# design 1

--- config.mk ---
export PLATFORM = sky130hd
export DESIGN_NAME = version_select_store
export DESIGN_NICKNAME = d
export VERILOG_FILES = /design/src/rtl/version_select_store.sv
export SDC_FILE = /design/constraint.sdc
export NUM_CORES = 1
export LEC_CHECK = 0
export CORE_MARGIN = 8
export CORE_UTILIZATION = 40
export DETAILED_ROUTE_END_ITERATION = 6
export GPL_TIMING_DRIVEN = 0
export MAX_ROUTING_LAYER = met4
export SLEW_MARGIN = 20
export SYNTH_ARGS = -nofsm -noshare
export SYNTH_HDL_FRONTEND = slang
export SYNTH_SLANG_ARGS = --single-unit
--- constraint.sdc ---
create_clock -name clk -period 13.8 [get_ports clk]
set_input_delay 1.38 -clock clk [delete_from_list [all_inputs] [get_ports clk]]
set_output_delay 1.38 -clock clk [all_outputs]
set_load 0.03 [all_outputs]
--- src/rtl/version_select_store.sv ---
// version_select_store: small multi-version store. Keeps up to NUM_SLOTS
// (version, data) entries and answers registered "newest version strictly
// below rdVersion" queries. Supports in-place overwrite, eviction of the
// oldest entry when full, and bulk pruning of stale versions.
module version_select_store #(
    parameter int NUM_SLOTS  = 8,
    parameter int BLOCK_SIZE = 4,
    parameter int DATA_WIDTH = 32
) (
    input  logic                            clk,
    input  logic                            rst,
    input  logic                            wrValid,
    output logic                            wrReady,
    input  logic [BLOCK_SIZE-1:0]           wrVersion,
    input  logic [DATA_WIDTH-1:0]           wrData,
    output logic                            wrDropped,
    input  logic                            pruneValid,
    input  logic [BLOCK_SIZE-1:0]           pruneVersion,
    input  logic                            rdValid,
    input  logic [BLOCK_SIZE-1:0]           rdVersion,
    output logic                            rdRespValid,
    output logic                            rdHit,
    output logic [DATA_WIDTH-1:0]           rdData,
    output logic [BLOCK_SIZE-1:0]           rdHitVersion,
    output logic [$clog2(NUM_SLOTS+1)-1:0]  count
);

    localparam int IW = $clog2(NUM_SLOTS);
    localparam int CW = $clog2(NUM_SLOTS+1);

    logic [NUM_SLOTS-1:0]  slot_valid;
    logic [NUM_SLOTS-1:0]  valid_next;
    logic [BLOCK_SIZE-1:0] slot_ver  [NUM_SLOTS];
    logic [DATA_WIDTH-1:0] slot_data [NUM_SLOTS];

    logic                  rd_found;
    logic [IW-1:0]         rd_idx;
    logic [BLOCK_SIZE-1:0] rd_best;

    logic                  match_found;
    logic [IW-1:0]         match_idx;
    logic                  free_found;
    logic [IW-1:0]         free_idx;
    logic [IW-1:0]         min_idx;
    logic [BLOCK_SIZE-1:0] min_ver;

    logic                  wr_fire;
    logic                  wr_en;
    logic [IW-1:0]         wr_idx;
    logic                  wr_drop;
    logic [CW-1:0]         count_next;

    // A prune owns the cycle; writers must wait it out.
    assign wrReady = !pruneValid;
    assign wr_fire = wrValid && wrReady;

    // Read search on the pre-update slot state: largest valid version below rdVersion.
    always_comb begin
        rd_found = 1'b0;
        rd_idx   = '0;
        rd_best  = '0;
        for (int i = 0; i < NUM_SLOTS; i++) begin
            if (slot_valid[i] && (slot_ver[i] < rdVersion) &&
                (!rd_found || (slot_ver[i] > rd_best))) begin
                rd_found = 1'b1;
                rd_idx   = IW'(i);
                rd_best  = slot_ver[i];
            end
        end
    end

    // Write-side lookups: matching version, lowest free slot, oldest valid slot.
    always_comb begin
        match_found = 1'b0;
        match_idx   = '0;
        free_found  = 1'b0;
        free_idx    = '0;
        min_idx     = '0;
        min_ver     = '1;
        for (int i = 0; i < NUM_SLOTS; i++) begin
            if (slot_valid[i] && (slot_ver[i] == wrVersion) && !match_found) begin
                match_found = 1'b1;
                match_idx   = IW'(i);
            end
            if (!slot_valid[i] && !free_found) begin
                free_found = 1'b1;
                free_idx   = IW'(i);
            end
        end
        for (int i = NUM_SLOTS - 1; i >= 0; i--) begin
            // Scanning downward with <= leaves the lowest index on a tie.
            if (slot_valid[i] && (slot_ver[i] <= min_ver)) begin
                min_idx = IW'(i);
                min_ver = slot_ver[i];
            end
        end
    end

    // Update decision: prune, or place/overwrite/evict/drop an accepted write.
    always_comb begin
        valid_next = slot_valid;
        wr_en      = 1'b0;
        wr_idx     = '0;
        wr_drop    = 1'b0;
        if (pruneValid) begin
            for (int i = 0; i < NUM_SLOTS; i++) begin
                if (slot_ver[i] < pruneVersion) begin
                    valid_next[i] = 1'b0;
                end
            end
        end else if (wr_fire) begin
            if (match_found) begin
                wr_en  = 1'b1;
                wr_idx = match_idx;
            end else if (free_found) begin
                wr_en                = 1'b1;
                wr_idx               = free_idx;
                valid_next[free_idx] = 1'b1;
            end else if (wrVersion > min_ver) begin
                wr_en  = 1'b1;
                wr_idx = min_idx;
            end else begin
                wr_drop = 1'b1;
            end
        end
        count_next = '0;
        for (int i = 0; i < NUM_SLOTS; i++) begin
            count_next = count_next + CW'(valid_next[i]);
        end
    end

    // Slot valid bits and occupancy count.
    always_ff @(posedge clk) begin
        if (rst) begin
            slot_valid <= '0;
            count      <= '0;
        end else begin
            slot_valid <= valid_next;
            count      <= count_next;
        end
    end

    // Slot payload storage; only meaningful where the valid bit is set.
    always_ff @(posedge clk) begin
        if (!rst && wr_en) begin
            slot_ver[wr_idx]  <= wrVersion;
            slot_data[wr_idx] <= wrData;
        end
    end

    // Registered read response and drop pulse.
    always_ff @(posedge clk) begin
        if (rst) begin
            rdRespValid  <= 1'b0;
            rdHit        <= 1'b0;
            rdData       <= '0;
            rdHitVersion <= '0;
            wrDropped    <= 1'b0;
        end else begin
            rdRespValid <= rdValid;
            wrDropped   <= wr_drop;
            if (rdValid) begin
                rdHit        <= rd_found;
                rdData       <= rd_found ? slot_data[rd_idx] : '0;
                rdHitVersion <= rd_found ? slot_ver[rd_idx]  : '0;
            end
        end
    end

endmodule

==> out/metrics.yaml <==
final_layout:
  ff_count: 339
  final-seq-area_mm2: 0.00967
  fill_cells: 3894
  signal_buffers: 223
  sh_seq_area_pct: 45.5
  final_nets: 1761
setup_path:
  crit_fanout: 10
  end_kind: "register"
  worstPathRequired_ns: 14.05
  crit_top_cell: "ha_1"
  reg2reg_slack_ns: 0.70
logic_synthesis:
  async_flop_share_pct: 0
  common_cells: "edfxtp_1 (288), nand2_1 (117), ha_1 (111)"
  postSynthSeqShare_pct: 55.1
  edf_count: 288
  ys_cells: 1408
  yosysChipArea_mm2: 0.0175
grt:
  grt_pass1_vias: 13000
  grt_max_degree: 15
  grt-ovfl-total: 0
power:
  p_comb_uw: 120
outcome:
  status: "completed"
route:
  wire_per_inst_um: 24.4
clock_network:
  cts_tree: "done"
[per-layer routing]
layer,GRT usage (%),up-vias,share of wire (%)
li1,-,5912,-
met1,28.3,6395,43
met2,35.1,472,48
met3,3.18,95,6.4
met4,5.97,0,2.5
met5,-,-,0
[repair_timing]
item	CTS	global route
hold endpoints to repair	0	0
setup buffers	7	20
gates resized	43	51
setup endpoints to repair	324	324
pin swaps	4	10
[metrics by stage]
stage	util [%]	worst slack, ns	hold WS [ns]
floorplan	-	-0.487	0.510
global placement	44.5	-5.68	0.475
detailed placement	45.4	-1.76	0.475
CTS	48.6	0.0282	0.490
global route	49.2	-0.00573	0.528
finish	49.2	0.701	0.488
[path summary, 6_finish.rpt]
path | startpoint | end | cells past startpoint
max | slot_ver[7][1] | slot_data[1][19] | 62
min | rdHitVersion[0] | rdHitVersion[0] | 2
max reg2reg | slot_ver[7][1] | slot_data[1][19] | 62
min reg2reg | rdHitVersion[0] | rdHitVersion[0] | 2
[state kept, by name, summed over array words and instances, names as in the netlist]
signal and cells:
count 4, slot_data 256, rdRespValid 1, slot_ver 32, rdData 32, rdHitVersion 4, wrDropped 1, rdHit 1
slot_valid 8
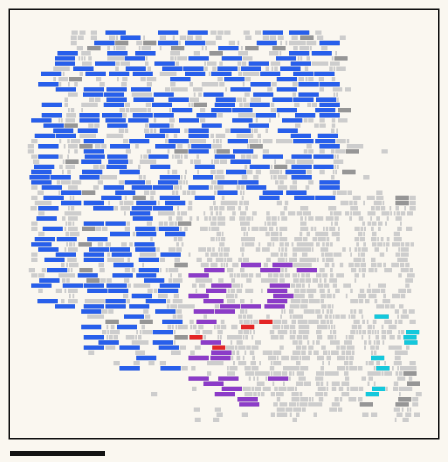
**Above:** design 1 (sequential cells grouped by signal name).
Scale bar: 50 um.
legend:
  slot_ver:
    color: purple
    sequential_cells: 32
  slot_data:
    color: blue
    sequential_cells: 256
  slot_valid:
    color: cyan
    sequential_cells: 8
    where: bottom right
  rdHitVersion:
    color: red
    sequential_cells: 4
    where: bottom middle

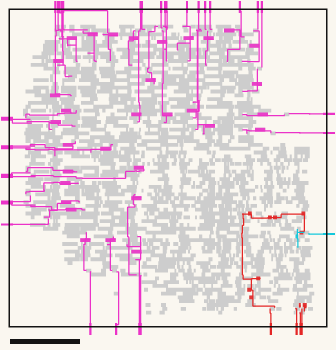
**Above:** design 1 (wires at chosen ports, followed through buffers).
Scale bar: 50 um.
legend:
  pruneVersion:
    color: red
    bits: 4
    direction: input
    end_cells: 11
    buffers: 4
    wire: 221 um
  rdData:
    color: magenta
    bits: 32
    direction: output
    end_cells: 32
    buffers: 32
    wire: 2260 um
  wrReady:
    color: cyan
    bits: 1
    direction: output
    end_cells: 1
    buffers: 1
    wire: 30.9 um
I/O pin total: 93
I/O Buffers: 91

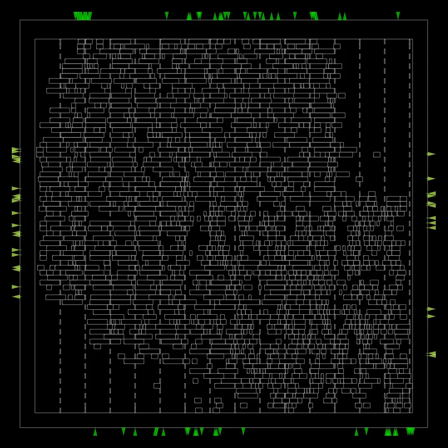
**Above:** design 1 (placed standard cells).
Post-Route Utilization: 49.2%
n_taps: 585
Row Count: 76
Non-Filler Instances: 2210


# design 2

**Design 2: PDN straps and rails**

Scale bar: 50 um. Pins as bars on the die edge. Tap cells in gray.
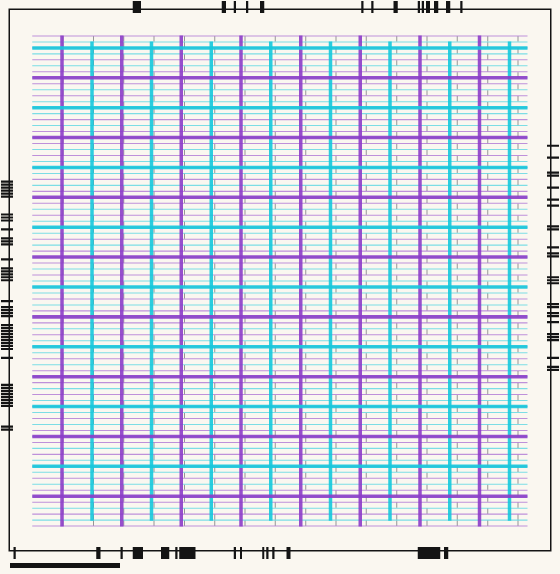
**Design 2: cell density map**

Scale bar: 50 um. 25 x 25 tiles, from white (low) to dark blue (high), 0 to 100% covered.
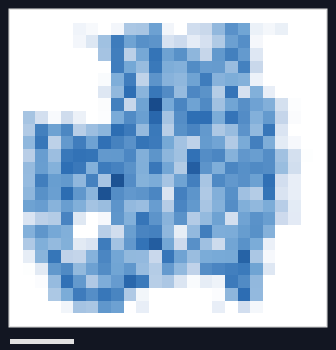
[src/rtl/mul_seq.sv]
// Sequential 32x32 shift-add multiplier filling HI/LO (signed or unsigned).
// Build option MUL_EARLY_TERM_EN: leave CALC once the remaining multiplier is zero.
module mul_seq (
   input  logic        clk,
   input  logic        rst_n,
   input  logic        start,
   input  logic [1:0]  sign,
   input  logic [31:0] multiplicand,
   input  logic [31:0] multiplier,
   output logic        busy,
   output logic        done,
   output logic [31:0] multHI,
   output logic [31:0] multLO
);

   typedef enum logic [1:0] {IDLE, CALC, FINISH} state_t;

   state_t      state, state_n;
   logic [31:0] mcand, mcand_n;
   logic [31:0] mplr, mplr_n;
   logic [4:0]  count, count_n;
   logic [63:0] acc, acc_n;
   logic        neg, neg_n;
   logic        busy_n, done_n;
   logic [31:0] hi_n, lo_n;
   logic [31:0] mag_a, mag_b;
   logic [63:0] addend;
   logic        last;
   logic        unused;

   assign unused = sign[0];

   assign mag_a = (sign[1] & multiplicand[31]) ? -multiplicand : multiplicand;
   assign mag_b = (sign[1] & multiplier[31]) ? -multiplier : multiplier;
   assign addend = {32'd0, mcand} << count;

`ifdef MUL_EARLY_TERM_EN
   assign last = (count == 5'd31) | (mplr[31:1] == 31'd0);
`else
   assign last = (count == 5'd31);
`endif

   always_comb begin
      state_n = state;
      mcand_n = mcand;
      mplr_n  = mplr;
      count_n = count;
      acc_n   = acc;
      neg_n   = neg;
      busy_n  = busy;
      done_n  = 1'b0;
      hi_n    = multHI;
      lo_n    = multLO;
      unique case (state)
         IDLE: begin
            if (start) begin
               mcand_n = mag_a;
               mplr_n  = mag_b;
               neg_n   = sign[1] & (multiplicand[31] ^ multiplier[31]);
               acc_n   = 64'd0;
               count_n = 5'd0;
               busy_n  = 1'b1;
               state_n = CALC;
            end
         end
         CALC: begin
            if (mplr[0]) acc_n = acc + addend;
            mplr_n  = mplr >> 1;
            count_n = count + 5'd1;
            if (last) state_n = FINISH;
         end
         FINISH: begin
            // negating a zero accumulator yields zero, so no negative zero
            {hi_n, lo_n} = neg ? -acc : acc;
            done_n  = 1'b1;
            busy_n  = 1'b0;
            state_n = IDLE;
         end
         default: state_n = IDLE;
      endcase
   end

   always_ff @(posedge clk or negedge rst_n) begin
      if (!rst_n) begin
         state  <= IDLE;
         mcand  <= 32'd0;
         mplr   <= 32'd0;
         count  <= 5'd0;
         acc    <= 64'd0;
         neg    <= 1'b0;
         busy   <= 1'b0;
         done   <= 1'b0;
         multHI <= 32'd0;
         multLO <= 32'd0;
      end else begin
         state  <= state_n;
         mcand  <= mcand_n;
         mplr   <= mplr_n;
         count  <= count_n;
         acc    <= acc_n;
         neg    <= neg_n;
         busy   <= busy_n;
         done   <= done_n;
         multHI <= hi_n;
         multLO <= lo_n;
      end
   end

endmodule
[config.mk]
export PLATFORM = sky130hd
export DESIGN_NAME = mul_seq
export DESIGN_NICKNAME = d
export VERILOG_FILES = /design/src/rtl/mul_seq.sv
export SDC_FILE = /design/constraint.sdc
export NUM_CORES = 1
export LEC_CHECK = 0
export CAP_MARGIN = 10
export CORE_MARGIN = 10
export CORE_UTILIZATION = 30
export DETAILED_ROUTE_END_ITERATION = 16
export SYNTH_ARGS = -nofsm -noshare
export SYNTH_HDL_FRONTEND = slang
export SYNTH_SLANG_ARGS = --single-unit
[constraint.sdc]
create_clock -name clk -period 4.8 [get_ports clk]
set_input_delay 0.72 -clock clk [delete_from_list [all_inputs] [get_ports clk]]
set_output_delay 0.72 -clock clk [all_outputs]
set_load 0.1 [all_outputs]
==> out/metrics.yaml <==
outcome:
  status: "completed"
sta:
  setup_ws_ns: 0.205
  fin_crit_sh_pct: 95.7
  slew_viol_final: 0
final_layout:
  top_register: "acc"
  drive_gt1_share_pct: 12.4
  final_core_util_pct: 37.8
  instances_no_fill: 2693
  sh_seq_area_pct: 26.6
  ff_count: 202
power:
  p_comb_uw: 10500
  combPwrFrac_pct: 67.4
  leakagePower_uw: 0.00803
  clockPowerShare_pct: 13.0
  p_clk_uw: 2010
logic_synthesis:
  dominantRegCellSynth: "dfrtp_1"
  edf_count: 0
  ys_cells: 1832
clock_network:
  cts_root_buffer: "clkbuf_16"
  cts_tree: "done"
  numCtsBuffers: 24
floorplanning:
  placement_rows: 82
setup_path:
  worstPathRequired_ns: 5.21
placed_design:
  dpl_cell_area_mm2: 0.0180
## Picture notes: 'PDN straps and rails' of design 2
legend:
  VSS:
    color: purple
  VDD:
    color: cyan
met4 straps: 16
signal pins: 135
met5 straps: 16

## Picture notes: 'cell density map' of design 2
nearly empty tiles: 35%
tiles over 75% full: 1.9%
densest ninth of the die: middle
mean over tiles: 30%

[worst max-delay path, cell delays in order (launching register included)]
cell and delay [ns]:
dfrtp_2 0.42, buf_4 0.15, mux4_2 0.53, mux2_2 0.30
o21ai_0 0.45, mux2i_1 0.20, ha_1 0.35, buf_4 0.17
a21oi_1 0.13, o21ai_0 0.08, a21oi_1 0.22, o21ai_1 0.12
a221oi_2 0.30, a31o_2 0.24, a21oi_1 0.09, buf_4 0.15
a221oi_1 0.29, xor2_1 0.18, o21ai_0 0.08
[worst paths after layout]
check / from / endpoint / slack [ns] / cells past startpoint
worst max-delay path: count[0] / acc[62] / 0.21 / 18
worst min-delay path: rst_n / multLO[23] / 0.24 / 1
worst max register to register: count[0] / acc[62] / 0.21 / 18
worst min register to register: multLO[22] / multLO[22] / 0.48 / 2
max in group asynchronous: rst_n / multLO[30] / 3.34 / 2
min in group clk: multLO[22] / multLO[22] / 0.48 / 2
[routing by layer]
metal | wire length (um) | GRT usage (%)
met5 | 0 | 0
met1 | 22200 | 20.2
met4 | 707 | 3.39
met2 | 21100 | 23.8
met3 | 1960 | 1.79

# design 3

--- config.mk ---
export PLATFORM = sky130hd
export DESIGN_NAME = logic_gate_pipe
export DESIGN_NICKNAME = d
export VERILOG_FILES = /design/src/rtl/logic_gate_pkg.sv /design/src/rtl/logic_gate_alu.sv /design/src/rtl/logic_gate_pipe.sv
export SDC_FILE = /design/constraint.sdc
export NUM_CORES = 1
export LEC_CHECK = 0
export ABC_CLOCK_PERIOD_IN_PS = 2190
export CAP_MARGIN = 40
export CORE_MARGIN = 3
export CORE_UTILIZATION = 46
export DETAILED_ROUTE_END_ITERATION = 10
export GPL_ROUTABILITY_DRIVEN = 0
export HOLD_SLACK_MARGIN = 0.05
export PLACE_DENSITY = 0.87
export REMOVE_ABC_BUFFERS = 1
export SYNTH_ARGS = -nofsm -noshare
export SYNTH_HDL_FRONTEND = slang
export SYNTH_SLANG_ARGS = --single-unit
--- constraint.sdc ---
create_clock -name clk -period 2.19 [get_ports clk]
set_input_delay 0.219 -clock clk [delete_from_list [all_inputs] [get_ports clk]]
set_output_delay 0.219 -clock clk [all_outputs]
set_load 0.005 [all_outputs]
--- src/rtl/logic_gate_pkg.sv ---
// Shared op encoding for the logic gate pipeline.
package logic_gate_pkg;

  localparam int OP_W = 3;

  typedef enum logic [OP_W-1:0] {
    OP_NOT  = 3'b000,
    OP_AND  = 3'b001,
    OP_OR   = 3'b010,
    OP_XOR  = 3'b011,
    OP_NAND = 3'b100,
    OP_NOR  = 3'b101,
    OP_XNOR = 3'b110,
    OP_BUF  = 3'b111
  } op_e;

endpackage

--- src/rtl/logic_gate_alu.sv ---
// Combinational bitwise gate function selected by op.
module logic_gate_alu
  import logic_gate_pkg::*;
#(
  parameter int WIDTH = 5
) (
  input  logic [WIDTH-1:0] a,
  input  logic [WIDTH-1:0] b,
  input  logic [OP_W-1:0]  op,
  output logic [WIDTH-1:0] z
);

  always_comb begin
    z = '0;
    case (op_e'(op))
      OP_NOT:  z = ~a;
      OP_AND:  z = a & b;
      OP_OR:   z = a | b;
      OP_XOR:  z = a ^ b;
      OP_NAND: z = ~(a & b);
      OP_NOR:  z = ~(a | b);
      OP_XNOR: z = ~(a ^ b);
      OP_BUF:  z = a;
      default: z = '0;
    endcase
  end

endmodule

--- src/rtl/logic_gate_pipe.sv ---
// Logic gate with a 2-entry result FIFO and valid/ready handshakes.
// Define LGP_PARITY_EN to add the out_par even-parity output.
module logic_gate_pipe
  import logic_gate_pkg::*;
#(
  parameter int WIDTH = 5
) (
  input  logic             clk,
  input  logic             rst_n,
  input  logic             in_valid,
  output logic             in_ready,
  input  logic [WIDTH-1:0] a,
  input  logic [WIDTH-1:0] b,
  input  logic [OP_W-1:0]  op,
  output logic             out_valid,
  input  logic             out_ready,
  output logic [WIDTH-1:0] out_z
`ifdef LGP_PARITY_EN
  ,
  output logic             out_par
`endif
);

  logic [WIDTH-1:0] alu_z;
  logic [WIDTH-1:0] tail_z;
  logic [1:0]       count;
  logic             ready_q;
  logic             push;
  logic             pop;

  logic_gate_alu #(.WIDTH(WIDTH)) u_alu (
    .a  (a),
    .b  (b),
    .op (op),
    .z  (alu_z)
  );

  // out_z is the FIFO head register itself, so it naturally holds its last
  // value once the FIFO drains; ready_q keeps in_ready low until the first
  // edge after reset release.
  assign in_ready  = ready_q && (count != 2'd2);
  assign out_valid = (count != 2'd0);
  assign push      = in_valid && in_ready;
  assign pop       = out_valid && out_ready;

  always_ff @(posedge clk or negedge rst_n) begin
    if (!rst_n) begin
      count   <= 2'd0;
      ready_q <= 1'b0;
      out_z   <= '0;
      tail_z  <= '0;
    end else begin
      ready_q <= 1'b1;
      case ({push, pop})
        2'b10: begin
          if (count == 2'd0) out_z <= alu_z;
          else               tail_z <= alu_z;
          count <= count + 2'd1;
        end
        2'b01: begin
          if (count == 2'd2) out_z <= tail_z;
          count <= count - 2'd1;
        end
        2'b11: out_z <= alu_z;
        default: ;
      endcase
    end
  end

`ifdef LGP_PARITY_EN
  logic tail_par;

  // Parity is stored per entry and follows out_z through the same moves.
  always_ff @(posedge clk or negedge rst_n) begin
    if (!rst_n) begin
      out_par  <= 1'b0;
      tail_par <= 1'b0;
    end else begin
      case ({push, pop})
        2'b10: begin
          if (count == 2'd0) out_par <= ^alu_z;
          else               tail_par <= ^alu_z;
        end
        2'b01: if (count == 2'd2) out_par <= tail_par;
        2'b11: out_par <= ^alu_z;
        default: ;
      endcase
    end
  end
`endif

endmodule

==> out/metrics.yaml <==
outcome:
  status: "completed"
floorplanning:
  chipWidth_um: 57.0
  die-area_mm2: 0.00325
logic_synthesis:
  dominantRegCellSynth: "dfrtp_1"
  avgSynthCellArea_um2: 8.15
clock_network:
  post_cts_buffers: 0
  hold_buffers: 0
final_layout:
  final-nonclk-buf-share_pct: 18.7
  final-seq-area_um2: 327
  final_core_util_pct: 64.5
  sh_seq_area_pct: 21.6
  instances_no_fill: 203
  inverters: 14
  design_area_mm2: 0.00151
  mostFrequentLayoutCell: "clkdlybuf4s50_1"
  area_growth_pct: 26.1
setup_path:
  crit_slowest_cell: "dfrtp_2"
route:
  wire_per_inst_um: 13.7
==> flip-flops by register name, summed over array words and instances (netlist names) <==
signal   count
tail_z       5
ready_q      1
count        2
out_z        5
==> metal layers <==
layer | vias to the layer above | part of all wire (%) | track usage [%]
li1 | 570 | - | -
met1 | 567 | 41 | 19.9
met2 | 24 | 54 | 33.3
met3 | 6 | 3.2 | 3.62
met4 | 0 | 1.6 | 5.63
met5 | - | 0 | 0
==> logic make-up after synthesis <==
| logic type | Yosys count | synth area share, % |
|---|---|---|
| flip-flops | 13 | 27.2 |
| XOR/XNOR | 3 | 2.19 |
| buffers and inverters | 20 | 7.42 |
| AND/OR/NAND/NOR | 43 | 16.4 |
| AND-OR/OR-AND | 45 | 23.7 |
| other | 1 | 0.313 |
| adder cells (fa/ha/maj) | 13 | 13.6 |
| multiplexers | 9 | 9.19 |
==> worst max-delay path by stage <==
stage	slack [ns]	cells after the start	endpoint
global route	0.02	11	out_z[3]
floorplan	0.11	9	out_z[0]
CTS	0.09	9	out_z[0]
detailed placement	-0.01	7	out_z[3]
global placement	0.05	6	tail_z[3]
finish	0.16	9	out_z[0]
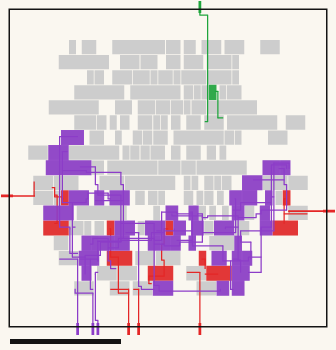
**Above:** design 3 (wires at chosen ports, followed through buffers).
Scale bar: 20 um.
legend:
  op:
    color: purple
    bits: 3
    direction: input
    end_cells: 42
    buffers: 5
    wire: 446 um
  in_valid:
    color: green
    bits: 1
    direction: input
    end_cells: 1
    buffers: 1
    wire: 27.9 um
  b:
    color: red
    bits: 5
    direction: input
    end_cells: 10
    buffers: 5
    wire: 94.1 um
I/O Buffers: 23
I/O pin total: 24

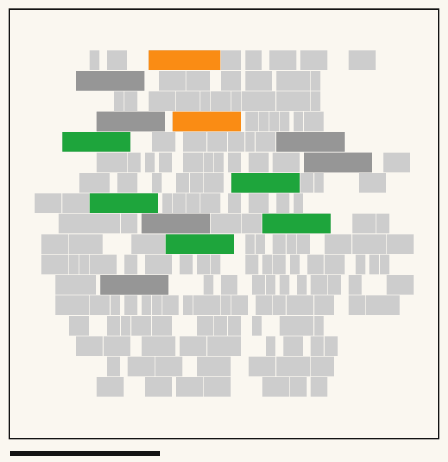
**Above:** design 3 (sequential cells grouped by signal name).
Scale bar: 20 um.
legend:
  tail_z:
    color: green
    sequential_cells: 5
  count:
    color: orange
    sequential_cells: 2


# design 4

**Design 4: cell density map**

Scale bar: 20 um. 9 x 7 tiles, from white (low) to dark blue (high), 0 to 100% covered.
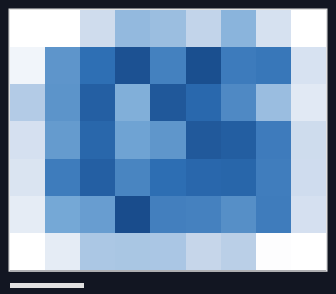
**Design 4: wires at chosen ports, followed through buffers**

Scale bar: 20 um.
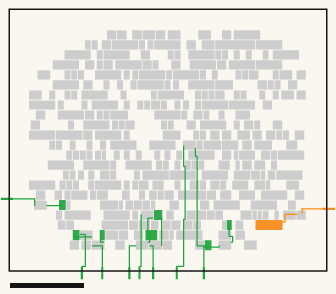
**Design 4: sequential cells grouped by signal name**

Scale bar: 20 um.
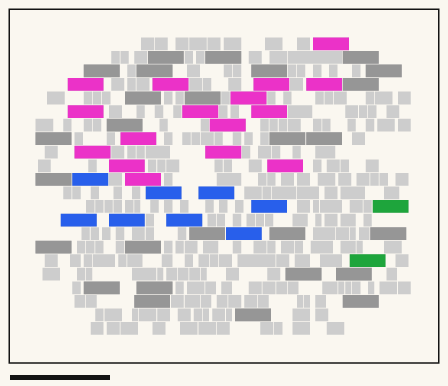
===== src/rtl/fetch_controller_pkg.sv =====
// rtl/fetch_controller_pkg.sv - shared widths, fetch state encoding and queue entry type
package fetch_controller_pkg;

  localparam int ADDR_WIDTH_DEF = 8;
  localparam int DATA_WIDTH_DEF = 8;
  localparam int RESET_PC_DEF   = 0;

  typedef enum logic {
    ST_RUN  = 1'b0,
    ST_HALT = 1'b1
  } fetch_state_t;

  typedef struct packed {
    logic [DATA_WIDTH_DEF-1:0] instr;
    logic [ADDR_WIDTH_DEF-1:0] pc;
  } fetch_entry_t;

endpackage


===== src/rtl/fetch_queue.sv =====
// rtl/fetch_queue.sv - 2-entry {instr, pc} FIFO; slot0 is always the head so outputs come straight from flops
module fetch_queue
  import fetch_controller_pkg::*;
#(
  parameter type entry_t = fetch_entry_t
) (
  input  logic       clock,
  input  logic       reset,
  input  logic       push,
  input  entry_t     push_entry,
  input  logic       pop,
  input  logic       flush,
  output logic [1:0] count,
  output entry_t     head
);

  entry_t slot0;
  entry_t slot1;

  always_ff @(posedge clock) begin
    if (!reset) begin
      count <= 2'd0;
      slot0 <= '0;
      slot1 <= '0;
    end else if (flush) begin
      count <= 2'd0;
    end else begin
      case ({push, pop})
        2'b10: begin
          if (count == 2'd0) slot0 <= push_entry;
          else               slot1 <= push_entry;
          count <= count + 2'd1;
        end
        2'b01: begin
          slot0 <= slot1;
          count <= count - 2'd1;
        end
        2'b11: begin
          // occupancy unchanged; the incoming entry lands behind whatever remains
          if (count == 2'd2) begin
            slot0 <= slot1;
            slot1 <= push_entry;
          end else begin
            slot0 <= push_entry;
          end
        end
        default: ;
      endcase
    end
  end

  assign head = slot0;

endmodule


===== src/rtl/fetch_controller.sv =====
// rtl/fetch_controller.sv - PC sequencing, one fetch per cycle, redirect and halt/resume for the NanoRisc core
module fetch_controller
  import fetch_controller_pkg::*;
#(
  parameter int ADDR_WIDTH = ADDR_WIDTH_DEF,
  parameter int DATA_WIDTH = DATA_WIDTH_DEF,
  parameter int RESET_PC   = RESET_PC_DEF
) (
  input  logic                  clock,
  input  logic                  reset,
  output logic [ADDR_WIDTH-1:0] imem_addr,
  input  logic [DATA_WIDTH-1:0] imem_data,
  output logic [DATA_WIDTH-1:0] instr_out,
  output logic [ADDR_WIDTH-1:0] instr_pc,
  output logic                  instr_valid,
  input  logic                  instr_ready,
  input  logic                  redirect_valid,
  input  logic [ADDR_WIDTH-1:0] redirect_target,
  input  logic                  halt,
  input  logic                  resume,
  output logic                  halted
);

  typedef struct packed {
    logic [DATA_WIDTH-1:0] instr;
    logic [ADDR_WIDTH-1:0] pc;
  } entry_t;

  fetch_state_t          state;
  fetch_state_t          state_next;
  logic [ADDR_WIDTH-1:0] pc;
  logic [ADDR_WIDTH-1:0] inflight_pc;
  logic                  inflight;
  logic [1:0]            count;
  entry_t                head;
  entry_t                push_entry;
  logic                  pop;
  logic                  push;
  logic                  issue;

  assign pop  = instr_valid & instr_ready;
  assign push = inflight & ~redirect_valid;
  assign push_entry = {imem_data, inflight_pc};

  // a slot is only promised to a new fetch if it is free once this cycle's pop retires
  assign issue = (state == ST_RUN) & ~redirect_valid & ~halt &
                 (({1'b0, count} + {2'b0, inflight}) < (3'd2 + {2'b0, pop}));

  always_comb begin
    state_next = state;
    if (halt)        state_next = ST_HALT;
    else if (resume) state_next = ST_RUN;
  end

  always_ff @(posedge clock) begin
    if (!reset) begin
      state       <= ST_RUN;
      pc          <= ADDR_WIDTH'(RESET_PC);
      inflight    <= 1'b0;
      inflight_pc <= '0;
      halted      <= 1'b0;
    end else begin
      state    <= state_next;
      inflight <= issue;
      halted   <= (state_next == ST_HALT) & ~issue;
      if (issue) inflight_pc <= pc;
      if (redirect_valid) pc <= redirect_target;
      else if (issue)     pc <= pc + ADDR_WIDTH'(1);
    end
  end

  fetch_queue #(
    .entry_t(entry_t)
  ) u_queue (
    .clock     (clock),
    .reset     (reset),
    .push      (push),
    .push_entry(push_entry),
    .pop       (pop),
    .flush     (redirect_valid),
    .count     (count),
    .head      (head)
  );

  assign imem_addr   = pc;
  assign instr_valid = (count != 2'd0);
  assign instr_out   = head.instr;
  assign instr_pc    = head.pc;

endmodule

===== config.mk =====
export PLATFORM = sky130hd
export DESIGN_NAME = fetch_controller
export DESIGN_NICKNAME = d
export VERILOG_FILES = /design/src/rtl/fetch_controller_pkg.sv /design/src/rtl/fetch_queue.sv /design/src/rtl/fetch_controller.sv
export SDC_FILE = /design/constraint.sdc
export NUM_CORES = 1
export LEC_CHECK = 0
export CORE_ASPECT_RATIO = 0.8
export CORE_MARGIN = 5
export CORE_UTILIZATION = 51
export CTS_BUF_LIST = sky130_fd_sc_hd__clkbuf_8
export DETAILED_ROUTE_END_ITERATION = 16
export MAX_ROUTING_LAYER = met4
export PLACE_DENSITY = 0.79
export SLEW_MARGIN = 20
export SYNTH_ARGS = -nofsm -noshare
export SYNTH_HDL_FRONTEND = slang
export SYNTH_SLANG_ARGS = --single-unit

===== constraint.sdc =====
create_clock -name clock -period 3 [get_ports clock]
set_clock_uncertainty 0.05 [all_clocks]
set_input_delay 0.6 -clock clock [delete_from_list [all_inputs] [get_ports clock]]
set_output_delay 0.6 -clock clock [all_outputs]
set_load 0.1 [all_outputs]

==> out/metrics.yaml <==
setup_path:
  cp_num_buf_inv: 2
  crit_chain: "clkdlybuf4s50_1 -> buf_4 -> nor4_4 -> nand4_1 -> or4_1 -> a31oi_1"
  worstPathRequired_ns: 3.18
floorplanning:
  placement_rows: 22
  fp.dieH_um: 70.7
outcome:
  status: "completed"
power:
  leakagePower_uw: 0.00111
grt:
  grt_pass1_vias: 2097
  grt_max_degree: 33
route:
  dr_total_vias: 2208
  wl_met2_um: 2750
job:
  cap_violations: 0
logic_synthesis:
  yosysUniqueCellTypes: 41
  compound_area_share_pct: 30.3
  yosysWarnings: 0
sta:
  slew_headroom_pct: 58.8
  rsz0062_at_grt: "no"
placed_design:
  place_inst: 373
Notes on 'cell density map' of design 4 above:
fullest tile: 89%
densest ninth of the die: middle
mean over tiles: 47%
Post-Route Utilization: 65.0%
Core Footprint: 0.00451 mm2

Notes on 'wires at chosen ports, followed through buffers' of design 4 above:
legend:
  redirect_target:
    color: green
    bits: 8
    direction: input
    end_cells: 8
    buffers: 8
    wire: 172 um
  halted:
    color: orange
    bits: 1
    direction: output
    end_cells: 1
    buffers: 1
    wire: 13.1 um
I/O Buffers: 47
I/O pin total: 48

Notes on 'sequential cells grouped by signal name' of design 4 above:
legend:
  u_queue.slot1:
    color: magenta
    sequential_cells: 16
  u_queue.count:
    color: green
    sequential_cells: 2
  inflight_pc:
    color: blue
    sequential_cells: 8

## power breakdown
group          switching, uW  internal, uW  leakage, uW
Clock                    229           247    0.0000595
Combinational            181          75.2     0.000623
Sequential              21.3           726     0.000431
Total                    431          1050      0.00111
## stage by stage
| stage | utilization, % | setup WS, ns | power, uW | hold slack (ns) |
|---|---|---|---|---|
| 2_1_floorplan | - | 0.372 | 937 | 0.403 |
| 3_3_place_gp | 62.5 | 0.502 | 1020 | 0.410 |
| 3_5_place_dp | 62.5 | 0.437 | 1020 | 0.417 |
| 4_1_cts | 65.0 | 0.749 | 1490 | 0.429 |
| 5_1_grt | 65.0 | 0.621 | 1540 | 0.447 |
| 6_report | 65.0 | 0.746 | 1480 | 0.428 |
## worst reg2reg max path, delay by kind of cell (launching register included)
family / cells / cell delay, ns
fa+ha+maj: 2 / 0.44
compound gates: 2 / 0.49
simple gates: 1 / 0.58
flops: 1 / 0.50
## layout make-up
class | count | area, um2
well taps | 60 | 75.1
flip-flops and latches | 53 | 1060
inverters | 5 | 18.8
fillers | 403 | 1580
clock buffers | 5 | 68.8
clock inverters | 3 | 42.5
repair buffers | 59 | 495
multi-input cells | 196 | 1170

# design 5

**Design 5: PDN straps and rails**

Scale bar: 20 um. Pins as bars on the die edge. Tap cells in gray.
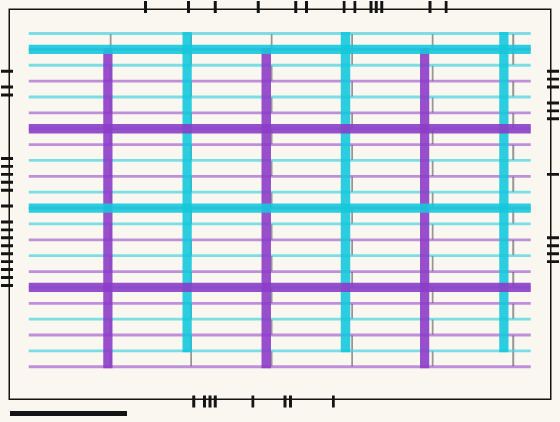
**Design 5: wires at chosen ports, followed through buffers**

Scale bar: 20 um.
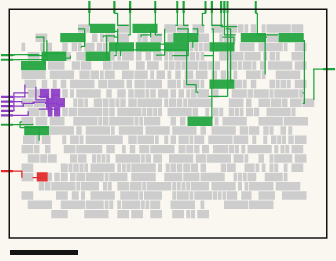
## config.mk

```make
export PLATFORM = sky130hd
export DESIGN_NAME = sext_pack_flat
export DESIGN_NICKNAME = d
export VERILOG_FILES = /design/src/rtl/lc3_pkg.sv /design/src/rtl/sext_pack_if.sv /design/src/rtl/sext_var.sv /design/src/rtl/sext_pack.sv /design/src/flat_wrapper.sv
export SDC_FILE = /design/constraint.sdc
export NUM_CORES = 1
export LEC_CHECK = 0
export ABC_CLOCK_PERIOD_IN_PS = 3110
export CORE_ASPECT_RATIO = 0.7
export CORE_MARGIN = 3
export CORE_UTILIZATION = 60
export CTS_BUF_LIST = sky130_fd_sc_hd__clkbuf_8
export CTS_CLUSTER_SIZE = 25
export DETAILED_ROUTE_END_ITERATION = 10
export PLACE_DENSITY = 0.9
export SYNTH_ARGS = -nofsm -noshare
export SYNTH_HDL_FRONTEND = slang
export SYNTH_SLANG_ARGS = --single-unit
```

## constraint.sdc

```tcl
create_clock -name clk -period 3.11 [get_ports clk]
set_input_delay 0.622 -clock clk [delete_from_list [all_inputs] [get_ports clk]]
set_output_delay 0.622 -clock clk [all_outputs]
set_load 0.02 [all_outputs]
```

## src/rtl/lc3_pkg.sv

```systemverilog
// rtl/lc3_pkg.sv - LC-3 shared widths, sext_pack state encoding and field helpers
package lc3_pkg;
    localparam int LC3_W     = 16;
    localparam int IMM5_W    = 5;
    localparam int OFF6_W    = 6;
    localparam int PCOFF9_W  = 9;
    localparam int PCOFF11_W = 11;

    typedef enum logic [1:0] {
        IDLE = 2'd0,
        SCAN = 2'd1,
        DONE = 2'd2
    } sp_state_t;

    // Widths of 0 or above 16 mean "whole word".
    function automatic logic [4:0] clamp_n(input logic [4:0] n);
        return (n == 5'd0 || n > 5'd16) ? 5'd16 : n;
    endfunction

    function automatic logic [15:0] field_mask(input logic [4:0] n);
        if (n >= 5'd16) return 16'hFFFF;
        return (16'd1 << n) - 16'd1;
    endfunction
endpackage

```

## src/rtl/sext_pack_if.sv

```systemverilog
// rtl/sext_pack_if.sv - request/result handshake bundle for sext_pack
interface sext_pack_if;
    import lc3_pkg::*;
    logic             in_valid;
    logic             in_ready;
    logic [LC3_W-1:0] in_data;
    logic [4:0]       in_n;
    logic             out_valid;
    logic             out_ready;
    logic [LC3_W-1:0] out_field;
    logic             out_fits;
    logic [4:0]       out_minw;

    modport master (
        output in_valid, in_data, in_n, out_ready,
        input  in_ready, out_valid, out_field, out_fits, out_minw
    );
    modport slave (
        input  in_valid, in_data, in_n, out_ready,
        output in_ready, out_valid, out_field, out_fits, out_minw
    );
endinterface

```

## src/rtl/sext_var.sv

```systemverilog
// rtl/sext_var.sv - combinational sign extender from runtime bit n-1
module sext_var
    import lc3_pkg::*;
(
    input  logic [LC3_W-1:0] in_data,
    input  logic [4:0]       n,
    output logic [LC3_W-1:0] out_data
);
    logic [4:0] nn;
    logic [3:0] top;

    always_comb begin
        nn       = clamp_n(n);
        top      = 4'(nn - 5'd1);
        out_data = '0;
        for (int i = 0; i < LC3_W; i++) begin
            out_data[i] = (i < int'(nn)) ? in_data[i] : in_data[top];
        end
    end
endmodule

```

## src/rtl/sext_pack.sv

```systemverilog
// rtl/sext_pack.sv - sign-compression encoder, one redundant sign bit per cycle; SEXT_PACK_CHECK_EN adds a round-trip checker
module sext_pack
    import lc3_pkg::*;
(
    input  logic       clk,
    input  logic       rst,
    sext_pack_if.slave bus,
    output logic       err
);
    sp_state_t        state, state_next;
    logic [LC3_W-1:0] sh, data_r, field_r;
    logic [4:0]       n_r, minw_r, minw_calc;
    logic [3:0]       cnt;
    logic             out_valid_r, fits_r;
    logic             scan_stop, accept, take;

    assign scan_stop = (sh[15] != sh[14]) || (cnt == 4'd15);
    assign minw_calc = 5'd16 - {1'b0, cnt};
    assign accept    = bus.in_valid && bus.in_ready;
    assign take      = out_valid_r && bus.out_ready;

    assign bus.in_ready  = (state == IDLE) && !rst;
    assign bus.out_valid = out_valid_r;
    assign bus.out_field = field_r;
    assign bus.out_fits  = fits_r;
    assign bus.out_minw  = minw_r;

    always_ff @(posedge clk) begin
        if (rst) state <= IDLE;
        else     state <= state_next;
    end

    always_comb begin
        state_next = state;
        case (state)
            IDLE:    if (accept)    state_next = SCAN;
            SCAN:    if (scan_stop) state_next = DONE;
            DONE:    if (take)      state_next = IDLE;
            default:                state_next = IDLE;
        endcase
    end

    // First DONE cycle lets results settle (and the checker look) before out_valid rises.
    always_ff @(posedge clk) begin
        if (rst) begin
            sh          <= '0;
            data_r      <= '0;
            n_r         <= '0;
            cnt         <= '0;
            field_r     <= '0;
            fits_r      <= 1'b0;
            minw_r      <= '0;
            out_valid_r <= 1'b0;
        end else begin
            case (state)
                IDLE: if (accept) begin
                    sh     <= bus.in_data;
                    data_r <= bus.in_data;
                    n_r    <= clamp_n(bus.in_n);
                    cnt    <= '0;
                end
                SCAN: if (!scan_stop) begin
                    sh  <= {sh[14:0], 1'b0};
                    cnt <= cnt + 4'd1;
                end else begin
                    field_r <= data_r & field_mask(n_r);
                    fits_r  <= (minw_calc <= n_r);
                    minw_r  <= minw_calc;
                end
                DONE: out_valid_r <= !take;
                default: ;
            endcase
        end
    end

`ifdef SEXT_PACK_CHECK_EN
    logic [LC3_W-1:0] sext_val;
    logic             err_r;

    sext_var u_sext_var (
        .in_data  (field_r),
        .n        (n_r),
        .out_data (sext_val)
    );

    always_ff @(posedge clk) begin
        if (rst)
            err_r <= 1'b0;
        else if (state == DONE && !out_valid_r && fits_r && sext_val != data_r)
            err_r <= 1'b1;
    end
    assign err = err_r;
`else
    assign err = 1'b0;
`endif
endmodule

```

## src/flat_wrapper.sv

```systemverilog
// flat-port wrapper written by rule: the top's interface ports become plain ports
module sext_pack_flat import lc3_pkg::*;
  (clk, rst, err, bus_in_valid, bus_in_data, bus_in_n, bus_out_ready, bus_in_ready, bus_out_valid, bus_out_field, bus_out_fits, bus_out_minw);
  sext_pack_if bus_i ();
  input  logic clk;
  input  logic rst;
  output logic err;
  input wire logic [$bits(bus_i.in_valid)-1:0] bus_in_valid;
  input wire logic [$bits(bus_i.in_data)-1:0] bus_in_data;
  input wire logic [$bits(bus_i.in_n)-1:0] bus_in_n;
  input wire logic [$bits(bus_i.out_ready)-1:0] bus_out_ready;
  output wire logic [$bits(bus_i.in_ready)-1:0] bus_in_ready;
  output wire logic [$bits(bus_i.out_valid)-1:0] bus_out_valid;
  output wire logic [$bits(bus_i.out_field)-1:0] bus_out_field;
  output wire logic [$bits(bus_i.out_fits)-1:0] bus_out_fits;
  output wire logic [$bits(bus_i.out_minw)-1:0] bus_out_minw;
  assign bus_i.in_valid = bus_in_valid;
  assign bus_i.in_data = bus_in_data;
  assign bus_i.in_n = bus_in_n;
  assign bus_i.out_ready = bus_out_ready;
  assign bus_in_ready = bus_i.in_ready;
  assign bus_out_valid = bus_i.out_valid;
  assign bus_out_field = bus_i.out_field;
  assign bus_out_fits = bus_i.out_fits;
  assign bus_out_minw = bus_i.out_minw;
  sext_pack u_core (.clk(clk), .rst(rst), .bus(bus_i), .err(err));
endmodule
```

==> out/metrics.yaml <==
floorplanning:
  placement_rows: 21
outcome:
  status: "completed"
grt:
  grt_max_degree: 37
setup_path:
  start_kind: "register"
  crit_slowest_cell: "nor3_1"
  crit_type: "register to register"
power:
  combPwrFrac_pct: 22.8
  vdd_drop_max_mv: 0.437
  maxPowerGroup: "sequential cells"
final_layout:
  area_growth_pct: 22.5
  instances_no_fill: 500
  antennaDiodeCount: 0
clock_network:
  cts_tree: "done"
  numClockSinks: 66
  clock_latency_ns: 0.35
  htree_levels: 3
logic_synthesis:
  edf_count: 0
  yosysWarnings: 0
  syn-cell-area_mm2: 0.00315
sta:
  fin_crit_sh_pct: 81.6
  slew_headroom_pct: 22.5
  setup_ws_ns: 0.573
  final.setup_skew_ns: 0.0120
route:
  wl_um: 7910
## Picture notes: 'PDN straps and rails' of design 5
legend:
  VSS:
    color: purple
  VDD:
    color: cyan
met5 straps: 4
met4 straps: 6
met1 rails: 22
signal pins: 50
Core Footprint: 0.00491 mm2
die height: 66.6 um

## Picture notes: 'wires at chosen ports, followed through buffers' of design 5
legend:
  bus_out_field:
    color: green
    bits: 16
    direction: output
    end_cells: 16
    buffers: 16
    wire: 388 um
  bus_out_ready:
    color: red
    bits: 1
    direction: input
    end_cells: 1
    buffers: 1
    wire: 7.20 um
  bus_in_n:
    color: purple
    bits: 5
    direction: input
    end_cells: 6
    buffers: 5
    wire: 72.4 um

synthesized netlist by cell type (6+ instances only):
library cell   n  share of area [%]
inv_1         10                1.2
clkbuf_1      21                2.5
nand3_1       15                2.4
nor3_1         6               0.95
nand2_1       91                 11
dfxtp_1       66                 42
o21ai_0        9                1.4
nor2_1        24                2.9
a21oi_1       48                7.6
a311oi_2      12                5.7
ha_1           9                3.6
routing by layer:
layer  wire length [um]  up-vias  global-route usage, %  part of all wire (%)
met3                624       23                   7.45                   7.9
li1                   -     1441                      -                     -
met1               3380     1417                   34.4                    43
met4                206        0                   13.1                   2.6
met2               3700      134                   45.3                    47
met5                  0        -                      0                     0
state kept, by name, indices dropped and copies added (netlist names):
register	cells
u_core.state	2
u_core.cnt	4
u_core.n_r	5
u_core.data_r	16
u_core.bus.out_valid	1
u_core.sh	16
u_core.bus.out_minw	5
u_core.bus.out_field	16
u_core.bus.out_fits	1
cell type report:
class | count | area, um2
flip-flops and latches | 66 | 1320
well taps | 69 | 86.3
repair buffers | 61 | 573
clock inverters | 3 | 38.8
multi-input cells | 277 | 1620
inverters | 12 | 45.0
fillers | 358 | 1060
clock buffers | 12 | 165

# design 6

### config.mk
export PLATFORM = sky130hd
export DESIGN_NAME = bm_wr_ctrl
export DESIGN_NICKNAME = d
export VERILOG_FILES = /design/src/rtl/bm_wr_pkg.sv /design/src/rtl/bm_wr_addr_gen.sv /design/src/rtl/bm_wr_ctrl.sv
export SDC_FILE = /design/constraint.sdc
export NUM_CORES = 1
export LEC_CHECK = 0
export ABC_CLOCK_PERIOD_IN_PS = 3100
export CAP_MARGIN = 20
export CORE_MARGIN = 2
export CORE_UTILIZATION = 47
export DETAILED_ROUTE_END_ITERATION = 7
export PLACE_DENSITY = 0.83
export SLEW_MARGIN = 20
export SYNTH_ARGS = -nofsm -noshare
export SYNTH_HDL_FRONTEND = slang
export SYNTH_SLANG_ARGS = --single-unit
export TNS_END_PERCENT = 10
### constraint.sdc
create_clock -name clk -period 3.1 [get_ports clk]
set_input_delay 0.31 -clock clk [delete_from_list [all_inputs] [get_ports clk]]
set_output_delay 0.31 -clock clk [all_outputs]
set_load 0.02 [all_outputs]
### src/rtl/bm_wr_pkg.sv
// BM write controller shared definitions.
// BM_DEPTH / BM_DATA_WIDTH normally arrive from incl.vh. The fallbacks below
// let this slice build on its own.
`ifndef BM_DEPTH
`define BM_DEPTH 16
`endif
`ifndef BM_DATA_WIDTH
`define BM_DATA_WIDTH 8
`endif

package bm_wr_pkg;

    localparam int BM_DEPTH_DEF = `BM_DEPTH;
    localparam int BM_DW_DEF    = `BM_DATA_WIDTH;

    // True when a burst starting at addr with len words would run past the last entry.
    function automatic logic range_bad(input logic [31:0] addr,
                                       input logic [31:0] len,
                                       input logic [31:0] depth);
        return (addr + len) > depth;
    endfunction

endpackage

### src/rtl/bm_wr_addr_gen.sv
// Burst address/length tracker for the BM write controller.
// It loads on command accept and steps on each data beat.
// The last flag marks the final beat of the burst.
module bm_wr_addr_gen #(
    parameter int AW = 4
) (
    input  logic          clk,
    input  logic          rstn,
    input  logic          load,
    input  logic [AW-1:0] load_addr,
    input  logic [AW:0]   load_len,
    input  logic          step,
    output logic [AW-1:0] cur,
    output logic          last
);

    logic [AW:0] rem;

    // cur wraps naturally modulo DEPTH. rem counts the words still owed.
    always_ff @(posedge clk) begin
        if (!rstn) begin
            cur <= '0;
            rem <= '0;
        end else if (load) begin
            cur <= load_addr;
            rem <= load_len;
        end else if (step) begin
            cur <= cur + AW'(1);
            rem <= rem - (AW+1)'(1);
        end
    end

    assign last = (rem == (AW+1)'(1));

endmodule

### src/rtl/bm_wr_ctrl.sv
// BM write controller.
// It takes a burst command and then streams data into the BM write port.
// Write addresses are registered and auto-increment.
// Optional macro BM_WR_RANGE_CHK_EN: when defined, the controller rejects any
// burst that would run past the last BM entry and raises a sticky err.
//
//  state   | meaning
//  --------+-----------------------------------------------
//  ST_IDLE | waiting for a command (cmd_rdy=1)
//  ST_WR   | accepting data beats (din_rdy=1)
//  ST_DONE | one-cycle done pulse; the final write is on the port
module bm_wr_ctrl
    import bm_wr_pkg::*;
#(
    parameter  int DEPTH = BM_DEPTH_DEF,
    parameter  int DW    = BM_DW_DEF,
    localparam int AW    = $clog2(DEPTH)
) (
    input  logic          clk,
    input  logic          rstn,
    input  logic          cmd_vld,
    output logic          cmd_rdy,
    input  logic [AW-1:0] cmd_addr,
    input  logic [AW:0]   cmd_len,
    input  logic          din_vld,
    output logic          din_rdy,
    input  logic [DW-1:0] din,
    output logic          wr_en,
    output logic [AW-1:0] wr_addr,
    output logic [DW-1:0] wr_data,
    output logic          busy,
    output logic          done,
    output logic          err
);

    typedef enum logic [1:0] {
        ST_IDLE = 2'd0,
        ST_WR   = 2'd1,
        ST_DONE = 2'd2
    } state_t;

    state_t        state, state_nxt;
    logic [AW-1:0] cur;
    logic          last;
    logic          cmd_acc;
    logic          beat;
    logic          bad;

    assign cmd_acc = cmd_vld && cmd_rdy;
    assign beat    = din_vld && din_rdy;

`ifdef BM_WR_RANGE_CHK_EN
    assign bad = range_bad(32'(cmd_addr), 32'(cmd_len), 32'(DEPTH));
`else
    assign bad = 1'b0;
`endif

    bm_wr_addr_gen #(.AW(AW)) u_addr_gen (
        .clk       (clk),
        .rstn      (rstn),
        .load      (cmd_acc),
        .load_addr (cmd_addr),
        .load_len  (cmd_len),
        .step      (beat),
        .cur       (cur),
        .last      (last)
    );

    // State register. Reset drops any in-flight burst without a done pulse.
    always_ff @(posedge clk) begin
        if (!rstn) state <= ST_IDLE;
        else       state <= state_nxt;
    end

    // Next-state logic and state-decoded handshake/status outputs.
    always_comb begin
        state_nxt = state;
        cmd_rdy   = 1'b0;
        din_rdy   = 1'b0;
        done      = 1'b0;
        case (state)
            ST_IDLE: begin
                cmd_rdy = 1'b1;
                if (cmd_vld) begin
                    if (bad || (cmd_len == '0)) state_nxt = ST_DONE;
                    else                        state_nxt = ST_WR;
                end
            end
            ST_WR: begin
                din_rdy = 1'b1;
                if (din_vld && last) state_nxt = ST_DONE;
            end
            ST_DONE: begin
                done      = 1'b1;
                state_nxt = ST_IDLE;
            end
            default: state_nxt = ST_IDLE;
        endcase
    end

    assign busy = (state != ST_IDLE);

    // Write port registers. Address and data hold their values between beats.
    always_ff @(posedge clk) begin
        if (!rstn) begin
            wr_en   <= 1'b0;
            wr_addr <= '0;
            wr_data <= '0;
        end else begin
            wr_en <= beat;
            if (beat) begin
                wr_addr <= cur;
                wr_data <= din;
            end
        end
    end

`ifdef BM_WR_RANGE_CHK_EN
    // Sticky range error. Only reset clears it.
    always_ff @(posedge clk) begin
        if (!rstn)               err <= 1'b0;
        else if (cmd_acc && bad) err <= 1'b1;
    end
`else
    assign err = 1'b0;
`endif

endmodule

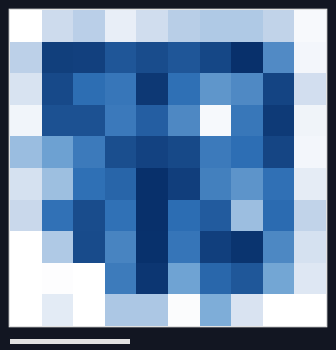
**Above:** design 6 (cell density map).
Scale bar: 20 um. 10 x 10 tiles, from white (low) to dark blue (high), 0 to 100% covered.
fullest tile: 100%
mean over tiles: 54%
tiles over 75% full: 35%
emptiest ninth of the die: bottom left
nearly empty tiles: 10%
densest ninth of the die: middle

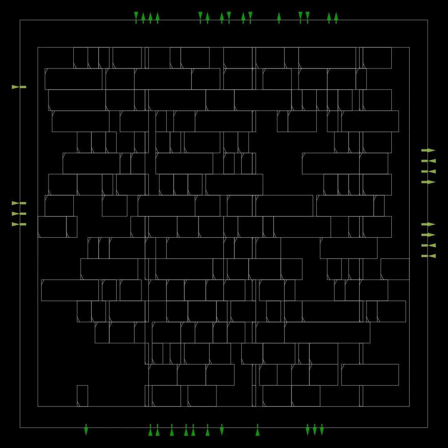
**Above:** design 6 (placed standard cells).
sequential share of cell area: 31.8%
registers: 24
Non-Filler Instances: 194
Fillers: 184
Post-Route Utilization: 68.4%

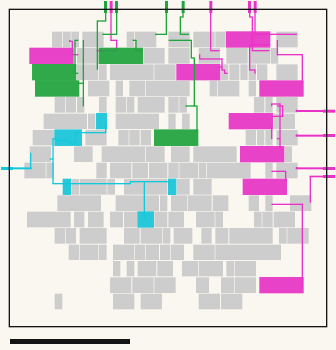
**Above:** design 6 (wires at chosen ports, followed through buffers).
Scale bar: 20 um.
legend:
  wr_data:
    color: magenta
    bits: 8
    direction: output
    end_cells: 8
    buffers: 8
    wire: 130 um
  rstn:
    color: cyan
    bits: 1
    direction: input
    end_cells: 6
    buffers: 1
    wire: 53.2 um
  wr_addr:
    color: green
    bits: 4
    direction: output
    end_cells: 4
    buffers: 4
    wire: 69.9 um
I/O pin total: 39
I/O Buffers: 37

## placed cells by master, fill, tap and decap left out, types with 2 or more instances in the layout
| master | count |
|---|---|
| ha_1 | 3 |
| nor3b_1 | 2 |
| nand2_1 | 27 |
| inv_1 | 10 |
| a311o_1 | 2 |
| a32oi_1 | 3 |
| dfxtp_1 | 24 |
| a21oi_1 | 19 |
| clkbuf_4 | 3 |
| a22oi_1 | 2 |
| nand3_1 | 4 |
| nand4_1 | 3 |
| clkdlybuf4s50_1 | 37 |
| nor2_1 | 3 |
| nor2b_1 | 3 |
## kinds of logic (layout without fill, tap and decap cells)
group,count (synthesis),in the layout
muxes,2,2
and+or+nand+nor,47,47
adders and majority gates,3,3
buffers and inverters,19,52
DFF,24,24
AOI/OAI and AO/OA,36,36
other,1,1
xor gates and xnor gates,1,1
## power breakdown
part	switching [uW]	total, uW	internal, uW
combinational	73.4	145	72.0
sequential	14.9	342	327
clock	98.1	229	131
## per-stage QoR
step / cells / area (um2) / setup WS, ns
after floorplan: 133 / 1100 / 1.77
after global placement: 190 / 1460 / 1.20
after detailed placement: 190 / 1460 / 1.15
after CTS: 194 / 1510 / 0.925
after global routing: 194 / 1510 / 0.827
final: 194 / 1510 / 0.933
==> out/metrics.yaml <==
outcome:
  status: "completed"
setup_path:
  r2r_start: "state[0]"
  crit_type: "register to output pin"
  critPathMaxStageDelay_ns: 0.68
logic_synthesis:
  dominantRegCellSynth: "dfxtp_1"
  ys_cells: 133
  ys_sh_xor_pct: 0.793
  logic_family: "AND-OR/OR-AND gates"
final_layout:
  comb_cells: 90
sta:
  slew_viol_final: 0
  worst_slew_pin_slew_ns: 0.687
  slew_headroom_pct: 54.2
floorplanning:
  chipWidth_um: 52.5
power:
  vdd_drop_max_mv: 0.314
grt:
  grtUsageMet2_pct: 35.8

# design 7

<file path="config.mk">
export PLATFORM = sky130hd
export DESIGN_NAME = display_multiplexer_flat
export DESIGN_NICKNAME = d
export VERILOG_FILES = /design/src/rtl/display_pkg.sv /design/src/rtl/display_multiplexer_if.sv /design/src/rtl/display_multiplexer_bin_to_bcd.sv /design/src/rtl/display_multiplexer.sv /design/src/flat_wrapper.sv
export SDC_FILE = /design/constraint.sdc
export NUM_CORES = 1
export LEC_CHECK = 0
export CORE_UTILIZATION = 40
export DETAILED_ROUTE_END_ITERATION = 12
export HOLD_SLACK_MARGIN = 0.06
export SLEW_MARGIN = 25
export SYNTH_ARGS = -nofsm -noshare
export SYNTH_HDL_FRONTEND = slang
export SYNTH_HIERARCHICAL = 1
export SYNTH_SLANG_ARGS = --single-unit
</file>
<file path="constraint.sdc">
create_clock -name clk -period 2.7 [get_ports clk]
set_input_delay 0.54 -clock clk [delete_from_list [all_inputs] [get_ports clk]]
set_output_delay 0.54 -clock clk [all_outputs]
set_load 0.03 [all_outputs]
</file>
<file path="src/rtl/display_pkg.sv">
// display_pkg: segment codes, BCD/digit-index types and the digit-to-segment decoder
package display_pkg;
    typedef logic [3:0] bcd_t;
    typedef logic [1:0] digit_idx_t;
    localparam logic [6:0] SEG_0     = 7'h40;
    localparam logic [6:0] SEG_1     = 7'h79;
    localparam logic [6:0] SEG_2     = 7'h24;
    localparam logic [6:0] SEG_3     = 7'h30;
    localparam logic [6:0] SEG_4     = 7'h19;
    localparam logic [6:0] SEG_5     = 7'h12;
    localparam logic [6:0] SEG_6     = 7'h02;
    localparam logic [6:0] SEG_7     = 7'h78;
    localparam logic [6:0] SEG_8     = 7'h00;
    localparam logic [6:0] SEG_9     = 7'h10;
    localparam logic [6:0] SEG_BLANK = 7'h7F;
    function automatic logic [6:0] seg_decode(bcd_t d);
        case (d)
            4'd0:    return SEG_0;
            4'd1:    return SEG_1;
            4'd2:    return SEG_2;
            4'd3:    return SEG_3;
            4'd4:    return SEG_4;
            4'd5:    return SEG_5;
            4'd6:    return SEG_6;
            4'd7:    return SEG_7;
            4'd8:    return SEG_8;
            4'd9:    return SEG_9;
            default: return SEG_BLANK;
        endcase
    endfunction
endpackage

</file>
<file path="src/rtl/display_multiplexer_if.sv">
// display_multiplexer_if: value-in / segment-bus-out signals between datapath and display driver
interface display_multiplexer_if;
    logic [11:0] sum_result;
    logic [6:0]  segments;
    logic [3:0]  display_select;
    modport master (output sum_result, input segments, input display_select);
    modport slave  (input sum_result, output segments, output display_select);
endinterface

</file>
<file path="src/rtl/display_multiplexer_bin_to_bcd.sv">
// bin_to_bcd: combinational double-dabble of a 12-bit binary value into four BCD digits
module bin_to_bcd
    import display_pkg::*;
(
    input  logic [11:0] i_bin,
    output bcd_t        o_units,
    output bcd_t        o_tens,
    output bcd_t        o_hundreds,
    output bcd_t        o_thousands
);
    logic [27:0] w_s;
    // shift-add-3: bump any BCD nibble above 4 before each left shift
    always_comb begin
        w_s = {16'd0, i_bin};
        for (int i = 0; i < 12; i++) begin
            for (int d = 0; d < 4; d++)
                if (w_s[12+4*d +: 4] > 4'd4) w_s[12+4*d +: 4] = w_s[12+4*d +: 4] + 4'd3;
            w_s = w_s << 1;
        end
    end
    assign o_units     = w_s[15:12];
    assign o_tens      = w_s[19:16];
    assign o_hundreds  = w_s[23:20];
    assign o_thousands = w_s[27:24];
endmodule

</file>
<file path="src/rtl/display_multiplexer.sv">
// display_multiplexer: BCD digit registers plus 4-digit scan onto a shared 7-segment bus
// Optional: define LEADING_ZERO_BLANK_EN to blank leading zero digits (units always lit).
module display_multiplexer
    import display_pkg::*;
#(
    parameter int REFRESH_DIV = 50000
) (
    input  logic                  clk,
    input  logic                  reset,
    display_multiplexer_if.slave  bus
);
    localparam int CW = (REFRESH_DIV > 2) ? $clog2(REFRESH_DIV) : 1;
    localparam logic [CW-1:0] LAST = CW'(REFRESH_DIV - 1);
    bcd_t w_units, w_tens, w_hundreds, w_thousands, w_digit;
    bcd_t units, tens, hundreds, thousands;
    logic [CW-1:0] r_cnt;
    digit_idx_t    r_idx;
    logic [6:0]    r_seg;
    logic [3:0]    r_sel;
    logic          w_blank;
    bin_to_bcd u_bin_to_bcd (
        .i_bin       (bus.sum_result),
        .o_units     (w_units),
        .o_tens      (w_tens),
        .o_hundreds  (w_hundreds),
        .o_thousands (w_thousands)
    );
    // sample the converted input every cycle
    always_ff @(posedge clk or posedge reset) begin
        if (reset) begin
            units     <= '0;
            tens      <= '0;
            hundreds  <= '0;
            thousands <= '0;
        end else begin
            units     <= w_units;
            tens      <= w_tens;
            hundreds  <= w_hundreds;
            thousands <= w_thousands;
        end
    end
    // dwell counter; digit index advances once per REFRESH_DIV cycles
    always_ff @(posedge clk or posedge reset) begin
        if (reset) begin
            r_cnt <= '0;
            r_idx <= '0;
        end else if (r_cnt == LAST) begin
            r_cnt <= '0;
            r_idx <= r_idx + 2'd1;
        end else begin
            r_cnt <= r_cnt + 1'b1;
        end
    end
    assign w_digit = (r_idx == 2'd0) ? units :
                     (r_idx == 2'd1) ? tens :
                     (r_idx == 2'd2) ? hundreds : thousands;
`ifdef LEADING_ZERO_BLANK_EN
    assign w_blank = (r_idx == 2'd3 && thousands == 4'd0) ||
                     (r_idx == 2'd2 && {thousands, hundreds} == 8'd0) ||
                     (r_idx == 2'd1 && {thousands, hundreds, tens} == 12'd0);
`else
    assign w_blank = 1'b0;
`endif
    // segments and select are registered together so they always switch on the same edge
    always_ff @(posedge clk or posedge reset) begin
        if (reset) begin
            r_seg <= SEG_BLANK;
            r_sel <= 4'b1111;
        end else begin
            r_seg <= w_blank ? SEG_BLANK : seg_decode(w_digit);
            r_sel <= ~(4'b0001 << r_idx);
        end
    end
    assign bus.segments       = r_seg;
    assign bus.display_select = r_sel;
endmodule

</file>
<file path="src/flat_wrapper.sv">
// flat-port wrapper written by rule: the top's interface ports become plain ports
module display_multiplexer_flat import display_pkg::*;
#(
    parameter int REFRESH_DIV = 50000
)
  (clk, reset, bus_sum_result, bus_segments, bus_display_select);
  display_multiplexer_if bus_i ();
  input  logic clk;
  input  logic reset;
  input wire logic [$bits(bus_i.sum_result)-1:0] bus_sum_result;
  output wire logic [$bits(bus_i.segments)-1:0] bus_segments;
  output wire logic [$bits(bus_i.display_select)-1:0] bus_display_select;
  assign bus_i.sum_result = bus_sum_result;
  assign bus_segments = bus_i.segments;
  assign bus_display_select = bus_i.display_select;
  display_multiplexer #(.REFRESH_DIV(REFRESH_DIV)) u_core (.clk(clk), .reset(reset), .bus(bus_i));
endmodule
</file>
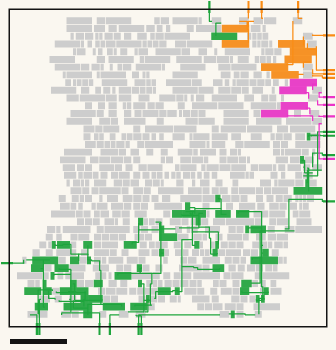
**Above:** design 7 (wires at chosen ports, followed through buffers).
Scale bar: 20 um.
legend:
  bus_display_select:
    color: magenta
    bits: 4
    direction: output
    end_cells: 4
    buffers: 4
    wire: 47.3 um
  bus_segments:
    color: orange
    bits: 7
    direction: output
    end_cells: 7
    buffers: 7
    wire: 83.2 um
  bus_sum_result:
    color: green
    bits: 12
    direction: input
    end_cells: 62
    buffers: 22
    wire: 733 um

==> out/metrics.yaml <==
outcome:
  status: "finished with violations"
  violations: "design-rule violations, negative setup slack"
clock_network:
  post_cts_buffers: 30
logic_synthesis:
  yosys-top-cells-area: "dfrtp_1 (18%), ha_1 (7.3%), dfstp_2 (6.1%)"
  top_area_share_pct: 17.8
  fp_nets: 560
  synth_flop_count: 45
  synth_top_cell_by_area: "dfrtp_1"
sta:
  finalSetupViolCount: 14
  hold_viol: 0
  setup_ws_ns: -3.10
job:
  warnings: 45
route:
  drcViolationCount: 9
grt:
  grt-ovfl-total: 0
floorplanning:
  placement_rows: 39
placed_design:
  dpl_cell_area_mm2: 0.00628
final_layout:
  final-comb-area_mm2: 0.00401
  final-nonclk-buf-share_pct: 23.5
[how the worst min path moves through the flow]
| stage | start | endpoint | slack, ns | cells after the start |
|---|---|---|---|---|
| after floorplan | u_core/r_cnt[0] | u_core/r_cnt[0] | 0.45 | 1 |
| after global placement | u_core/r_cnt[0] | u_core/r_cnt[0] | 0.47 | 1 |
| after detailed placement | u_core/r_cnt[0] | u_core/r_cnt[0] | 0.48 | 1 |
| after CTS | u_core/r_cnt[0] | u_core/r_cnt[0] | 0.49 | 1 |
| after global routing | u_core/r_cnt[0] | u_core/r_cnt[0] | 0.52 | 1 |
| final | u_core/r_cnt[0] | u_core/r_cnt[0] | 0.49 | 1 |
[kinds of logic after synthesis]
logic type | after synthesis | synth area share, %
AOI/OAI and AO/OA | 160 | 28.6
muxes | 26 | 6.16
xor gates and xnor gates | 34 | 7.65
other | 1 | 0.0786
DFF | 45 | 23.9
adders and majority gates | 28 | 7.34
and+or+nand+nor | 167 | 20.3
buffers and inverters | 57 | 6.00
[report_power, final]
| group | internal (uW) | switching [uW] |
|---|---|---|
| sequential | 882 | 41.9 |
| combinational | 2690 | 2460 |
| clock | 344 | 251 |

# design 8

## config.mk

```make
export PLATFORM = sky130hd
export DESIGN_NAME = data_break_arbiter_flat
export DESIGN_NICKNAME = d
export VERILOG_FILES = /design/src/rtl/data_break_arbiter_if.sv /design/src/rtl/data_break_arbiter.sv /design/src/flat_wrapper.sv
export SDC_FILE = /design/constraint.sdc
export NUM_CORES = 1
export LEC_CHECK = 0
export CORE_MARGIN = 8
export CORE_UTILIZATION = 38
export CTS_CLUSTER_DIAMETER = 150
export DETAILED_ROUTE_END_ITERATION = 7
export PLACE_DENSITY = 0.78
export SYNTH_ARGS = -nofsm -noshare
export SYNTH_HDL_FRONTEND = slang
export SYNTH_SLANG_ARGS = --single-unit
```

## constraint.sdc

```tcl
create_clock -name clk -period 1.9 [get_ports clk]
set_input_delay 0.38 -clock clk [delete_from_list [all_inputs] [get_ports clk]]
set_output_delay 0.38 -clock clk [all_outputs]
set_load 0.03 [all_outputs]
```

## src/rtl/data_break_arbiter_if.sv

```systemverilog
// data_break_arbiter_if: requester-side and CPU-side break signals of the data-break arbiter
interface data_break_arbiter_if #(
    parameter int NREQ = 4,
    parameter int AW   = 15
);
    logic [NREQ-1:0]    req;
    logic [NREQ-1:0]    req_to_disk;
    logic [NREQ*AW-1:0] req_addr;
    logic [NREQ*12-1:0] req_wdata;
    logic [NREQ-1:0]    ack;
    logic [11:0]        rd_data;
    logic               break_in_prog;
    logic [11:0]        mem_rdata;
    logic               data_break;
    logic               to_disk;
    logic [AW-1:0]      db_addr;
    logic [11:0]        db_wdata;
    logic               busy;

    modport slave (
        input  req, req_to_disk, req_addr, req_wdata, break_in_prog, mem_rdata,
        output ack, rd_data, data_break, to_disk, db_addr, db_wdata, busy
    );

    modport master (
        output req, req_to_disk, req_addr, req_wdata, break_in_prog, mem_rdata,
        input  ack, rd_data, data_break, to_disk, db_addr, db_wdata, busy
    );
endinterface

```

## src/rtl/data_break_arbiter.sv

```systemverilog
// data_break_arbiter: round-robin sharing of the CPU data-break channel among NREQ requesters
module data_break_arbiter #(
    parameter int NREQ = 4,
    parameter int AW   = 15
) (
    input logic               clk,
    input logic               reset,
    data_break_arbiter_if.slave bus
);
    localparam int WW = $clog2(NREQ);
    localparam logic [NREQ-1:0] ONE = NREQ'(1);

    typedef enum logic [1:0] {IDLE, REQ, XFER, DONE} state_t;

    state_t          state_q, state_d;
    logic [WW-1:0]   ptr_q, ptr_d;
    logic [WW-1:0]   winner_q, winner_d;
    logic            to_disk_q, to_disk_d;
    logic [AW-1:0]   addr_q, addr_d;
    logic [11:0]     wdata_q, wdata_d;
    logic            data_break_q, data_break_d;
    logic [NREQ-1:0] ack_q, ack_d;
    logic [11:0]     rd_data_q, rd_data_d;
    logic [11:0]     cap_q, cap_d;
    logic [WW-1:0]   win;
    logic [WW-1:0]   idx;
    logic            hit;

    // first requester at or above ptr, wrapping past NREQ-1 back to 0
    always_comb begin
        win = ptr_q;
        hit = 1'b0;
        idx = '0;
        for (int i = 0; i < NREQ; i++) begin
            idx = WW'((int'(ptr_q) + i) % NREQ);
            if (!hit && bus.req[idx]) begin
                hit = 1'b1;
                win = idx;
            end
        end
    end

    // next state: grant, wait for DB0, capture read data, then one-cycle ack
    always_comb begin
        state_d      = state_q;
        ptr_d        = ptr_q;
        winner_d     = winner_q;
        to_disk_d    = to_disk_q;
        addr_d       = addr_q;
        wdata_d      = wdata_q;
        data_break_d = data_break_q;
        ack_d        = '0;
        rd_data_d    = rd_data_q;
        cap_d        = cap_q;
        case (state_q)
            IDLE: if (hit && !bus.break_in_prog) begin
                state_d      = REQ;
                winner_d     = win;
                to_disk_d    = bus.req_to_disk[win];
                addr_d       = bus.req_addr[win*AW +: AW];
                wdata_d      = bus.req_wdata[win*12 +: 12];
                data_break_d = 1'b1;
            end
            REQ: if (bus.break_in_prog) begin
                data_break_d = 1'b0;
                state_d      = XFER;
            end
            XFER: if (bus.break_in_prog) begin
                cap_d = bus.mem_rdata;
            end else begin
                state_d   = DONE;
                ack_d     = ONE << winner_q;
                rd_data_d = cap_q;
            end
            DONE: begin
                state_d = IDLE;
                ptr_d   = (winner_q == WW'(NREQ - 1)) ? '0 : winner_q + 1'b1;
            end
            default: state_d = IDLE;
        endcase
    end

    // state and latched break fields; reset abandons any break without an ack
    always_ff @(posedge clk or negedge reset) begin
        if (!reset) begin
            state_q      <= IDLE;
            ptr_q        <= '0;
            winner_q     <= '0;
            to_disk_q    <= 1'b0;
            addr_q       <= '0;
            wdata_q      <= '0;
            data_break_q <= 1'b0;
            ack_q        <= '0;
            rd_data_q    <= '0;
            cap_q        <= '0;
        end else begin
            state_q      <= state_d;
            ptr_q        <= ptr_d;
            winner_q     <= winner_d;
            to_disk_q    <= to_disk_d;
            addr_q       <= addr_d;
            wdata_q      <= wdata_d;
            data_break_q <= data_break_d;
            ack_q        <= ack_d;
            rd_data_q    <= rd_data_d;
            cap_q        <= cap_d;
        end
    end

    assign bus.ack        = ack_q;
    assign bus.rd_data    = rd_data_q;
    assign bus.data_break = data_break_q;
    assign bus.to_disk    = to_disk_q;
    assign bus.db_addr    = addr_q;
    assign bus.db_wdata   = wdata_q;
    assign bus.busy       = (state_q != IDLE);
endmodule

```

## src/flat_wrapper.sv

```systemverilog
// flat-port wrapper written by rule: the top's interface ports become plain ports
module data_break_arbiter_flat 
#(
    parameter int NREQ = 4,
    parameter int AW   = 15
)
  (clk, reset, bus_req, bus_req_to_disk, bus_req_addr, bus_req_wdata, bus_break_in_prog, bus_mem_rdata, bus_ack, bus_rd_data, bus_data_break, bus_to_disk, bus_db_addr, bus_db_wdata, bus_busy);
  data_break_arbiter_if #(.NREQ(NREQ), .AW(AW)) bus_i ();
  input logic clk;
  input logic reset;
  input wire logic [$bits(bus_i.req)-1:0] bus_req;
  input wire logic [$bits(bus_i.req_to_disk)-1:0] bus_req_to_disk;
  input wire logic [$bits(bus_i.req_addr)-1:0] bus_req_addr;
  input wire logic [$bits(bus_i.req_wdata)-1:0] bus_req_wdata;
  input wire logic [$bits(bus_i.break_in_prog)-1:0] bus_break_in_prog;
  input wire logic [$bits(bus_i.mem_rdata)-1:0] bus_mem_rdata;
  output wire logic [$bits(bus_i.ack)-1:0] bus_ack;
  output wire logic [$bits(bus_i.rd_data)-1:0] bus_rd_data;
  output wire logic [$bits(bus_i.data_break)-1:0] bus_data_break;
  output wire logic [$bits(bus_i.to_disk)-1:0] bus_to_disk;
  output wire logic [$bits(bus_i.db_addr)-1:0] bus_db_addr;
  output wire logic [$bits(bus_i.db_wdata)-1:0] bus_db_wdata;
  output wire logic [$bits(bus_i.busy)-1:0] bus_busy;
  assign bus_i.req = bus_req;
  assign bus_i.req_to_disk = bus_req_to_disk;
  assign bus_i.req_addr = bus_req_addr;
  assign bus_i.req_wdata = bus_req_wdata;
  assign bus_i.break_in_prog = bus_break_in_prog;
  assign bus_i.mem_rdata = bus_mem_rdata;
  assign bus_ack = bus_i.ack;
  assign bus_rd_data = bus_i.rd_data;
  assign bus_data_break = bus_i.data_break;
  assign bus_to_disk = bus_i.to_disk;
  assign bus_db_addr = bus_i.db_addr;
  assign bus_db_wdata = bus_i.db_wdata;
  assign bus_busy = bus_i.busy;
  data_break_arbiter #(.NREQ(NREQ), .AW(AW)) u_core (.clk(clk), .reset(reset), .bus(bus_i));
endmodule
```

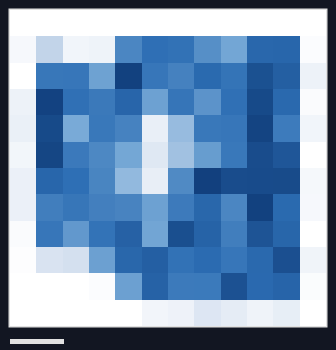
**Above:** design 8 (cell density map).
Scale bar: 20 um. 12 x 12 tiles, from white (low) to dark blue (high), 0 to 100% covered.
densest ninth of the die: right middle
tiles over 75% full: 26%
mean over tiles: 47%

==> out/metrics.yaml <==
outcome:
  violations: "negative setup slack"
  status: "finished with violations"
power:
  power_density_mw_per_mm2: 1410
  maxPowerGroup: "combinational logic"
  leakagePower_uw: 0.00290
route:
  ant_nets: 0
grt:
  grt_max_degree: 41
  gr-usage-met1_pct: 23.3
final_layout:
  final_nets: 703
  area_growth_pct: 69.1
  inverters: 35
sta:
  finalSetupViolCount: 3
  slew_viol_final: 0
  setup_ws_ns: -0.00720
  slew_headroom_pct: 57.0
setup_path:
  endpoint: "u_core.bus.db_addr[0]"
  crit_type: "register to register"
floorplanning:
  chipWidth_um: 116
  initCoreUtil_pct: 39.1
clock_network:
  cts_buffer_depth: 2
logic_synthesis:
  fp_nets: 506
  yosysChipArea_mm2: 0.00382
  adder_share_pct: 2.62
  compound_area_share_pct: 24.2
  synth_flop_count: 63
  syn-cell-area_mm2: 0.00382
## through the flow
stage	power, uW	setup slack, ns	instances	hold slack (ns)	setup TNS [ns]
after detailed placement	7300	-0.514	679	0.434	-14.51
after CTS	8840	-0.0130	700	0.0600	-0.0159
final	9140	-0.00720	702	0.0681	-0.00989
after global placement	7130	-0.474	679	0.426	-13.47
after floorplan	5200	0.0548	367	0.0844	0
after global routing	9640	-0.0895	702	0.0949	-1.65
## cell usage after synthesis, drive strengths merged
cell type  instances  share of area, %
dfrtp             63                41
nand2             45               4.5
mux2              42                12
inv               35               3.4
o2111ai           29               6.6
nand2b            28               4.6
o211a             28               7.3
o211ai            28               8.1
clkbuf            15               1.5
buf               14               2.5
ha                 8               2.6
o21ai              8               1.1
and2               4              0.65
nor2b              4              0.65
nor2               3              0.29
and3b              2              0.46
nand3              2              0.26
or4                2              0.49
a21oi              1              0.13
a2bb2oi            1              0.23
a31oi              1              0.16
and2b              1              0.20
nor3               1              0.13
o221a              1              0.29
o22ai              1              0.16

# design 9

## src/rtl/cpu_param_pkg.sv

```systemverilog
`default_nettype none
// ============================================================================
//  Module      : cpu_param_pkg
//  Description : Shared definitions for the parametrised multi-cycle core:
//                opcode values, the execute/memory state encoding and the
//                ALU operation encoding used between cpu_param and alu_param.
//  Ports       : none (package)
//  Revision    : 1.0 - initial release
// ============================================================================
package cpu_param_pkg;

   // Opcode byte, INSTRUCTION[31:24]
   localparam logic [7:0] OP_LOADI = 8'h00;
   localparam logic [7:0] OP_MOV   = 8'h01;
   localparam logic [7:0] OP_ADD   = 8'h02;
   localparam logic [7:0] OP_SUB   = 8'h03;
   localparam logic [7:0] OP_AND   = 8'h04;
   localparam logic [7:0] OP_OR    = 8'h05;
   localparam logic [7:0] OP_J     = 8'h06;
   localparam logic [7:0] OP_BEQ   = 8'h07;
   localparam logic [7:0] OP_BNE   = 8'h08;
   localparam logic [7:0] OP_SLL   = 8'h09;
   localparam logic [7:0] OP_SRL   = 8'h0A;
   localparam logic [7:0] OP_SRA   = 8'h0B;
   localparam logic [7:0] OP_ROR   = 8'h0C;
   localparam logic [7:0] OP_LWD   = 8'h0D;
   localparam logic [7:0] OP_LWI   = 8'h0E;
   localparam logic [7:0] OP_SWD   = 8'h0F;
   localparam logic [7:0] OP_SWI   = 8'h10;

   typedef enum logic [0:0] {
      S_EXEC = 1'b0,
      S_MEM  = 1'b1
   } state_t;

   typedef enum logic [3:0] {
      ALU_PASS = 4'd0,
      ALU_ADD  = 4'd1,
      ALU_SUB  = 4'd2,
      ALU_AND  = 4'd3,
      ALU_OR   = 4'd4,
      ALU_SLL  = 4'd5,
      ALU_SRL  = 4'd6,
      ALU_SRA  = 4'd7,
      ALU_ROR  = 4'd8
   } aluop_t;

endpackage : cpu_param_pkg
`default_nettype wire

```

## src/rtl/alu_param.sv

```systemverilog
`default_nettype none
// ============================================================================
//  Module      : alu_param
//  Description : Combinational ALU of DATA_W bits. Pass-through, add, sub,
//                and, or, and four shift/rotate modes driven by an 8-bit
//                shift amount.
//  Ports       : DATA1  - first operand (rs1), also the shifted value
//                DATA2  - second operand (rs2 or immediate), PASS source
//                ALUOP  - operation select
//                SHAMT  - shift/rotate amount (raw immediate byte)
//                RESULT - operation result
//                ZERO   - RESULT is all zeros
//  Revision    : 1.0 - initial release
// ============================================================================
module alu_param
   import cpu_param_pkg::*;
#(
   parameter int DATA_W = 8
) (
   input  logic [DATA_W-1:0] DATA1,
   input  logic [DATA_W-1:0] DATA2,
   input  aluop_t            ALUOP,
   input  logic [7:0]        SHAMT,
   output logic [DATA_W-1:0] RESULT,
   output logic              ZERO
);

   logic        shift_sat;
   logic [31:0] rot_amt;

   // Logical/arithmetic shifts saturate once the amount reaches the width.
   assign shift_sat = ({24'd0, SHAMT} >= 32'(DATA_W));
   // Rotation wraps; a zero amount makes the left term shift out entirely.
   assign rot_amt   = {24'd0, SHAMT} % 32'(DATA_W);

   always_comb begin
      RESULT = DATA2;
      case (ALUOP)
         ALU_PASS: RESULT = DATA2;
         ALU_ADD:  RESULT = DATA1 + DATA2;
         ALU_SUB:  RESULT = DATA1 - DATA2;
         ALU_AND:  RESULT = DATA1 & DATA2;
         ALU_OR:   RESULT = DATA1 | DATA2;
         ALU_SLL:  RESULT = shift_sat ? '0 : (DATA1 << SHAMT);
         ALU_SRL:  RESULT = shift_sat ? '0 : (DATA1 >> SHAMT);
         ALU_SRA:  RESULT = shift_sat ? {DATA_W{DATA1[DATA_W-1]}}
                                      : $unsigned($signed(DATA1) >>> SHAMT);
         ALU_ROR:  RESULT = (DATA1 >> rot_amt) | (DATA1 << (32'(DATA_W) - rot_amt));
         default:  RESULT = DATA2;
      endcase
   end

   assign ZERO = (RESULT == '0);

endmodule : alu_param
`default_nettype wire

```

## src/rtl/cpu_param.sv

```systemverilog
`default_nettype none
// ============================================================================
//  Module      : cpu_param
//  Description : Parametrised multi-cycle core. ALU, branch and jump
//                instructions commit in one cycle in S_EXEC; loads and stores
//                latch a registered request and wait in S_MEM until the
//                memory drops MEM_BUSYWAIT.
//  Ports       : CLK           - clock, rising edge
//                RESET         - synchronous active-high reset
//                INSTRUCTION   - instruction at PC (combinational)
//                PC            - current instruction address
//                MEM_READ      - registered load request
//                MEM_WRITE     - registered store request
//                MEM_ADDRESS   - registered access address
//                MEM_WRITEDATA - registered store data
//                MEM_READDATA  - load data, valid when not busy in S_MEM
//                MEM_BUSYWAIT  - memory stall, sampled only in S_MEM
//  Revision    : 1.0 - initial release
// ============================================================================
module cpu_param
   import cpu_param_pkg::*;
#(
   parameter int DATA_W = 8,
   parameter int REG_N  = 8
) (
   input  logic              CLK,
   input  logic              RESET,
   input  logic [31:0]       INSTRUCTION,
   output logic [31:0]       PC,
   output logic              MEM_READ,
   output logic              MEM_WRITE,
   output logic [DATA_W-1:0] MEM_ADDRESS,
   output logic [DATA_W-1:0] MEM_WRITEDATA,
   input  logic [DATA_W-1:0] MEM_READDATA,
   input  logic              MEM_BUSYWAIT
);

   localparam int IDX_W = (REG_N > 1) ? $clog2(REG_N) : 1;

   // ---------------------------------------------------------------- state
   state_t            state_q, state_d;
   logic [31:0]       pc_q, pc_d;
   logic              mem_read_q, mem_read_d;
   logic              mem_write_q, mem_write_d;
   logic [DATA_W-1:0] mem_addr_q, mem_addr_d;
   logic [DATA_W-1:0] mem_wdata_q, mem_wdata_d;
   logic [DATA_W-1:0] regs_q [REG_N];

   // --------------------------------------------------------------- decode
   logic [7:0]        opcode;
   logic [IDX_W-1:0]  rd_idx, rs1_idx, rs2_idx;
   logic [DATA_W-1:0] imm;
   logic [DATA_W-1:0] rs1_val, rs2_val;
   logic [31:0]       pc_plus4, br_target;
   logic              unused_instr_bits;

   assign opcode  = INSTRUCTION[31:24];
   assign rd_idx  = INSTRUCTION[16 +: IDX_W];
   assign rs1_idx = INSTRUCTION[8 +: IDX_W];
   assign rs2_idx = INSTRUCTION[0 +: IDX_W];

   // High index bits of rs1 are ignored by design.
   assign unused_instr_bits = ^INSTRUCTION[15:8];

   // Immediate byte fitted to the datapath: zero-extend or truncate.
   generate
      if (DATA_W > 8) begin : g_imm_zext
         assign imm = {{(DATA_W-8){1'b0}}, INSTRUCTION[7:0]};
      end else if (DATA_W == 8) begin : g_imm_exact
         assign imm = INSTRUCTION[7:0];
      end else begin : g_imm_trunc
         assign imm = INSTRUCTION[DATA_W-1:0];
      end
   endgenerate

   // Combinational read ports: a same-cycle write is seen only after the edge.
   assign rs1_val = regs_q[rs1_idx];
   assign rs2_val = regs_q[rs2_idx];

   assign pc_plus4  = pc_q + 32'd4;
   assign br_target = pc_plus4 + {{22{INSTRUCTION[23]}}, INSTRUCTION[23:16], 2'b00};

   // ------------------------------------------------------------------ ALU
   aluop_t            aluop;
   logic [DATA_W-1:0] alu_data2;
   logic [DATA_W-1:0] alu_result;
   logic              alu_zero;

   alu_param #(
      .DATA_W (DATA_W)
   ) u_alu (
      .DATA1  (rs1_val),
      .DATA2  (alu_data2),
      .ALUOP  (aluop),
      .SHAMT  (INSTRUCTION[7:0]),
      .RESULT (alu_result),
      .ZERO   (alu_zero)
   );

   // ------------------------------------------------ next-state / outputs
   logic              rf_we;
   logic [DATA_W-1:0] rf_wdata;

   always_comb begin
      state_d     = state_q;
      pc_d        = pc_q;
      mem_read_d  = mem_read_q;
      mem_write_d = mem_write_q;
      mem_addr_d  = mem_addr_q;
      mem_wdata_d = mem_wdata_q;
      aluop       = ALU_PASS;
      alu_data2   = rs2_val;
      rf_we       = 1'b0;
      rf_wdata    = alu_result;

      case (state_q)
         S_EXEC: begin
            pc_d = pc_plus4;
            case (opcode)
               OP_LOADI: begin
                  alu_data2 = imm;
                  rf_we     = 1'b1;
               end
               OP_MOV:   rf_we = 1'b1;
               OP_ADD:   begin aluop = ALU_ADD; rf_we = 1'b1; end
               OP_SUB:   begin aluop = ALU_SUB; rf_we = 1'b1; end
               OP_AND:   begin aluop = ALU_AND; rf_we = 1'b1; end
               OP_OR:    begin aluop = ALU_OR;  rf_we = 1'b1; end
               OP_J:     pc_d = br_target;
               OP_BEQ: begin
                  aluop = ALU_SUB;
                  pc_d  = alu_zero ? br_target : pc_plus4;
               end
               OP_BNE: begin
                  aluop = ALU_SUB;
                  pc_d  = alu_zero ? pc_plus4 : br_target;
               end
               OP_SLL:   begin aluop = ALU_SLL; rf_we = 1'b1; end
               OP_SRL:   begin aluop = ALU_SRL; rf_we = 1'b1; end
               OP_SRA:   begin aluop = ALU_SRA; rf_we = 1'b1; end
               OP_ROR:   begin aluop = ALU_ROR; rf_we = 1'b1; end
               OP_LWD, OP_LWI: begin
                  pc_d       = pc_q;
                  mem_read_d = 1'b1;
                  mem_addr_d = (opcode == OP_LWD) ? rs2_val : imm;
                  state_d    = S_MEM;
               end
               OP_SWD, OP_SWI: begin
                  pc_d        = pc_q;
                  mem_write_d = 1'b1;
                  mem_addr_d  = (opcode == OP_SWD) ? rs2_val : imm;
                  mem_wdata_d = rs1_val;
                  state_d     = S_MEM;
               end
               default: ;
            endcase
         end

         S_MEM: begin
            // Request stays asserted and stable until the memory is ready.
            if (!MEM_BUSYWAIT) begin
               rf_we       = mem_read_q;
               rf_wdata    = MEM_READDATA;
               pc_d        = pc_plus4;
               mem_read_d  = 1'b0;
               mem_write_d = 1'b0;
               state_d     = S_EXEC;
            end
         end

         default: state_d = S_EXEC;
      endcase
   end

   // ------------------------------------------------------------ registers
   always_ff @(posedge CLK) begin
      if (RESET) begin
         state_q     <= S_EXEC;
         pc_q        <= '0;
         mem_read_q  <= 1'b0;
         mem_write_q <= 1'b0;
         mem_addr_q  <= '0;
         mem_wdata_q <= '0;
         for (int i = 0; i < REG_N; i++) begin
            regs_q[i] <= '0;
         end
      end else begin
         state_q     <= state_d;
         pc_q        <= pc_d;
         mem_read_q  <= mem_read_d;
         mem_write_q <= mem_write_d;
         mem_addr_q  <= mem_addr_d;
         mem_wdata_q <= mem_wdata_d;
         if (rf_we) begin
            regs_q[rd_idx] <= rf_wdata;
         end
      end
   end

   assign PC            = pc_q;
   assign MEM_READ      = mem_read_q;
   assign MEM_WRITE     = mem_write_q;
   assign MEM_ADDRESS   = mem_addr_q;
   assign MEM_WRITEDATA = mem_wdata_q;

endmodule : cpu_param
`default_nettype wire

```

## config.mk

```make
export PLATFORM = sky130hd
export DESIGN_NAME = cpu_param
export DESIGN_NICKNAME = d
export VERILOG_FILES = /design/src/rtl/cpu_param_pkg.sv /design/src/rtl/alu_param.sv /design/src/rtl/cpu_param.sv
export SDC_FILE = /design/constraint.sdc
export NUM_CORES = 1
export LEC_CHECK = 0
export CORE_MARGIN = 8
export CORE_UTILIZATION = 40
export CTS_BUF_LIST = sky130_fd_sc_hd__clkbuf_8 sky130_fd_sc_hd__clkbuf_16
export DETAILED_ROUTE_END_ITERATION = 10
export GPL_TIMING_DRIVEN = 0
export PLACE_DENSITY = 0.6
export RECOVER_POWER = 25
export SKIP_LAST_GASP = 1
export SLEW_MARGIN = 20
export SYNTH_ARGS = -nofsm -noshare
export SYNTH_HDL_FRONTEND = slang
export SYNTH_SLANG_ARGS = --single-unit
```

## constraint.sdc

```tcl
create_clock -name CLK -period 6.52 [get_ports CLK]
set_input_delay 1.304 -clock CLK [delete_from_list [all_inputs] [get_ports CLK]]
set_output_delay 1.304 -clock CLK [all_outputs]
set_load 0.05 [all_outputs]
```

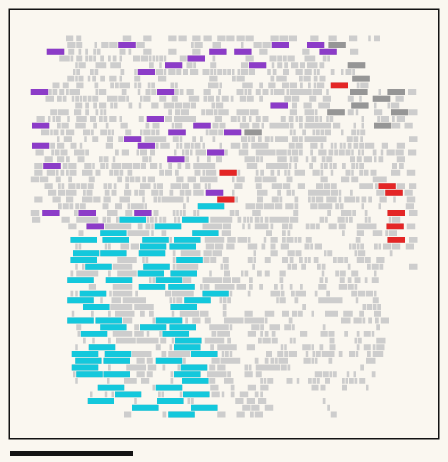
**Above:** design 9 (sequential cells grouped by signal name).
Scale bar: 50 um.
legend:
  PC:
    color: purple
    sequential_cells: 30
  regs_q:
    color: cyan
    sequential_cells: 64
  MEM_ADDRESS:
    color: red
    sequential_cells: 8
not colored: 11
Seq group: 785 uW
Post-Route Utilization: 49.2%

==> out/metrics.yaml <==
route:
  routed.top_layer: "met4"
  routed-wl-met3_um: 2770
  routed_via_density: 6.11
  wl_met2_um: 17300
setup_path:
  start_kind: "input port"
  end_kind: "register"
final_layout:
  top_register: "regs_q"
  antennaDiodeCount: 0
logic_synthesis:
  dominantRegCellSynth: "edfxtp_1"
  yosysWarnings: 0
grt:
  grt_max_degree: 24
  grt_pass1_wl_um: 58000
  gr-usage-met1_pct: 33.4
sta:
  fin_crit_sh_pct: 97.7
outcome:
  status: "completed"
job:
  warnings: 33
clock_network:
  clock_latency_ns: 0.43
  clk_pin_slew_worst_paths_ns: 0.06
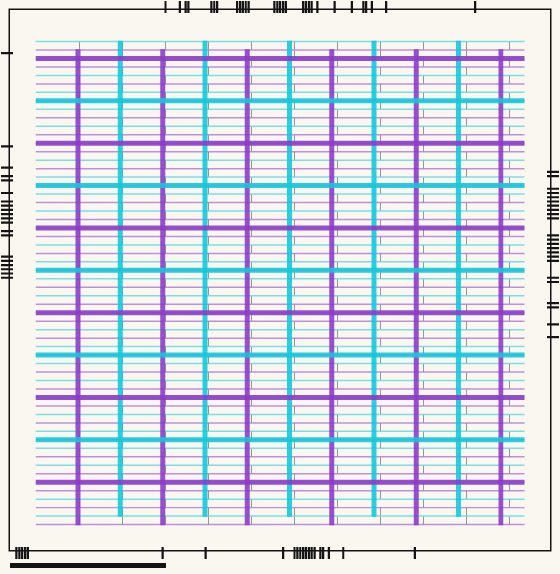
**Above:** design 9 (PDN straps and rails).
Scale bar: 50 um. Pins as bars on the die edge. Tap cells in gray.
legend:
  VDD:
    color: cyan
  VSS:
    color: purple
met4 straps: 11
met1 rails: 58
tap cells: 324
met5 straps: 11
signal pins: 93

[power breakdown]
group	total [uW]	internal (uW)	switching, uW	leakage [uW]
Combinational	533	198	335	0.00331
Clock	972	575	398	0.000288
Sequential	785	769	15.2	0.00106
Total	2290	1540	748	0.00465
[tightest hold or removal path, cell delays in order (launching register included)]
cell	delay (ns)
dfxtp_1	0.32
mux2i_1	0.06
nor2_1	0.07
[cell type report]
class	count	area, um2	share of cell area [%]
Multi-Input combinational cell	945	6680	55.8
Sequential cell	113	2900	24.3
Timing Repair Buffer	88	861	7.19
Clock buffer	17	425	3.55
Tap cell	324	405	3.39
Buffer	66	368	3.07
Clock inverter	15	174	1.45
Inverter	40	150	1.25
[logic make-up (layout without fill, tap and decap cells)]
logic type	count (synthesis)	count (layout)	share of synthesized area, %
xor+xnor	67	67	6.07
fa+ha+maj	43	43	5.59
other cells	1	2	0.0379
mux	99	99	13.6
flops	113	113	29.3
simple gates	452	452	21.2
buf+inv	109	226	4.85
compound gates	282	282	19.4
[through the flow]
stage | cells | util, %
after floorplan | 1167 | -
after global placement | 1572 | 45.7
after detailed placement | 1572 | 45.7
after CTS | 1608 | 48.8
after global routing | 1608 | 49.2
final | 1608 | 49.2

# design 10

**Design 10: PDN straps and rails**

Scale bar: 20 um. Pins as bars on the die edge. Tap cells in gray.
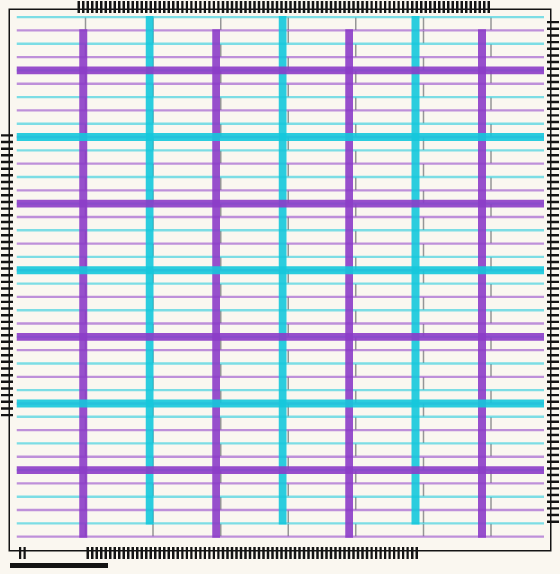
**Design 10: wires at chosen ports, followed through buffers**

Scale bar: 20 um.
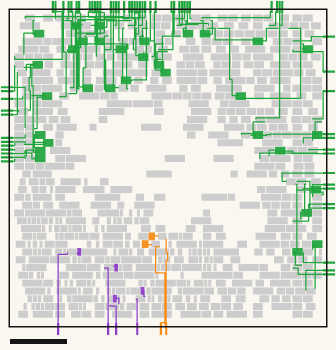
**Design 10: placed standard cells**

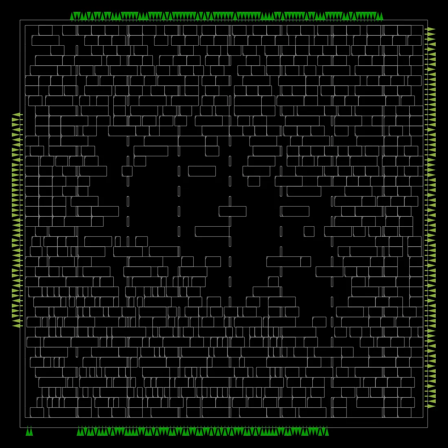
## src/rtl/alu_pkg.sv

```systemverilog
// Shared ALU operation/status types plus the arbiter's state encoding and requester limit.
package alu_pkg;

   typedef enum logic [2:0] {
      ALU_ADD = 3'd0,
      ALU_SUB = 3'd1,
      ALU_AND = 3'd2,
      ALU_OR  = 3'd3,
      ALU_XOR = 3'd4
   } alu_op_e;

   typedef struct packed {
      logic n;
      logic z;
      logic c;
      logic v;
   } alu_status_t;

   typedef enum logic [1:0] {
      ARB_IDLE,
      ARB_EXEC,
      ARB_RESP
   } alu_arb_state_e;

   localparam int ALU_ARB_MAX_REQ = 8;

endpackage

```

## src/rtl/rr_picker.sv

```systemverilog
// Round-robin picker: first asserted request at or after ptr_i, wrapping at NUM_REQ.
module rr_picker #(
   parameter int NUM_REQ = 2,
   parameter int PTR_W   = 1
) (
   input  logic [NUM_REQ-1:0] req_i,
   input  logic [PTR_W-1:0]   ptr_i,
   output logic [NUM_REQ-1:0] gnt_o,
   output logic [PTR_W-1:0]   idx_o,
   output logic               any_o
);

   always_comb begin
      int j;
      j     = 0;
      gnt_o = '0;
      idx_o = '0;
      any_o = 1'b0;
      for (int i = 0; i < NUM_REQ; i++) begin
         j = int'(ptr_i) + i;
         if (j >= NUM_REQ) j = j - NUM_REQ;
         if (!any_o && req_i[j]) begin
            any_o    = 1'b1;
            gnt_o[j] = 1'b1;
            idx_o    = PTR_W'(j);
         end
      end
   end

endmodule

```

## src/rtl/alu_arbiter.sv

```systemverilog
// Round-robin sharing of one combinational ALU; one op in flight, response held until accepted.
// Optional per-requester carry chaining is enabled by defining ALU_ARB_CARRY_EN.
module alu_arbiter
   import alu_pkg::*;
#(
   parameter int NUM_REQ = 2
) (
   input  logic                clk,
   input  logic                rst,
   input  logic [NUM_REQ-1:0]  req_valid,
   output logic [NUM_REQ-1:0]  req_ready,
   input  alu_op_e             req_op [NUM_REQ],
   input  logic [31:0]         req_a [NUM_REQ],
   input  logic [31:0]         req_b [NUM_REQ],
   input  logic [NUM_REQ-1:0]  req_use_carry,
   output logic [NUM_REQ-1:0]  rsp_valid,
   input  logic [NUM_REQ-1:0]  rsp_ready,
   output logic [31:0]         rsp_result,
   output alu_status_t         rsp_status,
   output logic                alu_oe,
   output alu_op_e             alu_operation,
   output logic                alu_carry_in,
   output logic [31:0]         alu_a,
   output logic [31:0]         alu_b,
   input  logic [31:0]         alu_out,
   input  alu_status_t         alu_status
);

   localparam int PTR_W = $clog2(NUM_REQ);

   if (NUM_REQ < 2 || NUM_REQ > ALU_ARB_MAX_REQ) begin : g_bad_num_req
      $error("alu_arbiter: NUM_REQ out of range");
   end

   alu_arb_state_e      state_q, state_d;
   logic [PTR_W-1:0]    rr_ptr_q, rr_ptr_d;
   logic [PTR_W-1:0]    grant_q;
   alu_op_e             op_q;
   logic [31:0]         a_q, b_q;
   logic [31:0]         rsp_result_q;
   alu_status_t         rsp_status_q;

   logic [NUM_REQ-1:0]  pick_gnt;
   logic [PTR_W-1:0]    pick_idx;
   logic                pick_any;
   logic                accept;
   logic                capture;

   rr_picker #(
      .NUM_REQ (NUM_REQ),
      .PTR_W   (PTR_W)
   ) u_picker (
      .req_i (req_valid),
      .ptr_i (rr_ptr_q),
      .gnt_o (pick_gnt),
      .idx_o (pick_idx),
      .any_o (pick_any)
   );

   assign capture = (state_q == ARB_EXEC);

   always_comb begin
      state_d   = state_q;
      rr_ptr_d  = rr_ptr_q;
      req_ready = '0;
      rsp_valid = '0;
      accept    = 1'b0;
      case (state_q)
         ARB_IDLE: begin
            if (pick_any) begin
               req_ready = pick_gnt;
               accept    = 1'b1;
               state_d   = ARB_EXEC;
            end
         end
         ARB_EXEC: state_d = ARB_RESP;
         ARB_RESP: begin
            rsp_valid[grant_q] = 1'b1;
            // Only the owner's rsp_ready releases the response; next search starts past it.
            if (rsp_ready[grant_q]) begin
               state_d  = ARB_IDLE;
               rr_ptr_d = (grant_q == PTR_W'(NUM_REQ - 1)) ? '0 : grant_q + 1'b1;
            end
         end
         default: state_d = ARB_IDLE;
      endcase
   end

   always_ff @(posedge clk) begin
      if (rst) begin
         state_q      <= ARB_IDLE;
         rr_ptr_q     <= '0;
         grant_q      <= '0;
         op_q         <= ALU_ADD;
         a_q          <= '0;
         b_q          <= '0;
         rsp_result_q <= '0;
         rsp_status_q <= '0;
      end else begin
         state_q  <= state_d;
         rr_ptr_q <= rr_ptr_d;
         if (accept) begin
            grant_q <= pick_idx;
            op_q    <= req_op[pick_idx];
            a_q     <= req_a[pick_idx];
            b_q     <= req_b[pick_idx];
         end
         if (capture) begin
            rsp_result_q <= alu_out;
            rsp_status_q <= alu_status;
         end
      end
   end

`ifdef ALU_ARB_CARRY_EN
   logic               use_carry_q;
   logic [NUM_REQ-1:0] carry_q;

   always_ff @(posedge clk) begin
      if (rst) begin
         use_carry_q <= 1'b0;
         carry_q     <= '0;
      end else begin
         if (accept) use_carry_q <= req_use_carry[pick_idx];
         if (capture) carry_q[grant_q] <= alu_status.c;
      end
   end

   assign alu_carry_in = use_carry_q & carry_q[grant_q];
`else
   logic unused_use_carry;

   assign unused_use_carry = ^req_use_carry;
   assign alu_carry_in     = 1'b0;
`endif

   // Operands hold their last latched value so the ALU inputs stay quiet between ops.
   assign alu_oe        = (state_q == ARB_EXEC);
   assign alu_operation = op_q;
   assign alu_a         = a_q;
   assign alu_b         = b_q;
   assign rsp_result    = rsp_result_q;
   assign rsp_status    = rsp_status_q;

endmodule

```

## config.mk

```make
export PLATFORM = sky130hd
export DESIGN_NAME = alu_arbiter
export DESIGN_NICKNAME = d
export VERILOG_FILES = /design/src/rtl/alu_pkg.sv /design/src/rtl/rr_picker.sv /design/src/rtl/alu_arbiter.sv
export SDC_FILE = /design/constraint.sdc
export NUM_CORES = 1
export LEC_CHECK = 0
export CAP_MARGIN = 20
export CORE_MARGIN = 1
export CORE_UTILIZATION = 36
export DETAILED_ROUTE_END_ITERATION = 10
export PLACE_DENSITY = 0.9
export SYNTH_ARGS = -nofsm -noshare
export SYNTH_HDL_FRONTEND = slang
export SYNTH_HIERARCHICAL = 1
export SYNTH_SLANG_ARGS = --single-unit
```

## constraint.sdc

```tcl
create_clock -name clk -period 1.65 [get_ports clk]
set_input_delay 0.165 -clock clk [delete_from_list [all_inputs] [get_ports clk]]
set_output_delay 0.165 -clock clk [all_outputs]
set_load 0.01 [all_outputs]
```

==> out/metrics.yaml <==
min_path:
  min_path_type: "input port to register"
grt:
  grt_pass1_vias: 4053
  antenna_found_initial: 0
route:
  routed_via_density: 4.95
  drt-met1-wl_um: 5300
clock_network:
  post_cts_buffers: 0
  cts_resized: 8
  cts_tree: "done"
  htree_levels: 3
setup_path:
  reg2regPathDepth: 6
  crit_chain: "clkdlybuf4s50_1 -> or2_1 -> nor3b_4 -> and2_1 -> dlygate4sd2_1"
  start_kind: "input port"
  path_depth: 5
placed_design:
  place_inst: 825
  place_worst_setup_slack_ns: -0.184
job:
  cap_violations: 0
  warnings: 28
sta:
  setup_ws_ns: 0.0554
  hold_viol: 0
  fmax_mhz: 627
  finalSetupViolCount: 0
  rsz0062_at_grt: "no"
power:
  combPwrFrac_pct: 24.7
  vdd_drop_max_mv: 0.661
  p_int_uw: 5080
  p_sw_share_pct: 25.9
outcome:
  status: "completed"
final_layout:
  area_growth_pct: 80.3
  drive_gt1_share_pct: 7.02
About 'PDN straps and rails' of design 10:
legend:
  VSS:
    color: purple
  VDD:
    color: cyan
tap cells: 143
rows: 39
signal pins: 287
met4 straps: 7

About 'wires at chosen ports, followed through buffers' of design 10:
legend:
  req_a:
    color: green
    bits: 64
    direction: input
    end_cells: 32
    buffers: 64
    wire: 1580 um
  alu_status:
    color: purple
    bits: 4
    direction: input
    end_cells: 4
    buffers: 4
    wire: 77.9 um
  rsp_valid:
    color: orange
    bits: 2
    direction: output
    end_cells: 2
    buffers: 2
    wire: 68.0 um
I/O Buffers: 283
I/O pin total: 287

About 'placed standard cells' of design 10:
Core Footprint: 0.0114 mm2
Row Count: 39
sequential share of cell area: 28.2%
Non-Filler Instances: 841

==> cells by family (layout without fill, tap and decap cells) <==
family                 Yosys count  after routing  synth area share (%)
muxes                           69             69                  16.4
and+or+nand+nor                 85             85                  8.45
DFF                            107            107                  50.8
AOI/OAI and AO/OA              109            109                  19.2
other                            1              1                0.0889
buffers and inverters           40            327                  5.16
==> layout make-up <==
class	instances	area, um2
Clock inverter	6	71.3
Tap cell	143	179
Timing Repair Buffer	307	3070
Multi-Input combinational cell	264	1880
Sequential cell	107	2150
Clock buffer	10	239
Fill cell	889	3810
Inverter	4	15.0
==> placed cells by master (no fill, tap or decap), types with 2 or more instances in the layout <==
cell type	count
clkdlybuf4s50_1	278
dfxtp_1	104
nand2_1	72
mux2i_1	69
o2bb2ai_1	67
a21oi_1	38
buf_4	19
clkbuf_16	9
buf_12	5
dlygate4sd2_1	4
and2_1	3
inv_1	3
dfxtp_2	3
nor2_1	2
clkinvlp_4	2
inv_6	2
a21boi_0	2
==> stage by stage <==
stage,power [uW],hold slack [ns]
final,6850,0.367
after global routing,7130,0.374
after CTS,6910,0.361
after detailed placement,4710,0.446
after global placement,4650,0.442
after floorplan,3620,0.253

# design 11

**Design 11: cell density map**

Scale bar: 20 um. 8 x 8 tiles, from white (low) to dark blue (high), 0 to 100% covered.
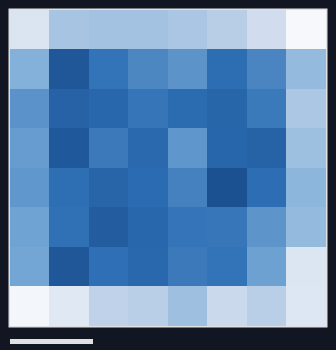
**Design 11: sequential cells grouped by signal name**

Scale bar: 20 um.
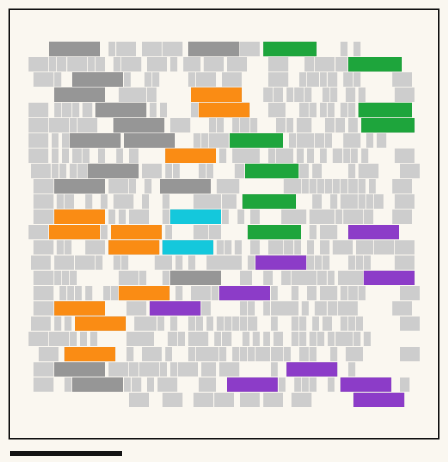
**config.mk**
```make
export PLATFORM = sky130hd
export DESIGN_NAME = stack_ctrl
export DESIGN_NICKNAME = d
export VERILOG_FILES = /design/src/rtl/stack_ctrl.sv
export SDC_FILE = /design/constraint.sdc
export NUM_CORES = 1
export LEC_CHECK = 0
export ABC_AREA = 1
export CAP_MARGIN = 15
export CORE_MARGIN = 3
export CORE_UTILIZATION = 49
export CTS_CLUSTER_SIZE = 40
export DETAILED_ROUTE_END_ITERATION = 10
export PLACE_DENSITY = 0.85
export SKIP_CTS_REPAIR_TIMING = 1
export SYNTH_ARGS = -nofsm -noshare
export SYNTH_HDL_FRONTEND = slang
export SYNTH_SLANG_ARGS = --single-unit
```
**constraint.sdc**
```tcl
create_clock -name clk -period 3.9 [get_ports clk]
set_input_delay 0.78 -clock clk [delete_from_list [all_inputs] [get_ports clk]]
set_output_delay 0.78 -clock clk [all_outputs]
set_load 0.05 [all_outputs]
```
**src/rtl/stack_ctrl.sv**
```systemverilog
// Descending stack-pointer controller: turns single-cycle push/pop/peek
// requests into one-cycle accesses on a combinational-read stack memory.
module stack_ctrl #(
    parameter int DW = 11,
    parameter int AW = 8,
    parameter logic [AW-1:0] TOP = '1
) (
    input  logic          clk,
    input  logic          rst_n,
    input  logic          push,
    input  logic          pop,
    input  logic          peek,
    input  logic [DW-1:0] push_data,
    input  logic          clr_err,
    output logic          ready,
    output logic [DW-1:0] pop_data,
    output logic          pop_valid,
    output logic [AW-1:0] sp,
    output logic [AW:0]   count,
    output logic          full,
    output logic          empty,
    output logic          overflow,
    output logic          underflow,
    output logic [AW-1:0] address,
    output logic [DW-1:0] write_data_stack,
    input  logic [DW-1:0] read_data_stack,
    output logic          MemWrite,
    output logic          MemRead
);
    typedef enum logic [1:0] {IDLE, WRITE, READ, RESP} state_t;

    localparam logic [AW:0] DEPTH = {1'b1, {AW{1'b0}}};

    state_t        state, next_state;
    logic [DW-1:0] wdata;
    logic          is_pop;
    logic [2:0]    req;
    logic          one_req, do_push, do_read, ovf_evt, unf_evt;

    assign full  = (count == DEPTH);
    assign empty = (count == '0);

    // Conflicting requests (more than one strobe high) are dropped silently.
    assign req     = {push, pop, peek};
    assign one_req = (req == 3'b100) || (req == 3'b010) || (req == 3'b001);
    assign do_push = (state == IDLE) && one_req && push && !full;
    assign ovf_evt = (state == IDLE) && one_req && push && full;
    assign do_read = (state == IDLE) && one_req && (pop || peek) && !empty;
    assign unf_evt = (state == IDLE) && one_req && (pop || peek) && empty;

    always_ff @(posedge clk or negedge rst_n) begin
        if (!rst_n) state <= IDLE;
        else        state <= next_state;
    end

    always_comb begin
        next_state = state;
        case (state)
            IDLE:  if (do_push)      next_state = WRITE;
                   else if (do_read) next_state = READ;
            WRITE: next_state = IDLE;
            READ:  next_state = RESP;
            RESP:  next_state = IDLE;
            default: next_state = IDLE;
        endcase
    end

    always_comb begin
        ready            = (state == IDLE);
        pop_valid        = (state == RESP);
        MemWrite         = 1'b0;
        MemRead          = 1'b0;
        address          = sp;
        write_data_stack = '0;
        case (state)
            WRITE: begin
                MemWrite         = 1'b1;
                write_data_stack = wdata;
            end
            READ: begin
                MemRead = 1'b1;
                address = sp + 1'b1;
            end
            default: ;
        endcase
    end

    always_ff @(posedge clk or negedge rst_n) begin
        if (!rst_n) begin
            sp        <= TOP;
            count     <= '0;
            wdata     <= '0;
            is_pop    <= 1'b0;
            pop_data  <= '0;
            overflow  <= 1'b0;
            underflow <= 1'b0;
        end else begin
            if (do_push) wdata  <= push_data;
            if (do_read) is_pop <= pop;
            if (state == WRITE) begin
                sp    <= sp - 1'b1;
                count <= count + 1'b1;
            end
            if (state == READ) begin
                pop_data <= read_data_stack;
                if (is_pop) begin
                    sp    <= sp + 1'b1;
                    count <= count - 1'b1;
                end
            end
            // A new error event in the same cycle outranks clr_err.
            if (ovf_evt)      overflow <= 1'b1;
            else if (clr_err) overflow <= 1'b0;
            if (unf_evt)      underflow <= 1'b1;
            else if (clr_err) underflow <= 1'b0;
        end
    end
endmodule

```
==> out/metrics.yaml <==
sta:
  setup_tns_ns: 0
  final.setup_skew_ns: 0.00384
  setup_ws_ns: 0.590
  slew_headroom_pct: 37.0
  fmax_mhz: 302
final_layout:
  final_nets: 436
route:
  routed.top_layer: "met4"
  routed-wl-met3_um: 446
grt:
  met3_usage_pct: 6.97
min_path:
  min_path_type: "register to register"
logic_synthesis:
  top_cell: "nand2_1"
  syn_inst: 322
  common_cells: "nand2_1 (93), inv_1 (45), nor2_1 (45)"
setup_path:
  reg2reg_slack_ns: 2.21
placed_design:
  dpl_cell_area_mm2: 0.00327
  io_buffer_count: 82
floorplanning:
  die-area_mm2: 0.00583
  fp.dieH_um: 76.3
outcome:
  status: "completed"
## Picture notes: 'cell density map' of design 11
tiles over 75% full: 28%
fullest tile: 87%
mean over tiles: 56%
Core Footprint: 0.00456 mm2
Post-Route Utilization: 73.4%
fp util: 53.1%

## Picture notes: 'sequential cells grouped by signal name' of design 11
legend:
  count:
    color: purple
    sequential_cells: 9
  pop_data:
    color: orange
    sequential_cells: 11
  state:
    color: cyan
    sequential_cells: 2
  sp:
    color: green
    sequential_cells: 8

-- area by class of cell --
type                       instances  area (um2)  share of cell area, %
tap                               65        81.3                   2.43
sequential                        44        1110                   33.2
clock inverter                     1        5.00                  0.149
timing repair buffer              84         831                   24.8
multi-input combinational        221        1070                   31.9
clock buffer                       6        72.6                   2.17
inverter                          48         180                   5.38
-- logic make-up (layout without fill, tap and decap cells) --
| logic type | count (synthesis) | after routing | synth area share [%] |
|---|---|---|---|
| adder cells (fa/ha/maj) | 4 | 4 | 2.07 |
| XOR/XNOR | 12 | 12 | 4.34 |
| flip-flops | 44 | 44 | 45.8 |
| buffers and inverters | 57 | 139 | 10.0 |
| AND-OR/OR-AND | 37 | 37 | 8.21 |
| AND/OR/NAND/NOR | 168 | 168 | 29.5 |
-- critical path, stage by stage, from the launching register on --
cell and delay, ns:
dfrtp_1 0.45, inv_2 0.14, nand2_1 0.26, inv_1 0.32
buf_4 0.24, clkdlybuf4s50_1 0.82

# design 12

`src/rtl/crc32_pkg.sv`:
```
// Shared constants and helper functions for the IEEE 802.3 CRC-32 engine.
// The register form is non-reflected and non-inverted; data bit 0 enters first.
package crc32_pkg;

    localparam logic [31:0] CRC32_POLY    = 32'h04C11DB7;
    localparam logic [31:0] CRC32_INIT    = 32'hFFFFFFFF;
    localparam logic [31:0] CRC32_RESIDUE = 32'hC704DD7B;

    // One byte through the MSB-first shift register, wire order d[0]..d[7].
    function automatic logic [31:0] crc32_next8(
        input logic [31:0] c,
        input logic [7:0]  d,
        input logic [31:0] poly = CRC32_POLY
    );
        logic [31:0] r;
        logic        fb;
        r = c;
        for (int i = 0; i < 8; i++) begin
            fb = r[31] ^ d[i];
            r  = {r[30:0], 1'b0} ^ (fb ? poly : 32'h0);
        end
        return r;
    endfunction

    function automatic logic [7:0] bitrev8(input logic [7:0] b);
        logic [7:0] r;
        for (int i = 0; i < 8; i++) begin
            r[i] = b[7-i];
        end
        return r;
    endfunction

endpackage

```
`src/rtl/crc32_next8_comb.sv`:
```
// Purely combinational one-byte CRC-32 next-state network.
// Kept separate so wider or narrower variants can chain or swap it.
module crc32_next8_comb
    import crc32_pkg::*;
#(
    parameter logic [31:0] POLY = CRC32_POLY
) (
    input  logic [31:0] crc_in,
    input  logic [7:0]  d,
    output logic [31:0] crc_out
);

    assign crc_out = crc32_next8(crc_in, d, POLY);

endmodule

```
`src/rtl/crc32_8023_engine.sv`:
```
// Byte-wide IEEE 802.3 CRC-32 engine: frame check on receive, FCS byte
// generation on transmit. One byte folded or shifted out per enabled clock.
module crc32_8023_engine
    import crc32_pkg::*;
#(
    parameter logic [31:0] POLY = CRC32_POLY,
    parameter logic [31:0] INIT = CRC32_INIT
) (
    input  logic        clk,
    input  logic        reset,
    input  logic [7:0]  d,
    input  logic        load_init,
    input  logic        calc,
    input  logic        d_valid,
    output logic [31:0] crc_reg,
    output logic [7:0]  crc
);

    logic [31:0] crc_next;

    crc32_next8_comb #(
        .POLY (POLY)
    ) u_next8 (
        .crc_in  (crc_reg),
        .d       (d),
        .crc_out (crc_next)
    );

    always_ff @(posedge clk) begin
        if (reset) begin
            crc_reg <= INIT;
        end else if (load_init) begin
            crc_reg <= INIT;
        end else if (d_valid) begin
            if (calc) begin
                crc_reg <= crc_next;
            end else begin
                // Shift-out fills with ones so the register returns to INIT after four bytes.
                crc_reg <= {crc_reg[23:0], 8'hFF};
            end
        end
    end

    // Transmit order is LSB first, so the top byte is reversed and inverted.
    assign crc = bitrev8(~crc_reg[31:24]);

endmodule

```
`config.mk`:
```
export PLATFORM = sky130hd
export DESIGN_NAME = crc32_8023_engine
export DESIGN_NICKNAME = d
export VERILOG_FILES = /design/src/rtl/crc32_pkg.sv /design/src/rtl/crc32_next8_comb.sv /design/src/rtl/crc32_8023_engine.sv
export SDC_FILE = /design/constraint.sdc
export NUM_CORES = 1
export LEC_CHECK = 0
export CORE_MARGIN = 2
export CORE_UTILIZATION = 28
export CTS_CLUSTER_DIAMETER = 150
export DETAILED_ROUTE_END_ITERATION = 6
export PLACE_DENSITY = 0.57
export SKIP_CTS_REPAIR_TIMING = 1
export SKIP_LAST_GASP = 1
export SLEW_MARGIN = 40
export SYNTH_ARGS = -nofsm -noshare
export SYNTH_HDL_FRONTEND = slang
export SYNTH_HIERARCHICAL = 1
export SYNTH_SLANG_ARGS = --single-unit
```
`constraint.sdc`:
```
create_clock -name clk -period 1.9 [get_ports clk]
set_clock_uncertainty 0.1 [all_clocks]
set_input_delay 0.19 -clock clk [delete_from_list [all_inputs] [get_ports clk]]
set_output_delay 0.19 -clock clk [all_outputs]
set_load 0.02 [all_outputs]
```
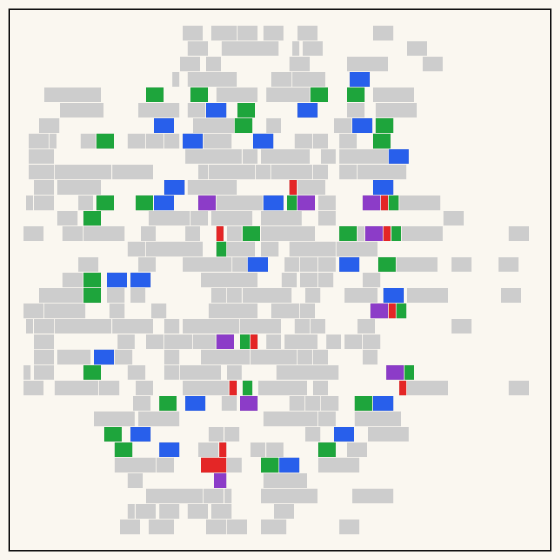
**Above:** design 12 (gate families picked out).
legend:
  NOR gates:
    color: red
    cells: 10
    most_used: nor2_1
  multiplexers:
    color: blue
    cells: 24
    most_used: mux2i_1
  inverting AOI/OAI gates:
    color: green
    cells: 32
    most_used: a2bb2oi_1
  AND and OR gates:
    color: purple
    cells: 9
    most_used: and3b_1
Non-Filler Instances: 392
Commonest Layout Cell: clkdlybuf4s50_1
Comb/total area: 46.7%

==> out/metrics.yaml <==
outcome:
  status: "completed"
power:
  leakagePower_uw: 0.00165
  p_total_uw: 2580
logic_synthesis:
  ys_cells: 189
  synth_top_cell_by_area: "dfxtp_1"
  adder_share_pct: 0
  yosys-top-cells-area: "dfxtp_1 (28%), mux2i_1 (10%), xnor2_1 (9.4%)"
  async_flop_share_pct: 0
  logic_family: "XOR/XNOR gates"
  avgSynthCellArea_um2: 12.3
floorplanning:
  pin_count: 53
grt:
  grt.total_usage_pct: 12.7
  grt_pass1_vias: 1709
placed_design:
  place_inst: 378
sta:
  setup_tns_ns: 0
final_layout:
  final-seq-area_um2: 652
  area_growth_pct: 50.2
clock_network:
  cts_root_buffer: "clkbuf_8"
  clock_latency_ns: 0.29
setup_path:
  crit_slowest_cell: "xor3_4"
  arrival_ns: 1.92
  reg2reg_slack_ns: 0.05
  crit_chain: "xnor2_4 -> buf_4 -> xnor2_1 -> buf_4 -> xor3_4 -> mux2i_1 -> a2bb2oi_1"
  end_kind: "register"
route:
  ant_nets: 0
  wl_um: 5480
job:
  cap_violations: 0
  warnings: 28
min_path:
  worstHoldStart: "crc_reg[24]"
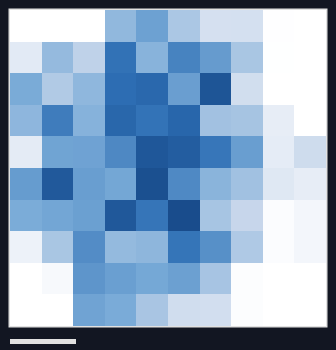
**Above:** design 12 (cell density map).
Scale bar: 20 um. 10 x 10 tiles, from white (low) to dark blue (high), 0 to 100% covered.
nearly empty tiles: 21%
mean over tiles: 37%
fullest tile: 89%
tiles over 75% full: 11%
emptiest ninth of the die: bottom right
Core Footprint: 0.00813 mm2
Post-Route Utilization: 43.0%
fp util: 28.6%

==> critical path: cells and delay by family, from the launching register on <==
| kind | cells | cell delay [ns] |
|---|---|---|
| buffers and inverters | 2 | 0.31 |
| AND-OR/OR-AND | 1 | 0.08 |
| XOR/XNOR | 3 | 0.70 |
| flip-flops | 1 | 0.37 |
| multiplexers | 1 | 0.17 |
==> metal layers <==
layer	GRT usage, %	wire (um)
met1	16.9	2570
met5	0	0
met2	20.6	2620
met3	3.00	245
met4	3.26	51
==> kinds of logic (layout without fill, tap and decap cells) <==
kind of cell / after synthesis / count (layout)
buffers and inverters: 19 / 117
DFF: 32 / 32
AOI/OAI and AO/OA: 32 / 32
muxes: 24 / 24
xor gates and xnor gates: 63 / 63
and+or+nand+nor: 19 / 19
==> cell type report <==
cell class                      instances  share of cell area (%)
Multi-Input combinational cell        138                    46.7
Clock buffer                            5                    1.97
Sequential cell                        32                    18.6
Inverter                                9                   0.966
Tap cell                              105                    3.76
Timing Repair Buffer                  100                    26.7
Clock inverter                          3                    1.22
==> power by group <==
group	total (uW)	internal, uW	switching, uW	leakage [uW]
sequential	746	703	42.8	0.000258
clock	683	388	295	0.0000541
combinational	1160	730	425	0.00133
total	2580	1820	763	0.00165

# design 13

--- config.mk ---
export PLATFORM = sky130hd
export DESIGN_NAME = fifo_ptr_ctrl_flat
export DESIGN_NICKNAME = d
export VERILOG_FILES = /design/src/rtl/fifo_ptr_ctrl_if.sv /design/src/rtl/fifo_ptr_ctrl.sv /design/src/flat_wrapper.sv
export SDC_FILE = /design/constraint.sdc
export NUM_CORES = 1
export LEC_CHECK = 0
export ABC_CLOCK_PERIOD_IN_PS = 2220
export CAP_MARGIN = 20
export CORE_MARGIN = 4
export CORE_UTILIZATION = 41
export CTS_CLUSTER_SIZE = 30
export DETAILED_ROUTE_END_ITERATION = 8
export PLACE_DENSITY_LB_ADDON = 0.08
export SETUP_SLACK_MARGIN = 0.5
export SYNTH_ARGS = -nofsm -noshare
export SYNTH_HDL_FRONTEND = slang
export SYNTH_SLANG_ARGS = --single-unit
--- constraint.sdc ---
create_clock -name clk -period 2.22 [get_ports clk]
set_clock_uncertainty 0.1 [all_clocks]
set_input_delay 0.222 -clock clk [delete_from_list [all_inputs] [get_ports clk]]
set_output_delay 0.222 -clock clk [all_outputs]
set_load 0.01 [all_outputs]
--- src/rtl/fifo_ptr_ctrl_if.sv ---
// ----------------------------------------------------------------------------
// fifo_ptr_ctrl_if
// Signal bundle between a FIFO user (producer/consumer) and the pointer/flag
// controller.
//
// Handshake: fifo_wr / fifo_rd are requests. They are accepted in exactly the
// cycle where the controller raises push / pop (combinational strobes, same
// cycle). There is no back-pressure or retry. A request seen without its
// strobe is dropped and is not held or queued.
//
// Signals:
//   fifo_wr, fifo_rd, err_clr          requests from the user
//   push, pop                          qualified memory strobes
//   wr_ptr, rd_ptr                     registered memory addresses
//   fifo_count                         registered occupancy (PTR+1 bits)
//   fifo_empty, fifo_full,
//   almost_empty, almost_full          flags decoded from fifo_count
//   err_overflow, err_underflow        sticky error flags
// ----------------------------------------------------------------------------
interface fifo_ptr_ctrl_if #(
    parameter int PTR = 3
);
    logic           fifo_wr;
    logic           fifo_rd;
    logic           err_clr;
    logic           push;
    logic           pop;
    logic [PTR-1:0] wr_ptr;
    logic [PTR-1:0] rd_ptr;
    logic [PTR:0]   fifo_count;
    logic           fifo_empty;
    logic           fifo_full;
    logic           almost_empty;
    logic           almost_full;
    logic           err_overflow;
    logic           err_underflow;

    // User side: issues requests and observes status.
    modport master (
        output fifo_wr, fifo_rd, err_clr,
        input  push, pop, wr_ptr, rd_ptr, fifo_count,
        input  fifo_empty, fifo_full, almost_empty, almost_full,
        input  err_overflow, err_underflow
    );

    // Controller side.
    modport slave (
        input  fifo_wr, fifo_rd, err_clr,
        output push, pop, wr_ptr, rd_ptr, fifo_count,
        output fifo_empty, fifo_full, almost_empty, almost_full,
        output err_overflow, err_underflow
    );
endinterface

--- src/rtl/fifo_ptr_ctrl.sv ---
// ----------------------------------------------------------------------------
// fifo_ptr_ctrl
// Pointer and flag controller for a synchronous FIFO. It owns the read and
// write pointers, the occupancy counter, the full/empty/almost flags, and the
// sticky overflow/underflow errors. MEM_SIZE need not be a power of two, so
// the pointers wrap explicitly at MEM_SIZE-1.
//
// Ports:
//   clk    rising-edge clock
//   reset  synchronous, active-high reset
//   bus    fifo_ptr_ctrl_if.slave (requests in, strobes/pointers/flags out)
// ----------------------------------------------------------------------------
module fifo_ptr_ctrl #(
    parameter int MEM_SIZE  = 8,
    parameter int PTR       = 3,
    parameter int AE_THRESH = 1,
    parameter int AF_THRESH = 7
) (
    input  logic          clk,
    input  logic          reset,
    fifo_ptr_ctrl_if.slave bus
);
    localparam logic [PTR-1:0] LAST_PTR = PTR'(MEM_SIZE - 1);
    localparam logic [PTR:0]   SIZE_CNT = (PTR+1)'(MEM_SIZE);
    localparam logic [PTR:0]   AE_CNT   = (PTR+1)'(AE_THRESH);
    localparam logic [PTR:0]   AF_CNT   = (PTR+1)'(AF_THRESH);

    logic [PTR-1:0] wr_ptr_q, wr_ptr_d;
    logic [PTR-1:0] rd_ptr_q, rd_ptr_d;
    logic [PTR:0]   count_q,  count_d;
    logic           ovf_q,    ovf_d;
    logic           unf_q,    unf_d;

    logic empty;
    logic full;
    logic push;
    logic pop;

    // Flags come only from the count register, never from the inputs.
    assign empty = (count_q == '0);
    assign full  = (count_q == SIZE_CNT);

    // No read bypass on empty. A write into a full FIFO is accepted only when
    // a read frees a slot in the same cycle.
    assign pop  = !reset && bus.fifo_rd && !empty;
    assign push = !reset && bus.fifo_wr && (!full || pop);

    always_comb begin
        wr_ptr_d = wr_ptr_q;
        rd_ptr_d = rd_ptr_q;
        ovf_d    = ovf_q;
        unf_d    = unf_q;

        if (push) begin
            wr_ptr_d = (wr_ptr_q == LAST_PTR) ? '0 : wr_ptr_q + PTR'(1);
        end
        if (pop) begin
            rd_ptr_d = (rd_ptr_q == LAST_PTR) ? '0 : rd_ptr_q + PTR'(1);
        end

        count_d = count_q + {{PTR{1'b0}}, push} - {{PTR{1'b0}}, pop};

        // Clear first, so a same-cycle error event overrides the clear.
        if (bus.err_clr) begin
            ovf_d = 1'b0;
            unf_d = 1'b0;
        end
        if (bus.fifo_wr && full && !pop) begin
            ovf_d = 1'b1;
        end
        if (bus.fifo_rd && empty) begin
            unf_d = 1'b1;
        end
    end

    always_ff @(posedge clk) begin
        if (reset) begin
            wr_ptr_q <= '0;
            rd_ptr_q <= '0;
            count_q  <= '0;
            ovf_q    <= 1'b0;
            unf_q    <= 1'b0;
        end else begin
            wr_ptr_q <= wr_ptr_d;
            rd_ptr_q <= rd_ptr_d;
            count_q  <= count_d;
            ovf_q    <= ovf_d;
            unf_q    <= unf_d;
        end
    end

    assign bus.push          = push;
    assign bus.pop           = pop;
    assign bus.wr_ptr        = wr_ptr_q;
    assign bus.rd_ptr        = rd_ptr_q;
    assign bus.fifo_count    = count_q;
    assign bus.fifo_empty    = empty;
    assign bus.fifo_full     = full;
    assign bus.almost_empty  = (count_q <= AE_CNT);
    assign bus.almost_full   = (count_q >= AF_CNT);
    assign bus.err_overflow  = ovf_q;
    assign bus.err_underflow = unf_q;
endmodule

--- src/flat_wrapper.sv ---
// flat-port wrapper written by rule: the top's interface ports become plain ports
module fifo_ptr_ctrl_flat 
#(
    parameter int MEM_SIZE  = 8,
    parameter int PTR       = 3,
    parameter int AE_THRESH = 1,
    parameter int AF_THRESH = 7
)
  (clk, reset, bus_fifo_wr, bus_fifo_rd, bus_err_clr, bus_push, bus_pop, bus_wr_ptr, bus_rd_ptr, bus_fifo_count, bus_fifo_empty, bus_fifo_full, bus_almost_empty, bus_almost_full, bus_err_overflow, bus_err_underflow);
  fifo_ptr_ctrl_if #(.PTR(PTR)) bus_i ();
  input  logic clk;
  input  logic reset;
  input wire logic [$bits(bus_i.fifo_wr)-1:0] bus_fifo_wr;
  input wire logic [$bits(bus_i.fifo_rd)-1:0] bus_fifo_rd;
  input wire logic [$bits(bus_i.err_clr)-1:0] bus_err_clr;
  output wire logic [$bits(bus_i.push)-1:0] bus_push;
  output wire logic [$bits(bus_i.pop)-1:0] bus_pop;
  output wire logic [$bits(bus_i.wr_ptr)-1:0] bus_wr_ptr;
  output wire logic [$bits(bus_i.rd_ptr)-1:0] bus_rd_ptr;
  output wire logic [$bits(bus_i.fifo_count)-1:0] bus_fifo_count;
  output wire logic [$bits(bus_i.fifo_empty)-1:0] bus_fifo_empty;
  output wire logic [$bits(bus_i.fifo_full)-1:0] bus_fifo_full;
  output wire logic [$bits(bus_i.almost_empty)-1:0] bus_almost_empty;
  output wire logic [$bits(bus_i.almost_full)-1:0] bus_almost_full;
  output wire logic [$bits(bus_i.err_overflow)-1:0] bus_err_overflow;
  output wire logic [$bits(bus_i.err_underflow)-1:0] bus_err_underflow;
  assign bus_i.fifo_wr = bus_fifo_wr;
  assign bus_i.fifo_rd = bus_fifo_rd;
  assign bus_i.err_clr = bus_err_clr;
  assign bus_push = bus_i.push;
  assign bus_pop = bus_i.pop;
  assign bus_wr_ptr = bus_i.wr_ptr;
  assign bus_rd_ptr = bus_i.rd_ptr;
  assign bus_fifo_count = bus_i.fifo_count;
  assign bus_fifo_empty = bus_i.fifo_empty;
  assign bus_fifo_full = bus_i.fifo_full;
  assign bus_almost_empty = bus_i.almost_empty;
  assign bus_almost_full = bus_i.almost_full;
  assign bus_err_overflow = bus_i.err_overflow;
  assign bus_err_underflow = bus_i.err_underflow;
  fifo_ptr_ctrl #(.MEM_SIZE(MEM_SIZE), .PTR(PTR), .AE_THRESH(AE_THRESH), .AF_THRESH(AF_THRESH)) u_core (.clk(clk), .reset(reset), .bus(bus_i));
endmodule
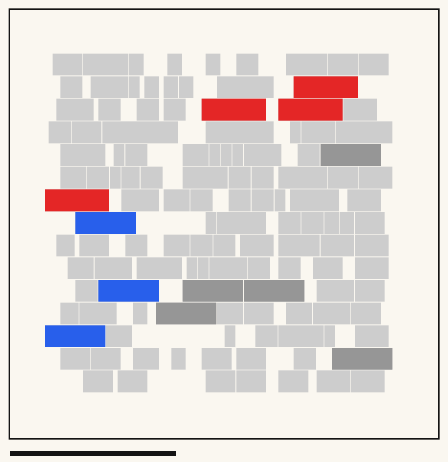
**Above:** design 13 (sequential cells grouped by signal name).
Scale bar: 20 um.
legend:
  u_core.bus.fifo_count:
    color: red
    sequential_cells: 4
  u_core.bus.wr_ptr:
    color: blue
    sequential_cells: 3
not colored: 5
Seq group: 332 uW
sequential share of cell area: 18.4%
Post-Route Utilization: 75.6%
Reg area: 245 um2

==> out/metrics.yaml <==
sta:
  worst_hold_slack_ns: 0.403
  setup_tns_ns: -0.0196
  slew_headroom_pct: 83.9
  hold_viol: 0
  finalSetupViolCount: 2
  setup_ws_ns: -0.0171
final_layout:
  design_area_mm2: 0.00133
  drive_gt1_share_pct: 52.4
  comb_cells: 55
  clkbuf_count: 3
  most-common-layout-cells: "buf_4 (20), clkdlybuf4s50_1 (16), buf_6 (9)"
setup_path:
  rr_endpoint: "u_core.bus.fifo_count[3]"
  r2r_start: "u_core.bus.fifo_count[2]"
  worstPathRequired_ns: 2.28
grt:
  antenna_found_initial: 0
  grtUsageMet2_pct: 26.5
  grt_pass1_wl_um: 3000
  gr-usage-met1_pct: 17.4
outcome:
  violations: "negative setup slack"
  status: "finished with violations"
logic_synthesis:
  ys_sh_mux_pct: 7.44
  top_area_share_pct: 31.1
  simple_gate_share_pct: 22.7
  ys_cells: 76
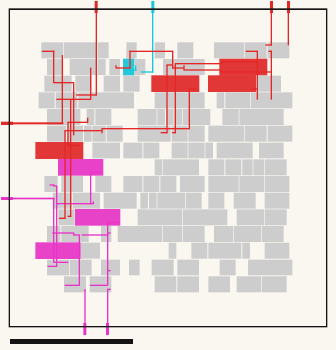
**Above:** design 13 (wires at chosen ports, followed through buffers).
Scale bar: 20 um.
legend:
  bus_wr_ptr:
    color: magenta
    bits: 3
    direction: output
    end_cells: 3
    buffers: 3
    wire: 95.3 um
  bus_almost_empty:
    color: cyan
    bits: 1
    direction: output
    end_cells: 1
    buffers: 1
    wire: 14.2 um
  bus_fifo_count:
    color: red
    bits: 4
    direction: output
    end_cells: 4
    buffers: 6
    wire: 239 um

timing repair:
| action | 4_1_cts | 5_1_grt |
|---|---|---|
| setup endpoints to repair | 11 | 15 |
| buffers inserted | 8 | 2 |
| gates cloned | 0 | 0 |
| hold endpoints to repair | 0 | 0 |
| resized | 29 | 18 |
| pin swaps | 1 | 2 |
| hold buffers | 0 | 0 |
worst max-delay path: cells and delay by family, from the launching register on:
family / cells / cell delay, ns
simple gates: 1 / 0.16
flops: 1 / 0.37
fa+ha+maj: 2 / 0.34
buf+inv: 2 / 0.18
mux: 1 / 0.31
compound gates: 4 / 0.66
layer usage:
layer | wire (um) | up-vias | part of all wire, %
met5 | 0 | - | 0
met3 | 97 | 5 | 5.1
met2 | 1020 | 12 | 53
met4 | 20 | 0 | 1.0
li1 | - | 361 | -
met1 | 769 | 329 | 40
cell families after synthesis:
group / after synthesis
xor+xnor: 1
buf+inv: 9
mux: 5
simple gates: 25
fa+ha+maj: 12
compound gates: 12
flops: 12
power by group:
group          switching, uW  internal (uW)  total (uW)
clock network           69.2           62.7         132
registers               60.3            272         332
logic                    400            653        1050
total                    530            987        1520

# design 14

[config.mk]
export PLATFORM = sky130hd
export DESIGN_NAME = m_muldiv_unit
export DESIGN_NICKNAME = d
export VERILOG_FILES = /design/src/rtl/m_muldiv_unit.sv
export SDC_FILE = /design/constraint.sdc
export NUM_CORES = 1
export LEC_CHECK = 0
export CAP_MARGIN = 20
export CORE_MARGIN = 5
export CORE_UTILIZATION = 55
export DETAILED_ROUTE_END_ITERATION = 8
export PLACE_DENSITY_LB_ADDON = 0.2
export SYNTH_ARGS = -nofsm -noshare
export SYNTH_HDL_FRONTEND = slang
export SYNTH_SLANG_ARGS = --single-unit
[constraint.sdc]
create_clock -name i_clk -period 3.9 [get_ports i_clk]
set_clock_uncertainty 0.05 [all_clocks]
set_input_delay 0.585 -clock i_clk [delete_from_list [all_inputs] [get_ports i_clk]]
set_output_delay 0.585 -clock i_clk [all_outputs]
set_load 0.005 [all_outputs]
[src/rtl/m_muldiv_unit.sv]
// Iterative unsigned multiply/divide unit for the execute stage.
//
// One iteration per clock for WIDTH clocks after the accept edge, then a
// one-cycle DONE state with o_done high. MUL/MULHU use shift-add into a
// 2*WIDTH accumulator; DIVU/REMU use restoring division, MSB first, with the
// remainder in the accumulator's upper half and the quotient in its lower half.
//
// Ports:
//   i_clk    - rising-edge clock
//   i_rst_n  - asynchronous active-low reset
//   i_start  - request; accepted in IDLE or DONE, ignored while running
//   i_op     - 0=MUL, 1=MULHU, 2=DIVU, 3=REMU
//   i_a/i_b  - operands, latched on the accept edge
//   o_busy   - high while iterating
//   o_done   - one-cycle pulse when o_result is updated
//   o_result - last completed result, held until the next completion
module m_muldiv_unit #(
  parameter int unsigned WIDTH = 32
) (
  input  logic             i_clk,
  input  logic             i_rst_n,
  input  logic             i_start,
  input  logic [1:0]       i_op,
  input  logic [WIDTH-1:0] i_a,
  input  logic [WIDTH-1:0] i_b,
  output logic             o_busy,
  output logic             o_done,
  output logic [WIDTH-1:0] o_result
);

  localparam int unsigned CntW = (WIDTH > 1) ? $clog2(WIDTH) : 1;
  localparam logic [CntW-1:0] LastCnt = CntW'(WIDTH - 1);

  localparam logic [1:0] OpMul   = 2'd0;
  localparam logic [1:0] OpMulhu = 2'd1;
  localparam logic [1:0] OpDivu  = 2'd2;
  localparam logic [1:0] OpRemu  = 2'd3;

  typedef enum logic [1:0] {StIdle, StRun, StDone} state_e;

  state_e             state_q, state_d;
  logic [1:0]         op_q, op_d;
  logic [WIDTH-1:0]   opa_q, opa_d;
  logic [WIDTH-1:0]   opb_q, opb_d;
  logic [WIDTH-1:0]   result_q, result_d;
  logic [CntW-1:0]    cnt_q, cnt_d;
  logic [2*WIDTH-1:0] acc_q, acc_d;

  // Both divide ops have op[1] set.
  logic is_div;
  assign is_div = op_q[1];

  logic [WIDTH-1:0]   acc_hi, acc_lo, mul_addend, div_diff;
  logic [WIDTH:0]     mul_sum, div_shift;
  logic               div_ge;
  logic [2*WIDTH-1:0] acc_step;

  // One iteration of the selected algorithm applied to the current accumulator.
  always_comb begin
    acc_hi     = acc_q[2*WIDTH-1:WIDTH];
    acc_lo     = acc_q[WIDTH-1:0];
    // Multiply: add multiplicand when the current multiplier LSB is set, then
    // shift the whole product right, keeping the carry.
    mul_addend = opb_q[0] ? opa_q : {WIDTH{1'b0}};
    mul_sum    = {1'b0, acc_hi} + {1'b0, mul_addend};
    // Divide: shift the next dividend bit into the partial remainder. A zero
    // divisor always "fits", giving an all-ones quotient and remainder = i_a.
    div_shift  = {acc_hi, opa_q[WIDTH-1]};
    div_ge     = (div_shift >= {1'b0, opb_q});
    div_diff   = div_shift[WIDTH-1:0] - opb_q;
    if (is_div) begin
      acc_step = {(div_ge ? div_diff : div_shift[WIDTH-1:0]), acc_lo[WIDTH-2:0], div_ge};
    end else begin
      acc_step = {mul_sum, acc_lo[WIDTH-1:1]};
    end
  end

  always_comb begin
    state_d  = state_q;
    op_d     = op_q;
    opa_d    = opa_q;
    opb_d    = opb_q;
    cnt_d    = cnt_q;
    acc_d    = acc_q;
    result_d = result_q;
    unique case (state_q)
      StIdle, StDone: begin
        state_d = StIdle;
        if (i_start) begin
          state_d = StRun;
          op_d    = i_op;
          opa_d   = i_a;
          opb_d   = i_b;
          cnt_d   = '0;
          acc_d   = '0;
        end
      end
      StRun: begin
        acc_d = acc_step;
        cnt_d = cnt_q + 1'b1;
        if (is_div) begin
          opa_d = opa_q << 1;
        end else begin
          opb_d = opb_q >> 1;
        end
        if (cnt_q == LastCnt) begin
          state_d = StDone;
          case (op_q)
            OpMul, OpDivu:   result_d = acc_step[WIDTH-1:0];
            OpMulhu, OpRemu: result_d = acc_step[2*WIDTH-1:WIDTH];
          endcase
        end
      end
      default: state_d = StIdle;
    endcase
  end

  always_ff @(posedge i_clk or negedge i_rst_n) begin
    if (!i_rst_n) begin
      state_q  <= StIdle;
      op_q     <= '0;
      opa_q    <= '0;
      opb_q    <= '0;
      cnt_q    <= '0;
      acc_q    <= '0;
      result_q <= '0;
    end else begin
      state_q  <= state_d;
      op_q     <= op_d;
      opa_q    <= opa_d;
      opb_q    <= opb_d;
      cnt_q    <= cnt_d;
      acc_q    <= acc_d;
      result_q <= result_d;
    end
  end

  assign o_busy   = (state_q == StRun);
  assign o_done   = (state_q == StDone);
  assign o_result = result_q;

endmodule

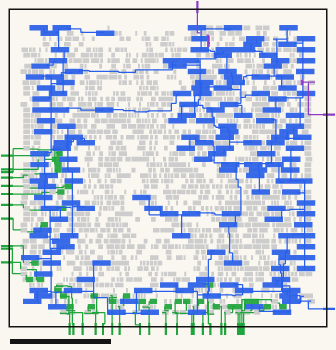
**Above:** design 14 (wires at chosen ports, followed through buffers).
Scale bar: 50 um.
legend:
  i_b:
    color: green
    bits: 32
    direction: input
    end_cells: 32
    buffers: 32
    wire: 635 um
  i_rst_n:
    color: blue
    bits: 1
    direction: input
    end_cells: 169
    buffers: 4
    wire: 1500 um
  i_op:
    color: purple
    bits: 2
    direction: input
    end_cells: 2
    buffers: 2
    wire: 48.9 um

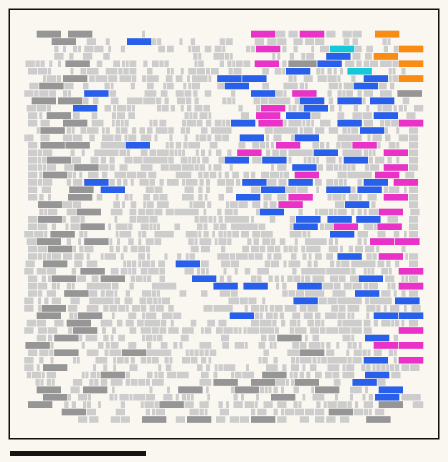
**Above:** design 14 (sequential cells grouped by signal name).
Scale bar: 50 um.
legend:
  acc_q:
    color: blue
    sequential_cells: 64
  state_q:
    color: cyan
    sequential_cells: 2
  o_result:
    color: magenta
    sequential_cells: 32
  cnt_q:
    color: orange
    sequential_cells: 5
    where: top right
not colored: 66
Seq group: 3440 uW
Post-Route Utilization: 66.2%
sequential share of cell area: 30.2%
Reg area: 0.00423 mm2

-- power breakdown --
group,total [uW],internal [uW],switching (uW)
clock network,1730,873,855
registers,3440,2540,904
logic,9580,3980,5600
-- metrics by stage --
stage,cell area [um2],worst slack (ns),hold WS (ns)
after floorplan,11900,0.330,0.239
after global placement,13400,0.203,0.401
after detailed placement,13400,0.215,0.406
after CTS,14000,0.203,0.194
after global routing,14000,0.00928,0.217
final,14000,0.169,0.147
-- final timing paths --
kind / startpoint / to / slack [ns] / depth (start not counted)
max: acc_q[42] / o_result[27] / 0.17 / 11
min: i_rst_n / acc_q[1] / 0.15 / 1
max reg2reg: acc_q[42] / o_result[27] / 0.17 / 11
min reg2reg: o_result[3] / o_result[3] / 0.41 / 2
max in group asynchronous: i_rst_n / opb_q[26] / 2.68 / 3
min in group i_clk: o_result[3] / o_result[3] / 0.41 / 2
-- layout make-up --
class | count | share of cell area (%)
flip-flops and latches | 169 | 30.2
inverters | 59 | 1.60
clock inverters | 14 | 1.04
clock buffers | 18 | 3.13
repair buffers | 147 | 10.2
multi-input cells | 1070 | 51.4
well taps | 275 | 2.46
==> out/metrics.yaml <==
logic_synthesis:
  common_cells: "nand2_1 (191), o21ai_0 (170), dfrtp_1 (169)"
  ys_sh_mux_pct: 11.1
  postSynthSeqShare_pct: 35.5
  ys_cells: 1371
  top_area_share_pct: 35.5
  dominantRegCellSynth: "dfrtp_1"
grt:
  grt_pass1_vias: 10600
  antenna_found_initial: 1
  grt_pass1_wl_um: 58100
route:
  wl_met2_um: 16400
setup_path:
  crit_chain: "ha_1 -> nand3_1 -> or4_1 -> a211oi_2 -> o21ai_0 -> nor4b_1 -> buf_4 -> o31ai_1 -> xor2_1 -> nor3_1 -> o31ai_1"
outcome:
  status: "completed"
placed_design:
  gp_congestion: 1.03
  hpwl_um: 28100
final_layout:
  fill_cells: 1804
job:
  warnings: 27
clock_network:
  cts_tree: "done"
sta:
  hold_viol: 0
  worst_slew_pin_slew_ns: 0.968
  setup_tns_ns: 0
floorplanning:
  core_mm2: 0.0212

# design 15

**Design 15: wires at chosen ports, followed through buffers**

Scale bar: 50 um.
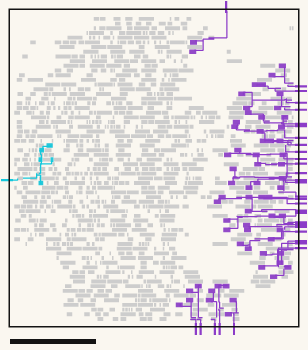
[src/rtl/fetch_unit.sv]
// rtl/fetch_unit.sv - instruction fetch stage: PC, imem request/response tracking, 2-entry output FIFO
//
// Ports:
//   clk, rst_n                        clock, asynchronous active-low reset
//   imem_req_valid/ready, imem_addr   word-aligned fetch request handshake
//   imem_resp_valid, imem_resp_data   in-order instruction responses
//   redirect_valid, redirect_pc       taken branch/jump; flushes buffered and in-flight fetches
//   if_valid/ready, if_instr, if_pc   instruction and its PC toward decode
module fetch_unit #(
   parameter logic [31:0] RESET_PC = 32'h0000_0000
) (
   input  logic        clk,
   input  logic        rst_n,
   output logic        imem_req_valid,
   input  logic        imem_req_ready,
   output logic [31:0] imem_addr,
   input  logic        imem_resp_valid,
   input  logic [31:0] imem_resp_data,
   input  logic        redirect_valid,
   input  logic [31:0] redirect_pc,
   output logic        if_valid,
   input  logic        if_ready,
   output logic [31:0] if_instr,
   output logic [31:0] if_pc
);

   logic [31:0] pc_q;
   logic [1:0]  live_cnt;
   logic [1:0]  kill_cnt;
   logic [1:0]  buf_cnt;

   // Tag FIFO: PCs of live in-flight requests, in issue order.
   logic [31:0] tag_mem [2];
   logic        tag_wr;
   logic        tag_rd;

   // Output FIFO toward decode; the head entry drives if_instr/if_pc directly.
   logic [31:0] out_instr [2];
   logic [31:0] out_pc [2];
   logic        out_wr;
   logic        out_rd;

   logic        pop;
   logic        credit_ok;
   logic        accept;
   logic        resp_kill;
   logic        resp_live;
   logic [2:0]  kill_sum;
   logic [1:0]  kill_redirect;

   assign if_valid  = (buf_cnt != 2'd0);
   assign if_instr  = out_instr[out_rd];
   assign if_pc     = out_pc[out_rd];
   assign imem_addr = pc_q;

   assign pop = if_valid & if_ready;

   // Outstanding requests (live + killed) are capped at two, and every live
   // request must already own a slot in the output FIFO so a response can
   // always be absorbed.
   assign credit_ok = (({1'b0, live_cnt} + {1'b0, kill_cnt}) < 3'd2) &
                      (({1'b0, live_cnt} + {1'b0, buf_cnt}) < (3'd2 + {2'b00, pop}));

   assign imem_req_valid = rst_n & credit_ok & ~redirect_valid;
   assign accept         = imem_req_valid & imem_req_ready;

   // Stale responses are consumed first; a response with nothing tracked is ignored.
   assign resp_kill = imem_resp_valid & (kill_cnt != 2'd0);
   assign resp_live = imem_resp_valid & (kill_cnt == 2'd0) & (live_cnt != 2'd0);

   // On redirect every live request becomes stale, minus any response that
   // lands in the redirect cycle itself (it is dropped right away).
   always_comb begin
      kill_sum      = {1'b0, kill_cnt} + {1'b0, live_cnt};
      kill_redirect = 2'd0;
      if (imem_resp_valid && (kill_sum != 3'd0)) begin
         kill_sum = kill_sum - 3'd1;
      end
      if (kill_sum > 3'd2) begin
         kill_redirect = 2'd2;
      end else begin
         kill_redirect = kill_sum[1:0];
      end
   end

   always_ff @(posedge clk or negedge rst_n) begin
      if (!rst_n) begin
         pc_q     <= RESET_PC;
         live_cnt <= 2'd0;
         kill_cnt <= 2'd0;
         buf_cnt  <= 2'd0;
         tag_wr   <= 1'b0;
         tag_rd   <= 1'b0;
         out_wr   <= 1'b0;
         out_rd   <= 1'b0;
         for (int i = 0; i < 2; i++) begin
            tag_mem[i]   <= 32'd0;
            out_instr[i] <= 32'd0;
            out_pc[i]    <= 32'd0;
         end
      end else if (redirect_valid) begin
         // A pop in this cycle is satisfied by the current head; the flush
         // then discards everything, so no pointer bookkeeping is needed.
         pc_q     <= {redirect_pc[31:2], 2'b00};
         live_cnt <= 2'd0;
         kill_cnt <= kill_redirect;
         buf_cnt  <= 2'd0;
         tag_wr   <= 1'b0;
         tag_rd   <= 1'b0;
         out_wr   <= 1'b0;
         out_rd   <= 1'b0;
      end else begin
         if (accept) begin
            tag_mem[tag_wr] <= pc_q;
            tag_wr          <= ~tag_wr;
            pc_q            <= pc_q + 32'd4;
         end
         if (resp_kill) begin
            kill_cnt <= kill_cnt - 2'd1;
         end
         if (resp_live) begin
            out_instr[out_wr] <= imem_resp_data;
            out_pc[out_wr]    <= tag_mem[tag_rd];
            out_wr            <= ~out_wr;
            tag_rd            <= ~tag_rd;
         end
         if (pop) begin
            out_rd <= ~out_rd;
         end
         live_cnt <= live_cnt + {1'b0, accept} - {1'b0, resp_live};
         buf_cnt  <= buf_cnt + {1'b0, resp_live} - {1'b0, pop};
      end
   end

endmodule

[config.mk]
export PLATFORM = sky130hd
export DESIGN_NAME = fetch_unit
export DESIGN_NICKNAME = d
export VERILOG_FILES = /design/src/rtl/fetch_unit.sv
export SDC_FILE = /design/constraint.sdc
export NUM_CORES = 1
export LEC_CHECK = 0
export ABC_CLOCK_PERIOD_IN_PS = 2500
export CORE_ASPECT_RATIO = 1.1
export CORE_MARGIN = 2
export CORE_UTILIZATION = 35
export CTS_CLUSTER_SIZE = 30
export DETAILED_ROUTE_END_ITERATION = 16
export SLEW_MARGIN = 20
export SYNTH_ARGS = -nofsm -noshare
export SYNTH_HDL_FRONTEND = slang
export SYNTH_SLANG_ARGS = --single-unit
export TNS_END_PERCENT = 5
[constraint.sdc]
create_clock -name clk -period 2.5 [get_ports clk]
set_input_delay 0.5 -clock clk [delete_from_list [all_inputs] [get_ports clk]]
set_output_delay 0.5 -clock clk [all_outputs]
set_load 0.01 [all_outputs]
==> out/metrics.yaml <==
outcome:
  status: "finished with violations"
  violations: "negative setup slack"
sta:
  final.setup_skew_ns: 0.0175
  fmax_mhz: 385
  fin_crit_sh_pct: 104
  slew_viol_final: 0
  finalSetupViolCount: 17
  setup_ws_ns: -0.0976
floorplanning:
  fp.dieH_um: 183
  core_mm2: 0.0287
  chipWidth_um: 167
clock_network:
  numCtsBuffers: 26
route:
  routed_via_density: 4.99
final_layout:
  design_area_mm2: 0.0136
  inverters: 18
  instances_no_fill: 1443
job:
  cap_violations: 0
grt:
  grt-ovfl-total: 0
placed_design:
  gp_congestion: 0.833
  dpl_cell_area_mm2: 0.0127
logic_synthesis:
  edf_count: 0
setup_path:
  end_kind: "output pin"
power:
  vdd_drop_max_mv: 0.585
About 'wires at chosen ports, followed through buffers' of design 15:
legend:
  imem_resp_data:
    color: purple
    bits: 32
    direction: input
    end_cells: 64
    buffers: 32
    wire: 1090 um
  imem_resp_valid:
    color: cyan
    bits: 1
    direction: input
    end_cells: 5
    buffers: 2
    wire: 56.9 um

[routing by layer]
layer,GRT usage [%],vias up,part of all wire (%)
met1,23.5,3529,47
met3,2.74,33,5.8
met5,0,-,0
met4,3.86,0,1.8
met2,26.4,208,45
li1,-,3432,-
[power by group]
group          switching [uW]  internal, uW  total, uW
combinational            1670          2080       3750
sequential                509          4570       5080
clock                    1480          2250       3730
total                    3660          8900      12600
[worst max-delay path by stage]
stage / startpoint / endpoint / slack (ns) / depth (start not counted)
after floorplan: live_cnt[0] / live_cnt[0] / -0.007 / 11
after global placement: if_ready / imem_req_valid / -0.03 / 5
after detailed placement: live_cnt[0] / kill_cnt[0] / -0.02 / 10
after CTS: buf_cnt[0] / imem_req_valid / -0.15 / 7
after global routing: buf_cnt[0] / imem_req_valid / -0.18 / 7
final: live_cnt[0] / imem_req_valid / -0.1 / 7
[kinds of logic after synthesis]
logic type                 synth area share (%)
AOI/OAI and AO/OA                          6.79
xor gates and xnor gates                   1.54
adders and majority gates                  1.61
buffers and inverters                      3.09
DFF                                        54.8
muxes                                      23.4
other                                    0.0366
and+or+nand+nor                            8.80

# design 16

File: config.mk
export PLATFORM = sky130hd
export DESIGN_NAME = counter_sched
export DESIGN_NICKNAME = d
export VERILOG_FILES = /design/src/rtl/counter_sched.sv
export SDC_FILE = /design/constraint.sdc
export NUM_CORES = 1
export LEC_CHECK = 0
export CAP_MARGIN = 20
export CORE_ASPECT_RATIO = 1.2
export CORE_MARGIN = 5
export CORE_UTILIZATION = 44
export CTS_BUF_LIST = sky130_fd_sc_hd__clkbuf_8
export DETAILED_ROUTE_END_ITERATION = 6
export GPL_TIMING_DRIVEN = 0
export PLACE_DENSITY = 0.75
export SYNTH_ARGS = -nofsm -noshare
export SYNTH_HDL_FRONTEND = slang
export SYNTH_SLANG_ARGS = --single-unit
File: constraint.sdc
create_clock -name clk -period 1.7 [get_ports clk]
set_input_delay 0.34 -clock clk [delete_from_list [all_inputs] [get_ports clk]]
set_output_delay 0.34 -clock clk [all_outputs]
set_load 0.05 [all_outputs]
File: src/rtl/counter_sched.sv
// counter_sched: round-robin scheduler sharing one WIDTH-bit run counter
// between two requesters. Each granted request runs for len cycles, then
// pulses done for one cycle.
//
// Ports:
//   clk, rst (async, active-low)
//   req0_valid/req0_len/req0_ready : requester 0 handshake (ready is comb)
//   req1_valid/req1_len/req1_ready : requester 1 handshake (ready is comb)
//   abort                          : cancel the active run (RUN only)
//   busy, owner, counter           : registered run status
//   done, done_id                  : registered one-cycle completion pulse
//
// Build option: define COUNTER_SCHED_DOWN_EN for down-count mode
// (counter shows len-1..0 instead of 0..len-1; timing unchanged).
module counter_sched #(
    parameter int WIDTH = 4
) (
    input  logic             clk,
    input  logic             rst,
    input  logic             req0_valid,
    input  logic [WIDTH-1:0] req0_len,
    output logic             req0_ready,
    input  logic             req1_valid,
    input  logic [WIDTH-1:0] req1_len,
    output logic             req1_ready,
    input  logic             abort,
    output logic             busy,
    output logic             owner,
    output logic [WIDTH-1:0] counter,
    output logic             done,
    output logic             done_id
);

    localparam logic [1:0] IDLE = 2'd0;
    localparam logic [1:0] RUN  = 2'd1;
    localparam logic [1:0] DONE = 2'd2;

    logic [1:0]       state;
    logic             ptr;
    logic             grant0;
    logic             grant1;
    logic             accept;
    logic             winner;
    logic [WIDTH-1:0] len_sel;
    logic             last;

    // A lone valid wins; on contention the priority pointer decides.
    assign grant0  = (state == IDLE) && req0_valid && (!req1_valid || !ptr);
    assign grant1  = (state == IDLE) && req1_valid && (!req0_valid || ptr);
    assign accept  = grant0 || grant1;
    assign winner  = grant1;
    assign len_sel = grant1 ? req1_len : req0_len;

    assign req0_ready = grant0;
    assign req1_ready = grant1;

`ifdef COUNTER_SCHED_DOWN_EN
    // Down-count: the run ends on the cycle the counter shows zero.
    assign last = (counter == '0);
`else
    logic [WIDTH-1:0] terminal;

    // Up-count: the run ends on the cycle the counter shows len-1.
    assign last = (counter == terminal - WIDTH'(1));

    always_ff @(posedge clk or negedge rst) begin
        if (!rst) begin
            terminal <= '0;
        end else if (accept) begin
            terminal <= len_sel;
        end
    end
`endif

    always_ff @(posedge clk or negedge rst) begin
        if (!rst) begin
            state   <= IDLE;
            ptr     <= 1'b0;
            owner   <= 1'b0;
            busy    <= 1'b0;
            counter <= '0;
            done    <= 1'b0;
            done_id <= 1'b0;
        end else begin
            case (state)
                IDLE: begin
                    done <= 1'b0;
                    if (accept) begin
                        owner <= winner;
                        ptr   <= ~winner;
                        busy  <= 1'b1;
                        if (len_sel == '0) begin
                            // Zero-length run skips RUN entirely.
                            state   <= DONE;
                            counter <= '0;
                            done    <= 1'b1;
                            done_id <= winner;
                        end else begin
                            state <= RUN;
`ifdef COUNTER_SCHED_DOWN_EN
                            counter <= len_sel - WIDTH'(1);
`else
                            counter <= '0;
`endif
                        end
                    end
                end
                RUN: begin
                    // abort wins over the terminal condition.
                    if (abort) begin
                        state   <= IDLE;
                        counter <= '0;
                        busy    <= 1'b0;
                    end else if (last) begin
                        state   <= DONE;
                        counter <= '0;
                        done    <= 1'b1;
                        done_id <= owner;
                    end else begin
`ifdef COUNTER_SCHED_DOWN_EN
                        counter <= counter - WIDTH'(1);
`else
                        counter <= counter + WIDTH'(1);
`endif
                    end
                end
                DONE: begin
                    state   <= IDLE;
                    busy    <= 1'b0;
                    done    <= 1'b0;
                    counter <= '0;
                end
                default: begin
                    state   <= IDLE;
                    busy    <= 1'b0;
                    done    <= 1'b0;
                    counter <= '0;
                end
            endcase
        end
    end

endmodule

==> out/metrics.yaml <==
floorplanning:
  initCoreUtil_pct: 46.0
  chipWidth_um: 49.9
setup_path:
  reg2reg_slack_ns: -0.009
  r2r_start: "terminal[1]"
outcome:
  status: "finished with violations"
  violations: "negative setup slack"
logic_synthesis:
  yosysUniqueCellTypes: 31
  simple_gate_share_pct: 21.4
  adder_share_pct: 2.97
  syn_inst: 86
sta:
  hold_viol: 0
  finalSetupViolCount: 1
  setup_ws_ns: -0.00924
placed_design:
  gp_congestion: 0.772
  hpwl_um: 1470
route:
  drtIter0Drc: 7
power:
  p_total_uw: 2290
[where the power goes]
group          switching, uW  internal, uW
Sequential               158           503
Clock                    127           160
Combinational            791           548
Total                   1080          1210
[through the flow]
| stage | setup WS [ns] | cell area, um2 |
|---|---|---|
| after floorplan | -0.0396 | 847 |
| after global placement | -0.631 | 1090 |
| after detailed placement | -0.627 | 1090 |
| after CTS | -0.0744 | 1180 |
| after global routing | -0.0671 | 1250 |
| final | -0.00924 | 1250 |
[layer usage]
metal	track usage, %	vias up
met5	0	-
met1	19.1	348
met4	7.87	0
met3	4.37	5
met2	24.7	25
li1	-	370
[worst max-delay path, stage by stage (launching register included)]
cell and delay, ns:
dfrtp_1 0.41, buf_4 0.16, nor3_4 0.20, xnor2_2 0.14, or4b_1 0.54, o311a_1 0.14
[cell type report]
class,count,area [um2]
buffer,1,3.75
multi-input combinational,61,502
clock inverter,1,3.75
fill,153,577
timing repair buffer,28,264
inverter,9,33.8
tap,19,23.8
sequential,15,380
clock buffer,3,41.3
[flip-flops by register name, indices dropped and copies added (netlist names)]
name      flops
counter       4
terminal      4
state         2
busy          1
done          1
done_id       1
owner         1
ptr           1
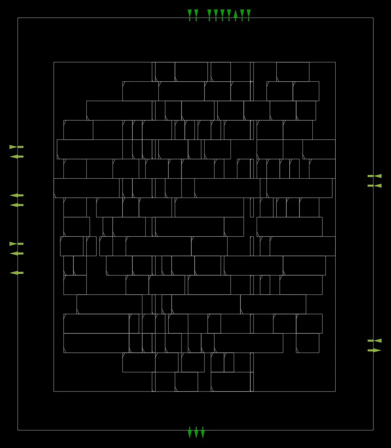
**Above:** design 16 (placed standard cells).
registers: 15
sequential share of cell area: 30.4%
Core Footprint: 0.00183 mm2
Post-Route Utilization: 68.5%

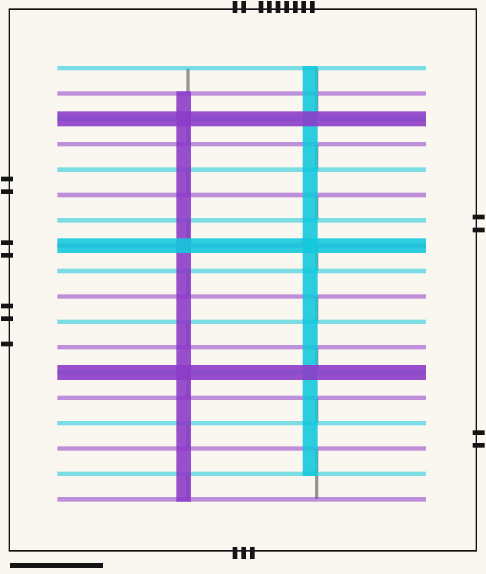
**Above:** design 16 (PDN straps and rails).
Scale bar: 10 um. Pins as bars on the die edge. Tap cells in gray.
legend:
  VDD:
    color: cyan
  VSS:
    color: purple
met4 straps: 2
met1 rails: 18
tap cells: 19
rows: 17

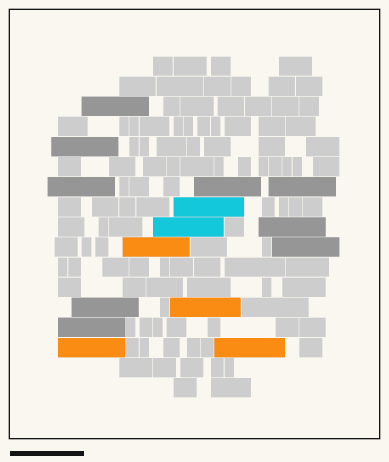
**Above:** design 16 (sequential cells grouped by signal name).
Scale bar: 10 um.
legend:
  state:
    color: cyan
    sequential_cells: 2
  counter:
    color: orange
    sequential_cells: 4
    where: bottom middle
not colored: 9


# design 17

===== src/rtl/pipelined_adder_tree_if.sv =====
// Beat input / group result bundle between the CIM readout and the adder tree.
// Latency: none, wires only.
// Backpressure: none; the tree accepts a beat every cycle.
interface pipelined_adder_tree_if #(
   parameter int N_IN  = 16,
   parameter int IN_W  = 1,
   parameter int ACC_W = 16
);
   logic [N_IN*IN_W-1:0] in_data;
   logic                 in_valid;
   logic                 in_first;
   logic                 in_last;
   logic                 acc_mode;
   logic                 out_valid;
   logic [ACC_W-1:0]     out_acc;
   logic                 out_ovf;

   // Producer of beats, consumer of group results.
   modport master (
      output in_data,
      output in_valid,
      output in_first,
      output in_last,
      output acc_mode,
      input  out_valid,
      input  out_acc,
      input  out_ovf
   );

   // The adder tree itself.
   modport slave (
      input  in_data,
      input  in_valid,
      input  in_first,
      input  in_last,
      input  acc_mode,
      output out_valid,
      output out_acc,
      output out_ovf
   );
endinterface


===== src/rtl/pipelined_adder_tree.sv =====
// Pipelined reduction of N_IN unsigned elements per beat, accumulated over multi-beat groups
// (plain add or MSB-first shift-accumulate); ADDER_TREE_SAT_EN selects saturation on overflow.
// Latency: LVL+1 cycles from beat to group result; one beat per cycle, no backpressure.
module pipelined_adder_tree #(
   parameter int N_IN  = 16,
   parameter int IN_W  = 1,
   parameter int ACC_W = 16
) (
   input  logic                  clk,
   input  logic                  rst,
   pipelined_adder_tree_if.slave tree_if
);

   // Tree depth and the exact width of a full per-beat sum. N_IN is expected to be a
   // power of two and ACC_W >= SUM_W, so a single beat can never overflow the accumulator.
   localparam int LVL   = $clog2(N_IN);
   localparam int SUM_W = IN_W + LVL;
   // Accumulator arithmetic carries two guard bits: one for a plain-add carry and one
   // more for the bit pushed out by the shift in shift-accumulate mode.
   localparam int EXT_W = ACC_W + 2;
   localparam int PAD_W = EXT_W - SUM_W;

   // Beat qualifiers that ride alongside the data through every tree level.
   typedef struct packed {
      logic vld;
      logic first;
      logic last;
      logic mode;
   } side_t;

   genvar j, k;

   // Unpack the flat input bus into elements (level 0 of the tree, not registered).
   logic [IN_W-1:0] in_elem [N_IN];
   generate
      for (k = 0; k < N_IN; k++) begin : g_unpack
         assign in_elem[k] = tree_if.in_data[k*IN_W +: IN_W];
      end
   endgenerate

   // Level j holds N_IN>>j registered sums, each IN_W+j bits wide so no carry is lost.
   generate
      for (j = 1; j <= LVL; j++) begin : g_lvl
         localparam int W = IN_W + j;
         localparam int N = N_IN >> j;

         logic [W-2:0] op_a [N];
         logic [W-2:0] op_b [N];
         logic [W-1:0] sum_q [N];

         // Pick the operand pairs from the level below.
         for (k = 0; k < N; k++) begin : g_ops
            if (j == 1) begin : g_from_in
               assign op_a[k] = in_elem[2*k];
               assign op_b[k] = in_elem[2*k+1];
            end else begin : g_from_lvl
               assign op_a[k] = g_lvl[j-1].sum_q[2*k];
               assign op_b[k] = g_lvl[j-1].sum_q[2*k+1];
            end
         end

         // Register full-width pairwise sums for this level.
         always_ff @(posedge clk) begin
            if (rst) begin
               for (int n = 0; n < N; n++) begin
                  sum_q[n] <= '0;
               end
            end else begin
               for (int n = 0; n < N; n++) begin
                  sum_q[n] <= {1'b0, op_a[n]} + {1'b0, op_b[n]};
               end
            end
         end
      end
   endgenerate

   // Sideband pipeline, one entry per tree level. first/last are qualified by valid at
   // entry so later stages never see a stray marker on a bubble.
   side_t side_q [LVL];

   // Shift the beat qualifiers along with the tree data.
   always_ff @(posedge clk) begin
      if (rst) begin
         for (int n = 0; n < LVL; n++) begin
            side_q[n] <= '0;
         end
      end else begin
         side_q[0] <= '{vld:   tree_if.in_valid,
                        first: tree_if.in_valid & tree_if.in_first,
                        last:  tree_if.in_valid & tree_if.in_last,
                        mode:  tree_if.acc_mode};
         for (int n = 1; n < LVL; n++) begin
            side_q[n] <= side_q[n-1];
         end
      end
   end

   // Output of the last tree level.
   logic [SUM_W-1:0] top_sum;
   side_t            top_side;
   assign top_sum  = g_lvl[LVL].sum_q[0];
   assign top_side = side_q[LVL-1];

   // Accumulator stage state and its next-state values.
   logic [ACC_W-1:0] acc_q, acc_d;
   logic             ovf_q, ovf_d;
   logic             mode_q, mode_d;
   logic             out_vld_q, out_vld_d;
   logic [ACC_W-1:0] out_acc_q, out_acc_d;
   logic             out_ovf_q, out_ovf_d;

   logic [EXT_W-1:0] sum_ext;
   logic [EXT_W-1:0] acc_ext;
   logic [EXT_W-1:0] exact;

   assign sum_ext = {{PAD_W{1'b0}}, top_sum};
   assign acc_ext = {2'b00, acc_q};

   // Fold the current beat into the group: load on first, otherwise add or shift-add;
   // overflow is judged on the exact result and stays set until the next first beat.
   always_comb begin
      acc_d     = acc_q;
      ovf_d     = ovf_q;
      mode_d    = mode_q;
      out_vld_d = 1'b0;
      out_acc_d = out_acc_q;
      out_ovf_d = out_ovf_q;
      exact     = '0;
      if (top_side.vld) begin
         if (top_side.first) begin
            exact  = sum_ext;
            ovf_d  = 1'b0;
            mode_d = top_side.mode;
         end else begin
            if (mode_q) begin
               exact = (acc_ext << 1) + sum_ext;
            end else begin
               exact = acc_ext + sum_ext;
            end
            ovf_d = ovf_q | (|exact[EXT_W-1:ACC_W]);
         end
`ifdef ADDER_TREE_SAT_EN
         // Once overflowed the group is pinned at full scale; a shift of full scale
         // always overflows again, so mode 1 stays saturated too.
         acc_d = ovf_d ? {ACC_W{1'b1}} : exact[ACC_W-1:0];
`else
         acc_d = exact[ACC_W-1:0];
`endif
         if (top_side.last) begin
            out_vld_d = 1'b1;
            out_acc_d = acc_d;
            out_ovf_d = ovf_d;
         end
      end
   end

   // Register accumulator state and the held group result.
   always_ff @(posedge clk) begin
      if (rst) begin
         acc_q     <= '0;
         ovf_q     <= 1'b0;
         mode_q    <= 1'b0;
         out_vld_q <= 1'b0;
         out_acc_q <= '0;
         out_ovf_q <= 1'b0;
      end else begin
         acc_q     <= acc_d;
         ovf_q     <= ovf_d;
         mode_q    <= mode_d;
         out_vld_q <= out_vld_d;
         out_acc_q <= out_acc_d;
         out_ovf_q <= out_ovf_d;
      end
   end

   assign tree_if.out_valid = out_vld_q;
   assign tree_if.out_acc   = out_acc_q;
   assign tree_if.out_ovf   = out_ovf_q;

endmodule


===== src/flat_wrapper.sv =====
// flat-port wrapper written by rule: the top's interface ports become plain ports
module pipelined_adder_tree_flat 
#(
   parameter int N_IN  = 16,
   parameter int IN_W  = 1,
   parameter int ACC_W = 16
)
  (clk, rst, tree_if_in_data, tree_if_in_valid, tree_if_in_first, tree_if_in_last, tree_if_acc_mode, tree_if_out_valid, tree_if_out_acc, tree_if_out_ovf);
  pipelined_adder_tree_if #(.N_IN(N_IN), .IN_W(IN_W), .ACC_W(ACC_W)) tree_if_i ();
  input  logic clk;
  input  logic rst;
  input wire logic [$bits(tree_if_i.in_data)-1:0] tree_if_in_data;
  input wire logic [$bits(tree_if_i.in_valid)-1:0] tree_if_in_valid;
  input wire logic [$bits(tree_if_i.in_first)-1:0] tree_if_in_first;
  input wire logic [$bits(tree_if_i.in_last)-1:0] tree_if_in_last;
  input wire logic [$bits(tree_if_i.acc_mode)-1:0] tree_if_acc_mode;
  output wire logic [$bits(tree_if_i.out_valid)-1:0] tree_if_out_valid;
  output wire logic [$bits(tree_if_i.out_acc)-1:0] tree_if_out_acc;
  output wire logic [$bits(tree_if_i.out_ovf)-1:0] tree_if_out_ovf;
  assign tree_if_i.in_data = tree_if_in_data;
  assign tree_if_i.in_valid = tree_if_in_valid;
  assign tree_if_i.in_first = tree_if_in_first;
  assign tree_if_i.in_last = tree_if_in_last;
  assign tree_if_i.acc_mode = tree_if_acc_mode;
  assign tree_if_out_valid = tree_if_i.out_valid;
  assign tree_if_out_acc = tree_if_i.out_acc;
  assign tree_if_out_ovf = tree_if_i.out_ovf;
  pipelined_adder_tree #(.N_IN(N_IN), .IN_W(IN_W), .ACC_W(ACC_W)) u_core (.clk(clk), .rst(rst), .tree_if(tree_if_i));
endmodule

===== config.mk =====
export PLATFORM = sky130hd
export DESIGN_NAME = pipelined_adder_tree_flat
export DESIGN_NICKNAME = d
export VERILOG_FILES = /design/src/rtl/pipelined_adder_tree_if.sv /design/src/rtl/pipelined_adder_tree.sv /design/src/flat_wrapper.sv
export SDC_FILE = /design/constraint.sdc
export NUM_CORES = 1
export LEC_CHECK = 0
export ABC_AREA = 1
export CORE_MARGIN = 2
export CORE_UTILIZATION = 36
export DETAILED_ROUTE_END_ITERATION = 7
export PLACE_DENSITY_LB_ADDON = 0.2
export SYNTH_ARGS = -nofsm -noshare
export SYNTH_HDL_FRONTEND = slang
export SYNTH_SLANG_ARGS = --single-unit

===== constraint.sdc =====
create_clock -name clk -period 4.9 [get_ports clk]
set_input_delay 0.98 -clock clk [delete_from_list [all_inputs] [get_ports clk]]
set_output_delay 0.98 -clock clk [all_outputs]
set_load 0.01 [all_outputs]

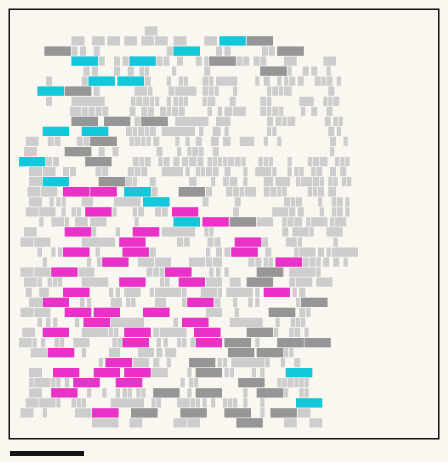
**Above:** design 17 (sequential cells grouped by signal name).
Scale bar: 20 um.
legend:
  u_core.g_lvl.sum_q:
    color: magenta
    sequential_cells: 41
  u_core.tree_if.out_acc:
    color: cyan
    sequential_cells: 16
not colored: 36
Seq group: 801 uW
Post-Route Utilization: 43.9%
sequential share of cell area: 35.0%

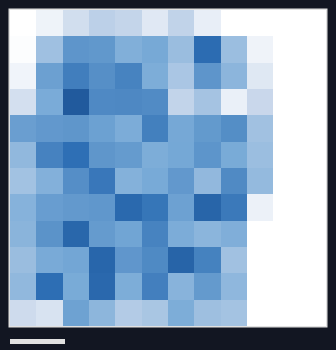
**Above:** design 17 (cell density map).
Scale bar: 20 um. 12 x 12 tiles, from white (low) to dark blue (high), 0 to 100% covered.
emptiest ninth of the die: top right
mean over tiles: 38%
nearly empty tiles: 22%
fp util: 37.2%
Core Footprint: 0.0121 mm2

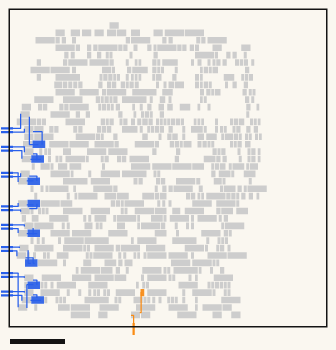
**Above:** design 17 (wires at chosen ports, followed through buffers).
Scale bar: 20 um.
legend:
  tree_if_in_last:
    color: orange
    bits: 1
    direction: input
    end_cells: 1
    buffers: 1
    wire: 12.4 um
  tree_if_in_data:
    color: blue
    bits: 16
    direction: input
    end_cells: 8
    buffers: 16
    wire: 173 um

-- cells by family (layout without fill, tap and decap cells) --
logic type      count (synthesis)  after routing
xor+xnor                        6              6
simple gates                  243            243
compound gates                 96             96
buf+inv                       115            150
fa+ha+maj                      40             40
flops                          93             93
-- state kept, by name, summed over array words and instances (netlist names) --
signal,count
u_core.g_lvl.sum_q,41
u_core.tree_if.out_valid,1
u_core.mode_q,1
u_core.acc_q,16
u_core.side_q,16
u_core.tree_if.out_acc,16
u_core.ovf_q,1
u_core.tree_if.out_ovf,1
-- final cells by class --
| type | instances | area (um2) | share of cell area (%) |
|---|---|---|---|
| Tap cell | 168 | 210 | 3.95 |
| Inverter | 94 | 353 | 6.63 |
| Clock buffer | 9 | 225 | 4.23 |
| Sequential cell | 93 | 1860 | 35.0 |
| Clock inverter | 7 | 76.3 | 1.43 |
| Timing Repair Buffer | 40 | 393 | 7.39 |
| Multi-Input combinational cell | 385 | 2200 | 41.4 |
-- routing by layer --
| metal | wire [um] | vias to the layer above |
|---|---|---|
| met4 | 146 | 0 |
| met1 | 4690 | 1687 |
| met3 | 608 | 9 |
| met2 | 3910 | 96 |
| met5 | 0 | - |
| li1 | - | 1949 |
==> out/metrics.yaml <==
outcome:
  status: "completed"
job:
  warnings: 26
sta:
  fmax_mhz: 418
  setup_tns_ns: 0
  slew_viol_final: 0
  worst_hold_slack_ns: 0.400
route:
  wl_um: 9360
  routed_via_density: 4.70
  ant_nets: 0
floorplanning:
  fp.dieH_um: 116
  chipWidth_um: 116
  die-area_mm2: 0.0134
power:
  p_comb_uw: 101
  p_int_uw: 1190
min_path:
  whs_endpoint: "u_core.side_q[2][0]"
  worstHoldStart: "u_core.side_q[1][0]"
logic_synthesis:
  common_cells: "dfxtp_1 (93), inv_1 (91), nand2_1 (81)"
  yosysChipArea_mm2: 0.00450
setup_path:
  crit_chain: "nand2_1 -> inv_1 -> o21ai_0 -> a21oi_1"
  worstPathRequired_ns: 5.17
  cp_num_buf_inv: 1
final_layout:
  drive_gt1_share_pct: 5.73
placed_design:
  dpl_cell_area_mm2: 0.00502
  io_buffer_count: 39

# design 18

File: src/rtl/io_pkg.sv
// -----------------------------------------------------------------------------
// io_pkg
// Purpose : Shared defaults and FSM state encoding for the CPU output-port
//           capture block, plus a small saturating-increment helper used by
//           the drop counter.
// Ports   : none (package)
// -----------------------------------------------------------------------------
package io_pkg;

    localparam int DATA_W_DEF = 16;
    localparam int DEPTH_DEF  = 8;

    // State encoding kept as plain constants so older tools and waveform
    // viewers see stable numeric values.
    typedef logic [1:0] state_t;

    localparam state_t ST_DISABLED = 2'd0;
    localparam state_t ST_PRIME    = 2'd1;
    localparam state_t ST_TRACK    = 2'd2;

    // Increment an 8-bit counter but stick at 255 instead of wrapping.
    function automatic logic [7:0] satInc8(input logic [7:0] value);
        return (value == 8'hFF) ? value : value + 8'd1;
    endfunction

endpackage

File: src/rtl/sync_fifo.sv
// -----------------------------------------------------------------------------
// sync_fifo
// Purpose : Single-clock FIFO holding captured words. A push while full is
//           only accepted when a pop happens in the same cycle; a pop while
//           empty is ignored. The head word is shown combinationally and
//           reads as zero when the FIFO is empty.
// Ports   : clk      - clock
//           rst      - synchronous active-high reset, empties the FIFO
//           i_push   - request to write i_data
//           i_pop    - request to remove the head entry
//           i_data   - word to write
//           o_data   - head word (zero when empty)
//           o_full   - FIFO holds DEPTH entries
//           o_empty  - FIFO holds no entries
//           o_count  - number of entries held (0..DEPTH)
// -----------------------------------------------------------------------------
module sync_fifo #(
    parameter int DATA_W = 16,
    parameter int DEPTH  = 8
) (
    input  logic                     clk,
    input  logic                     rst,
    input  logic                     i_push,
    input  logic                     i_pop,
    input  logic [DATA_W-1:0]        i_data,
    output logic [DATA_W-1:0]        o_data,
    output logic                     o_full,
    output logic                     o_empty,
    output logic [$clog2(DEPTH):0]   o_count
);

    localparam int AW = $clog2(DEPTH);

    logic [DATA_W-1:0] r_mem [DEPTH];
    logic [AW-1:0]     r_wrPtr;
    logic [AW-1:0]     r_rdPtr;
    logic [AW:0]       r_count;

    logic w_popOk;
    logic w_pushOk;

    assign o_full  = (r_count == (AW+1)'(DEPTH));
    assign o_empty = (r_count == '0);
    assign o_count = r_count;
    assign o_data  = o_empty ? '0 : r_mem[r_rdPtr];

    // A full FIFO can still take a word when the head leaves in the same
    // cycle, because the freed slot is the one being written.
    assign w_popOk  = i_pop && !o_empty;
    assign w_pushOk = i_push && (!o_full || w_popOk);

    // Pointer and occupancy bookkeeping. DEPTH is a power of two, so the
    // pointers wrap naturally at their bit width and the extra count bit
    // separates full from empty.
    always_ff @(posedge clk) begin
        if (rst) begin
            r_wrPtr <= '0;
            r_rdPtr <= '0;
            r_count <= '0;
        end else begin
            if (w_pushOk) begin
                r_wrPtr <= r_wrPtr + 1'b1;
            end
            if (w_popOk) begin
                r_rdPtr <= r_rdPtr + 1'b1;
            end
            case ({w_pushOk, w_popOk})
                2'b10:   r_count <= r_count + 1'b1;
                2'b01:   r_count <= r_count - 1'b1;
                default: r_count <= r_count;
            endcase
        end
    end

    // Storage array; contents need no reset since the head is masked to
    // zero whenever the FIFO is empty.
    always_ff @(posedge clk) begin
        if (w_pushOk) begin
            r_mem[r_wrPtr] <= i_data;
        end
    end

endmodule

File: src/rtl/out_port_capture.sv
// -----------------------------------------------------------------------------
// out_port_capture
// Purpose : Watches a CPU output port and queues each new value it takes.
//           The port is registered first; after enable the first registered
//           value is always captured, then only changes are captured.
//           Captures that find the FIFO full are dropped and counted.
// Ports   : clk       - clock
//           rst       - synchronous active-high reset
//           en        - capture enable
//           out_port  - monitored CPU output port
//           clr_ovf   - pulse clearing overflow and drop_cnt
//           cap_data  - oldest captured word (zero when empty)
//           cap_valid - cap_data holds an entry
//           cap_ready - consumer takes the head entry
//           count     - entries currently held
//           overflow  - sticky: at least one capture was dropped
//           drop_cnt  - dropped captures, saturating at 255
// -----------------------------------------------------------------------------
module out_port_capture
    import io_pkg::*;
#(
    parameter int DATA_W = DATA_W_DEF,
    parameter int DEPTH  = DEPTH_DEF
) (
    input  logic                     clk,
    input  logic                     rst,
    input  logic                     en,
    input  logic [DATA_W-1:0]        out_port,
    input  logic                     clr_ovf,
    output logic [DATA_W-1:0]        cap_data,
    output logic                     cap_valid,
    input  logic                     cap_ready,
    output logic [$clog2(DEPTH):0]   count,
    output logic                     overflow,
    output logic [7:0]               drop_cnt
);

    logic [DATA_W-1:0]      r_sq;
    logic [DATA_W-1:0]      r_lastQ;
    state_t                 r_state;
    logic                   r_overflow;
    logic [7:0]             r_dropCnt;

    state_t                 w_nextState;
    logic                   w_capture;
    logic                   w_pop;
    logic                   w_drop;
    logic                   w_fifoFull;
    logic                   w_fifoEmpty;
    logic [$clog2(DEPTH):0] w_fifoCount;
    logic [DATA_W-1:0]      w_headData;

    // PRIME takes the sample unconditionally; TRACK only on a change.
    assign w_capture = en && ((r_state == ST_PRIME) ||
                              ((r_state == ST_TRACK) && (r_sq != r_lastQ)));
    assign w_pop     = cap_ready && !w_fifoEmpty;
    assign w_drop    = w_capture && w_fifoFull && !w_pop;

    // Dropping enable always parks the FSM; otherwise walk through PRIME
    // into TRACK and stay there.
    always_comb begin
        w_nextState = ST_DISABLED;
        if (en) begin
            case (r_state)
                ST_DISABLED: w_nextState = ST_PRIME;
                ST_PRIME:    w_nextState = ST_TRACK;
                ST_TRACK:    w_nextState = ST_TRACK;
                default:     w_nextState = ST_DISABLED;
            endcase
        end
    end

    // Sample register, FSM and change-detection reference. last_q follows
    // every capture, including dropped ones, so a dropped value is not
    // retried on the next cycle.
    always_ff @(posedge clk) begin
        if (rst) begin
            r_sq    <= '0;
            r_lastQ <= '0;
            r_state <= ST_DISABLED;
        end else begin
            r_sq    <= out_port;
            r_state <= w_nextState;
            if (w_capture) begin
                r_lastQ <= r_sq;
            end
        end
    end

    // Overflow flag and drop counter. A drop in the same cycle as a clear
    // wins, leaving the flag set and the counter at one.
    always_ff @(posedge clk) begin
        if (rst) begin
            r_overflow <= 1'b0;
            r_dropCnt  <= '0;
        end else if (w_drop) begin
            r_overflow <= 1'b1;
            r_dropCnt  <= clr_ovf ? 8'd1 : satInc8(r_dropCnt);
        end else if (clr_ovf) begin
            r_overflow <= 1'b0;
            r_dropCnt  <= '0;
        end
    end

    sync_fifo #(
        .DATA_W (DATA_W),
        .DEPTH  (DEPTH)
    ) u_fifo (
        .clk     (clk),
        .rst     (rst),
        .i_push  (w_capture),
        .i_pop   (w_pop),
        .i_data  (r_sq),
        .o_data  (w_headData),
        .o_full  (w_fifoFull),
        .o_empty (w_fifoEmpty),
        .o_count (w_fifoCount)
    );

    assign cap_data  = w_headData;
    assign cap_valid = !w_fifoEmpty;
    assign count     = w_fifoCount;
    assign overflow  = r_overflow;
    assign drop_cnt  = r_dropCnt;

endmodule

File: config.mk
export PLATFORM = sky130hd
export DESIGN_NAME = out_port_capture
export DESIGN_NICKNAME = d
export VERILOG_FILES = /design/src/rtl/io_pkg.sv /design/src/rtl/sync_fifo.sv /design/src/rtl/out_port_capture.sv
export SDC_FILE = /design/constraint.sdc
export NUM_CORES = 1
export LEC_CHECK = 0
export CELL_PAD_IN_SITES_DETAIL_PLACEMENT = 1
export CELL_PAD_IN_SITES_GLOBAL_PLACEMENT = 1
export CORE_MARGIN = 3
export CORE_UTILIZATION = 35
export DETAILED_ROUTE_END_ITERATION = 10
export PLACE_DENSITY_LB_ADDON = 0.1
export SLEW_MARGIN = 30
export SYNTH_ARGS = -nofsm -noshare
export SYNTH_HDL_FRONTEND = slang
export SYNTH_SLANG_ARGS = --single-unit
File: constraint.sdc
create_clock -name clk -period 7.9 [get_ports clk]
set_input_delay 0.79 -clock clk [delete_from_list [all_inputs] [get_ports clk]]
set_output_delay 0.79 -clock clk [all_outputs]
set_load 0.01 [all_outputs]
==> out/metrics.yaml <==
outcome:
  status: "completed"
route:
  wire_per_inst_um: 19.9
  ant_nets: 0
  dr_total_vias: 4048
  dr.pass1.iters: 4
  routed-wl-met3_um: 591
final_layout:
  comb_share_pct: 26.0
  design_area_mm2: 0.00878
  drive_gt1_share_pct: 16.9
logic_synthesis:
  yosysChipArea_mm2: 0.00732
  dominantRegCellSynth: "edfxtp_1"
  ys_sh_mux_pct: 14.8
  simple_gate_share_pct: 9.02
  ys_cells: 465
  syn_inst: 465
placed_design:
  dpl_cell_area_mm2: 0.00822
  gp_congestion: 0.709
  place_inst: 779
sta:
  final.setup_skew_ns: 0.0104
  setup_tns_ns: 0
  slew_headroom_pct: 38.4
  fin_crit_sh_pct: 46.5
  slew_viol_final: 0
setup_path:
  end_kind: "register"
  endpoint: "u_fifo.o_count[3]"
  arrival_ns: 4.02
clock_network:
  clk_pin_slew_worst_paths_ns: 0.07
  htree_levels: 4
floorplanning:
  nWellTaps: 270
grt:
  grt_pass1_wl_um: 25400
==> worst max-delay path, stage by stage (launching register included) <==
cell and delay [ns]:
dfxtp_1 0.59, xnor2_1 0.18, nand4_1 0.21, nor4_4 0.57, o21ai_2 0.11, buf_4 0.27, or2_2 0.34, inv_1 0.08
ha_1 0.22, a21o_1 0.18, a21oi_1 0.27, or3b_1 0.17, mux2i_1 0.08, o21a_1 0.21, nor3_1 0.12
==> through the flow <==
step	power, uW	setup WS, ns
global placement	1630	4.21
finish	2420	4.23
detailed placement	1640	4.06
floorplan	1410	4.51
global route	2540	3.84
CTS	2470	4.14
==> sequential cells by signal, summed over array words and instances, names as in the netlist, named ones only <==
name / flops
overflow: 1
r_lastQ: 16
u_fifo.r_rdPtr: 3
u_fifo.o_count: 4
u_fifo.r_mem: 128
r_sq: 16
u_fifo.r_wrPtr: 3
r_state: 2
drop_cnt: 8
==> power by group <==
part           internal, uW  leakage [uW]  switching [uW]  total [uW]
logic                   259      0.000885             253         512
registers              1060       0.00163            38.5        1100
clock network           465      0.000266             351         815
total                  1780       0.00278             642        2420
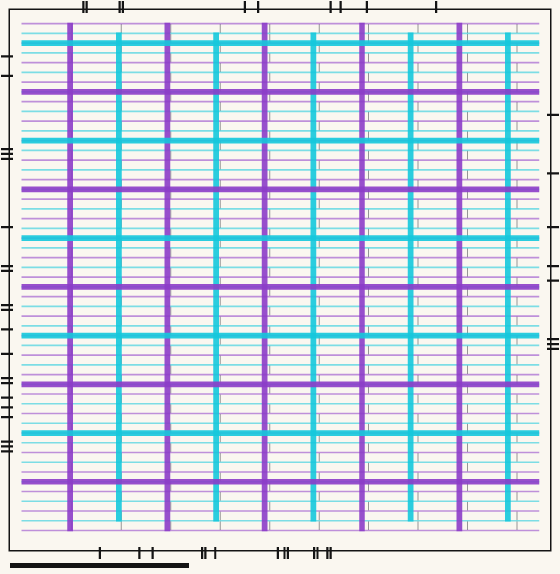
**Above:** design 18 (PDN straps and rails).
Scale bar: 50 um. Pins as bars on the die edge. Tap cells in gray.
legend:
  VDD:
    color: cyan
  VSS:
    color: purple
rows: 52
tap cells: 270

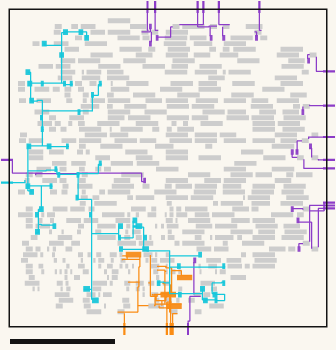
**Above:** design 18 (wires at chosen ports, followed through buffers).
Scale bar: 50 um.
legend:
  cap_data:
    color: purple
    bits: 16
    direction: output
    end_cells: 16
    buffers: 16
    wire: 382 um
  rst:
    color: cyan
    bits: 1
    direction: input
    end_cells: 51
    buffers: 1
    wire: 562 um
  count:
    color: orange
    bits: 4
    direction: output
    end_cells: 4
    buffers: 4
    wire: 248 um


# design 19

[src/rtl/multicycle_controller.sv]
// Multi-cycle main controller: sequences fetch/decode/execute/memory/writeback and
// drives datapath strobes, PC/IR enables and memory handshakes, with sticky trap flags.
module multicycle_controller #(
  parameter int OPCODE_WIDTH = 7,
  parameter int ALUOP_WIDTH  = 2,
  parameter int ENABLE_ITYPE = 1,
  parameter int MEM_TIMEOUT  = 16,
  parameter int CNT_WIDTH    = 32
) (
  input  logic                    clock,
  input  logic                    reset,
  input  logic [OPCODE_WIDTH-1:0] opcode,
  input  logic                    imem_ready,
  input  logic                    dmem_ready,
  output logic                    imem_req,
  output logic                    ir_write,
  output logic                    pc_write,
  output logic                    branch,
  output logic                    regWrite,
  output logic                    memoryToRegister,
  output logic                    ALUSrc,
  output logic                    memoryRead,
  output logic                    memoryWrite,
  output logic [ALUOP_WIDTH-1:0]  ALUOp,
  output logic                    illegal,
  output logic                    bus_error,
  output logic [2:0]              state,
  output logic [CNT_WIDTH-1:0]    instr_retired
);

  typedef enum logic [2:0] {
    FETCH  = 3'd0,
    DECODE = 3'd1,
    EXEC   = 3'd2,
    MEM    = 3'd3,
    WB     = 3'd4,
    TRAP   = 3'd5
  } state_t;

  typedef enum logic [2:0] {
    C_NONE = 3'd0,
    C_R    = 3'd1,
    C_I    = 3'd2,
    C_LD   = 3'd3,
    C_SD   = 3'd4,
    C_BEQ  = 3'd5
  } cls_t;

  localparam logic [OPCODE_WIDTH-1:0] OP_R   = OPCODE_WIDTH'(7'b0110011);
  localparam logic [OPCODE_WIDTH-1:0] OP_I   = OPCODE_WIDTH'(7'b0010011);
  localparam logic [OPCODE_WIDTH-1:0] OP_LD  = OPCODE_WIDTH'(7'b0000011);
  localparam logic [OPCODE_WIDTH-1:0] OP_SD  = OPCODE_WIDTH'(7'b0100011);
  localparam logic [OPCODE_WIDTH-1:0] OP_BEQ = OPCODE_WIDTH'(7'b1100011);

  localparam int              WAIT_W    = $clog2(MEM_TIMEOUT + 1);
  localparam logic [WAIT_W-1:0] WAIT_LAST = WAIT_W'(MEM_TIMEOUT - 1);

  state_t            st_q;
  cls_t              cls_q;
  cls_t              dec_cls;
  logic [WAIT_W-1:0] wait_q;

  always_comb begin
    dec_cls = C_NONE;
    if (opcode == OP_R)                            dec_cls = C_R;
    else if (opcode == OP_LD)                      dec_cls = C_LD;
    else if (opcode == OP_SD)                      dec_cls = C_SD;
    else if (opcode == OP_BEQ)                     dec_cls = C_BEQ;
    else if ((ENABLE_ITYPE != 0) && opcode == OP_I) dec_cls = C_I;
  end

  always_ff @(posedge clock) begin
    if (reset) begin
      st_q          <= FETCH;
      cls_q         <= C_NONE;
      wait_q        <= '0;
      instr_retired <= '0;
      illegal       <= 1'b0;
      bus_error     <= 1'b0;
    end else begin
      case (st_q)
        FETCH: if (imem_ready) st_q <= DECODE;
        DECODE: begin
          cls_q <= dec_cls;
          if (dec_cls == C_NONE) begin
            illegal <= 1'b1;
            st_q    <= TRAP;
          end else begin
            st_q <= EXEC;
          end
        end
        EXEC: begin
          wait_q <= '0;
          case (cls_q)
            C_R, C_I:   st_q <= WB;
            C_LD, C_SD: st_q <= MEM;
            C_BEQ: begin
              st_q          <= FETCH;
              instr_retired <= instr_retired + CNT_WIDTH'(1);
            end
            default:    st_q <= FETCH;
          endcase
        end
        MEM: begin
          // a completing access in the last allowed cycle beats the timeout
          if (dmem_ready) begin
            if (cls_q == C_LD) begin
              st_q <= WB;
            end else begin
              st_q          <= FETCH;
              instr_retired <= instr_retired + CNT_WIDTH'(1);
            end
          end else if (wait_q == WAIT_LAST) begin
            bus_error <= 1'b1;
            st_q      <= TRAP;
          end else begin
            wait_q <= wait_q + WAIT_W'(1);
          end
        end
        WB: begin
          st_q          <= FETCH;
          instr_retired <= instr_retired + CNT_WIDTH'(1);
        end
        TRAP:    st_q <= TRAP;
        default: st_q <= FETCH;
      endcase
    end
  end

  // strobes come from registered state/class; reset forces them low in the same cycle
  always_comb begin
    imem_req         = 1'b0;
    ir_write         = 1'b0;
    pc_write         = 1'b0;
    branch           = 1'b0;
    regWrite         = 1'b0;
    memoryToRegister = 1'b0;
    ALUSrc           = 1'b0;
    memoryRead       = 1'b0;
    memoryWrite      = 1'b0;
    ALUOp            = '0;
    if (!reset) begin
      case (st_q)
        FETCH: begin
          imem_req = 1'b1;
          ir_write = imem_ready;
          pc_write = imem_ready;
        end
        EXEC: begin
          case (cls_q)
            C_R: ALUOp = ALUOP_WIDTH'(2'b10);
            C_I: begin
              ALUSrc = 1'b1;
              ALUOp  = ALUOP_WIDTH'(2'b11);
            end
            C_LD, C_SD: ALUSrc = 1'b1;
            C_BEQ: begin
              branch = 1'b1;
              ALUOp  = ALUOP_WIDTH'(2'b01);
            end
            default: ;
          endcase
        end
        MEM: begin
          memoryRead  = (cls_q == C_LD);
          memoryWrite = (cls_q == C_SD);
        end
        WB: begin
          regWrite         = 1'b1;
          memoryToRegister = (cls_q == C_LD);
        end
        default: ;
      endcase
    end
  end

  assign state = st_q;

endmodule

[config.mk]
export PLATFORM = sky130hd
export DESIGN_NAME = multicycle_controller
export DESIGN_NICKNAME = d
export VERILOG_FILES = /design/src/rtl/multicycle_controller.sv
export SDC_FILE = /design/constraint.sdc
export NUM_CORES = 1
export LEC_CHECK = 0
export ABC_AREA = 1
export CAP_MARGIN = 20
export CORE_AREA = 2 2 88 90
export CTS_BUF_LIST = sky130_fd_sc_hd__clkbuf_16
export DETAILED_ROUTE_END_ITERATION = 16
export DIE_AREA = 0 0 90 92
export DONT_BUFFER_PORTS = 1
export HOLD_SLACK_MARGIN = 0.05
export PLACE_DENSITY_LB_ADDON = 0.25
export SETUP_SLACK_MARGIN = 0.15
export SLEW_MARGIN = 40
export SYNTH_ARGS = -nofsm -noshare
export SYNTH_HDL_FRONTEND = slang
export SYNTH_SLANG_ARGS = --single-unit
[constraint.sdc]
create_clock -name clock -period 2.31 [get_ports clock]
set_input_delay 0.5775 -clock clock [delete_from_list [all_inputs] [get_ports clock]]
set_output_delay 0.5775 -clock clock [all_outputs]
set_load 0.1 [all_outputs]
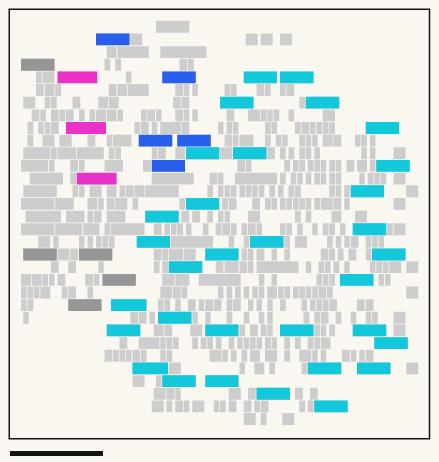
**Above:** design 19 (sequential cells grouped by signal name).
Scale bar: 20 um.
legend:
  wait_q:
    color: blue
    sequential_cells: 5
  state:
    color: magenta
    sequential_cells: 3
  instr_retired:
    color: cyan
    sequential_cells: 32

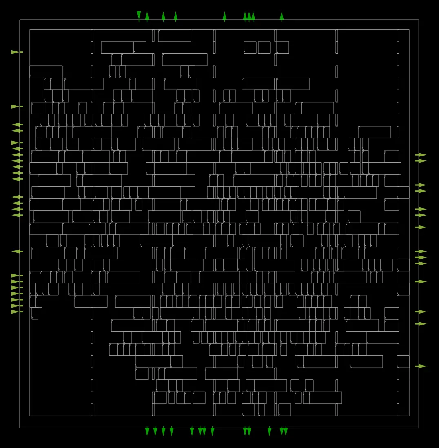
**Above:** design 19 (placed standard cells).
Non-Filler Instances: 618
Post-Route Utilization: 47.8%
Fillers: 795
sequential share of cell area: 25.7%

==> out/metrics.yaml <==
outcome:
  status: "completed"
placed_design:
  place_worst_setup_slack_ns: 0.372
  place_inst: 609
  hpwl_um: 5610
final_layout:
  area_growth_pct: 30.2
  clkbuf_count: 5
  ff_count: 45
  top_register: "instr_retired"
grt:
  antenna_found_initial: 0
  met3_usage_pct: 3.04
sta:
  worst_hold_slack_ns: 0.352
  setup_tns_ns: 0
  min_period_ns: 2.18
  final.setup_skew_ns: 0.00480
min_path:
  min_path_type: "input port to register"
logic_synthesis:
  yosysChipArea_mm2: 0.00273
  compound_area_share_pct: 8.56
  syn-cell-area_mm2: 0.00273
  fp_nets: 482
job:
  warnings: 29
  cap_violations: 0
clock_network:
  numCtsBuffers: 5
  cts_buffer_depth: 2
floorplanning:
  core_mm2: 0.00745
  nWellTaps: 102
  die-area_mm2: 0.00828
route:
  dr.pass1.iters: 5
  drt-met1-wl_um: 3340
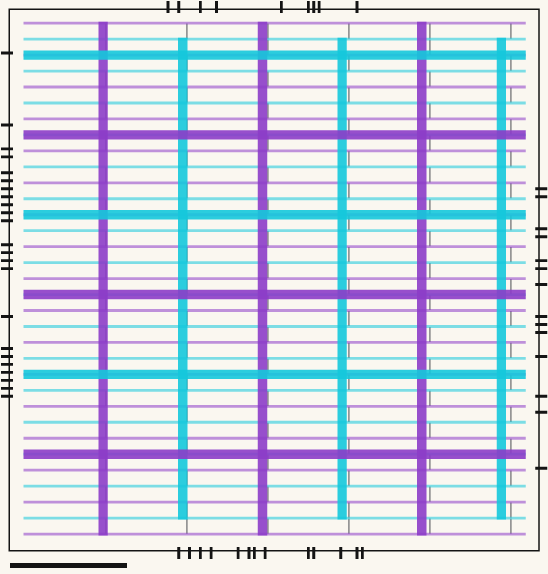
**Above:** design 19 (PDN straps and rails).
Scale bar: 20 um. Pins as bars on the die edge. Tap cells in gray.
legend:
  VSS:
    color: purple
  VDD:
    color: cyan
tap cells: 102
met1 rails: 33
signal pins: 59
rows: 32
met4 straps: 6
Horiz. Die Dim: 90 um
die height: 92 um

-- cell usage after synthesis (3+ instances only) --
master / n / area share [%]
ha_1: 3 / 1.4
nand3_1: 33 / 6.0
nand4_1: 7 / 1.6
nand2_1: 154 / 21
buf_2: 3 / 0.55
clkbuf_1: 4 / 0.55
buf_6: 3 / 1.2
dfxtp_1: 45 / 33
inv_2: 3 / 0.41
inv_1: 47 / 6.5
a21oi_1: 31 / 5.7
nor2_2: 5 / 1.1
nor2_1: 93 / 13
nor3_1: 10 / 1.8
o21ai_0: 9 / 1.6
-- layout by cell type (no fill, tap or decap), types with 3 or more instances in the layout --
cell / synthesis / routed
ha_1: 3 / 3
nand3_1: 33 / 33
inv_1: 47 / 46
dfxtp_4: 0 / 3
dfxtp_1: 45 / 40
clkbuf_16: 0 / 5
a21oi_1: 31 / 30
nor2_1: 93 / 87
o21ai_0: 9 / 9
nor3_4: 0 / 3
nor2_4: 0 / 3
nand2_2: 2 / 4
buf_12: 0 / 7
nor3_1: 10 / 7
nor2_2: 5 / 8
buf_6: 3 / 3
nand2_1: 154 / 152
nand4_1: 7 / 7
buf_4: 1 / 41
inv_2: 3 / 4

# design 20

===== src/rtl/mips_dmem_bridge.sv =====
// mips_dmem_bridge
// Data-memory bridge between the MIPS datapath and a variable-latency req/ack memory bus.
// Each load/store becomes one bus transaction. The core is stalled until the access
// completes. Load data comes back through a registered path. Misaligned, bus-error and
// timed-out accesses are reported with a one-cycle error pulse.
//
// Ports:
//   i_clk, i_rst            clock (rising edge), synchronous active-high reset
//   i_mem_read/i_mem_write  load/store strobes from the controller (write wins if both)
//   i_addr, i_wdata         byte address (ALU result) and store data
//   o_rdata                 registered load data
//   o_stall                 core holds PC/registers while high
//   o_err_valid, o_err_code error pulse; 01 misaligned, 10 bus error, 11 timeout
//   o_bus_req/we/addr/wdata bus request side, latched for the whole transaction
//   i_bus_ack, i_bus_rdata  completion and read data
//   i_bus_err               slave error, treated as completion
module mips_dmem_bridge #(
    parameter int unsigned ADDR_WIDTH     = 32,
    parameter int unsigned DATA_WIDTH     = 32,
    parameter int unsigned TIMEOUT_CYCLES = 255
) (
    input  logic                  i_clk,
    input  logic                  i_rst,
    input  logic                  i_mem_read,
    input  logic                  i_mem_write,
    input  logic [ADDR_WIDTH-1:0] i_addr,
    input  logic [DATA_WIDTH-1:0] i_wdata,
    output logic [DATA_WIDTH-1:0] o_rdata,
    output logic                  o_stall,
    output logic                  o_err_valid,
    output logic [1:0]            o_err_code,
    output logic                  o_bus_req,
    output logic                  o_bus_we,
    output logic [ADDR_WIDTH-1:0] o_bus_addr,
    output logic [DATA_WIDTH-1:0] o_bus_wdata,
    input  logic                  i_bus_ack,
    input  logic [DATA_WIDTH-1:0] i_bus_rdata,
    input  logic                  i_bus_err
);

    typedef enum logic [1:0] {
        StIdle = 2'd0,
        StBusy = 2'd1,
        StDone = 2'd2
    } state_t;

    localparam logic [1:0] ERR_MISALIGN = 2'b01;
    localparam logic [1:0] ERR_BUS      = 2'b10;
    localparam logic [1:0] ERR_TIMEOUT  = 2'b11;

    // Counter value seen in the last permitted BUSY cycle (it starts at 0 in the first).
    localparam logic [15:0] CNT_LAST = 16'(TIMEOUT_CYCLES - 1);

    state_t                r_state;
    state_t                w_state_next;
    logic [15:0]           r_cnt;
    logic [DATA_WIDTH-1:0] r_rdata;
    logic                  r_bus_req;
    logic                  r_bus_we;
    logic [ADDR_WIDTH-1:0] r_bus_addr;
    logic [DATA_WIDTH-1:0] r_bus_wdata;
    logic                  r_err_pend;
    logic [1:0]            r_err_code;

    logic w_access;
    logic w_aligned;
    logic w_start;
    logic w_misalign;
    logic w_timeout;

    always_comb begin
        w_access   = i_mem_read | i_mem_write;
        w_aligned  = (i_addr[1:0] == 2'b00);
        w_start    = (r_state == StIdle) && w_access && w_aligned;
        w_misalign = (r_state == StIdle) && w_access && !w_aligned;
        w_timeout  = (r_cnt == CNT_LAST);
    end

    always_comb begin
        w_state_next = r_state;
        case (r_state)
            StIdle: begin
                if (w_start) begin
                    w_state_next = StBusy;
                end
            end
            StBusy: begin
                if (i_bus_ack || i_bus_err || w_timeout) begin
                    w_state_next = StDone;
                end
            end
            // The core advances on this edge; the next instruction is sampled in IDLE.
            StDone:  w_state_next = StIdle;
            default: w_state_next = StIdle;
        endcase
    end

    always_ff @(posedge i_clk) begin
        if (i_rst) begin
            r_state     <= StIdle;
            r_cnt       <= 16'd0;
            r_rdata     <= '0;
            r_bus_req   <= 1'b0;
            r_bus_we    <= 1'b0;
            r_bus_addr  <= '0;
            r_bus_wdata <= '0;
            r_err_pend  <= 1'b0;
            r_err_code  <= 2'b00;
        end else begin
            r_state    <= w_state_next;
            // bus_req is high exactly while the FSM sits in BUSY.
            r_bus_req  <= (w_state_next == StBusy);
            r_err_pend <= 1'b0;
            case (r_state)
                StIdle: begin
                    if (w_start) begin
                        r_bus_we    <= i_mem_write;
                        r_bus_addr  <= {i_addr[ADDR_WIDTH-1:2], 2'b00};
                        r_bus_wdata <= i_wdata;
                        r_cnt       <= 16'd0;
                    end else if (w_misalign) begin
                        r_rdata <= '0;
                    end
                end
                StBusy: begin
                    r_cnt <= r_cnt + 16'd1;
                    if (i_bus_ack) begin
                        if (!r_bus_we) begin
                            r_rdata <= i_bus_rdata;
                        end
                    end else if (i_bus_err) begin
                        r_rdata    <= '0;
                        r_err_pend <= 1'b1;
                        r_err_code <= ERR_BUS;
                    end else if (w_timeout) begin
                        r_rdata    <= '0;
                        r_err_pend <= 1'b1;
                        r_err_code <= ERR_TIMEOUT;
                    end
                end
                default: ;
            endcase
        end
    end

    always_comb begin
        o_rdata     = r_rdata;
        o_stall     = w_start || (r_state == StBusy);
        // Misaligned errors are flagged in the same cycle; bus errors in the DONE cycle.
        o_err_valid = w_misalign || ((r_state == StDone) && r_err_pend);
        o_err_code  = w_misalign ? ERR_MISALIGN : r_err_code;
        o_bus_req   = r_bus_req;
        o_bus_we    = r_bus_we;
        o_bus_addr  = r_bus_addr;
        o_bus_wdata = r_bus_wdata;
    end

endmodule

===== config.mk =====
export PLATFORM = sky130hd
export DESIGN_NAME = mips_dmem_bridge
export DESIGN_NICKNAME = d
export VERILOG_FILES = /design/src/rtl/mips_dmem_bridge.sv
export SDC_FILE = /design/constraint.sdc
export NUM_CORES = 1
export LEC_CHECK = 0
export CAP_MARGIN = 20
export CORE_ASPECT_RATIO = 1.2
export CORE_MARGIN = 2
export CORE_UTILIZATION = 42
export DETAILED_ROUTE_END_ITERATION = 7
export PLACE_DENSITY = 0.81
export SLEW_MARGIN = 10
export SYNTH_ARGS = -nofsm -noshare
export SYNTH_HDL_FRONTEND = slang
export SYNTH_SLANG_ARGS = --single-unit

===== constraint.sdc =====
create_clock -name i_clk -period 2.1 [get_ports i_clk]
set_input_delay 0.42 -clock i_clk [delete_from_list [all_inputs] [get_ports i_clk]]
set_output_delay 0.42 -clock i_clk [all_outputs]
set_load 0.03 [all_outputs]

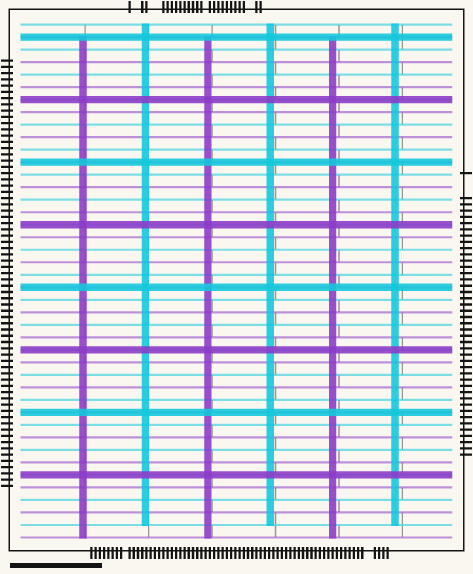
**Above:** design 20 (PDN straps and rails).
Scale bar: 20 um. Pins as bars on the die edge. Tap cells in gray.
legend:
  VDD:
    color: cyan
  VSS:
    color: purple
signal pins: 204
met1 rails: 42
met4 straps: 6
Horiz. Die Dim: 98.5 um
Core Footprint: 0.0105 mm2

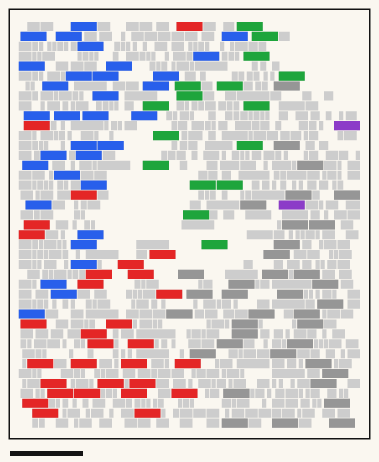
**Above:** design 20 (sequential cells grouped by signal name).
Scale bar: 20 um.
legend:
  o_bus_addr:
    color: red
    sequential_cells: 30
  o_bus_wdata:
    color: blue
    sequential_cells: 32
  r_cnt:
    color: green
    sequential_cells: 16
  r_err_code:
    color: purple
    sequential_cells: 2
not colored: 37
Seq group: 2320 uW
Post-Route Utilization: 69.6%
Reg area: 0.00234 mm2

==> out/metrics.yaml <==
floorplanning:
  pin_count: 204
  placement_rows: 41
route:
  wl_um: 13000
outcome:
  status: "completed"
logic_synthesis:
  yosysChipArea_mm2: 0.00450
  yosysWarnings: 0
min_path:
  min_path_type: "register to register"
  worstHoldStart: "o_bus_wdata[29]"
final_layout:
  design_area_mm2: 0.00728
  instances_no_fill: 894
setup_path:
  endpoint: "o_err_code[0]"
  end_kind: "output pin"
  arrival_ns: 1.61
power:
  p_comb_uw: 745
  p_clk_uw: 2800
placed_design:
  dpl_cell_area_mm2: 0.00670
grt:
  antenna_found_initial: 0
-- critical path, stage by stage --
cell and delay [ns]:
clkdlybuf4s50_1 0.41, nor2_1 0.11, and3b_2 0.24, or2_2 0.29, buf_6 0.14
-- cell usage in the layout (no fill, tap or decap), types with 5 or more instances in the layout --
cell	netlist	final
nor2_1	12	12
buf_4	3	14
clkinvlp_4	0	5
dfxtp_1	117	117
nand2_1	164	164
clkinv_4	0	6
clkdlybuf4s50_1	0	193
nand3_1	6	5
inv_1	40	40
clkbuf_16	0	17
o21ai_0	6	6
o31ai_1	32	32
buf_12	0	5
a21oi_1	80	80
-- layout make-up --
cell class / count / area (um2) / share of cell area (%)
flip-flops and latches: 117 / 2340 / 32.2
clock inverters: 15 / 160 / 2.20
inverters: 40 / 150 / 2.06
repair buffers: 218 / 2180 / 30.0
clock buffers: 17 / 425 / 5.84
well taps: 129 / 161 / 2.22
multi-input cells: 358 / 1860 / 25.5
-- flip-flops by register name, summed over array words and instances, names as in the netlist --
register and cells:
o_bus_wdata 32, r_cnt 16, o_rdata 32, o_bus_req 1, r_state 2, o_bus_addr 30, r_err_code 2, r_err_pend 1
o_bus_we 1

# design 21

**Design 21: placed standard cells**

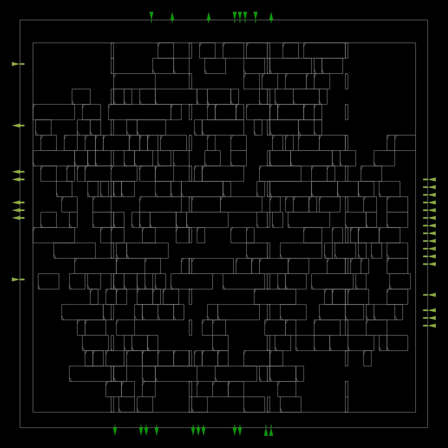
**Design 21: cell density map**

Scale bar: 20 um. 7 x 7 tiles, from white (low) to dark blue (high), 0 to 100% covered.
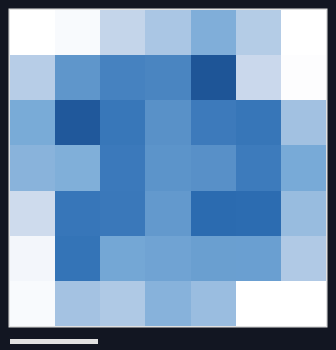
**config.mk**
```make
export PLATFORM = sky130hd
export DESIGN_NAME = spike_encoder_flat
export DESIGN_NICKNAME = d
export VERILOG_FILES = /design/src/rtl/spike_encoder_if.sv /design/src/rtl/spike_encoder.sv /design/src/flat_wrapper.sv
export SDC_FILE = /design/constraint.sdc
export NUM_CORES = 1
export LEC_CHECK = 0
export CORE_MARGIN = 2
export CORE_UTILIZATION = 40
export DETAILED_ROUTE_END_ITERATION = 6
export PLACE_DENSITY = 0.66
export SETUP_SLACK_MARGIN = 0.2
export SYNTH_ARGS = -nofsm -noshare
export SYNTH_HDL_FRONTEND = slang
export SYNTH_SLANG_ARGS = --single-unit
export TNS_END_PERCENT = 100
```
**constraint.sdc**
```tcl
create_clock -name clk -period 3.05 [get_ports clk]
set_clock_uncertainty 0.05 [all_clocks]
set_input_delay 0.61 -clock clk [delete_from_list [all_inputs] [get_ports clk]]
set_output_delay 0.61 -clock clk [all_outputs]
set_load 0.1 [all_outputs]
```
**src/rtl/spike_encoder_if.sv**
```systemverilog
// Handshake/data bundle for spike_encoder: stimulus controls in, spike outputs out.
interface spike_encoder_if;
  logic       ena;
  logic [7:0] intensity;
  logic [3:0] refr;
  logic       seed_load;
  logic [7:0] seed;
  logic       clr_cnt;
  logic       spike;
  logic [7:0] trace;
  logic [7:0] spike_cnt;
  logic       busy;

  modport master (
    output ena, intensity, refr, seed_load, seed, clr_cnt,
    input  spike, trace, spike_cnt, busy
  );

  modport slave (
    input  ena, intensity, refr, seed_load, seed, clr_cnt,
    output spike, trace, spike_cnt, busy
  );
endinterface

```
**src/rtl/spike_encoder.sv**
```systemverilog
// Rate-coded spike encoder: an 8-bit Galois LFSR is compared against the
// intensity to decide firing, followed by an optional refractory period.
// Also keeps a decaying pre-synaptic STDP trace and a saturating spike count.
module spike_encoder #(
  parameter int TRACE_SHIFT = 3
) (
  input logic            clk,
  input logic            rst_n,
  spike_encoder_if.slave bus
);

  typedef enum logic {IDLE, REFRACT} state_t;

  state_t     state_q, state_d;
  logic [3:0] rcnt_q, rcnt_d;
  logic [7:0] lfsr_q;
  logic [7:0] trace_q;
  logic [7:0] cnt_q;
  logic       spike_q;
  logic       fire;

  function automatic logic [7:0] lfsr_next(input logic [7:0] l);
    return (l >> 1) ^ (l[0] ? 8'hB8 : 8'h00);
  endfunction

  // Shift-based exponential decay; shift of zero still walks a non-zero trace down by one.
  function automatic logic [7:0] trace_decay(input logic [7:0] t);
    logic [7:0] d;
    d = t >> TRACE_SHIFT;
    if (d == 8'd0 && t != 8'd0) return t - 8'd1;
    return t - d;
  endfunction

  function automatic logic [7:0] sat_inc(input logic [7:0] v);
    return (v == 8'hFF) ? v : v + 8'd1;
  endfunction

  // Fire only when idle, enabled and not reseeding this cycle.
  assign fire = bus.ena && (state_q == IDLE) && !bus.seed_load &&
                (lfsr_q < bus.intensity);

  // Next-state logic for the refractory FSM.
  always_comb begin
    state_d = state_q;
    rcnt_d  = rcnt_q;
    case (state_q)
      IDLE: begin
        if (fire && bus.refr != 4'd0) begin
          state_d = REFRACT;
          rcnt_d  = bus.refr;
        end
      end
      REFRACT: begin
        if (bus.ena) begin
          if (rcnt_q == 4'd1) begin
            state_d = IDLE;
            rcnt_d  = 4'd0;
          end else begin
            rcnt_d = rcnt_q - 4'd1;
          end
        end
      end
      default: begin
        state_d = IDLE;
        rcnt_d  = 4'd0;
      end
    endcase
  end

  // FSM state and refractory counter register.
  always_ff @(posedge clk) begin
    if (!rst_n) begin
      state_q <= IDLE;
      rcnt_q  <= 4'd0;
    end else begin
      state_q <= state_d;
      rcnt_q  <= rcnt_d;
    end
  end

  // LFSR: reseed has priority over advance; a zero seed would lock up, so map it to 1.
  always_ff @(posedge clk) begin
    if (!rst_n) begin
      lfsr_q <= 8'h01;
    end else if (bus.ena) begin
      if (bus.seed_load) lfsr_q <= (bus.seed == 8'h00) ? 8'h01 : bus.seed;
      else               lfsr_q <= lfsr_next(lfsr_q);
    end
  end

  // Spike pulse registered one cycle after the fire decision.
  always_ff @(posedge clk) begin
    if (!rst_n) spike_q <= 1'b0;
    else        spike_q <= fire;
  end

  // Trace: jump to full scale on fire, decay on every other enabled cycle.
  always_ff @(posedge clk) begin
    if (!rst_n)       trace_q <= 8'h00;
    else if (fire)    trace_q <= 8'hFF;
    else if (bus.ena) trace_q <= trace_decay(trace_q);
  end

  // Spike counter: clear works even while disabled; a same-cycle fire leaves a count of one.
  always_ff @(posedge clk) begin
    if (!rst_n)           cnt_q <= 8'h00;
    else if (bus.clr_cnt) cnt_q <= fire ? 8'h01 : 8'h00;
    else if (fire)        cnt_q <= sat_inc(cnt_q);
  end

  assign bus.spike     = spike_q;
  assign bus.trace     = trace_q;
  assign bus.spike_cnt = cnt_q;
  assign bus.busy      = (state_q == REFRACT);

endmodule

```
**src/flat_wrapper.sv**
```systemverilog
// flat-port wrapper written by rule: the top's interface ports become plain ports
module spike_encoder_flat 
#(
  parameter int TRACE_SHIFT = 3
)
  (clk, rst_n, bus_ena, bus_intensity, bus_refr, bus_seed_load, bus_seed, bus_clr_cnt, bus_spike, bus_trace, bus_spike_cnt, bus_busy);
  spike_encoder_if bus_i ();
  input logic clk;
  input logic rst_n;
  input wire logic [$bits(bus_i.ena)-1:0] bus_ena;
  input wire logic [$bits(bus_i.intensity)-1:0] bus_intensity;
  input wire logic [$bits(bus_i.refr)-1:0] bus_refr;
  input wire logic [$bits(bus_i.seed_load)-1:0] bus_seed_load;
  input wire logic [$bits(bus_i.seed)-1:0] bus_seed;
  input wire logic [$bits(bus_i.clr_cnt)-1:0] bus_clr_cnt;
  output wire logic [$bits(bus_i.spike)-1:0] bus_spike;
  output wire logic [$bits(bus_i.trace)-1:0] bus_trace;
  output wire logic [$bits(bus_i.spike_cnt)-1:0] bus_spike_cnt;
  output wire logic [$bits(bus_i.busy)-1:0] bus_busy;
  assign bus_i.ena = bus_ena;
  assign bus_i.intensity = bus_intensity;
  assign bus_i.refr = bus_refr;
  assign bus_i.seed_load = bus_seed_load;
  assign bus_i.seed = bus_seed;
  assign bus_i.clr_cnt = bus_clr_cnt;
  assign bus_spike = bus_i.spike;
  assign bus_trace = bus_i.trace;
  assign bus_spike_cnt = bus_i.spike_cnt;
  assign bus_busy = bus_i.busy;
  spike_encoder #(.TRACE_SHIFT(TRACE_SHIFT)) u_core (.clk(clk), .rst_n(rst_n), .bus(bus_i));
endmodule
```
==> out/metrics.yaml <==
setup_path:
  arrival_ns: 2.84
  cp_num_buf_inv: 2
  critPathLaunch: "bus_intensity[2]"
  worstPathRequired_ns: 3.22
  crit_fanout: 8
clock_network:
  cts_buffer_depth: 2
  numCtsBuffers: 5
  cts_tree: "done"
min_path:
  hold_path_depth: 2
logic_synthesis:
  common_cells: "dfxtp_1 (30), nand2_1 (20), nor2_1 (19)"
  synth_flop_count: 30
  async_flop_share_pct: 0
  dominantRegCellSynth: "dfxtp_1"
grt:
  grt-ovfl-total: 0
  met3_usage_pct: 5.56
  grt.total_usage_pct: 17.3
  grt_busiest_layer: "met2"
  gr-usage-met1_pct: 22.2
final_layout:
  drive_gt1_share_pct: 13.7
  comb_share_pct: 47.1
  dominant_cells: "combinational gates"
  comb_cells: 165
  inverters: 19
route:
  ant_nets: 0
  wire_per_inst_um: 13.1
floorplanning:
  initCoreUtil_pct: 42.0
placed_design:
  io_buffer_count: 42
outcome:
  status: "completed"
sta:
  fmax_mhz: 375
power:
  vdd_drop_max_mv: 0.666
Notes on 'placed standard cells' of design 21 above:
n_taps: 52
sequential share of cell area: 24.9%
Fillers: 421
Post-Route Utilization: 54.6%

Notes on 'cell density map' of design 21 above:
nearly empty tiles: 10%
tiles over 75% full: 8.2%
fullest tile: 85%

## report_power, final
group / switching, uW / internal [uW]
Clock: 152 / 240
Combinational: 495 / 278
Sequential: 52.5 / 441
Total: 699 / 959
## stage by stage
stage          area (um2)  power [uW]  util (%)  cells  hold WS (ns)
5_1_grt              2410        1770      54.6    323         0.471
3_5_place_dp         2300        1270      52.1    315         0.424
4_1_cts              2410        1670      54.6    323         0.432
2_1_floorplan        1850        1100         -    225         0.402
6_report             2410        1660      54.6    323         0.433
3_3_place_gp         2300        1260      52.1    315         0.419
## cells by family (layout without fill, tap and decap cells)
group / after synthesis / in the layout / share of synthesized area (%)
buf+inv: 30 / 76 / 6.22
fa+ha+maj: 16 / 16 / 11.2
xor+xnor: 7 / 7 / 3.31
flops: 30 / 30 / 32.4
mux: 15 / 15 / 8.24
simple gates: 64 / 64 / 16.9
compound gates: 63 / 63 / 21.7
## flip-flops by register name, summed over array words and instances, names as in the netlist
register              flops
u_core.bus.spike_cnt      8
u_core.bus.trace          8
u_core.lfsr_q             8
u_core.rcnt_q             4
u_core.bus.busy           1
u_core.bus.spike          1

# design 22

`config.mk`:
```
export PLATFORM = sky130hd
export DESIGN_NAME = operand_join_flat
export DESIGN_NICKNAME = d
export VERILOG_FILES = /design/src/rtl/operand_join_if.sv /design/src/rtl/operand_join.sv /design/src/flat_wrapper.sv
export SDC_FILE = /design/constraint.sdc
export NUM_CORES = 1
export LEC_CHECK = 0
export ABC_AREA = 0
export ABC_CLOCK_PERIOD_IN_PS = 2600
export CORE_MARGIN = 4
export CORE_UTILIZATION = 51
export DETAILED_ROUTE_END_ITERATION = 8
export PLACE_DENSITY = 0.75
export SYNTH_ARGS = -nofsm -noshare
export SYNTH_HDL_FRONTEND = slang
export SYNTH_SLANG_ARGS = --single-unit
```
`constraint.sdc`:
```
create_clock -name clk -period 2.6 [get_ports clk]
set_input_delay 0.65 -clock clk [delete_from_list [all_inputs] [get_ports clk]]
set_output_delay 0.65 -clock clk [all_outputs]
set_load 0.01 [all_outputs]
```
`src/rtl/operand_join_if.sv`:
```
// Handshake bundle between the two operand producers, the join stage and the PE function cell.
interface operand_join_if #(
  parameter int size = 32
);
  logic [size-1:0] in0;
  logic            in0_valid;
  logic            in0_ready;
  logic [size-1:0] in1;
  logic            in1_valid;
  logic            in1_ready;
  logic [size-1:0] out0;
  logic [size-1:0] out1;
  logic            out_valid;
  logic            out_ready;

  modport master (
    output in0, in0_valid, in1, in1_valid, out_ready,
    input  in0_ready, in1_ready, out0, out1, out_valid
  );

  modport slave (
    input  in0, in0_valid, in1, in1_valid, out_ready,
    output in0_ready, in1_ready, out0, out1, out_valid
  );
endinterface

```
`src/rtl/operand_join.sv`:
```
// Buffers two operand streams in per-operand FIFOs and emits aligned pairs on a registered
// valid/ready output; config_sig selects single-operand mode and output swap.
module operand_join #(
  parameter int size  = 32,
  parameter int DEPTH = 4
) (
  input  logic           clk,
  input  logic           rst_n,
  input  logic [1:0]     config_sig,
  operand_join_if.slave  bus
);

  localparam int AW = (DEPTH > 1) ? $clog2(DEPTH) : 1;
  localparam int CW = $clog2(DEPTH + 1);
  localparam logic [CW-1:0] FULL = CW'(DEPTH);

  logic [size-1:0] memA_q [DEPTH];
  logic [size-1:0] memB_q [DEPTH];
  logic [AW-1:0]   wrPtrA_q, wrPtrA_d, rdPtrA_q, rdPtrA_d;
  logic [AW-1:0]   wrPtrB_q, wrPtrB_d, rdPtrB_q, rdPtrB_d;
  logic [CW-1:0]   countA_q, countA_d, countB_q, countB_d;
  logic [size-1:0] out0_q, out0_d, out1_q, out1_d;
  logic            outValid_q, outValid_d;

  logic            singleMode, swapOut;
  logic            pushA, pushB, popA, popB;
  logic            loadOk, fire;
  logic [size-1:0] headA, headB, pairFirst, pairSecond;

  assign singleMode = config_sig[0];
  assign swapOut    = config_sig[1];

  // Ready depends only on registered counts, so there is no path from out_ready.
  assign bus.in0_ready = (countA_q != FULL);
  assign bus.in1_ready = (countB_q != FULL) && !singleMode;

  assign pushA = bus.in0_valid && bus.in0_ready;
  assign pushB = bus.in1_valid && bus.in1_ready;

  assign loadOk = !outValid_q || bus.out_ready;
  assign fire   = loadOk && (countA_q != '0) && (singleMode || (countB_q != '0));
  assign popA   = fire;
  assign popB   = fire && !singleMode;

  assign headA      = memA_q[rdPtrA_q];
  assign headB      = memB_q[rdPtrB_q];
  assign pairFirst  = headA;
  assign pairSecond = singleMode ? '0 : headB;

  always_comb begin
    wrPtrA_d = pushA ? wrPtrA_q + AW'(1) : wrPtrA_q;
    rdPtrA_d = popA  ? rdPtrA_q + AW'(1) : rdPtrA_q;
    wrPtrB_d = pushB ? wrPtrB_q + AW'(1) : wrPtrB_q;
    rdPtrB_d = popB  ? rdPtrB_q + AW'(1) : rdPtrB_q;

    countA_d = countA_q;
    if (pushA && !popA) begin
      countA_d = countA_q + CW'(1);
    end else if (!pushA && popA) begin
      countA_d = countA_q - CW'(1);
    end

    countB_d = countB_q;
    if (pushB && !popB) begin
      countB_d = countB_q + CW'(1);
    end else if (!pushB && popB) begin
      countB_d = countB_q - CW'(1);
    end
  end

  // Output stage: load on fire, drop valid once consumed, otherwise hold.
  always_comb begin
    out0_d     = out0_q;
    out1_d     = out1_q;
    outValid_d = outValid_q;
    if (fire) begin
      out0_d     = swapOut ? pairSecond : pairFirst;
      out1_d     = swapOut ? pairFirst  : pairSecond;
      outValid_d = 1'b1;
    end else if (outValid_q && bus.out_ready) begin
      outValid_d = 1'b0;
    end
  end

  always_ff @(posedge clk) begin
    if (pushA) begin
      memA_q[wrPtrA_q] <= bus.in0;
    end
    if (pushB) begin
      memB_q[wrPtrB_q] <= bus.in1;
    end
  end

  always_ff @(posedge clk) begin
    if (!rst_n) begin
      wrPtrA_q   <= '0;
      rdPtrA_q   <= '0;
      wrPtrB_q   <= '0;
      rdPtrB_q   <= '0;
      countA_q   <= '0;
      countB_q   <= '0;
      out0_q     <= '0;
      out1_q     <= '0;
      outValid_q <= 1'b0;
    end else begin
      wrPtrA_q   <= wrPtrA_d;
      rdPtrA_q   <= rdPtrA_d;
      wrPtrB_q   <= wrPtrB_d;
      rdPtrB_q   <= rdPtrB_d;
      countA_q   <= countA_d;
      countB_q   <= countB_d;
      out0_q     <= out0_d;
      out1_q     <= out1_d;
      outValid_q <= outValid_d;
    end
  end

  assign bus.out0      = out0_q;
  assign bus.out1      = out1_q;
  assign bus.out_valid = outValid_q;

endmodule

```
`src/flat_wrapper.sv`:
```
// flat-port wrapper written by rule: the top's interface ports become plain ports
module operand_join_flat 
#(
  parameter int size  = 32,
  parameter int DEPTH = 4
)
  (clk, rst_n, config_sig, bus_in0, bus_in0_valid, bus_in1, bus_in1_valid, bus_out_ready, bus_in0_ready, bus_in1_ready, bus_out0, bus_out1, bus_out_valid);
  operand_join_if #(.size(size)) bus_i ();
  input  logic clk;
  input  logic rst_n;
  input  logic [1:0] config_sig;
  input wire logic [$bits(bus_i.in0)-1:0] bus_in0;
  input wire logic [$bits(bus_i.in0_valid)-1:0] bus_in0_valid;
  input wire logic [$bits(bus_i.in1)-1:0] bus_in1;
  input wire logic [$bits(bus_i.in1_valid)-1:0] bus_in1_valid;
  input wire logic [$bits(bus_i.out_ready)-1:0] bus_out_ready;
  output wire logic [$bits(bus_i.in0_ready)-1:0] bus_in0_ready;
  output wire logic [$bits(bus_i.in1_ready)-1:0] bus_in1_ready;
  output wire logic [$bits(bus_i.out0)-1:0] bus_out0;
  output wire logic [$bits(bus_i.out1)-1:0] bus_out1;
  output wire logic [$bits(bus_i.out_valid)-1:0] bus_out_valid;
  assign bus_i.in0 = bus_in0;
  assign bus_i.in0_valid = bus_in0_valid;
  assign bus_i.in1 = bus_in1;
  assign bus_i.in1_valid = bus_in1_valid;
  assign bus_i.out_ready = bus_out_ready;
  assign bus_in0_ready = bus_i.in0_ready;
  assign bus_in1_ready = bus_i.in1_ready;
  assign bus_out0 = bus_i.out0;
  assign bus_out1 = bus_i.out1;
  assign bus_out_valid = bus_i.out_valid;
  operand_join #(.size(size), .DEPTH(DEPTH)) u_core (.clk(clk), .rst_n(rst_n), .config_sig(config_sig), .bus(bus_i));
endmodule
```
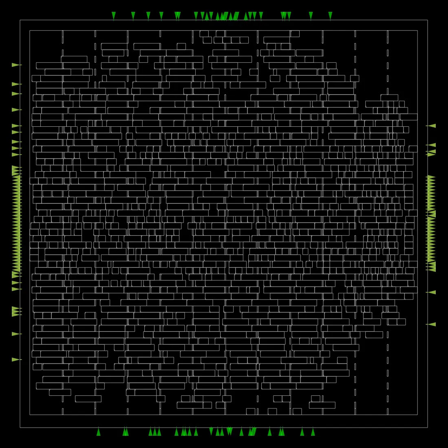
**Above:** design 22 (placed standard cells).
Fillers: 1950
Row Count: 60

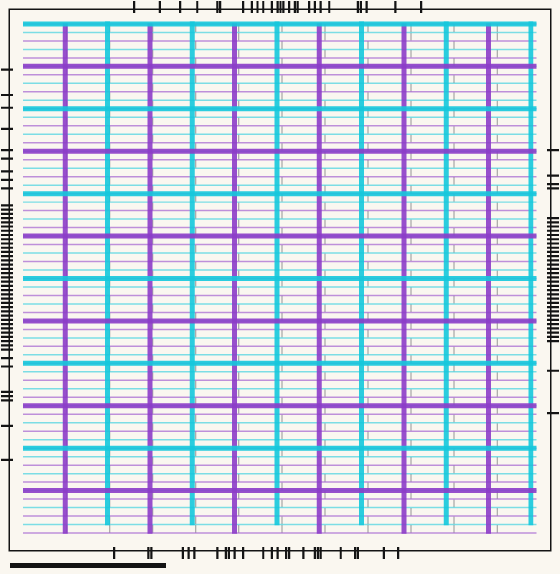
**Above:** design 22 (PDN straps and rails).
Scale bar: 50 um. Pins as bars on the die edge. Tap cells in gray.
legend:
  VSS:
    color: purple
  VDD:
    color: cyan
signal pins: 138
rows: 60
met4 straps: 12
met1 rails: 61
die height: 173 um
Core Footprint: 0.0269 mm2
maximum VDD drop: 0.699 mV

[per-layer routing]
metal	share of wire, %	vias up	track usage [%]	wire, um
met1	39	4444	27.0	13400
met3	6.2	61	5.25	2100
li1	-	4001	-	-
met5	0.024	-	0	8
met4	2.7	2	6.82	932
met2	52	307	38.5	17500
[worst max-delay path, stage by stage]
cell and delay (ns):
clkdlybuf4s50_1 0.46, buf_4 0.21, nor3_1 0.34, ha_2 0.27
inv_2 0.04, fa_2 0.32, xor2_1 0.17, or3_1 0.31
a21oi_1 0.12
[state kept, by name (all words and copies together), names as in the netlist, named ones only]
signal	cells
u_core.memA_q	128
u_core.memB_q	128
u_core.bus.out0	32
u_core.bus.out1	32
u_core.countA_q	3
u_core.countB_q	3
u_core.rdPtrA_q	2
u_core.rdPtrB_q	2
u_core.wrPtrA_q	2
u_core.wrPtrB_q	2
u_core.bus.out_valid	1
[area by class of cell]
cell class                 count  area share (%)
tap                          341            2.49
timing repair buffer         182            11.4
clock buffer                  44            5.85
inverter                      13           0.285
clock inverter                21            1.09
multi-input combinational    476            24.3
sequential                   339            54.6
==> out/metrics.yaml <==
outcome:
  status: "completed"
logic_synthesis:
  synth_flop_count: 339
  ys_sh_xor_pct: 0.252
  ys_cells: 905
sta:
  rsz0062_at_grt: "no"
  worst_hold_slack_ns: 0.469
  hold_viol: 0
final_layout:
  antennaDiodeCount: 0
setup_path:
  crit_type: "input port to register"
  r2r_start: "u_core.countA_q[0]"
route:
  ant_nets: 0
placed_design:
  place_inst: 1351
grt:
  grt_max_degree: 67
clock_network:
  hold_buffers: 0
job:
  warnings: 32
min_path:
  worstHoldStart: "u_core.rdPtrB_q[1]"
power:
  p_comb_uw: 4640
  seq-power_uw: 6930

# design 23

$ cat src/rtl/alu16_op_sequencer.sv
// ============================================================================
// alu16_op_sequencer
//
// Purpose:
//   Command-driven controller that owns a W-bit ALU datapath. It accepts one
//   command at a time, runs it either in a single EXEC cycle (AND/OR/XOR/ADD/
//   SUB/reserved, SHL by 0) or by iterating the shared shift/add path (MUL by
//   shift-add over W cycles, SHL by k single-bit shifts), and holds the
//   registered result and flags until the consumer takes them.
//
// Ports:
//   clk        in   system clock, rising edge
//   rst_n      in   synchronous active-low reset; aborts any in-flight command
//   cmd_valid  in   command present
//   cmd_ready  out  controller can accept a command (IDLE only)
//   cmd_op     in   3-bit opcode (AND, OR, XOR, ADD, SUB, MUL, SHL, reserved)
//   cmd_a      in   operand a (W bits)
//   cmd_b      in   operand b (W bits); SHL uses the low clog2(W) bits as k
//   res_valid  out  result available (DONE)
//   res_ready  in   consumer accepts result
//   res_s      out  result (W bits)
//   res_c      out  carry flag
//   res_z      out  zero flag (res_s == 0)
//   res_err    out  illegal opcode flag
//   busy       out  high while executing (EXEC or ITER)
// ============================================================================
module alu16_op_sequencer #(
    parameter int unsigned W = 16
) (
    input  logic         clk,
    input  logic         rst_n,
    input  logic         cmd_valid,
    output logic         cmd_ready,
    input  logic [2:0]   cmd_op,
    input  logic [W-1:0] cmd_a,
    input  logic [W-1:0] cmd_b,
    output logic         res_valid,
    input  logic         res_ready,
    output logic [W-1:0] res_s,
    output logic         res_c,
    output logic         res_z,
    output logic         res_err,
    output logic         busy
);

    // ------------------------------------------------------------------------
    // Constants
    // ------------------------------------------------------------------------
    // Shift-amount field width and iteration-counter width. The counter must
    // be able to hold W itself (MUL loads W).
    localparam int unsigned SW = (W > 1) ? $clog2(W) : 1;
    localparam int unsigned CW = $clog2(W + 1);

    localparam logic [CW-1:0] CNT_MUL = CW'(W);
    localparam logic [CW-1:0] CNT_ONE = CW'(1);

    localparam logic [2:0] OP_AND = 3'b000;
    localparam logic [2:0] OP_OR  = 3'b001;
    localparam logic [2:0] OP_XOR = 3'b010;
    localparam logic [2:0] OP_ADD = 3'b011;
    localparam logic [2:0] OP_SUB = 3'b100;
    localparam logic [2:0] OP_MUL = 3'b101;
    localparam logic [2:0] OP_SHL = 3'b110;

    localparam logic [1:0] S_IDLE = 2'd0;
    localparam logic [1:0] S_EXEC = 2'd1;
    localparam logic [1:0] S_ITER = 2'd2;
    localparam logic [1:0] S_DONE = 2'd3;

    // ------------------------------------------------------------------------
    // State
    // ------------------------------------------------------------------------
    logic [1:0]     state_q,   state_d;
    logic [2:0]     op_q,      op_d;
    // mcand holds operand a. It is 2W wide so the MUL shift-add keeps the
    // high half of the product, which is what the MUL carry flag reports.
    // SHL reuses the same register and shift path; only the low W bits and
    // bit W-1 (the next bit to fall out) matter for it.
    logic [2*W-1:0] mcand_q,   mcand_d;
    // mplier holds operand b; MUL shifts it right one bit per iteration.
    logic [W-1:0]   mplier_q,  mplier_d;
    logic [2*W-1:0] acc_q,     acc_d;
    logic [CW-1:0]  cnt_q,     cnt_d;
    logic [W-1:0]   res_s_q,   res_s_d;
    logic           res_c_q,   res_c_d;
    logic           res_z_q,   res_z_d;
    logic           res_err_q, res_err_d;

    // ------------------------------------------------------------------------
    // Single-cycle datapath, working on the latched operands
    // ------------------------------------------------------------------------
    logic [W-1:0] opa;
    logic [W-1:0] opb;
    logic [W-1:0] and_w;
    logic [W-1:0] or_w;
    logic [W-1:0] xor_w;
    logic [W:0]   add_w;
    logic [W:0]   sub_w;
    logic [SW-1:0] shamt;

    assign opa   = mcand_q[W-1:0];
    assign opb   = mplier_q;
    assign shamt = mplier_q[SW-1:0];

    genvar gi;
    generate
        for (gi = 0; gi < int'(W); gi++) begin : g_bitwise
            assign and_w[gi] = opa[gi] & opb[gi];
            assign or_w[gi]  = opa[gi] | opb[gi];
            assign xor_w[gi] = opa[gi] ^ opb[gi];
        end
    endgenerate

    // One extra bit on each: ADD's top bit is the carry out; SUB's top bit
    // is the borrow, so "no borrow" (a >= b unsigned) is its inverse.
    assign add_w = {1'b0, opa} + {1'b0, opb};
    assign sub_w = {1'b0, opa} - {1'b0, opb};

    logic [W-1:0] exec_s;
    logic         exec_c;
    logic         exec_err;

    always_comb begin
        exec_s   = '0;
        exec_c   = 1'b0;
        exec_err = 1'b0;
        case (op_q)
            OP_AND: exec_s = and_w;
            OP_OR:  exec_s = or_w;
            OP_XOR: exec_s = xor_w;
            OP_ADD: begin
                exec_s = add_w[W-1:0];
                exec_c = add_w[W];
            end
            OP_SUB: begin
                exec_s = sub_w[W-1:0];
                exec_c = ~sub_w[W];
            end
            // SHL reaches this path only with k == 0: result is a, no carry.
            OP_SHL: exec_s = opa;
            // MUL never completes in EXEC; the reserved opcode flags an error
            // with a zero result.
            OP_MUL: exec_s = '0;
            default: exec_err = 1'b1;
        endcase
    end

    // ------------------------------------------------------------------------
    // Iterative datapath: one shift-add (MUL) or one shift (SHL) per cycle
    // ------------------------------------------------------------------------
    logic [2*W-1:0] acc_step;
    logic [2*W-1:0] mcand_shl;
    logic           last_iter;

    assign acc_step  = mplier_q[0] ? (acc_q + mcand_q) : acc_q;
    assign mcand_shl = {mcand_q[2*W-2:0], 1'b0};
    // The counter never legally sits at 0 in ITER; treating 0 like 1 keeps
    // the machine from wrapping round for 2^CW cycles if it ever did.
    assign last_iter = (cnt_q <= CNT_ONE);

    // ------------------------------------------------------------------------
    // Next-state logic
    // ------------------------------------------------------------------------
    logic         load_res;
    logic [W-1:0] load_s;
    logic         load_c;
    logic         load_err;

    always_comb begin
        state_d  = state_q;
        op_d     = op_q;
        mcand_d  = mcand_q;
        mplier_d = mplier_q;
        acc_d    = acc_q;
        cnt_d    = cnt_q;
        load_res = 1'b0;
        load_s   = '0;
        load_c   = 1'b0;
        load_err = 1'b0;

        case (state_q)
            S_IDLE: begin
                // cmd_ready is high throughout IDLE, so cmd_valid alone is
                // the handshake here.
                if (cmd_valid) begin
                    op_d     = cmd_op;
                    mcand_d  = {{W{1'b0}}, cmd_a};
                    mplier_d = cmd_b;
                    state_d  = S_EXEC;
                end
            end

            S_EXEC: begin
                if (op_q == OP_MUL) begin
                    acc_d   = '0;
                    cnt_d   = CNT_MUL;
                    state_d = S_ITER;
                end else if ((op_q == OP_SHL) && (shamt != '0)) begin
                    cnt_d   = CW'(shamt);
                    state_d = S_ITER;
                end else begin
                    load_res = 1'b1;
                    load_s   = exec_s;
                    load_c   = exec_c;
                    load_err = exec_err;
                    state_d  = S_DONE;
                end
            end

            S_ITER: begin
                cnt_d   = cnt_q - CNT_ONE;
                mcand_d = mcand_shl;
                if (op_q == OP_MUL) begin
                    acc_d    = acc_step;
                    mplier_d = {1'b0, mplier_q[W-1:1]};
                end
                if (last_iter) begin
                    // Result is taken straight from this cycle's step so it
                    // lands in the result registers on the edge into DONE.
                    load_res = 1'b1;
                    state_d  = S_DONE;
                    if (op_q == OP_MUL) begin
                        load_s = acc_step[W-1:0];
                        load_c = |acc_step[2*W-1:W];
                    end else begin
                        load_s = mcand_shl[W-1:0];
                        load_c = mcand_q[W-1];
                    end
                end
            end

            S_DONE: begin
                if (res_ready) begin
                    state_d = S_IDLE;
                end
            end

            default: state_d = S_IDLE;
        endcase

        // Result and flags move only on the edge that enters DONE.
        res_s_d   = load_res ? load_s           : res_s_q;
        res_c_d   = load_res ? load_c           : res_c_q;
        res_z_d   = load_res ? (load_s == '0)   : res_z_q;
        res_err_d = load_res ? load_err         : res_err_q;
    end

    // ------------------------------------------------------------------------
    // Registers
    // ------------------------------------------------------------------------
    always_ff @(posedge clk) begin
        if (!rst_n) begin
            state_q   <= S_IDLE;
            op_q      <= '0;
            mcand_q   <= '0;
            mplier_q  <= '0;
            acc_q     <= '0;
            cnt_q     <= '0;
            res_s_q   <= '0;
            res_c_q   <= 1'b0;
            res_z_q   <= 1'b0;
            res_err_q <= 1'b0;
        end else begin
            state_q   <= state_d;
            op_q      <= op_d;
            mcand_q   <= mcand_d;
            mplier_q  <= mplier_d;
            acc_q     <= acc_d;
            cnt_q     <= cnt_d;
            res_s_q   <= res_s_d;
            res_c_q   <= res_c_d;
            res_z_q   <= res_z_d;
            res_err_q <= res_err_d;
        end
    end

    // ------------------------------------------------------------------------
    // Outputs
    // ------------------------------------------------------------------------
    assign cmd_ready = (state_q == S_IDLE);
    assign res_valid = (state_q == S_DONE);
    assign busy      = (state_q == S_EXEC) || (state_q == S_ITER);
    assign res_s     = res_s_q;
    assign res_c     = res_c_q;
    assign res_z     = res_z_q;
    assign res_err   = res_err_q;

endmodule

$ cat config.mk
export PLATFORM = sky130hd
export DESIGN_NAME = alu16_op_sequencer
export DESIGN_NICKNAME = d
export VERILOG_FILES = /design/src/rtl/alu16_op_sequencer.sv
export SDC_FILE = /design/constraint.sdc
export NUM_CORES = 1
export LEC_CHECK = 0
export CELL_PAD_IN_SITES_DETAIL_PLACEMENT = 1
export CELL_PAD_IN_SITES_GLOBAL_PLACEMENT = 1
export CORE_UTILIZATION = 42
export CTS_BUF_LIST = sky130_fd_sc_hd__clkbuf_2 sky130_fd_sc_hd__clkbuf_4 sky130_fd_sc_hd__clkbuf_8
export DETAILED_ROUTE_END_ITERATION = 8
export GPL_ROUTABILITY_DRIVEN = 0
export HOLD_SLACK_MARGIN = 0.05
export PLACE_DENSITY_LB_ADDON = 0.1
export SLEW_MARGIN = 20
export SYNTH_ARGS = -nofsm -noshare
export SYNTH_HDL_FRONTEND = slang
export SYNTH_SLANG_ARGS = --single-unit
$ cat constraint.sdc
create_clock -name clk -period 3.4 [get_ports clk]
set_input_delay 0.85 -clock clk [delete_from_list [all_inputs] [get_ports clk]]
set_output_delay 0.85 -clock clk [all_outputs]
set_load 0.02 [all_outputs]
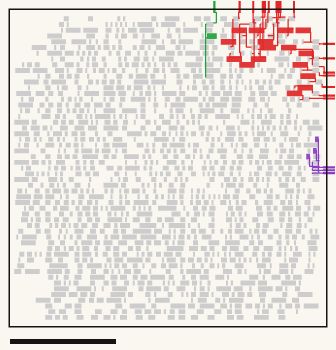
**Above:** design 23 (wires at chosen ports, followed through buffers).
Scale bar: 50 um.
legend:
  res_s:
    color: red
    bits: 16
    direction: output
    end_cells: 16
    buffers: 16
    wire: 299 um
  busy:
    color: green
    bits: 1
    direction: output
    end_cells: 1
    buffers: 1
    wire: 34.5 um
  cmd_op:
    color: purple
    bits: 3
    direction: input
    end_cells: 3
    buffers: 3
    wire: 53.5 um

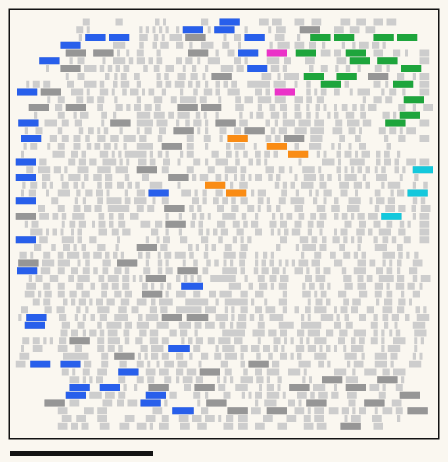
**Above:** design 23 (sequential cells grouped by signal name).
Scale bar: 50 um.
legend:
  op_q:
    color: cyan
    sequential_cells: 3
  cnt_q:
    color: orange
    sequential_cells: 5
  state_q:
    color: magenta
    sequential_cells: 2
  mcand_q:
    color: blue
    sequential_cells: 32
  res_s:
    color: green
    sequential_cells: 16
    where: top right
not colored: 51

-- cell usage after synthesis, drive strengths merged, types with 17 or more instances --
| cell type | n |
|---|---|
| ha | 86 |
| clkbuf | 72 |
| o21ai | 59 |
| a22oi | 43 |
| nor3 | 19 |
| nand3 | 18 |
| mux2i | 49 |
| a31oi | 17 |
| nor2 | 177 |
| a21oi | 111 |
| a21o | 17 |
| nand2 | 80 |
| inv | 60 |
| xnor2 | 27 |
| a211oi | 60 |
| dfxtp | 109 |
-- state kept, by name, indices dropped and copies added (netlist names) --
signal	flops
res_z	1
res_s	16
cnt_q	5
res_c	1
mcand_q	32
op_q	3
mplier_q	16
res_err	1
acc_q	32
state_q	2
-- final cells by class --
class | instances | share of cell area, %
clock buffers | 11 | 1.29
multi-input cells | 963 | 59.2
flip-flops and latches | 109 | 19.4
repair buffers | 198 | 14.6
inverters | 62 | 2.08
well taps | 275 | 3.06
clock inverters | 5 | 0.378
-- layer usage --
metal	GRT usage, %	part of all wire [%]	vias to the layer above	routed length (um)
li1	-	-	4670	-
met4	13.9	4.1	0	1420
met3	3.57	5.2	76	1820
met5	0	0	-	0
met1	40.2	44	4823	15200
met2	53.4	47	300	16400
==> out/metrics.yaml <==
outcome:
  status: "finished with violations"
  violations: "negative setup slack"
sta:
  setup_ws_ns: -0.146
  slew_viol_final: 0
  finalSetupViolCount: 2
floorplanning:
  initCoreUtil_pct: 43.2
logic_synthesis:
  yosysWarnings: 0
  fp_nets: 1345
route:
  drtIter0Drc: 487
  ant_nets: 0
clock_network:
  cts_buffer_depth: 2
  numClockSinks: 109
power:
  combPwrFrac_pct: 69.8
  vdd_drop_max_mv: 0.408
final_layout:
  final_nets: 1471
  fill_cells: 2664
job:
  cap_violations: 0
setup_path:
  reg2reg_slack_ns: -0.15
  crit_fanout: 3
  end_kind: "register"
placed_design:
  io_buffer_count: 60

# design 24

`src/rtl/salsa_ctrl_pkg.sv`:
```
// salsa_ctrl_pkg: shared widths and FSM encoding for the salsa stream
// sequencer and its output word buffer.
package salsa_ctrl_pkg;

    localparam int WORDS_PER_BLOCK = 4;
    localparam int KEY_W           = 256;
    localparam int WORD_W          = 128;
    localparam int CNT_W           = 64;
    localparam int NONCE_W         = 64;
    localparam int BLK_IDX_W       = $clog2(WORDS_PER_BLOCK);

    typedef enum logic [2:0] {
        IDLE,
        SETKEY,
        SETGAP,
        SETCNT,
        ISSUE,
        WAIT_HI,
        WAIT_LO,
        DRAIN
    } state_t;

endpackage

```
`src/rtl/salsa_word_fifo.sv`:
```
// salsa_word_fifo: synchronous FIFO of {last, data} words; the count output
// lets the sequencer hold back core starts when no slot is free.
module salsa_word_fifo #(
    parameter int DEPTH = 4,
    parameter int WIDTH = 129
) (
    input  logic                   clk,
    input  logic                   rst,
    input  logic                   push,
    input  logic                   pop,
    input  logic [WIDTH-1:0]       wdata,
    output logic [WIDTH-1:0]       rdata,
    output logic                   empty,
    output logic [$clog2(DEPTH):0] count
);

    localparam int AW = $clog2(DEPTH);

    logic [WIDTH-1:0] mem [DEPTH];
    logic [AW-1:0]    wptr;
    logic [AW-1:0]    rptr;
    logic             do_pop;

    assign empty  = (count == '0);
    assign do_pop = pop && !empty;
    assign rdata  = mem[rptr];

    always_ff @(posedge clk) begin
        if (rst) begin
            wptr  <= '0;
            rptr  <= '0;
            count <= '0;
        end else begin
            if (push)
                wptr <= wptr + 1'b1;
            if (do_pop)
                rptr <= rptr + 1'b1;
            case ({push, do_pop})
                2'b10:   count <= count + 1'b1;
                2'b01:   count <= count - 1'b1;
                default: count <= count;
            endcase
        end
    end

    // Storage is not reset; the reader masks it while empty.
    always_ff @(posedge clk) begin
        if (push)
            mem[wptr] <= wdata;
    end

endmodule

```
`src/rtl/salsa_stream_ctrl.sv`:
```
// salsa_stream_ctrl: job sequencer in front of the salsa keystream core.
// Define SALSA_CTRL_XOR_EN to add the PT_* plaintext port and XOR output.
module salsa_stream_ctrl
    import salsa_ctrl_pkg::*;
#(
    parameter int FIFO_DEPTH = 4,
    parameter int NW_W       = 32
) (
    input  logic                CLK,
    input  logic                RST,
    input  logic                CFG_VALID,
    output logic                CFG_READY,
    input  logic [KEY_W-1:0]    CFG_KEY,
    input  logic [NONCE_W-1:0]  CFG_NONCE,
    input  logic [CNT_W-1:0]    CFG_COUNTER,
    input  logic [NW_W-1:0]     CFG_NWORDS,
    output logic                KS_VALID,
    input  logic                KS_READY,
    output logic [WORD_W-1:0]   KS_DATA,
    output logic                KS_LAST,
`ifdef SALSA_CTRL_XOR_EN
    input  logic                PT_VALID,
    output logic                PT_READY,
    input  logic [WORD_W-1:0]   PT_DATA,
`endif
    output logic                DONE,
    output logic                BUSY,
    output logic [CNT_W-1:0]    COUNTER_NEXT,
    output logic                CORE_SET_KEY,
    output logic                CORE_SET_COUNT,
    output logic                CORE_START_ENC,
    output logic [WORD_W-1:0]   CORE_DATA_IN,
    output logic [KEY_W-1:0]    CORE_KEY_IN,
    input  logic                CORE_BUSY,
    input  logic [WORD_W-1:0]   CORE_DATA_OUT
);

    localparam int CW = $clog2(FIFO_DEPTH) + 1;

    state_t               state;
    state_t               state_nx;
    logic [KEY_W-1:0]     key_q;
    logic [NONCE_W-1:0]   nonce_q;
    logic [NW_W-1:0]      nwords_q;
    logic [NW_W-1:0]      issued;
    logic [NW_W-1:0]      pushed;
    logic [CNT_W-1:0]     blk;
    logic [CNT_W-1:0]     cnt_next;
    logic                 done_q;
    logic                 accept;
    logic                 push;
    logic                 pop;
    logic                 start;
    logic                 empty;
    logic                 inflight;
    logic                 has_credit;
    logic                 blk_first;
    logic                 blk_final;
    logic [CW-1:0]        count;
    logic [WORD_W:0]      head;

    assign CFG_READY   = (state == IDLE);
    assign BUSY        = !CFG_READY;
    assign accept      = CFG_VALID && CFG_READY;
    assign inflight    = (state == WAIT_HI) || (state == WAIT_LO);
    assign has_credit  = (count + CW'(inflight)) < CW'(FIFO_DEPTH);
    assign blk_first   = (pushed[BLK_IDX_W-1:0] == '0);
    assign blk_final   = (pushed[BLK_IDX_W-1:0] == BLK_IDX_W'(WORDS_PER_BLOCK - 1));

    assign DONE           = done_q;
    assign COUNTER_NEXT   = cnt_next;
    assign CORE_START_ENC = start;
    assign CORE_DATA_IN   = {blk, nonce_q};
    assign CORE_KEY_IN    = key_q;

    always_comb begin
        state_nx       = state;
        CORE_SET_KEY   = 1'b0;
        CORE_SET_COUNT = 1'b0;
        start          = 1'b0;
        push           = 1'b0;
        unique case (state)
            IDLE: begin
                if (accept && CFG_NWORDS != '0)
                    state_nx = SETKEY;
            end
            SETKEY: begin
                if (!CORE_BUSY) begin
                    CORE_SET_KEY = 1'b1;
                    state_nx     = SETGAP;
                end
            end
            // Give the core a cycle to raise BUSY after SET_KEY.
            SETGAP: state_nx = SETCNT;
            SETCNT: begin
                if (!CORE_BUSY) begin
                    CORE_SET_COUNT = 1'b1;
                    state_nx       = ISSUE;
                end
            end
            ISSUE: begin
                if (issued == nwords_q) begin
                    state_nx = DRAIN;
                end else if (!CORE_BUSY && has_credit) begin
                    start    = 1'b1;
                    state_nx = WAIT_HI;
                end
            end
            WAIT_HI: begin
                if (CORE_BUSY)
                    state_nx = WAIT_LO;
            end
            WAIT_LO: begin
                if (!CORE_BUSY) begin
                    push     = 1'b1;
                    state_nx = ISSUE;
                end
            end
            DRAIN: begin
                if (empty)
                    state_nx = IDLE;
            end
            default: state_nx = IDLE;
        endcase
    end

    always_ff @(posedge CLK) begin
        if (RST) begin
            state    <= IDLE;
            key_q    <= '0;
            nonce_q  <= '0;
            nwords_q <= '0;
            issued   <= '0;
            pushed   <= '0;
            blk      <= '0;
            cnt_next <= '0;
            done_q   <= 1'b0;
        end else begin
            state  <= state_nx;
            done_q <= (accept && CFG_NWORDS == '0) ||
                      (state == DRAIN && empty);
            if (accept) begin
                key_q    <= CFG_KEY;
                nonce_q  <= CFG_NONCE;
                nwords_q <= CFG_NWORDS;
                issued   <= '0;
                pushed   <= '0;
                blk      <= CFG_COUNTER;
                cnt_next <= CFG_COUNTER;
            end
            if (start)
                issued <= issued + 1'b1;
            // blk feeds the core; cnt_next rounds up to whole blocks.
            if (push) begin
                pushed <= pushed + 1'b1;
                if (blk_final)
                    blk <= blk + 1'b1;
                if (blk_first)
                    cnt_next <= blk + 1'b1;
            end
        end
    end

    salsa_word_fifo #(
        .DEPTH (FIFO_DEPTH),
        .WIDTH (WORD_W + 1)
    ) u_fifo (
        .clk   (CLK),
        .rst   (RST),
        .push  (push),
        .pop   (pop),
        .wdata ({issued == nwords_q, CORE_DATA_OUT}),
        .rdata (head),
        .empty (empty),
        .count (count)
    );

    assign KS_VALID = !empty;
    assign KS_LAST  = KS_VALID && head[WORD_W];

`ifdef SALSA_CTRL_XOR_EN
    assign pop      = KS_VALID && KS_READY && PT_VALID;
    assign PT_READY = KS_VALID && KS_READY;
    assign KS_DATA  = KS_VALID ? (head[WORD_W-1:0] ^ PT_DATA) : '0;
`else
    assign pop      = KS_VALID && KS_READY;
    assign KS_DATA  = KS_VALID ? head[WORD_W-1:0] : '0;
`endif

endmodule

```
`config.mk`:
```
export PLATFORM = sky130hd
export DESIGN_NAME = salsa_stream_ctrl
export DESIGN_NICKNAME = d
export VERILOG_FILES = /design/src/rtl/salsa_ctrl_pkg.sv /design/src/rtl/salsa_word_fifo.sv /design/src/rtl/salsa_stream_ctrl.sv
export SDC_FILE = /design/constraint.sdc
export NUM_CORES = 2
export LEC_CHECK = 0
export ABC_AREA = 1
export CAP_MARGIN = 0
export CORE_AREA = 2 2 443 445
export CTS_CLUSTER_SIZE = 16
export DETAILED_ROUTE_END_ITERATION = 8
export DIE_AREA = 0 0 445 447
export HOLD_SLACK_MARGIN = 0.06
export SLEW_MARGIN = 10
export SYNTH_ARGS = -nofsm -noshare
export SYNTH_HDL_FRONTEND = slang
export SYNTH_SLANG_ARGS = --single-unit
```
`constraint.sdc`:
```
create_clock -name CLK -period 17.9 [get_ports CLK]
set_input_delay 4.475 -clock CLK [delete_from_list [all_inputs] [get_ports CLK]]
set_output_delay 4.475 -clock CLK [all_outputs]
set_load 0.01 [all_outputs]
```
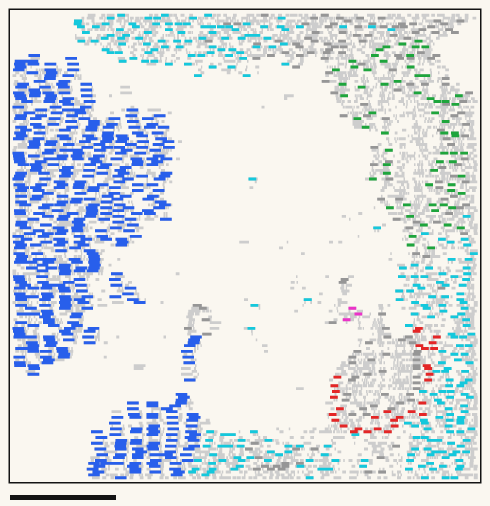
**Above:** design 24 (sequential cells grouped by signal name).
Scale bar: 100 um.
legend:
  blk:
    color: green
    sequential_cells: 64
  nwords_q:
    color: red
    sequential_cells: 32
    where: bottom right
  u_fifo.count:
    color: magenta
    sequential_cells: 3
  CORE_KEY_IN:
    color: cyan
    sequential_cells: 256
    where: all over the die
  u_fifo.mem:
    color: blue
    sequential_cells: 516
sequential share of cell area: 42.7%
Seq group: 3070 uW
Reg area: 0.0261 mm2
Post-Route Utilization: 31.4%

## stage by stage
stage / power (uW) / setup WS (ns) / hold slack [ns]
after floorplan: 3960 / 6.94 / 0.436
after global placement: 5150 / 5.43 / 0.443
after detailed placement: 5170 / 5.52 / 0.464
after CTS: 7750 / 5.51 / 0.473
after global routing: 8040 / 5.30 / 0.496
final: 7680 / 5.49 / 0.468
## layer usage
metal,GRT usage (%),share of wire [%],up-vias
met5,0,0.13,-
met4,9.27,5.2,36
met3,6.41,9.4,348
met2,28.0,46,1440
met1,20.9,39,18100
li1,-,-,18300
## state kept, by name (all words and copies together) (netlist names), named ones only
register and count:
u_fifo.mem 516, CORE_KEY_IN 256, COUNTER_NEXT 64, blk 64
nonce_q 64, issued 32, nwords_q 32, state 3
u_fifo.count 3, pushed 2, u_fifo.rptr 2, u_fifo.wptr 2
DONE 1
## power by group through the flow
stage          clock network [uW]  logic, uW  registers, uW
6_report                     2560       2050           3070
5_1_grt                      2710       2210           3110
4_1_cts                      2620       2070           3060
3_5_place_dp                    0       2060           3110
3_3_place_gp                    0       2050           3100
2_1_floorplan                   0        754           3200
==> out/metrics.yaml <==
setup_path:
  critPathLaunch: "CORE_BUSY"
  reg2reg_slack_ns: 13.29
  crit_type: "input port to output pin"
  path_depth: 8
  endpoint: "CORE_START_ENC"
  crit_chain: "clkdlybuf4s50_1 -> buf_4 -> inv_1 -> nand2_1 -> nor2_4 -> nand3_2 -> inv_1 -> clkdlybuf4s50_1"
floorplanning:
  placement_rows: 162
logic_synthesis:
  logic_family: "simple AND/OR/NAND/NOR gates"
  ys_sh_xor_pct: 1.54
  common_cells: "nor2_1 (1394), o21ai_0 (647), dfxtp_1 (527)"
  edf_count: 516
  ys_cells: 4882
  syn-cell-area_mm2: 0.0432
  synth_top_cell_by_area: "edfxtp_1"
  avgSynthCellArea_um2: 8.85
placed_design:
  gp_congestion: 0.946
  io_buffer_count: 1132
power:
  vdd_drop_max_mv: 0.0822
  combPwrFrac_pct: 26.7
clock_network:
  htree_levels: 3
route:
  routed_via_density: 4.48
final_layout:
  most-common-layout-cells: "nor2_1 (1390), clkdlybuf4s50_1 (1131), o21ai_0 (647)"
  drive_gt1_share_pct: 4.66
outcome:
  status: "completed"
sta:
  hold_viol: 0
  min_period_ns: 12.41
  finalSetupViolCount: 0
job:
  warnings: 79

# design 25

**Design 25: sequential cells grouped by signal name**

Scale bar: 20 um.
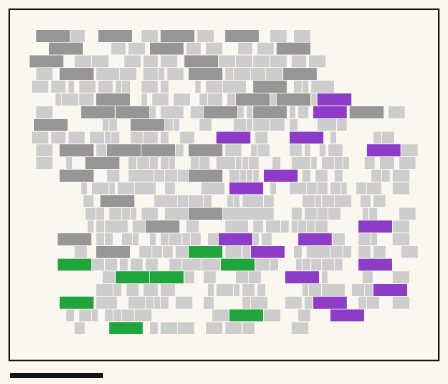
**Design 25: wires at chosen ports, followed through buffers**

Scale bar: 20 um.
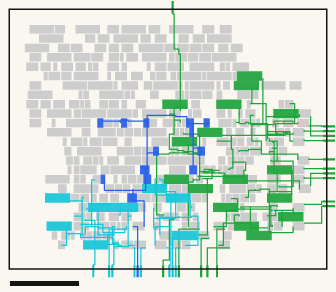
<file path="src/rtl/demux_l0_pkg.sv">
// Shared defaults and state type for the lane-0/lane-1 byte pair demultiplexer.
package demux_l0_pkg;

    localparam int unsigned DATA_W_DEFAULT  = 8;
    localparam int unsigned TIMEOUT_DEFAULT = 4;

    // WAIT0: no lane-0 byte held; WAIT1: lane-0 byte held in hold0
    typedef enum logic {
        WAIT0 = 1'b0,
        WAIT1 = 1'b1
    } state_e;

endpackage

</file>
<file path="src/rtl/sat_counter.sv">
// Saturating up-counter with synchronous clear; holds at all-ones instead of wrapping.
module sat_counter #(
    parameter int unsigned Width = 8
) (
    input  logic             clk_i,
    input  logic             clr_i,
    input  logic             inc_i,
    output logic [Width-1:0] cnt_o
);

    logic [Width-1:0] cnt_q;
    logic [Width-1:0] cnt_d;

    // Increment unless already saturated
    always_comb begin
        cnt_d = cnt_q;
        if (inc_i && (cnt_q != {Width{1'b1}})) begin
            cnt_d = cnt_q + Width'(1);
        end
    end

    // Count register; clear takes priority over increment
    always_ff @(posedge clk_i) begin
        if (clr_i) begin
            cnt_q <= '0;
        end else begin
            cnt_q <= cnt_d;
        end
    end

    assign cnt_o = cnt_q;

endmodule

</file>
<file path="src/rtl/demux_l0_pair.sv">
// Splits a serial byte stream into even/odd lane pairs; a lone even byte is flushed as a
// partial pair after TIMEOUT consecutive idle cycles.
module demux_l0_pair
    import demux_l0_pkg::*;
#(
    parameter int unsigned DATA_W  = DATA_W_DEFAULT,
    parameter int unsigned TIMEOUT = TIMEOUT_DEFAULT
) (
    input  logic              clk_4f,
    input  logic              reset,
    input  logic [DATA_W-1:0] data_in,
    input  logic              valid_in,
    output logic [DATA_W-1:0] data_out0,
    output logic [DATA_W-1:0] data_out1,
    output logic              valid_out0,
    output logic              valid_out1,
    output logic [15:0]       pair_cnt,
    output logic [7:0]        partial_cnt
);

    // Idle count value on which the next idle cycle triggers the partial flush
    localparam logic [7:0] IdleLast = 8'(TIMEOUT - 1);

    state_e            state_q, state_d;
    logic [DATA_W-1:0] hold0_q, hold0_d;
    logic [7:0]        idle_q, idle_d;
    logic [DATA_W-1:0] out0_q, out0_d;
    logic [DATA_W-1:0] out1_q, out1_d;
    logic              vout0_q, vout0_d;
    logic              vout1_q, vout1_d;
    logic              pair_inc;
    logic              partial_inc;

    // Next-state and registered-output computation
    always_comb begin
        state_d     = state_q;
        hold0_d     = hold0_q;
        idle_d      = idle_q;
        out0_d      = out0_q;
        out1_d      = out1_q;
        vout0_d     = 1'b0;
        vout1_d     = 1'b0;
        pair_inc    = 1'b0;
        partial_inc = 1'b0;
        unique case (state_q)
            WAIT0: begin
                if (valid_in) begin
                    hold0_d = data_in;
                    idle_d  = '0;
                    state_d = WAIT1;
                end
            end
            WAIT1: begin
                if (valid_in) begin
                    // A valid byte always completes the pair, even on the timeout cycle
                    out0_d   = hold0_q;
                    out1_d   = data_in;
                    vout0_d  = 1'b1;
                    vout1_d  = 1'b1;
                    pair_inc = 1'b1;
                    idle_d   = '0;
                    state_d  = WAIT0;
                end else if (idle_q == IdleLast) begin
                    out0_d      = hold0_q;
                    out1_d      = '0;
                    vout0_d     = 1'b1;
                    partial_inc = 1'b1;
                    idle_d      = '0;
                    state_d     = WAIT0;
                end else begin
                    idle_d = idle_q + 8'd1;
                end
            end
            default: begin
                state_d = WAIT0;
            end
        endcase
    end

    // State and output registers with synchronous reset
    always_ff @(posedge clk_4f) begin
        if (reset) begin
            state_q <= WAIT0;
            hold0_q <= '0;
            idle_q  <= '0;
            out0_q  <= '0;
            out1_q  <= '0;
            vout0_q <= 1'b0;
            vout1_q <= 1'b0;
        end else begin
            state_q <= state_d;
            hold0_q <= hold0_d;
            idle_q  <= idle_d;
            out0_q  <= out0_d;
            out1_q  <= out1_d;
            vout0_q <= vout0_d;
            vout1_q <= vout1_d;
        end
    end

    sat_counter #(
        .Width (16)
    ) u_pair_cnt (
        .clk_i (clk_4f),
        .clr_i (reset),
        .inc_i (pair_inc),
        .cnt_o (pair_cnt)
    );

    sat_counter #(
        .Width (8)
    ) u_partial_cnt (
        .clk_i (clk_4f),
        .clr_i (reset),
        .inc_i (partial_inc),
        .cnt_o (partial_cnt)
    );

    assign data_out0  = out0_q;
    assign data_out1  = out1_q;
    assign valid_out0 = vout0_q;
    assign valid_out1 = vout1_q;

endmodule

</file>
<file path="config.mk">
export PLATFORM = sky130hd
export DESIGN_NAME = demux_l0_pair
export DESIGN_NICKNAME = d
export VERILOG_FILES = /design/src/rtl/demux_l0_pkg.sv /design/src/rtl/sat_counter.sv /design/src/rtl/demux_l0_pair.sv
export SDC_FILE = /design/constraint.sdc
export NUM_CORES = 1
export LEC_CHECK = 0
export CORE_ASPECT_RATIO = 0.8
export CORE_MARGIN = 4
export CORE_UTILIZATION = 46
export DETAILED_ROUTE_END_ITERATION = 10
export PLACE_DENSITY = 0.76
export SLEW_MARGIN = 30
export SYNTH_ARGS = -nofsm -noshare
export SYNTH_HDL_FRONTEND = slang
export SYNTH_SLANG_ARGS = --single-unit
</file>
<file path="constraint.sdc">
create_clock -name clk_4f -period 2.38 [get_ports clk_4f]
set_input_delay 0.714 -clock clk_4f [delete_from_list [all_inputs] [get_ports clk_4f]]
set_output_delay 0.714 -clock clk_4f [all_outputs]
set_load 0.01 [all_outputs]
</file>
==> out/metrics.yaml <==
floorplanning:
  core_mm2: 0.00544
  initCoreUtil_pct: 47.4
grt:
  grt_pass1_wl_um: 10500
  grt_max_degree: 23
  gr-usage-met1_pct: 24.6
setup_path:
  crit_fanout: 5
  critPathMaxStageDelay_ns: 0.57
  reg2regPathDepth: 5
  arrival_ns: 2.60
placed_design:
  place_inst: 422
clock_network:
  cts_root_buffer: "clkbuf_8"
  clock_latency_ns: 0.34
route:
  wire_per_inst_um: 14.5
  routed-wl-met3_um: 220
  wl_um: 6370
logic_synthesis:
  edf_count: 0
  simple_gate_share_pct: 23.5
  fp_nets: 300
  ys_sh_mux_pct: 5.98
  top_cell: "dfxtp_1"
  common_cells: "dfxtp_1 (59), a21oi_1 (24), nand2_1 (22)"
  synth_flop_count: 59
outcome:
  status: "completed"
final_layout:
  largest_reg_flops: 16
Notes on 'sequential cells grouped by signal name' of design 25 above:
legend:
  u_partial_cnt.cnt_o:
    color: green
    sequential_cells: 8
  u_pair_cnt.cnt_o:
    color: purple
    sequential_cells: 16
not colored: 35
Post-Route Utilization: 64.3%
Seq group: 1020 uW
sequential share of cell area: 33.8%
Reg area: 0.00118 mm2

Notes on 'wires at chosen ports, followed through buffers' of design 25 above:
legend:
  valid_in:
    color: blue
    bits: 1
    direction: input
    end_cells: 13
    buffers: 2
    wire: 123 um
  pair_cnt:
    color: green
    bits: 16
    direction: output
    end_cells: 16
    buffers: 16
    wire: 734 um
  partial_cnt:
    color: cyan
    bits: 8
    direction: output
    end_cells: 8
    buffers: 8
    wire: 327 um
I/O Buffers: 52
I/O pin total: 53

[power groups by stage]
stage | Sequential, uW | Combinational, uW | Clock, uW
4_1_cts | 1020 | 147 | 920
5_1_grt | 1020 | 161 | 966
2_1_floorplan | 1050 | 72.9 | 0
3_5_place_dp | 1040 | 146 | 0
6_report | 1020 | 148 | 910
3_3_place_gp | 1040 | 145 | 0
[final cells by class]
| class | instances | area [um2] |
|---|---|---|
| Clock buffer | 11 | 141 |
| Tap cell | 78 | 97.6 |
| Clock inverter | 5 | 52.6 |
| Fill cell | 451 | 1940 |
| Sequential cell | 59 | 1180 |
| Multi-Input combinational cell | 204 | 1320 |
| Timing Repair Buffer | 73 | 678 |
| Inverter | 8 | 30.0 |
[final timing paths]
path                                    from                endpoint  slack [ns]
worst max-delay path                valid_in  u_partial_cnt.cnt_o[7]        0.05
worst min-delay path            data_out1[3]            data_out1[3]        0.48
worst max register to register     idle_q[0]  u_partial_cnt.cnt_o[7]        0.13
worst min register to register  data_out1[3]            data_out1[3]        0.48
[repair_timing]
action	CTS	global route
setup endpoints to repair	0	1
hold endpoints to repair	0	0
resized	0	2


==> screenshots <==
Sequential cells grouped by signal name.
Plate I
Scale bar: 50 um.
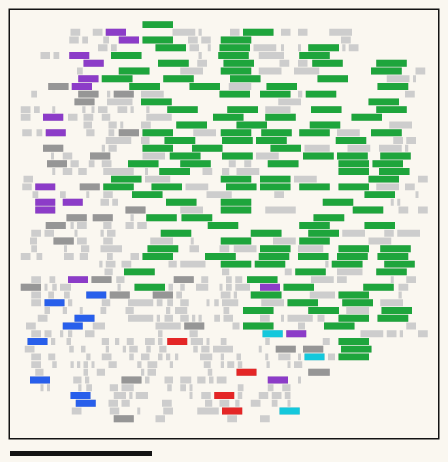
Plate II
Scale bar: 20 um.
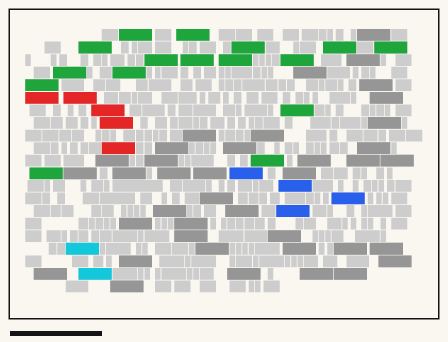
Plate III
Scale bar: 20 um.
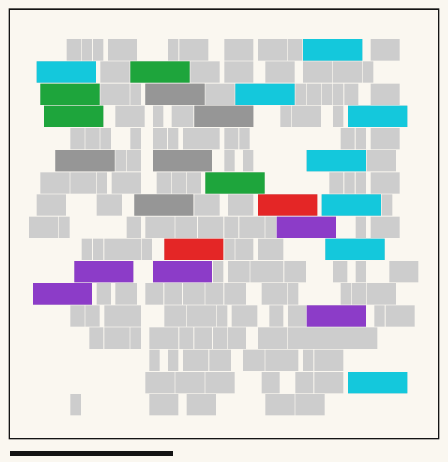
Plate IV
Scale bar: 20 um.
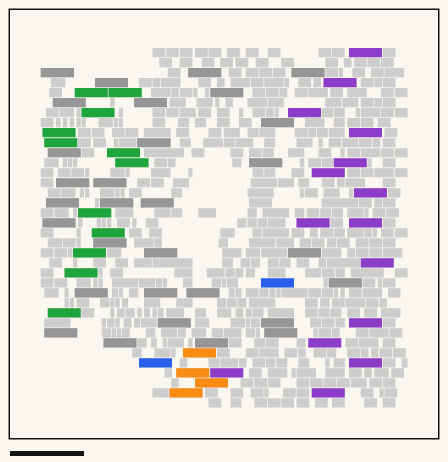
Plate V
Scale bar: 50 um.
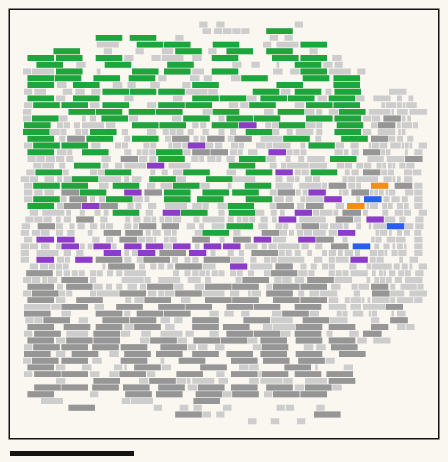
Plate VI
Scale bar: 20 um.
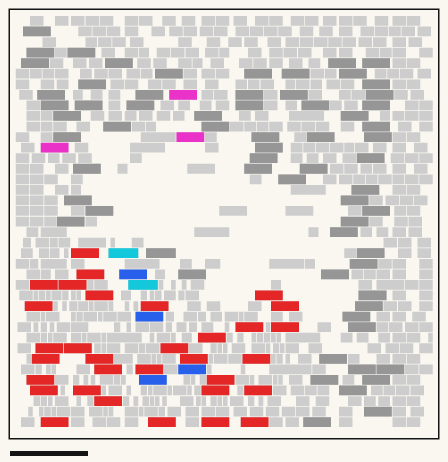
- fewest sequential cells: Plate III
- fewest cells: Plate III
Plate V is design 22.
Plate VI is design 10.
Plate I is design 18.
Plate IV is design 8.
Plate III is design 6.
Plate II is design 5.

Key to Plate V:
legend:
  u_core.rdPtrA_q:
    color: orange
    sequential_cells: 2
  u_core.memA_q:
    color: green
    sequential_cells: 128
  u_core.countB_q:
    color: blue
    sequential_cells: 3
  u_core.bus.out0:
    color: purple
    sequential_cells: 32
    where: a horizontal strip, middle
not colored: 174


## Gallery

Sequential cells grouped by signal name.
panel A
Scale bar: 50 um.
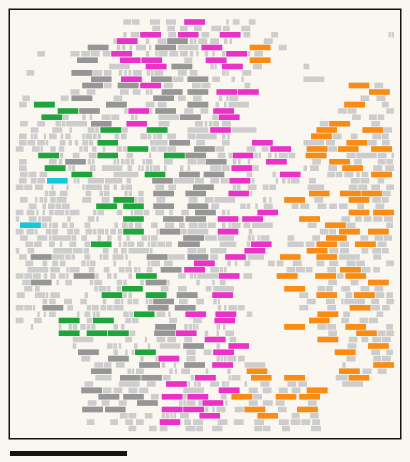
panel B
Scale bar: 50 um.
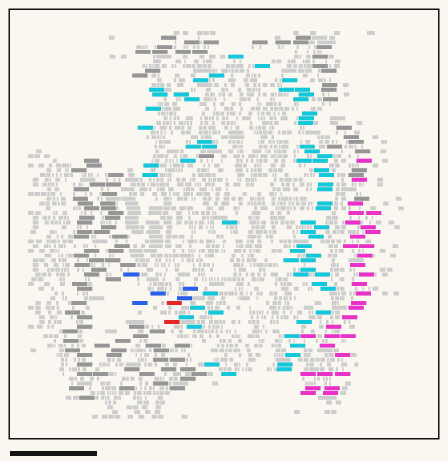
panel C
Scale bar: 20 um.
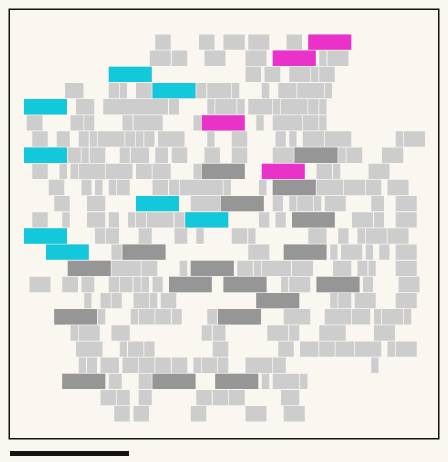
panel D
Scale bar: 20 um.
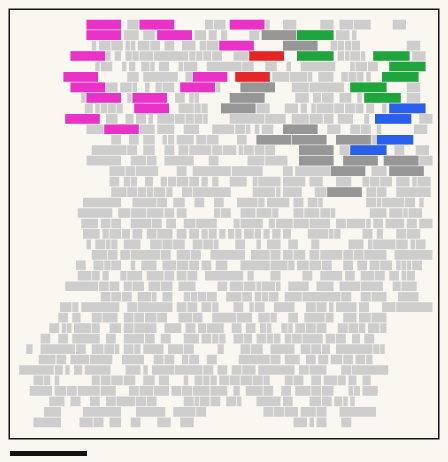
- design 15 = panel A
- design 7 = panel D
- design 21 = panel C
- design 2 = panel B
- most cells: panel B

Key to panel A:
legend:
  kill_cnt:
    color: cyan
    sequential_cells: 2
  imem_addr:
    color: green
    sequential_cells: 30
  out_pc:
    color: magenta
    sequential_cells: 60
  out_instr:
    color: orange
    sequential_cells: 64
not colored: 68

No activity file was given, so power comes from the tool's default toggle rates.
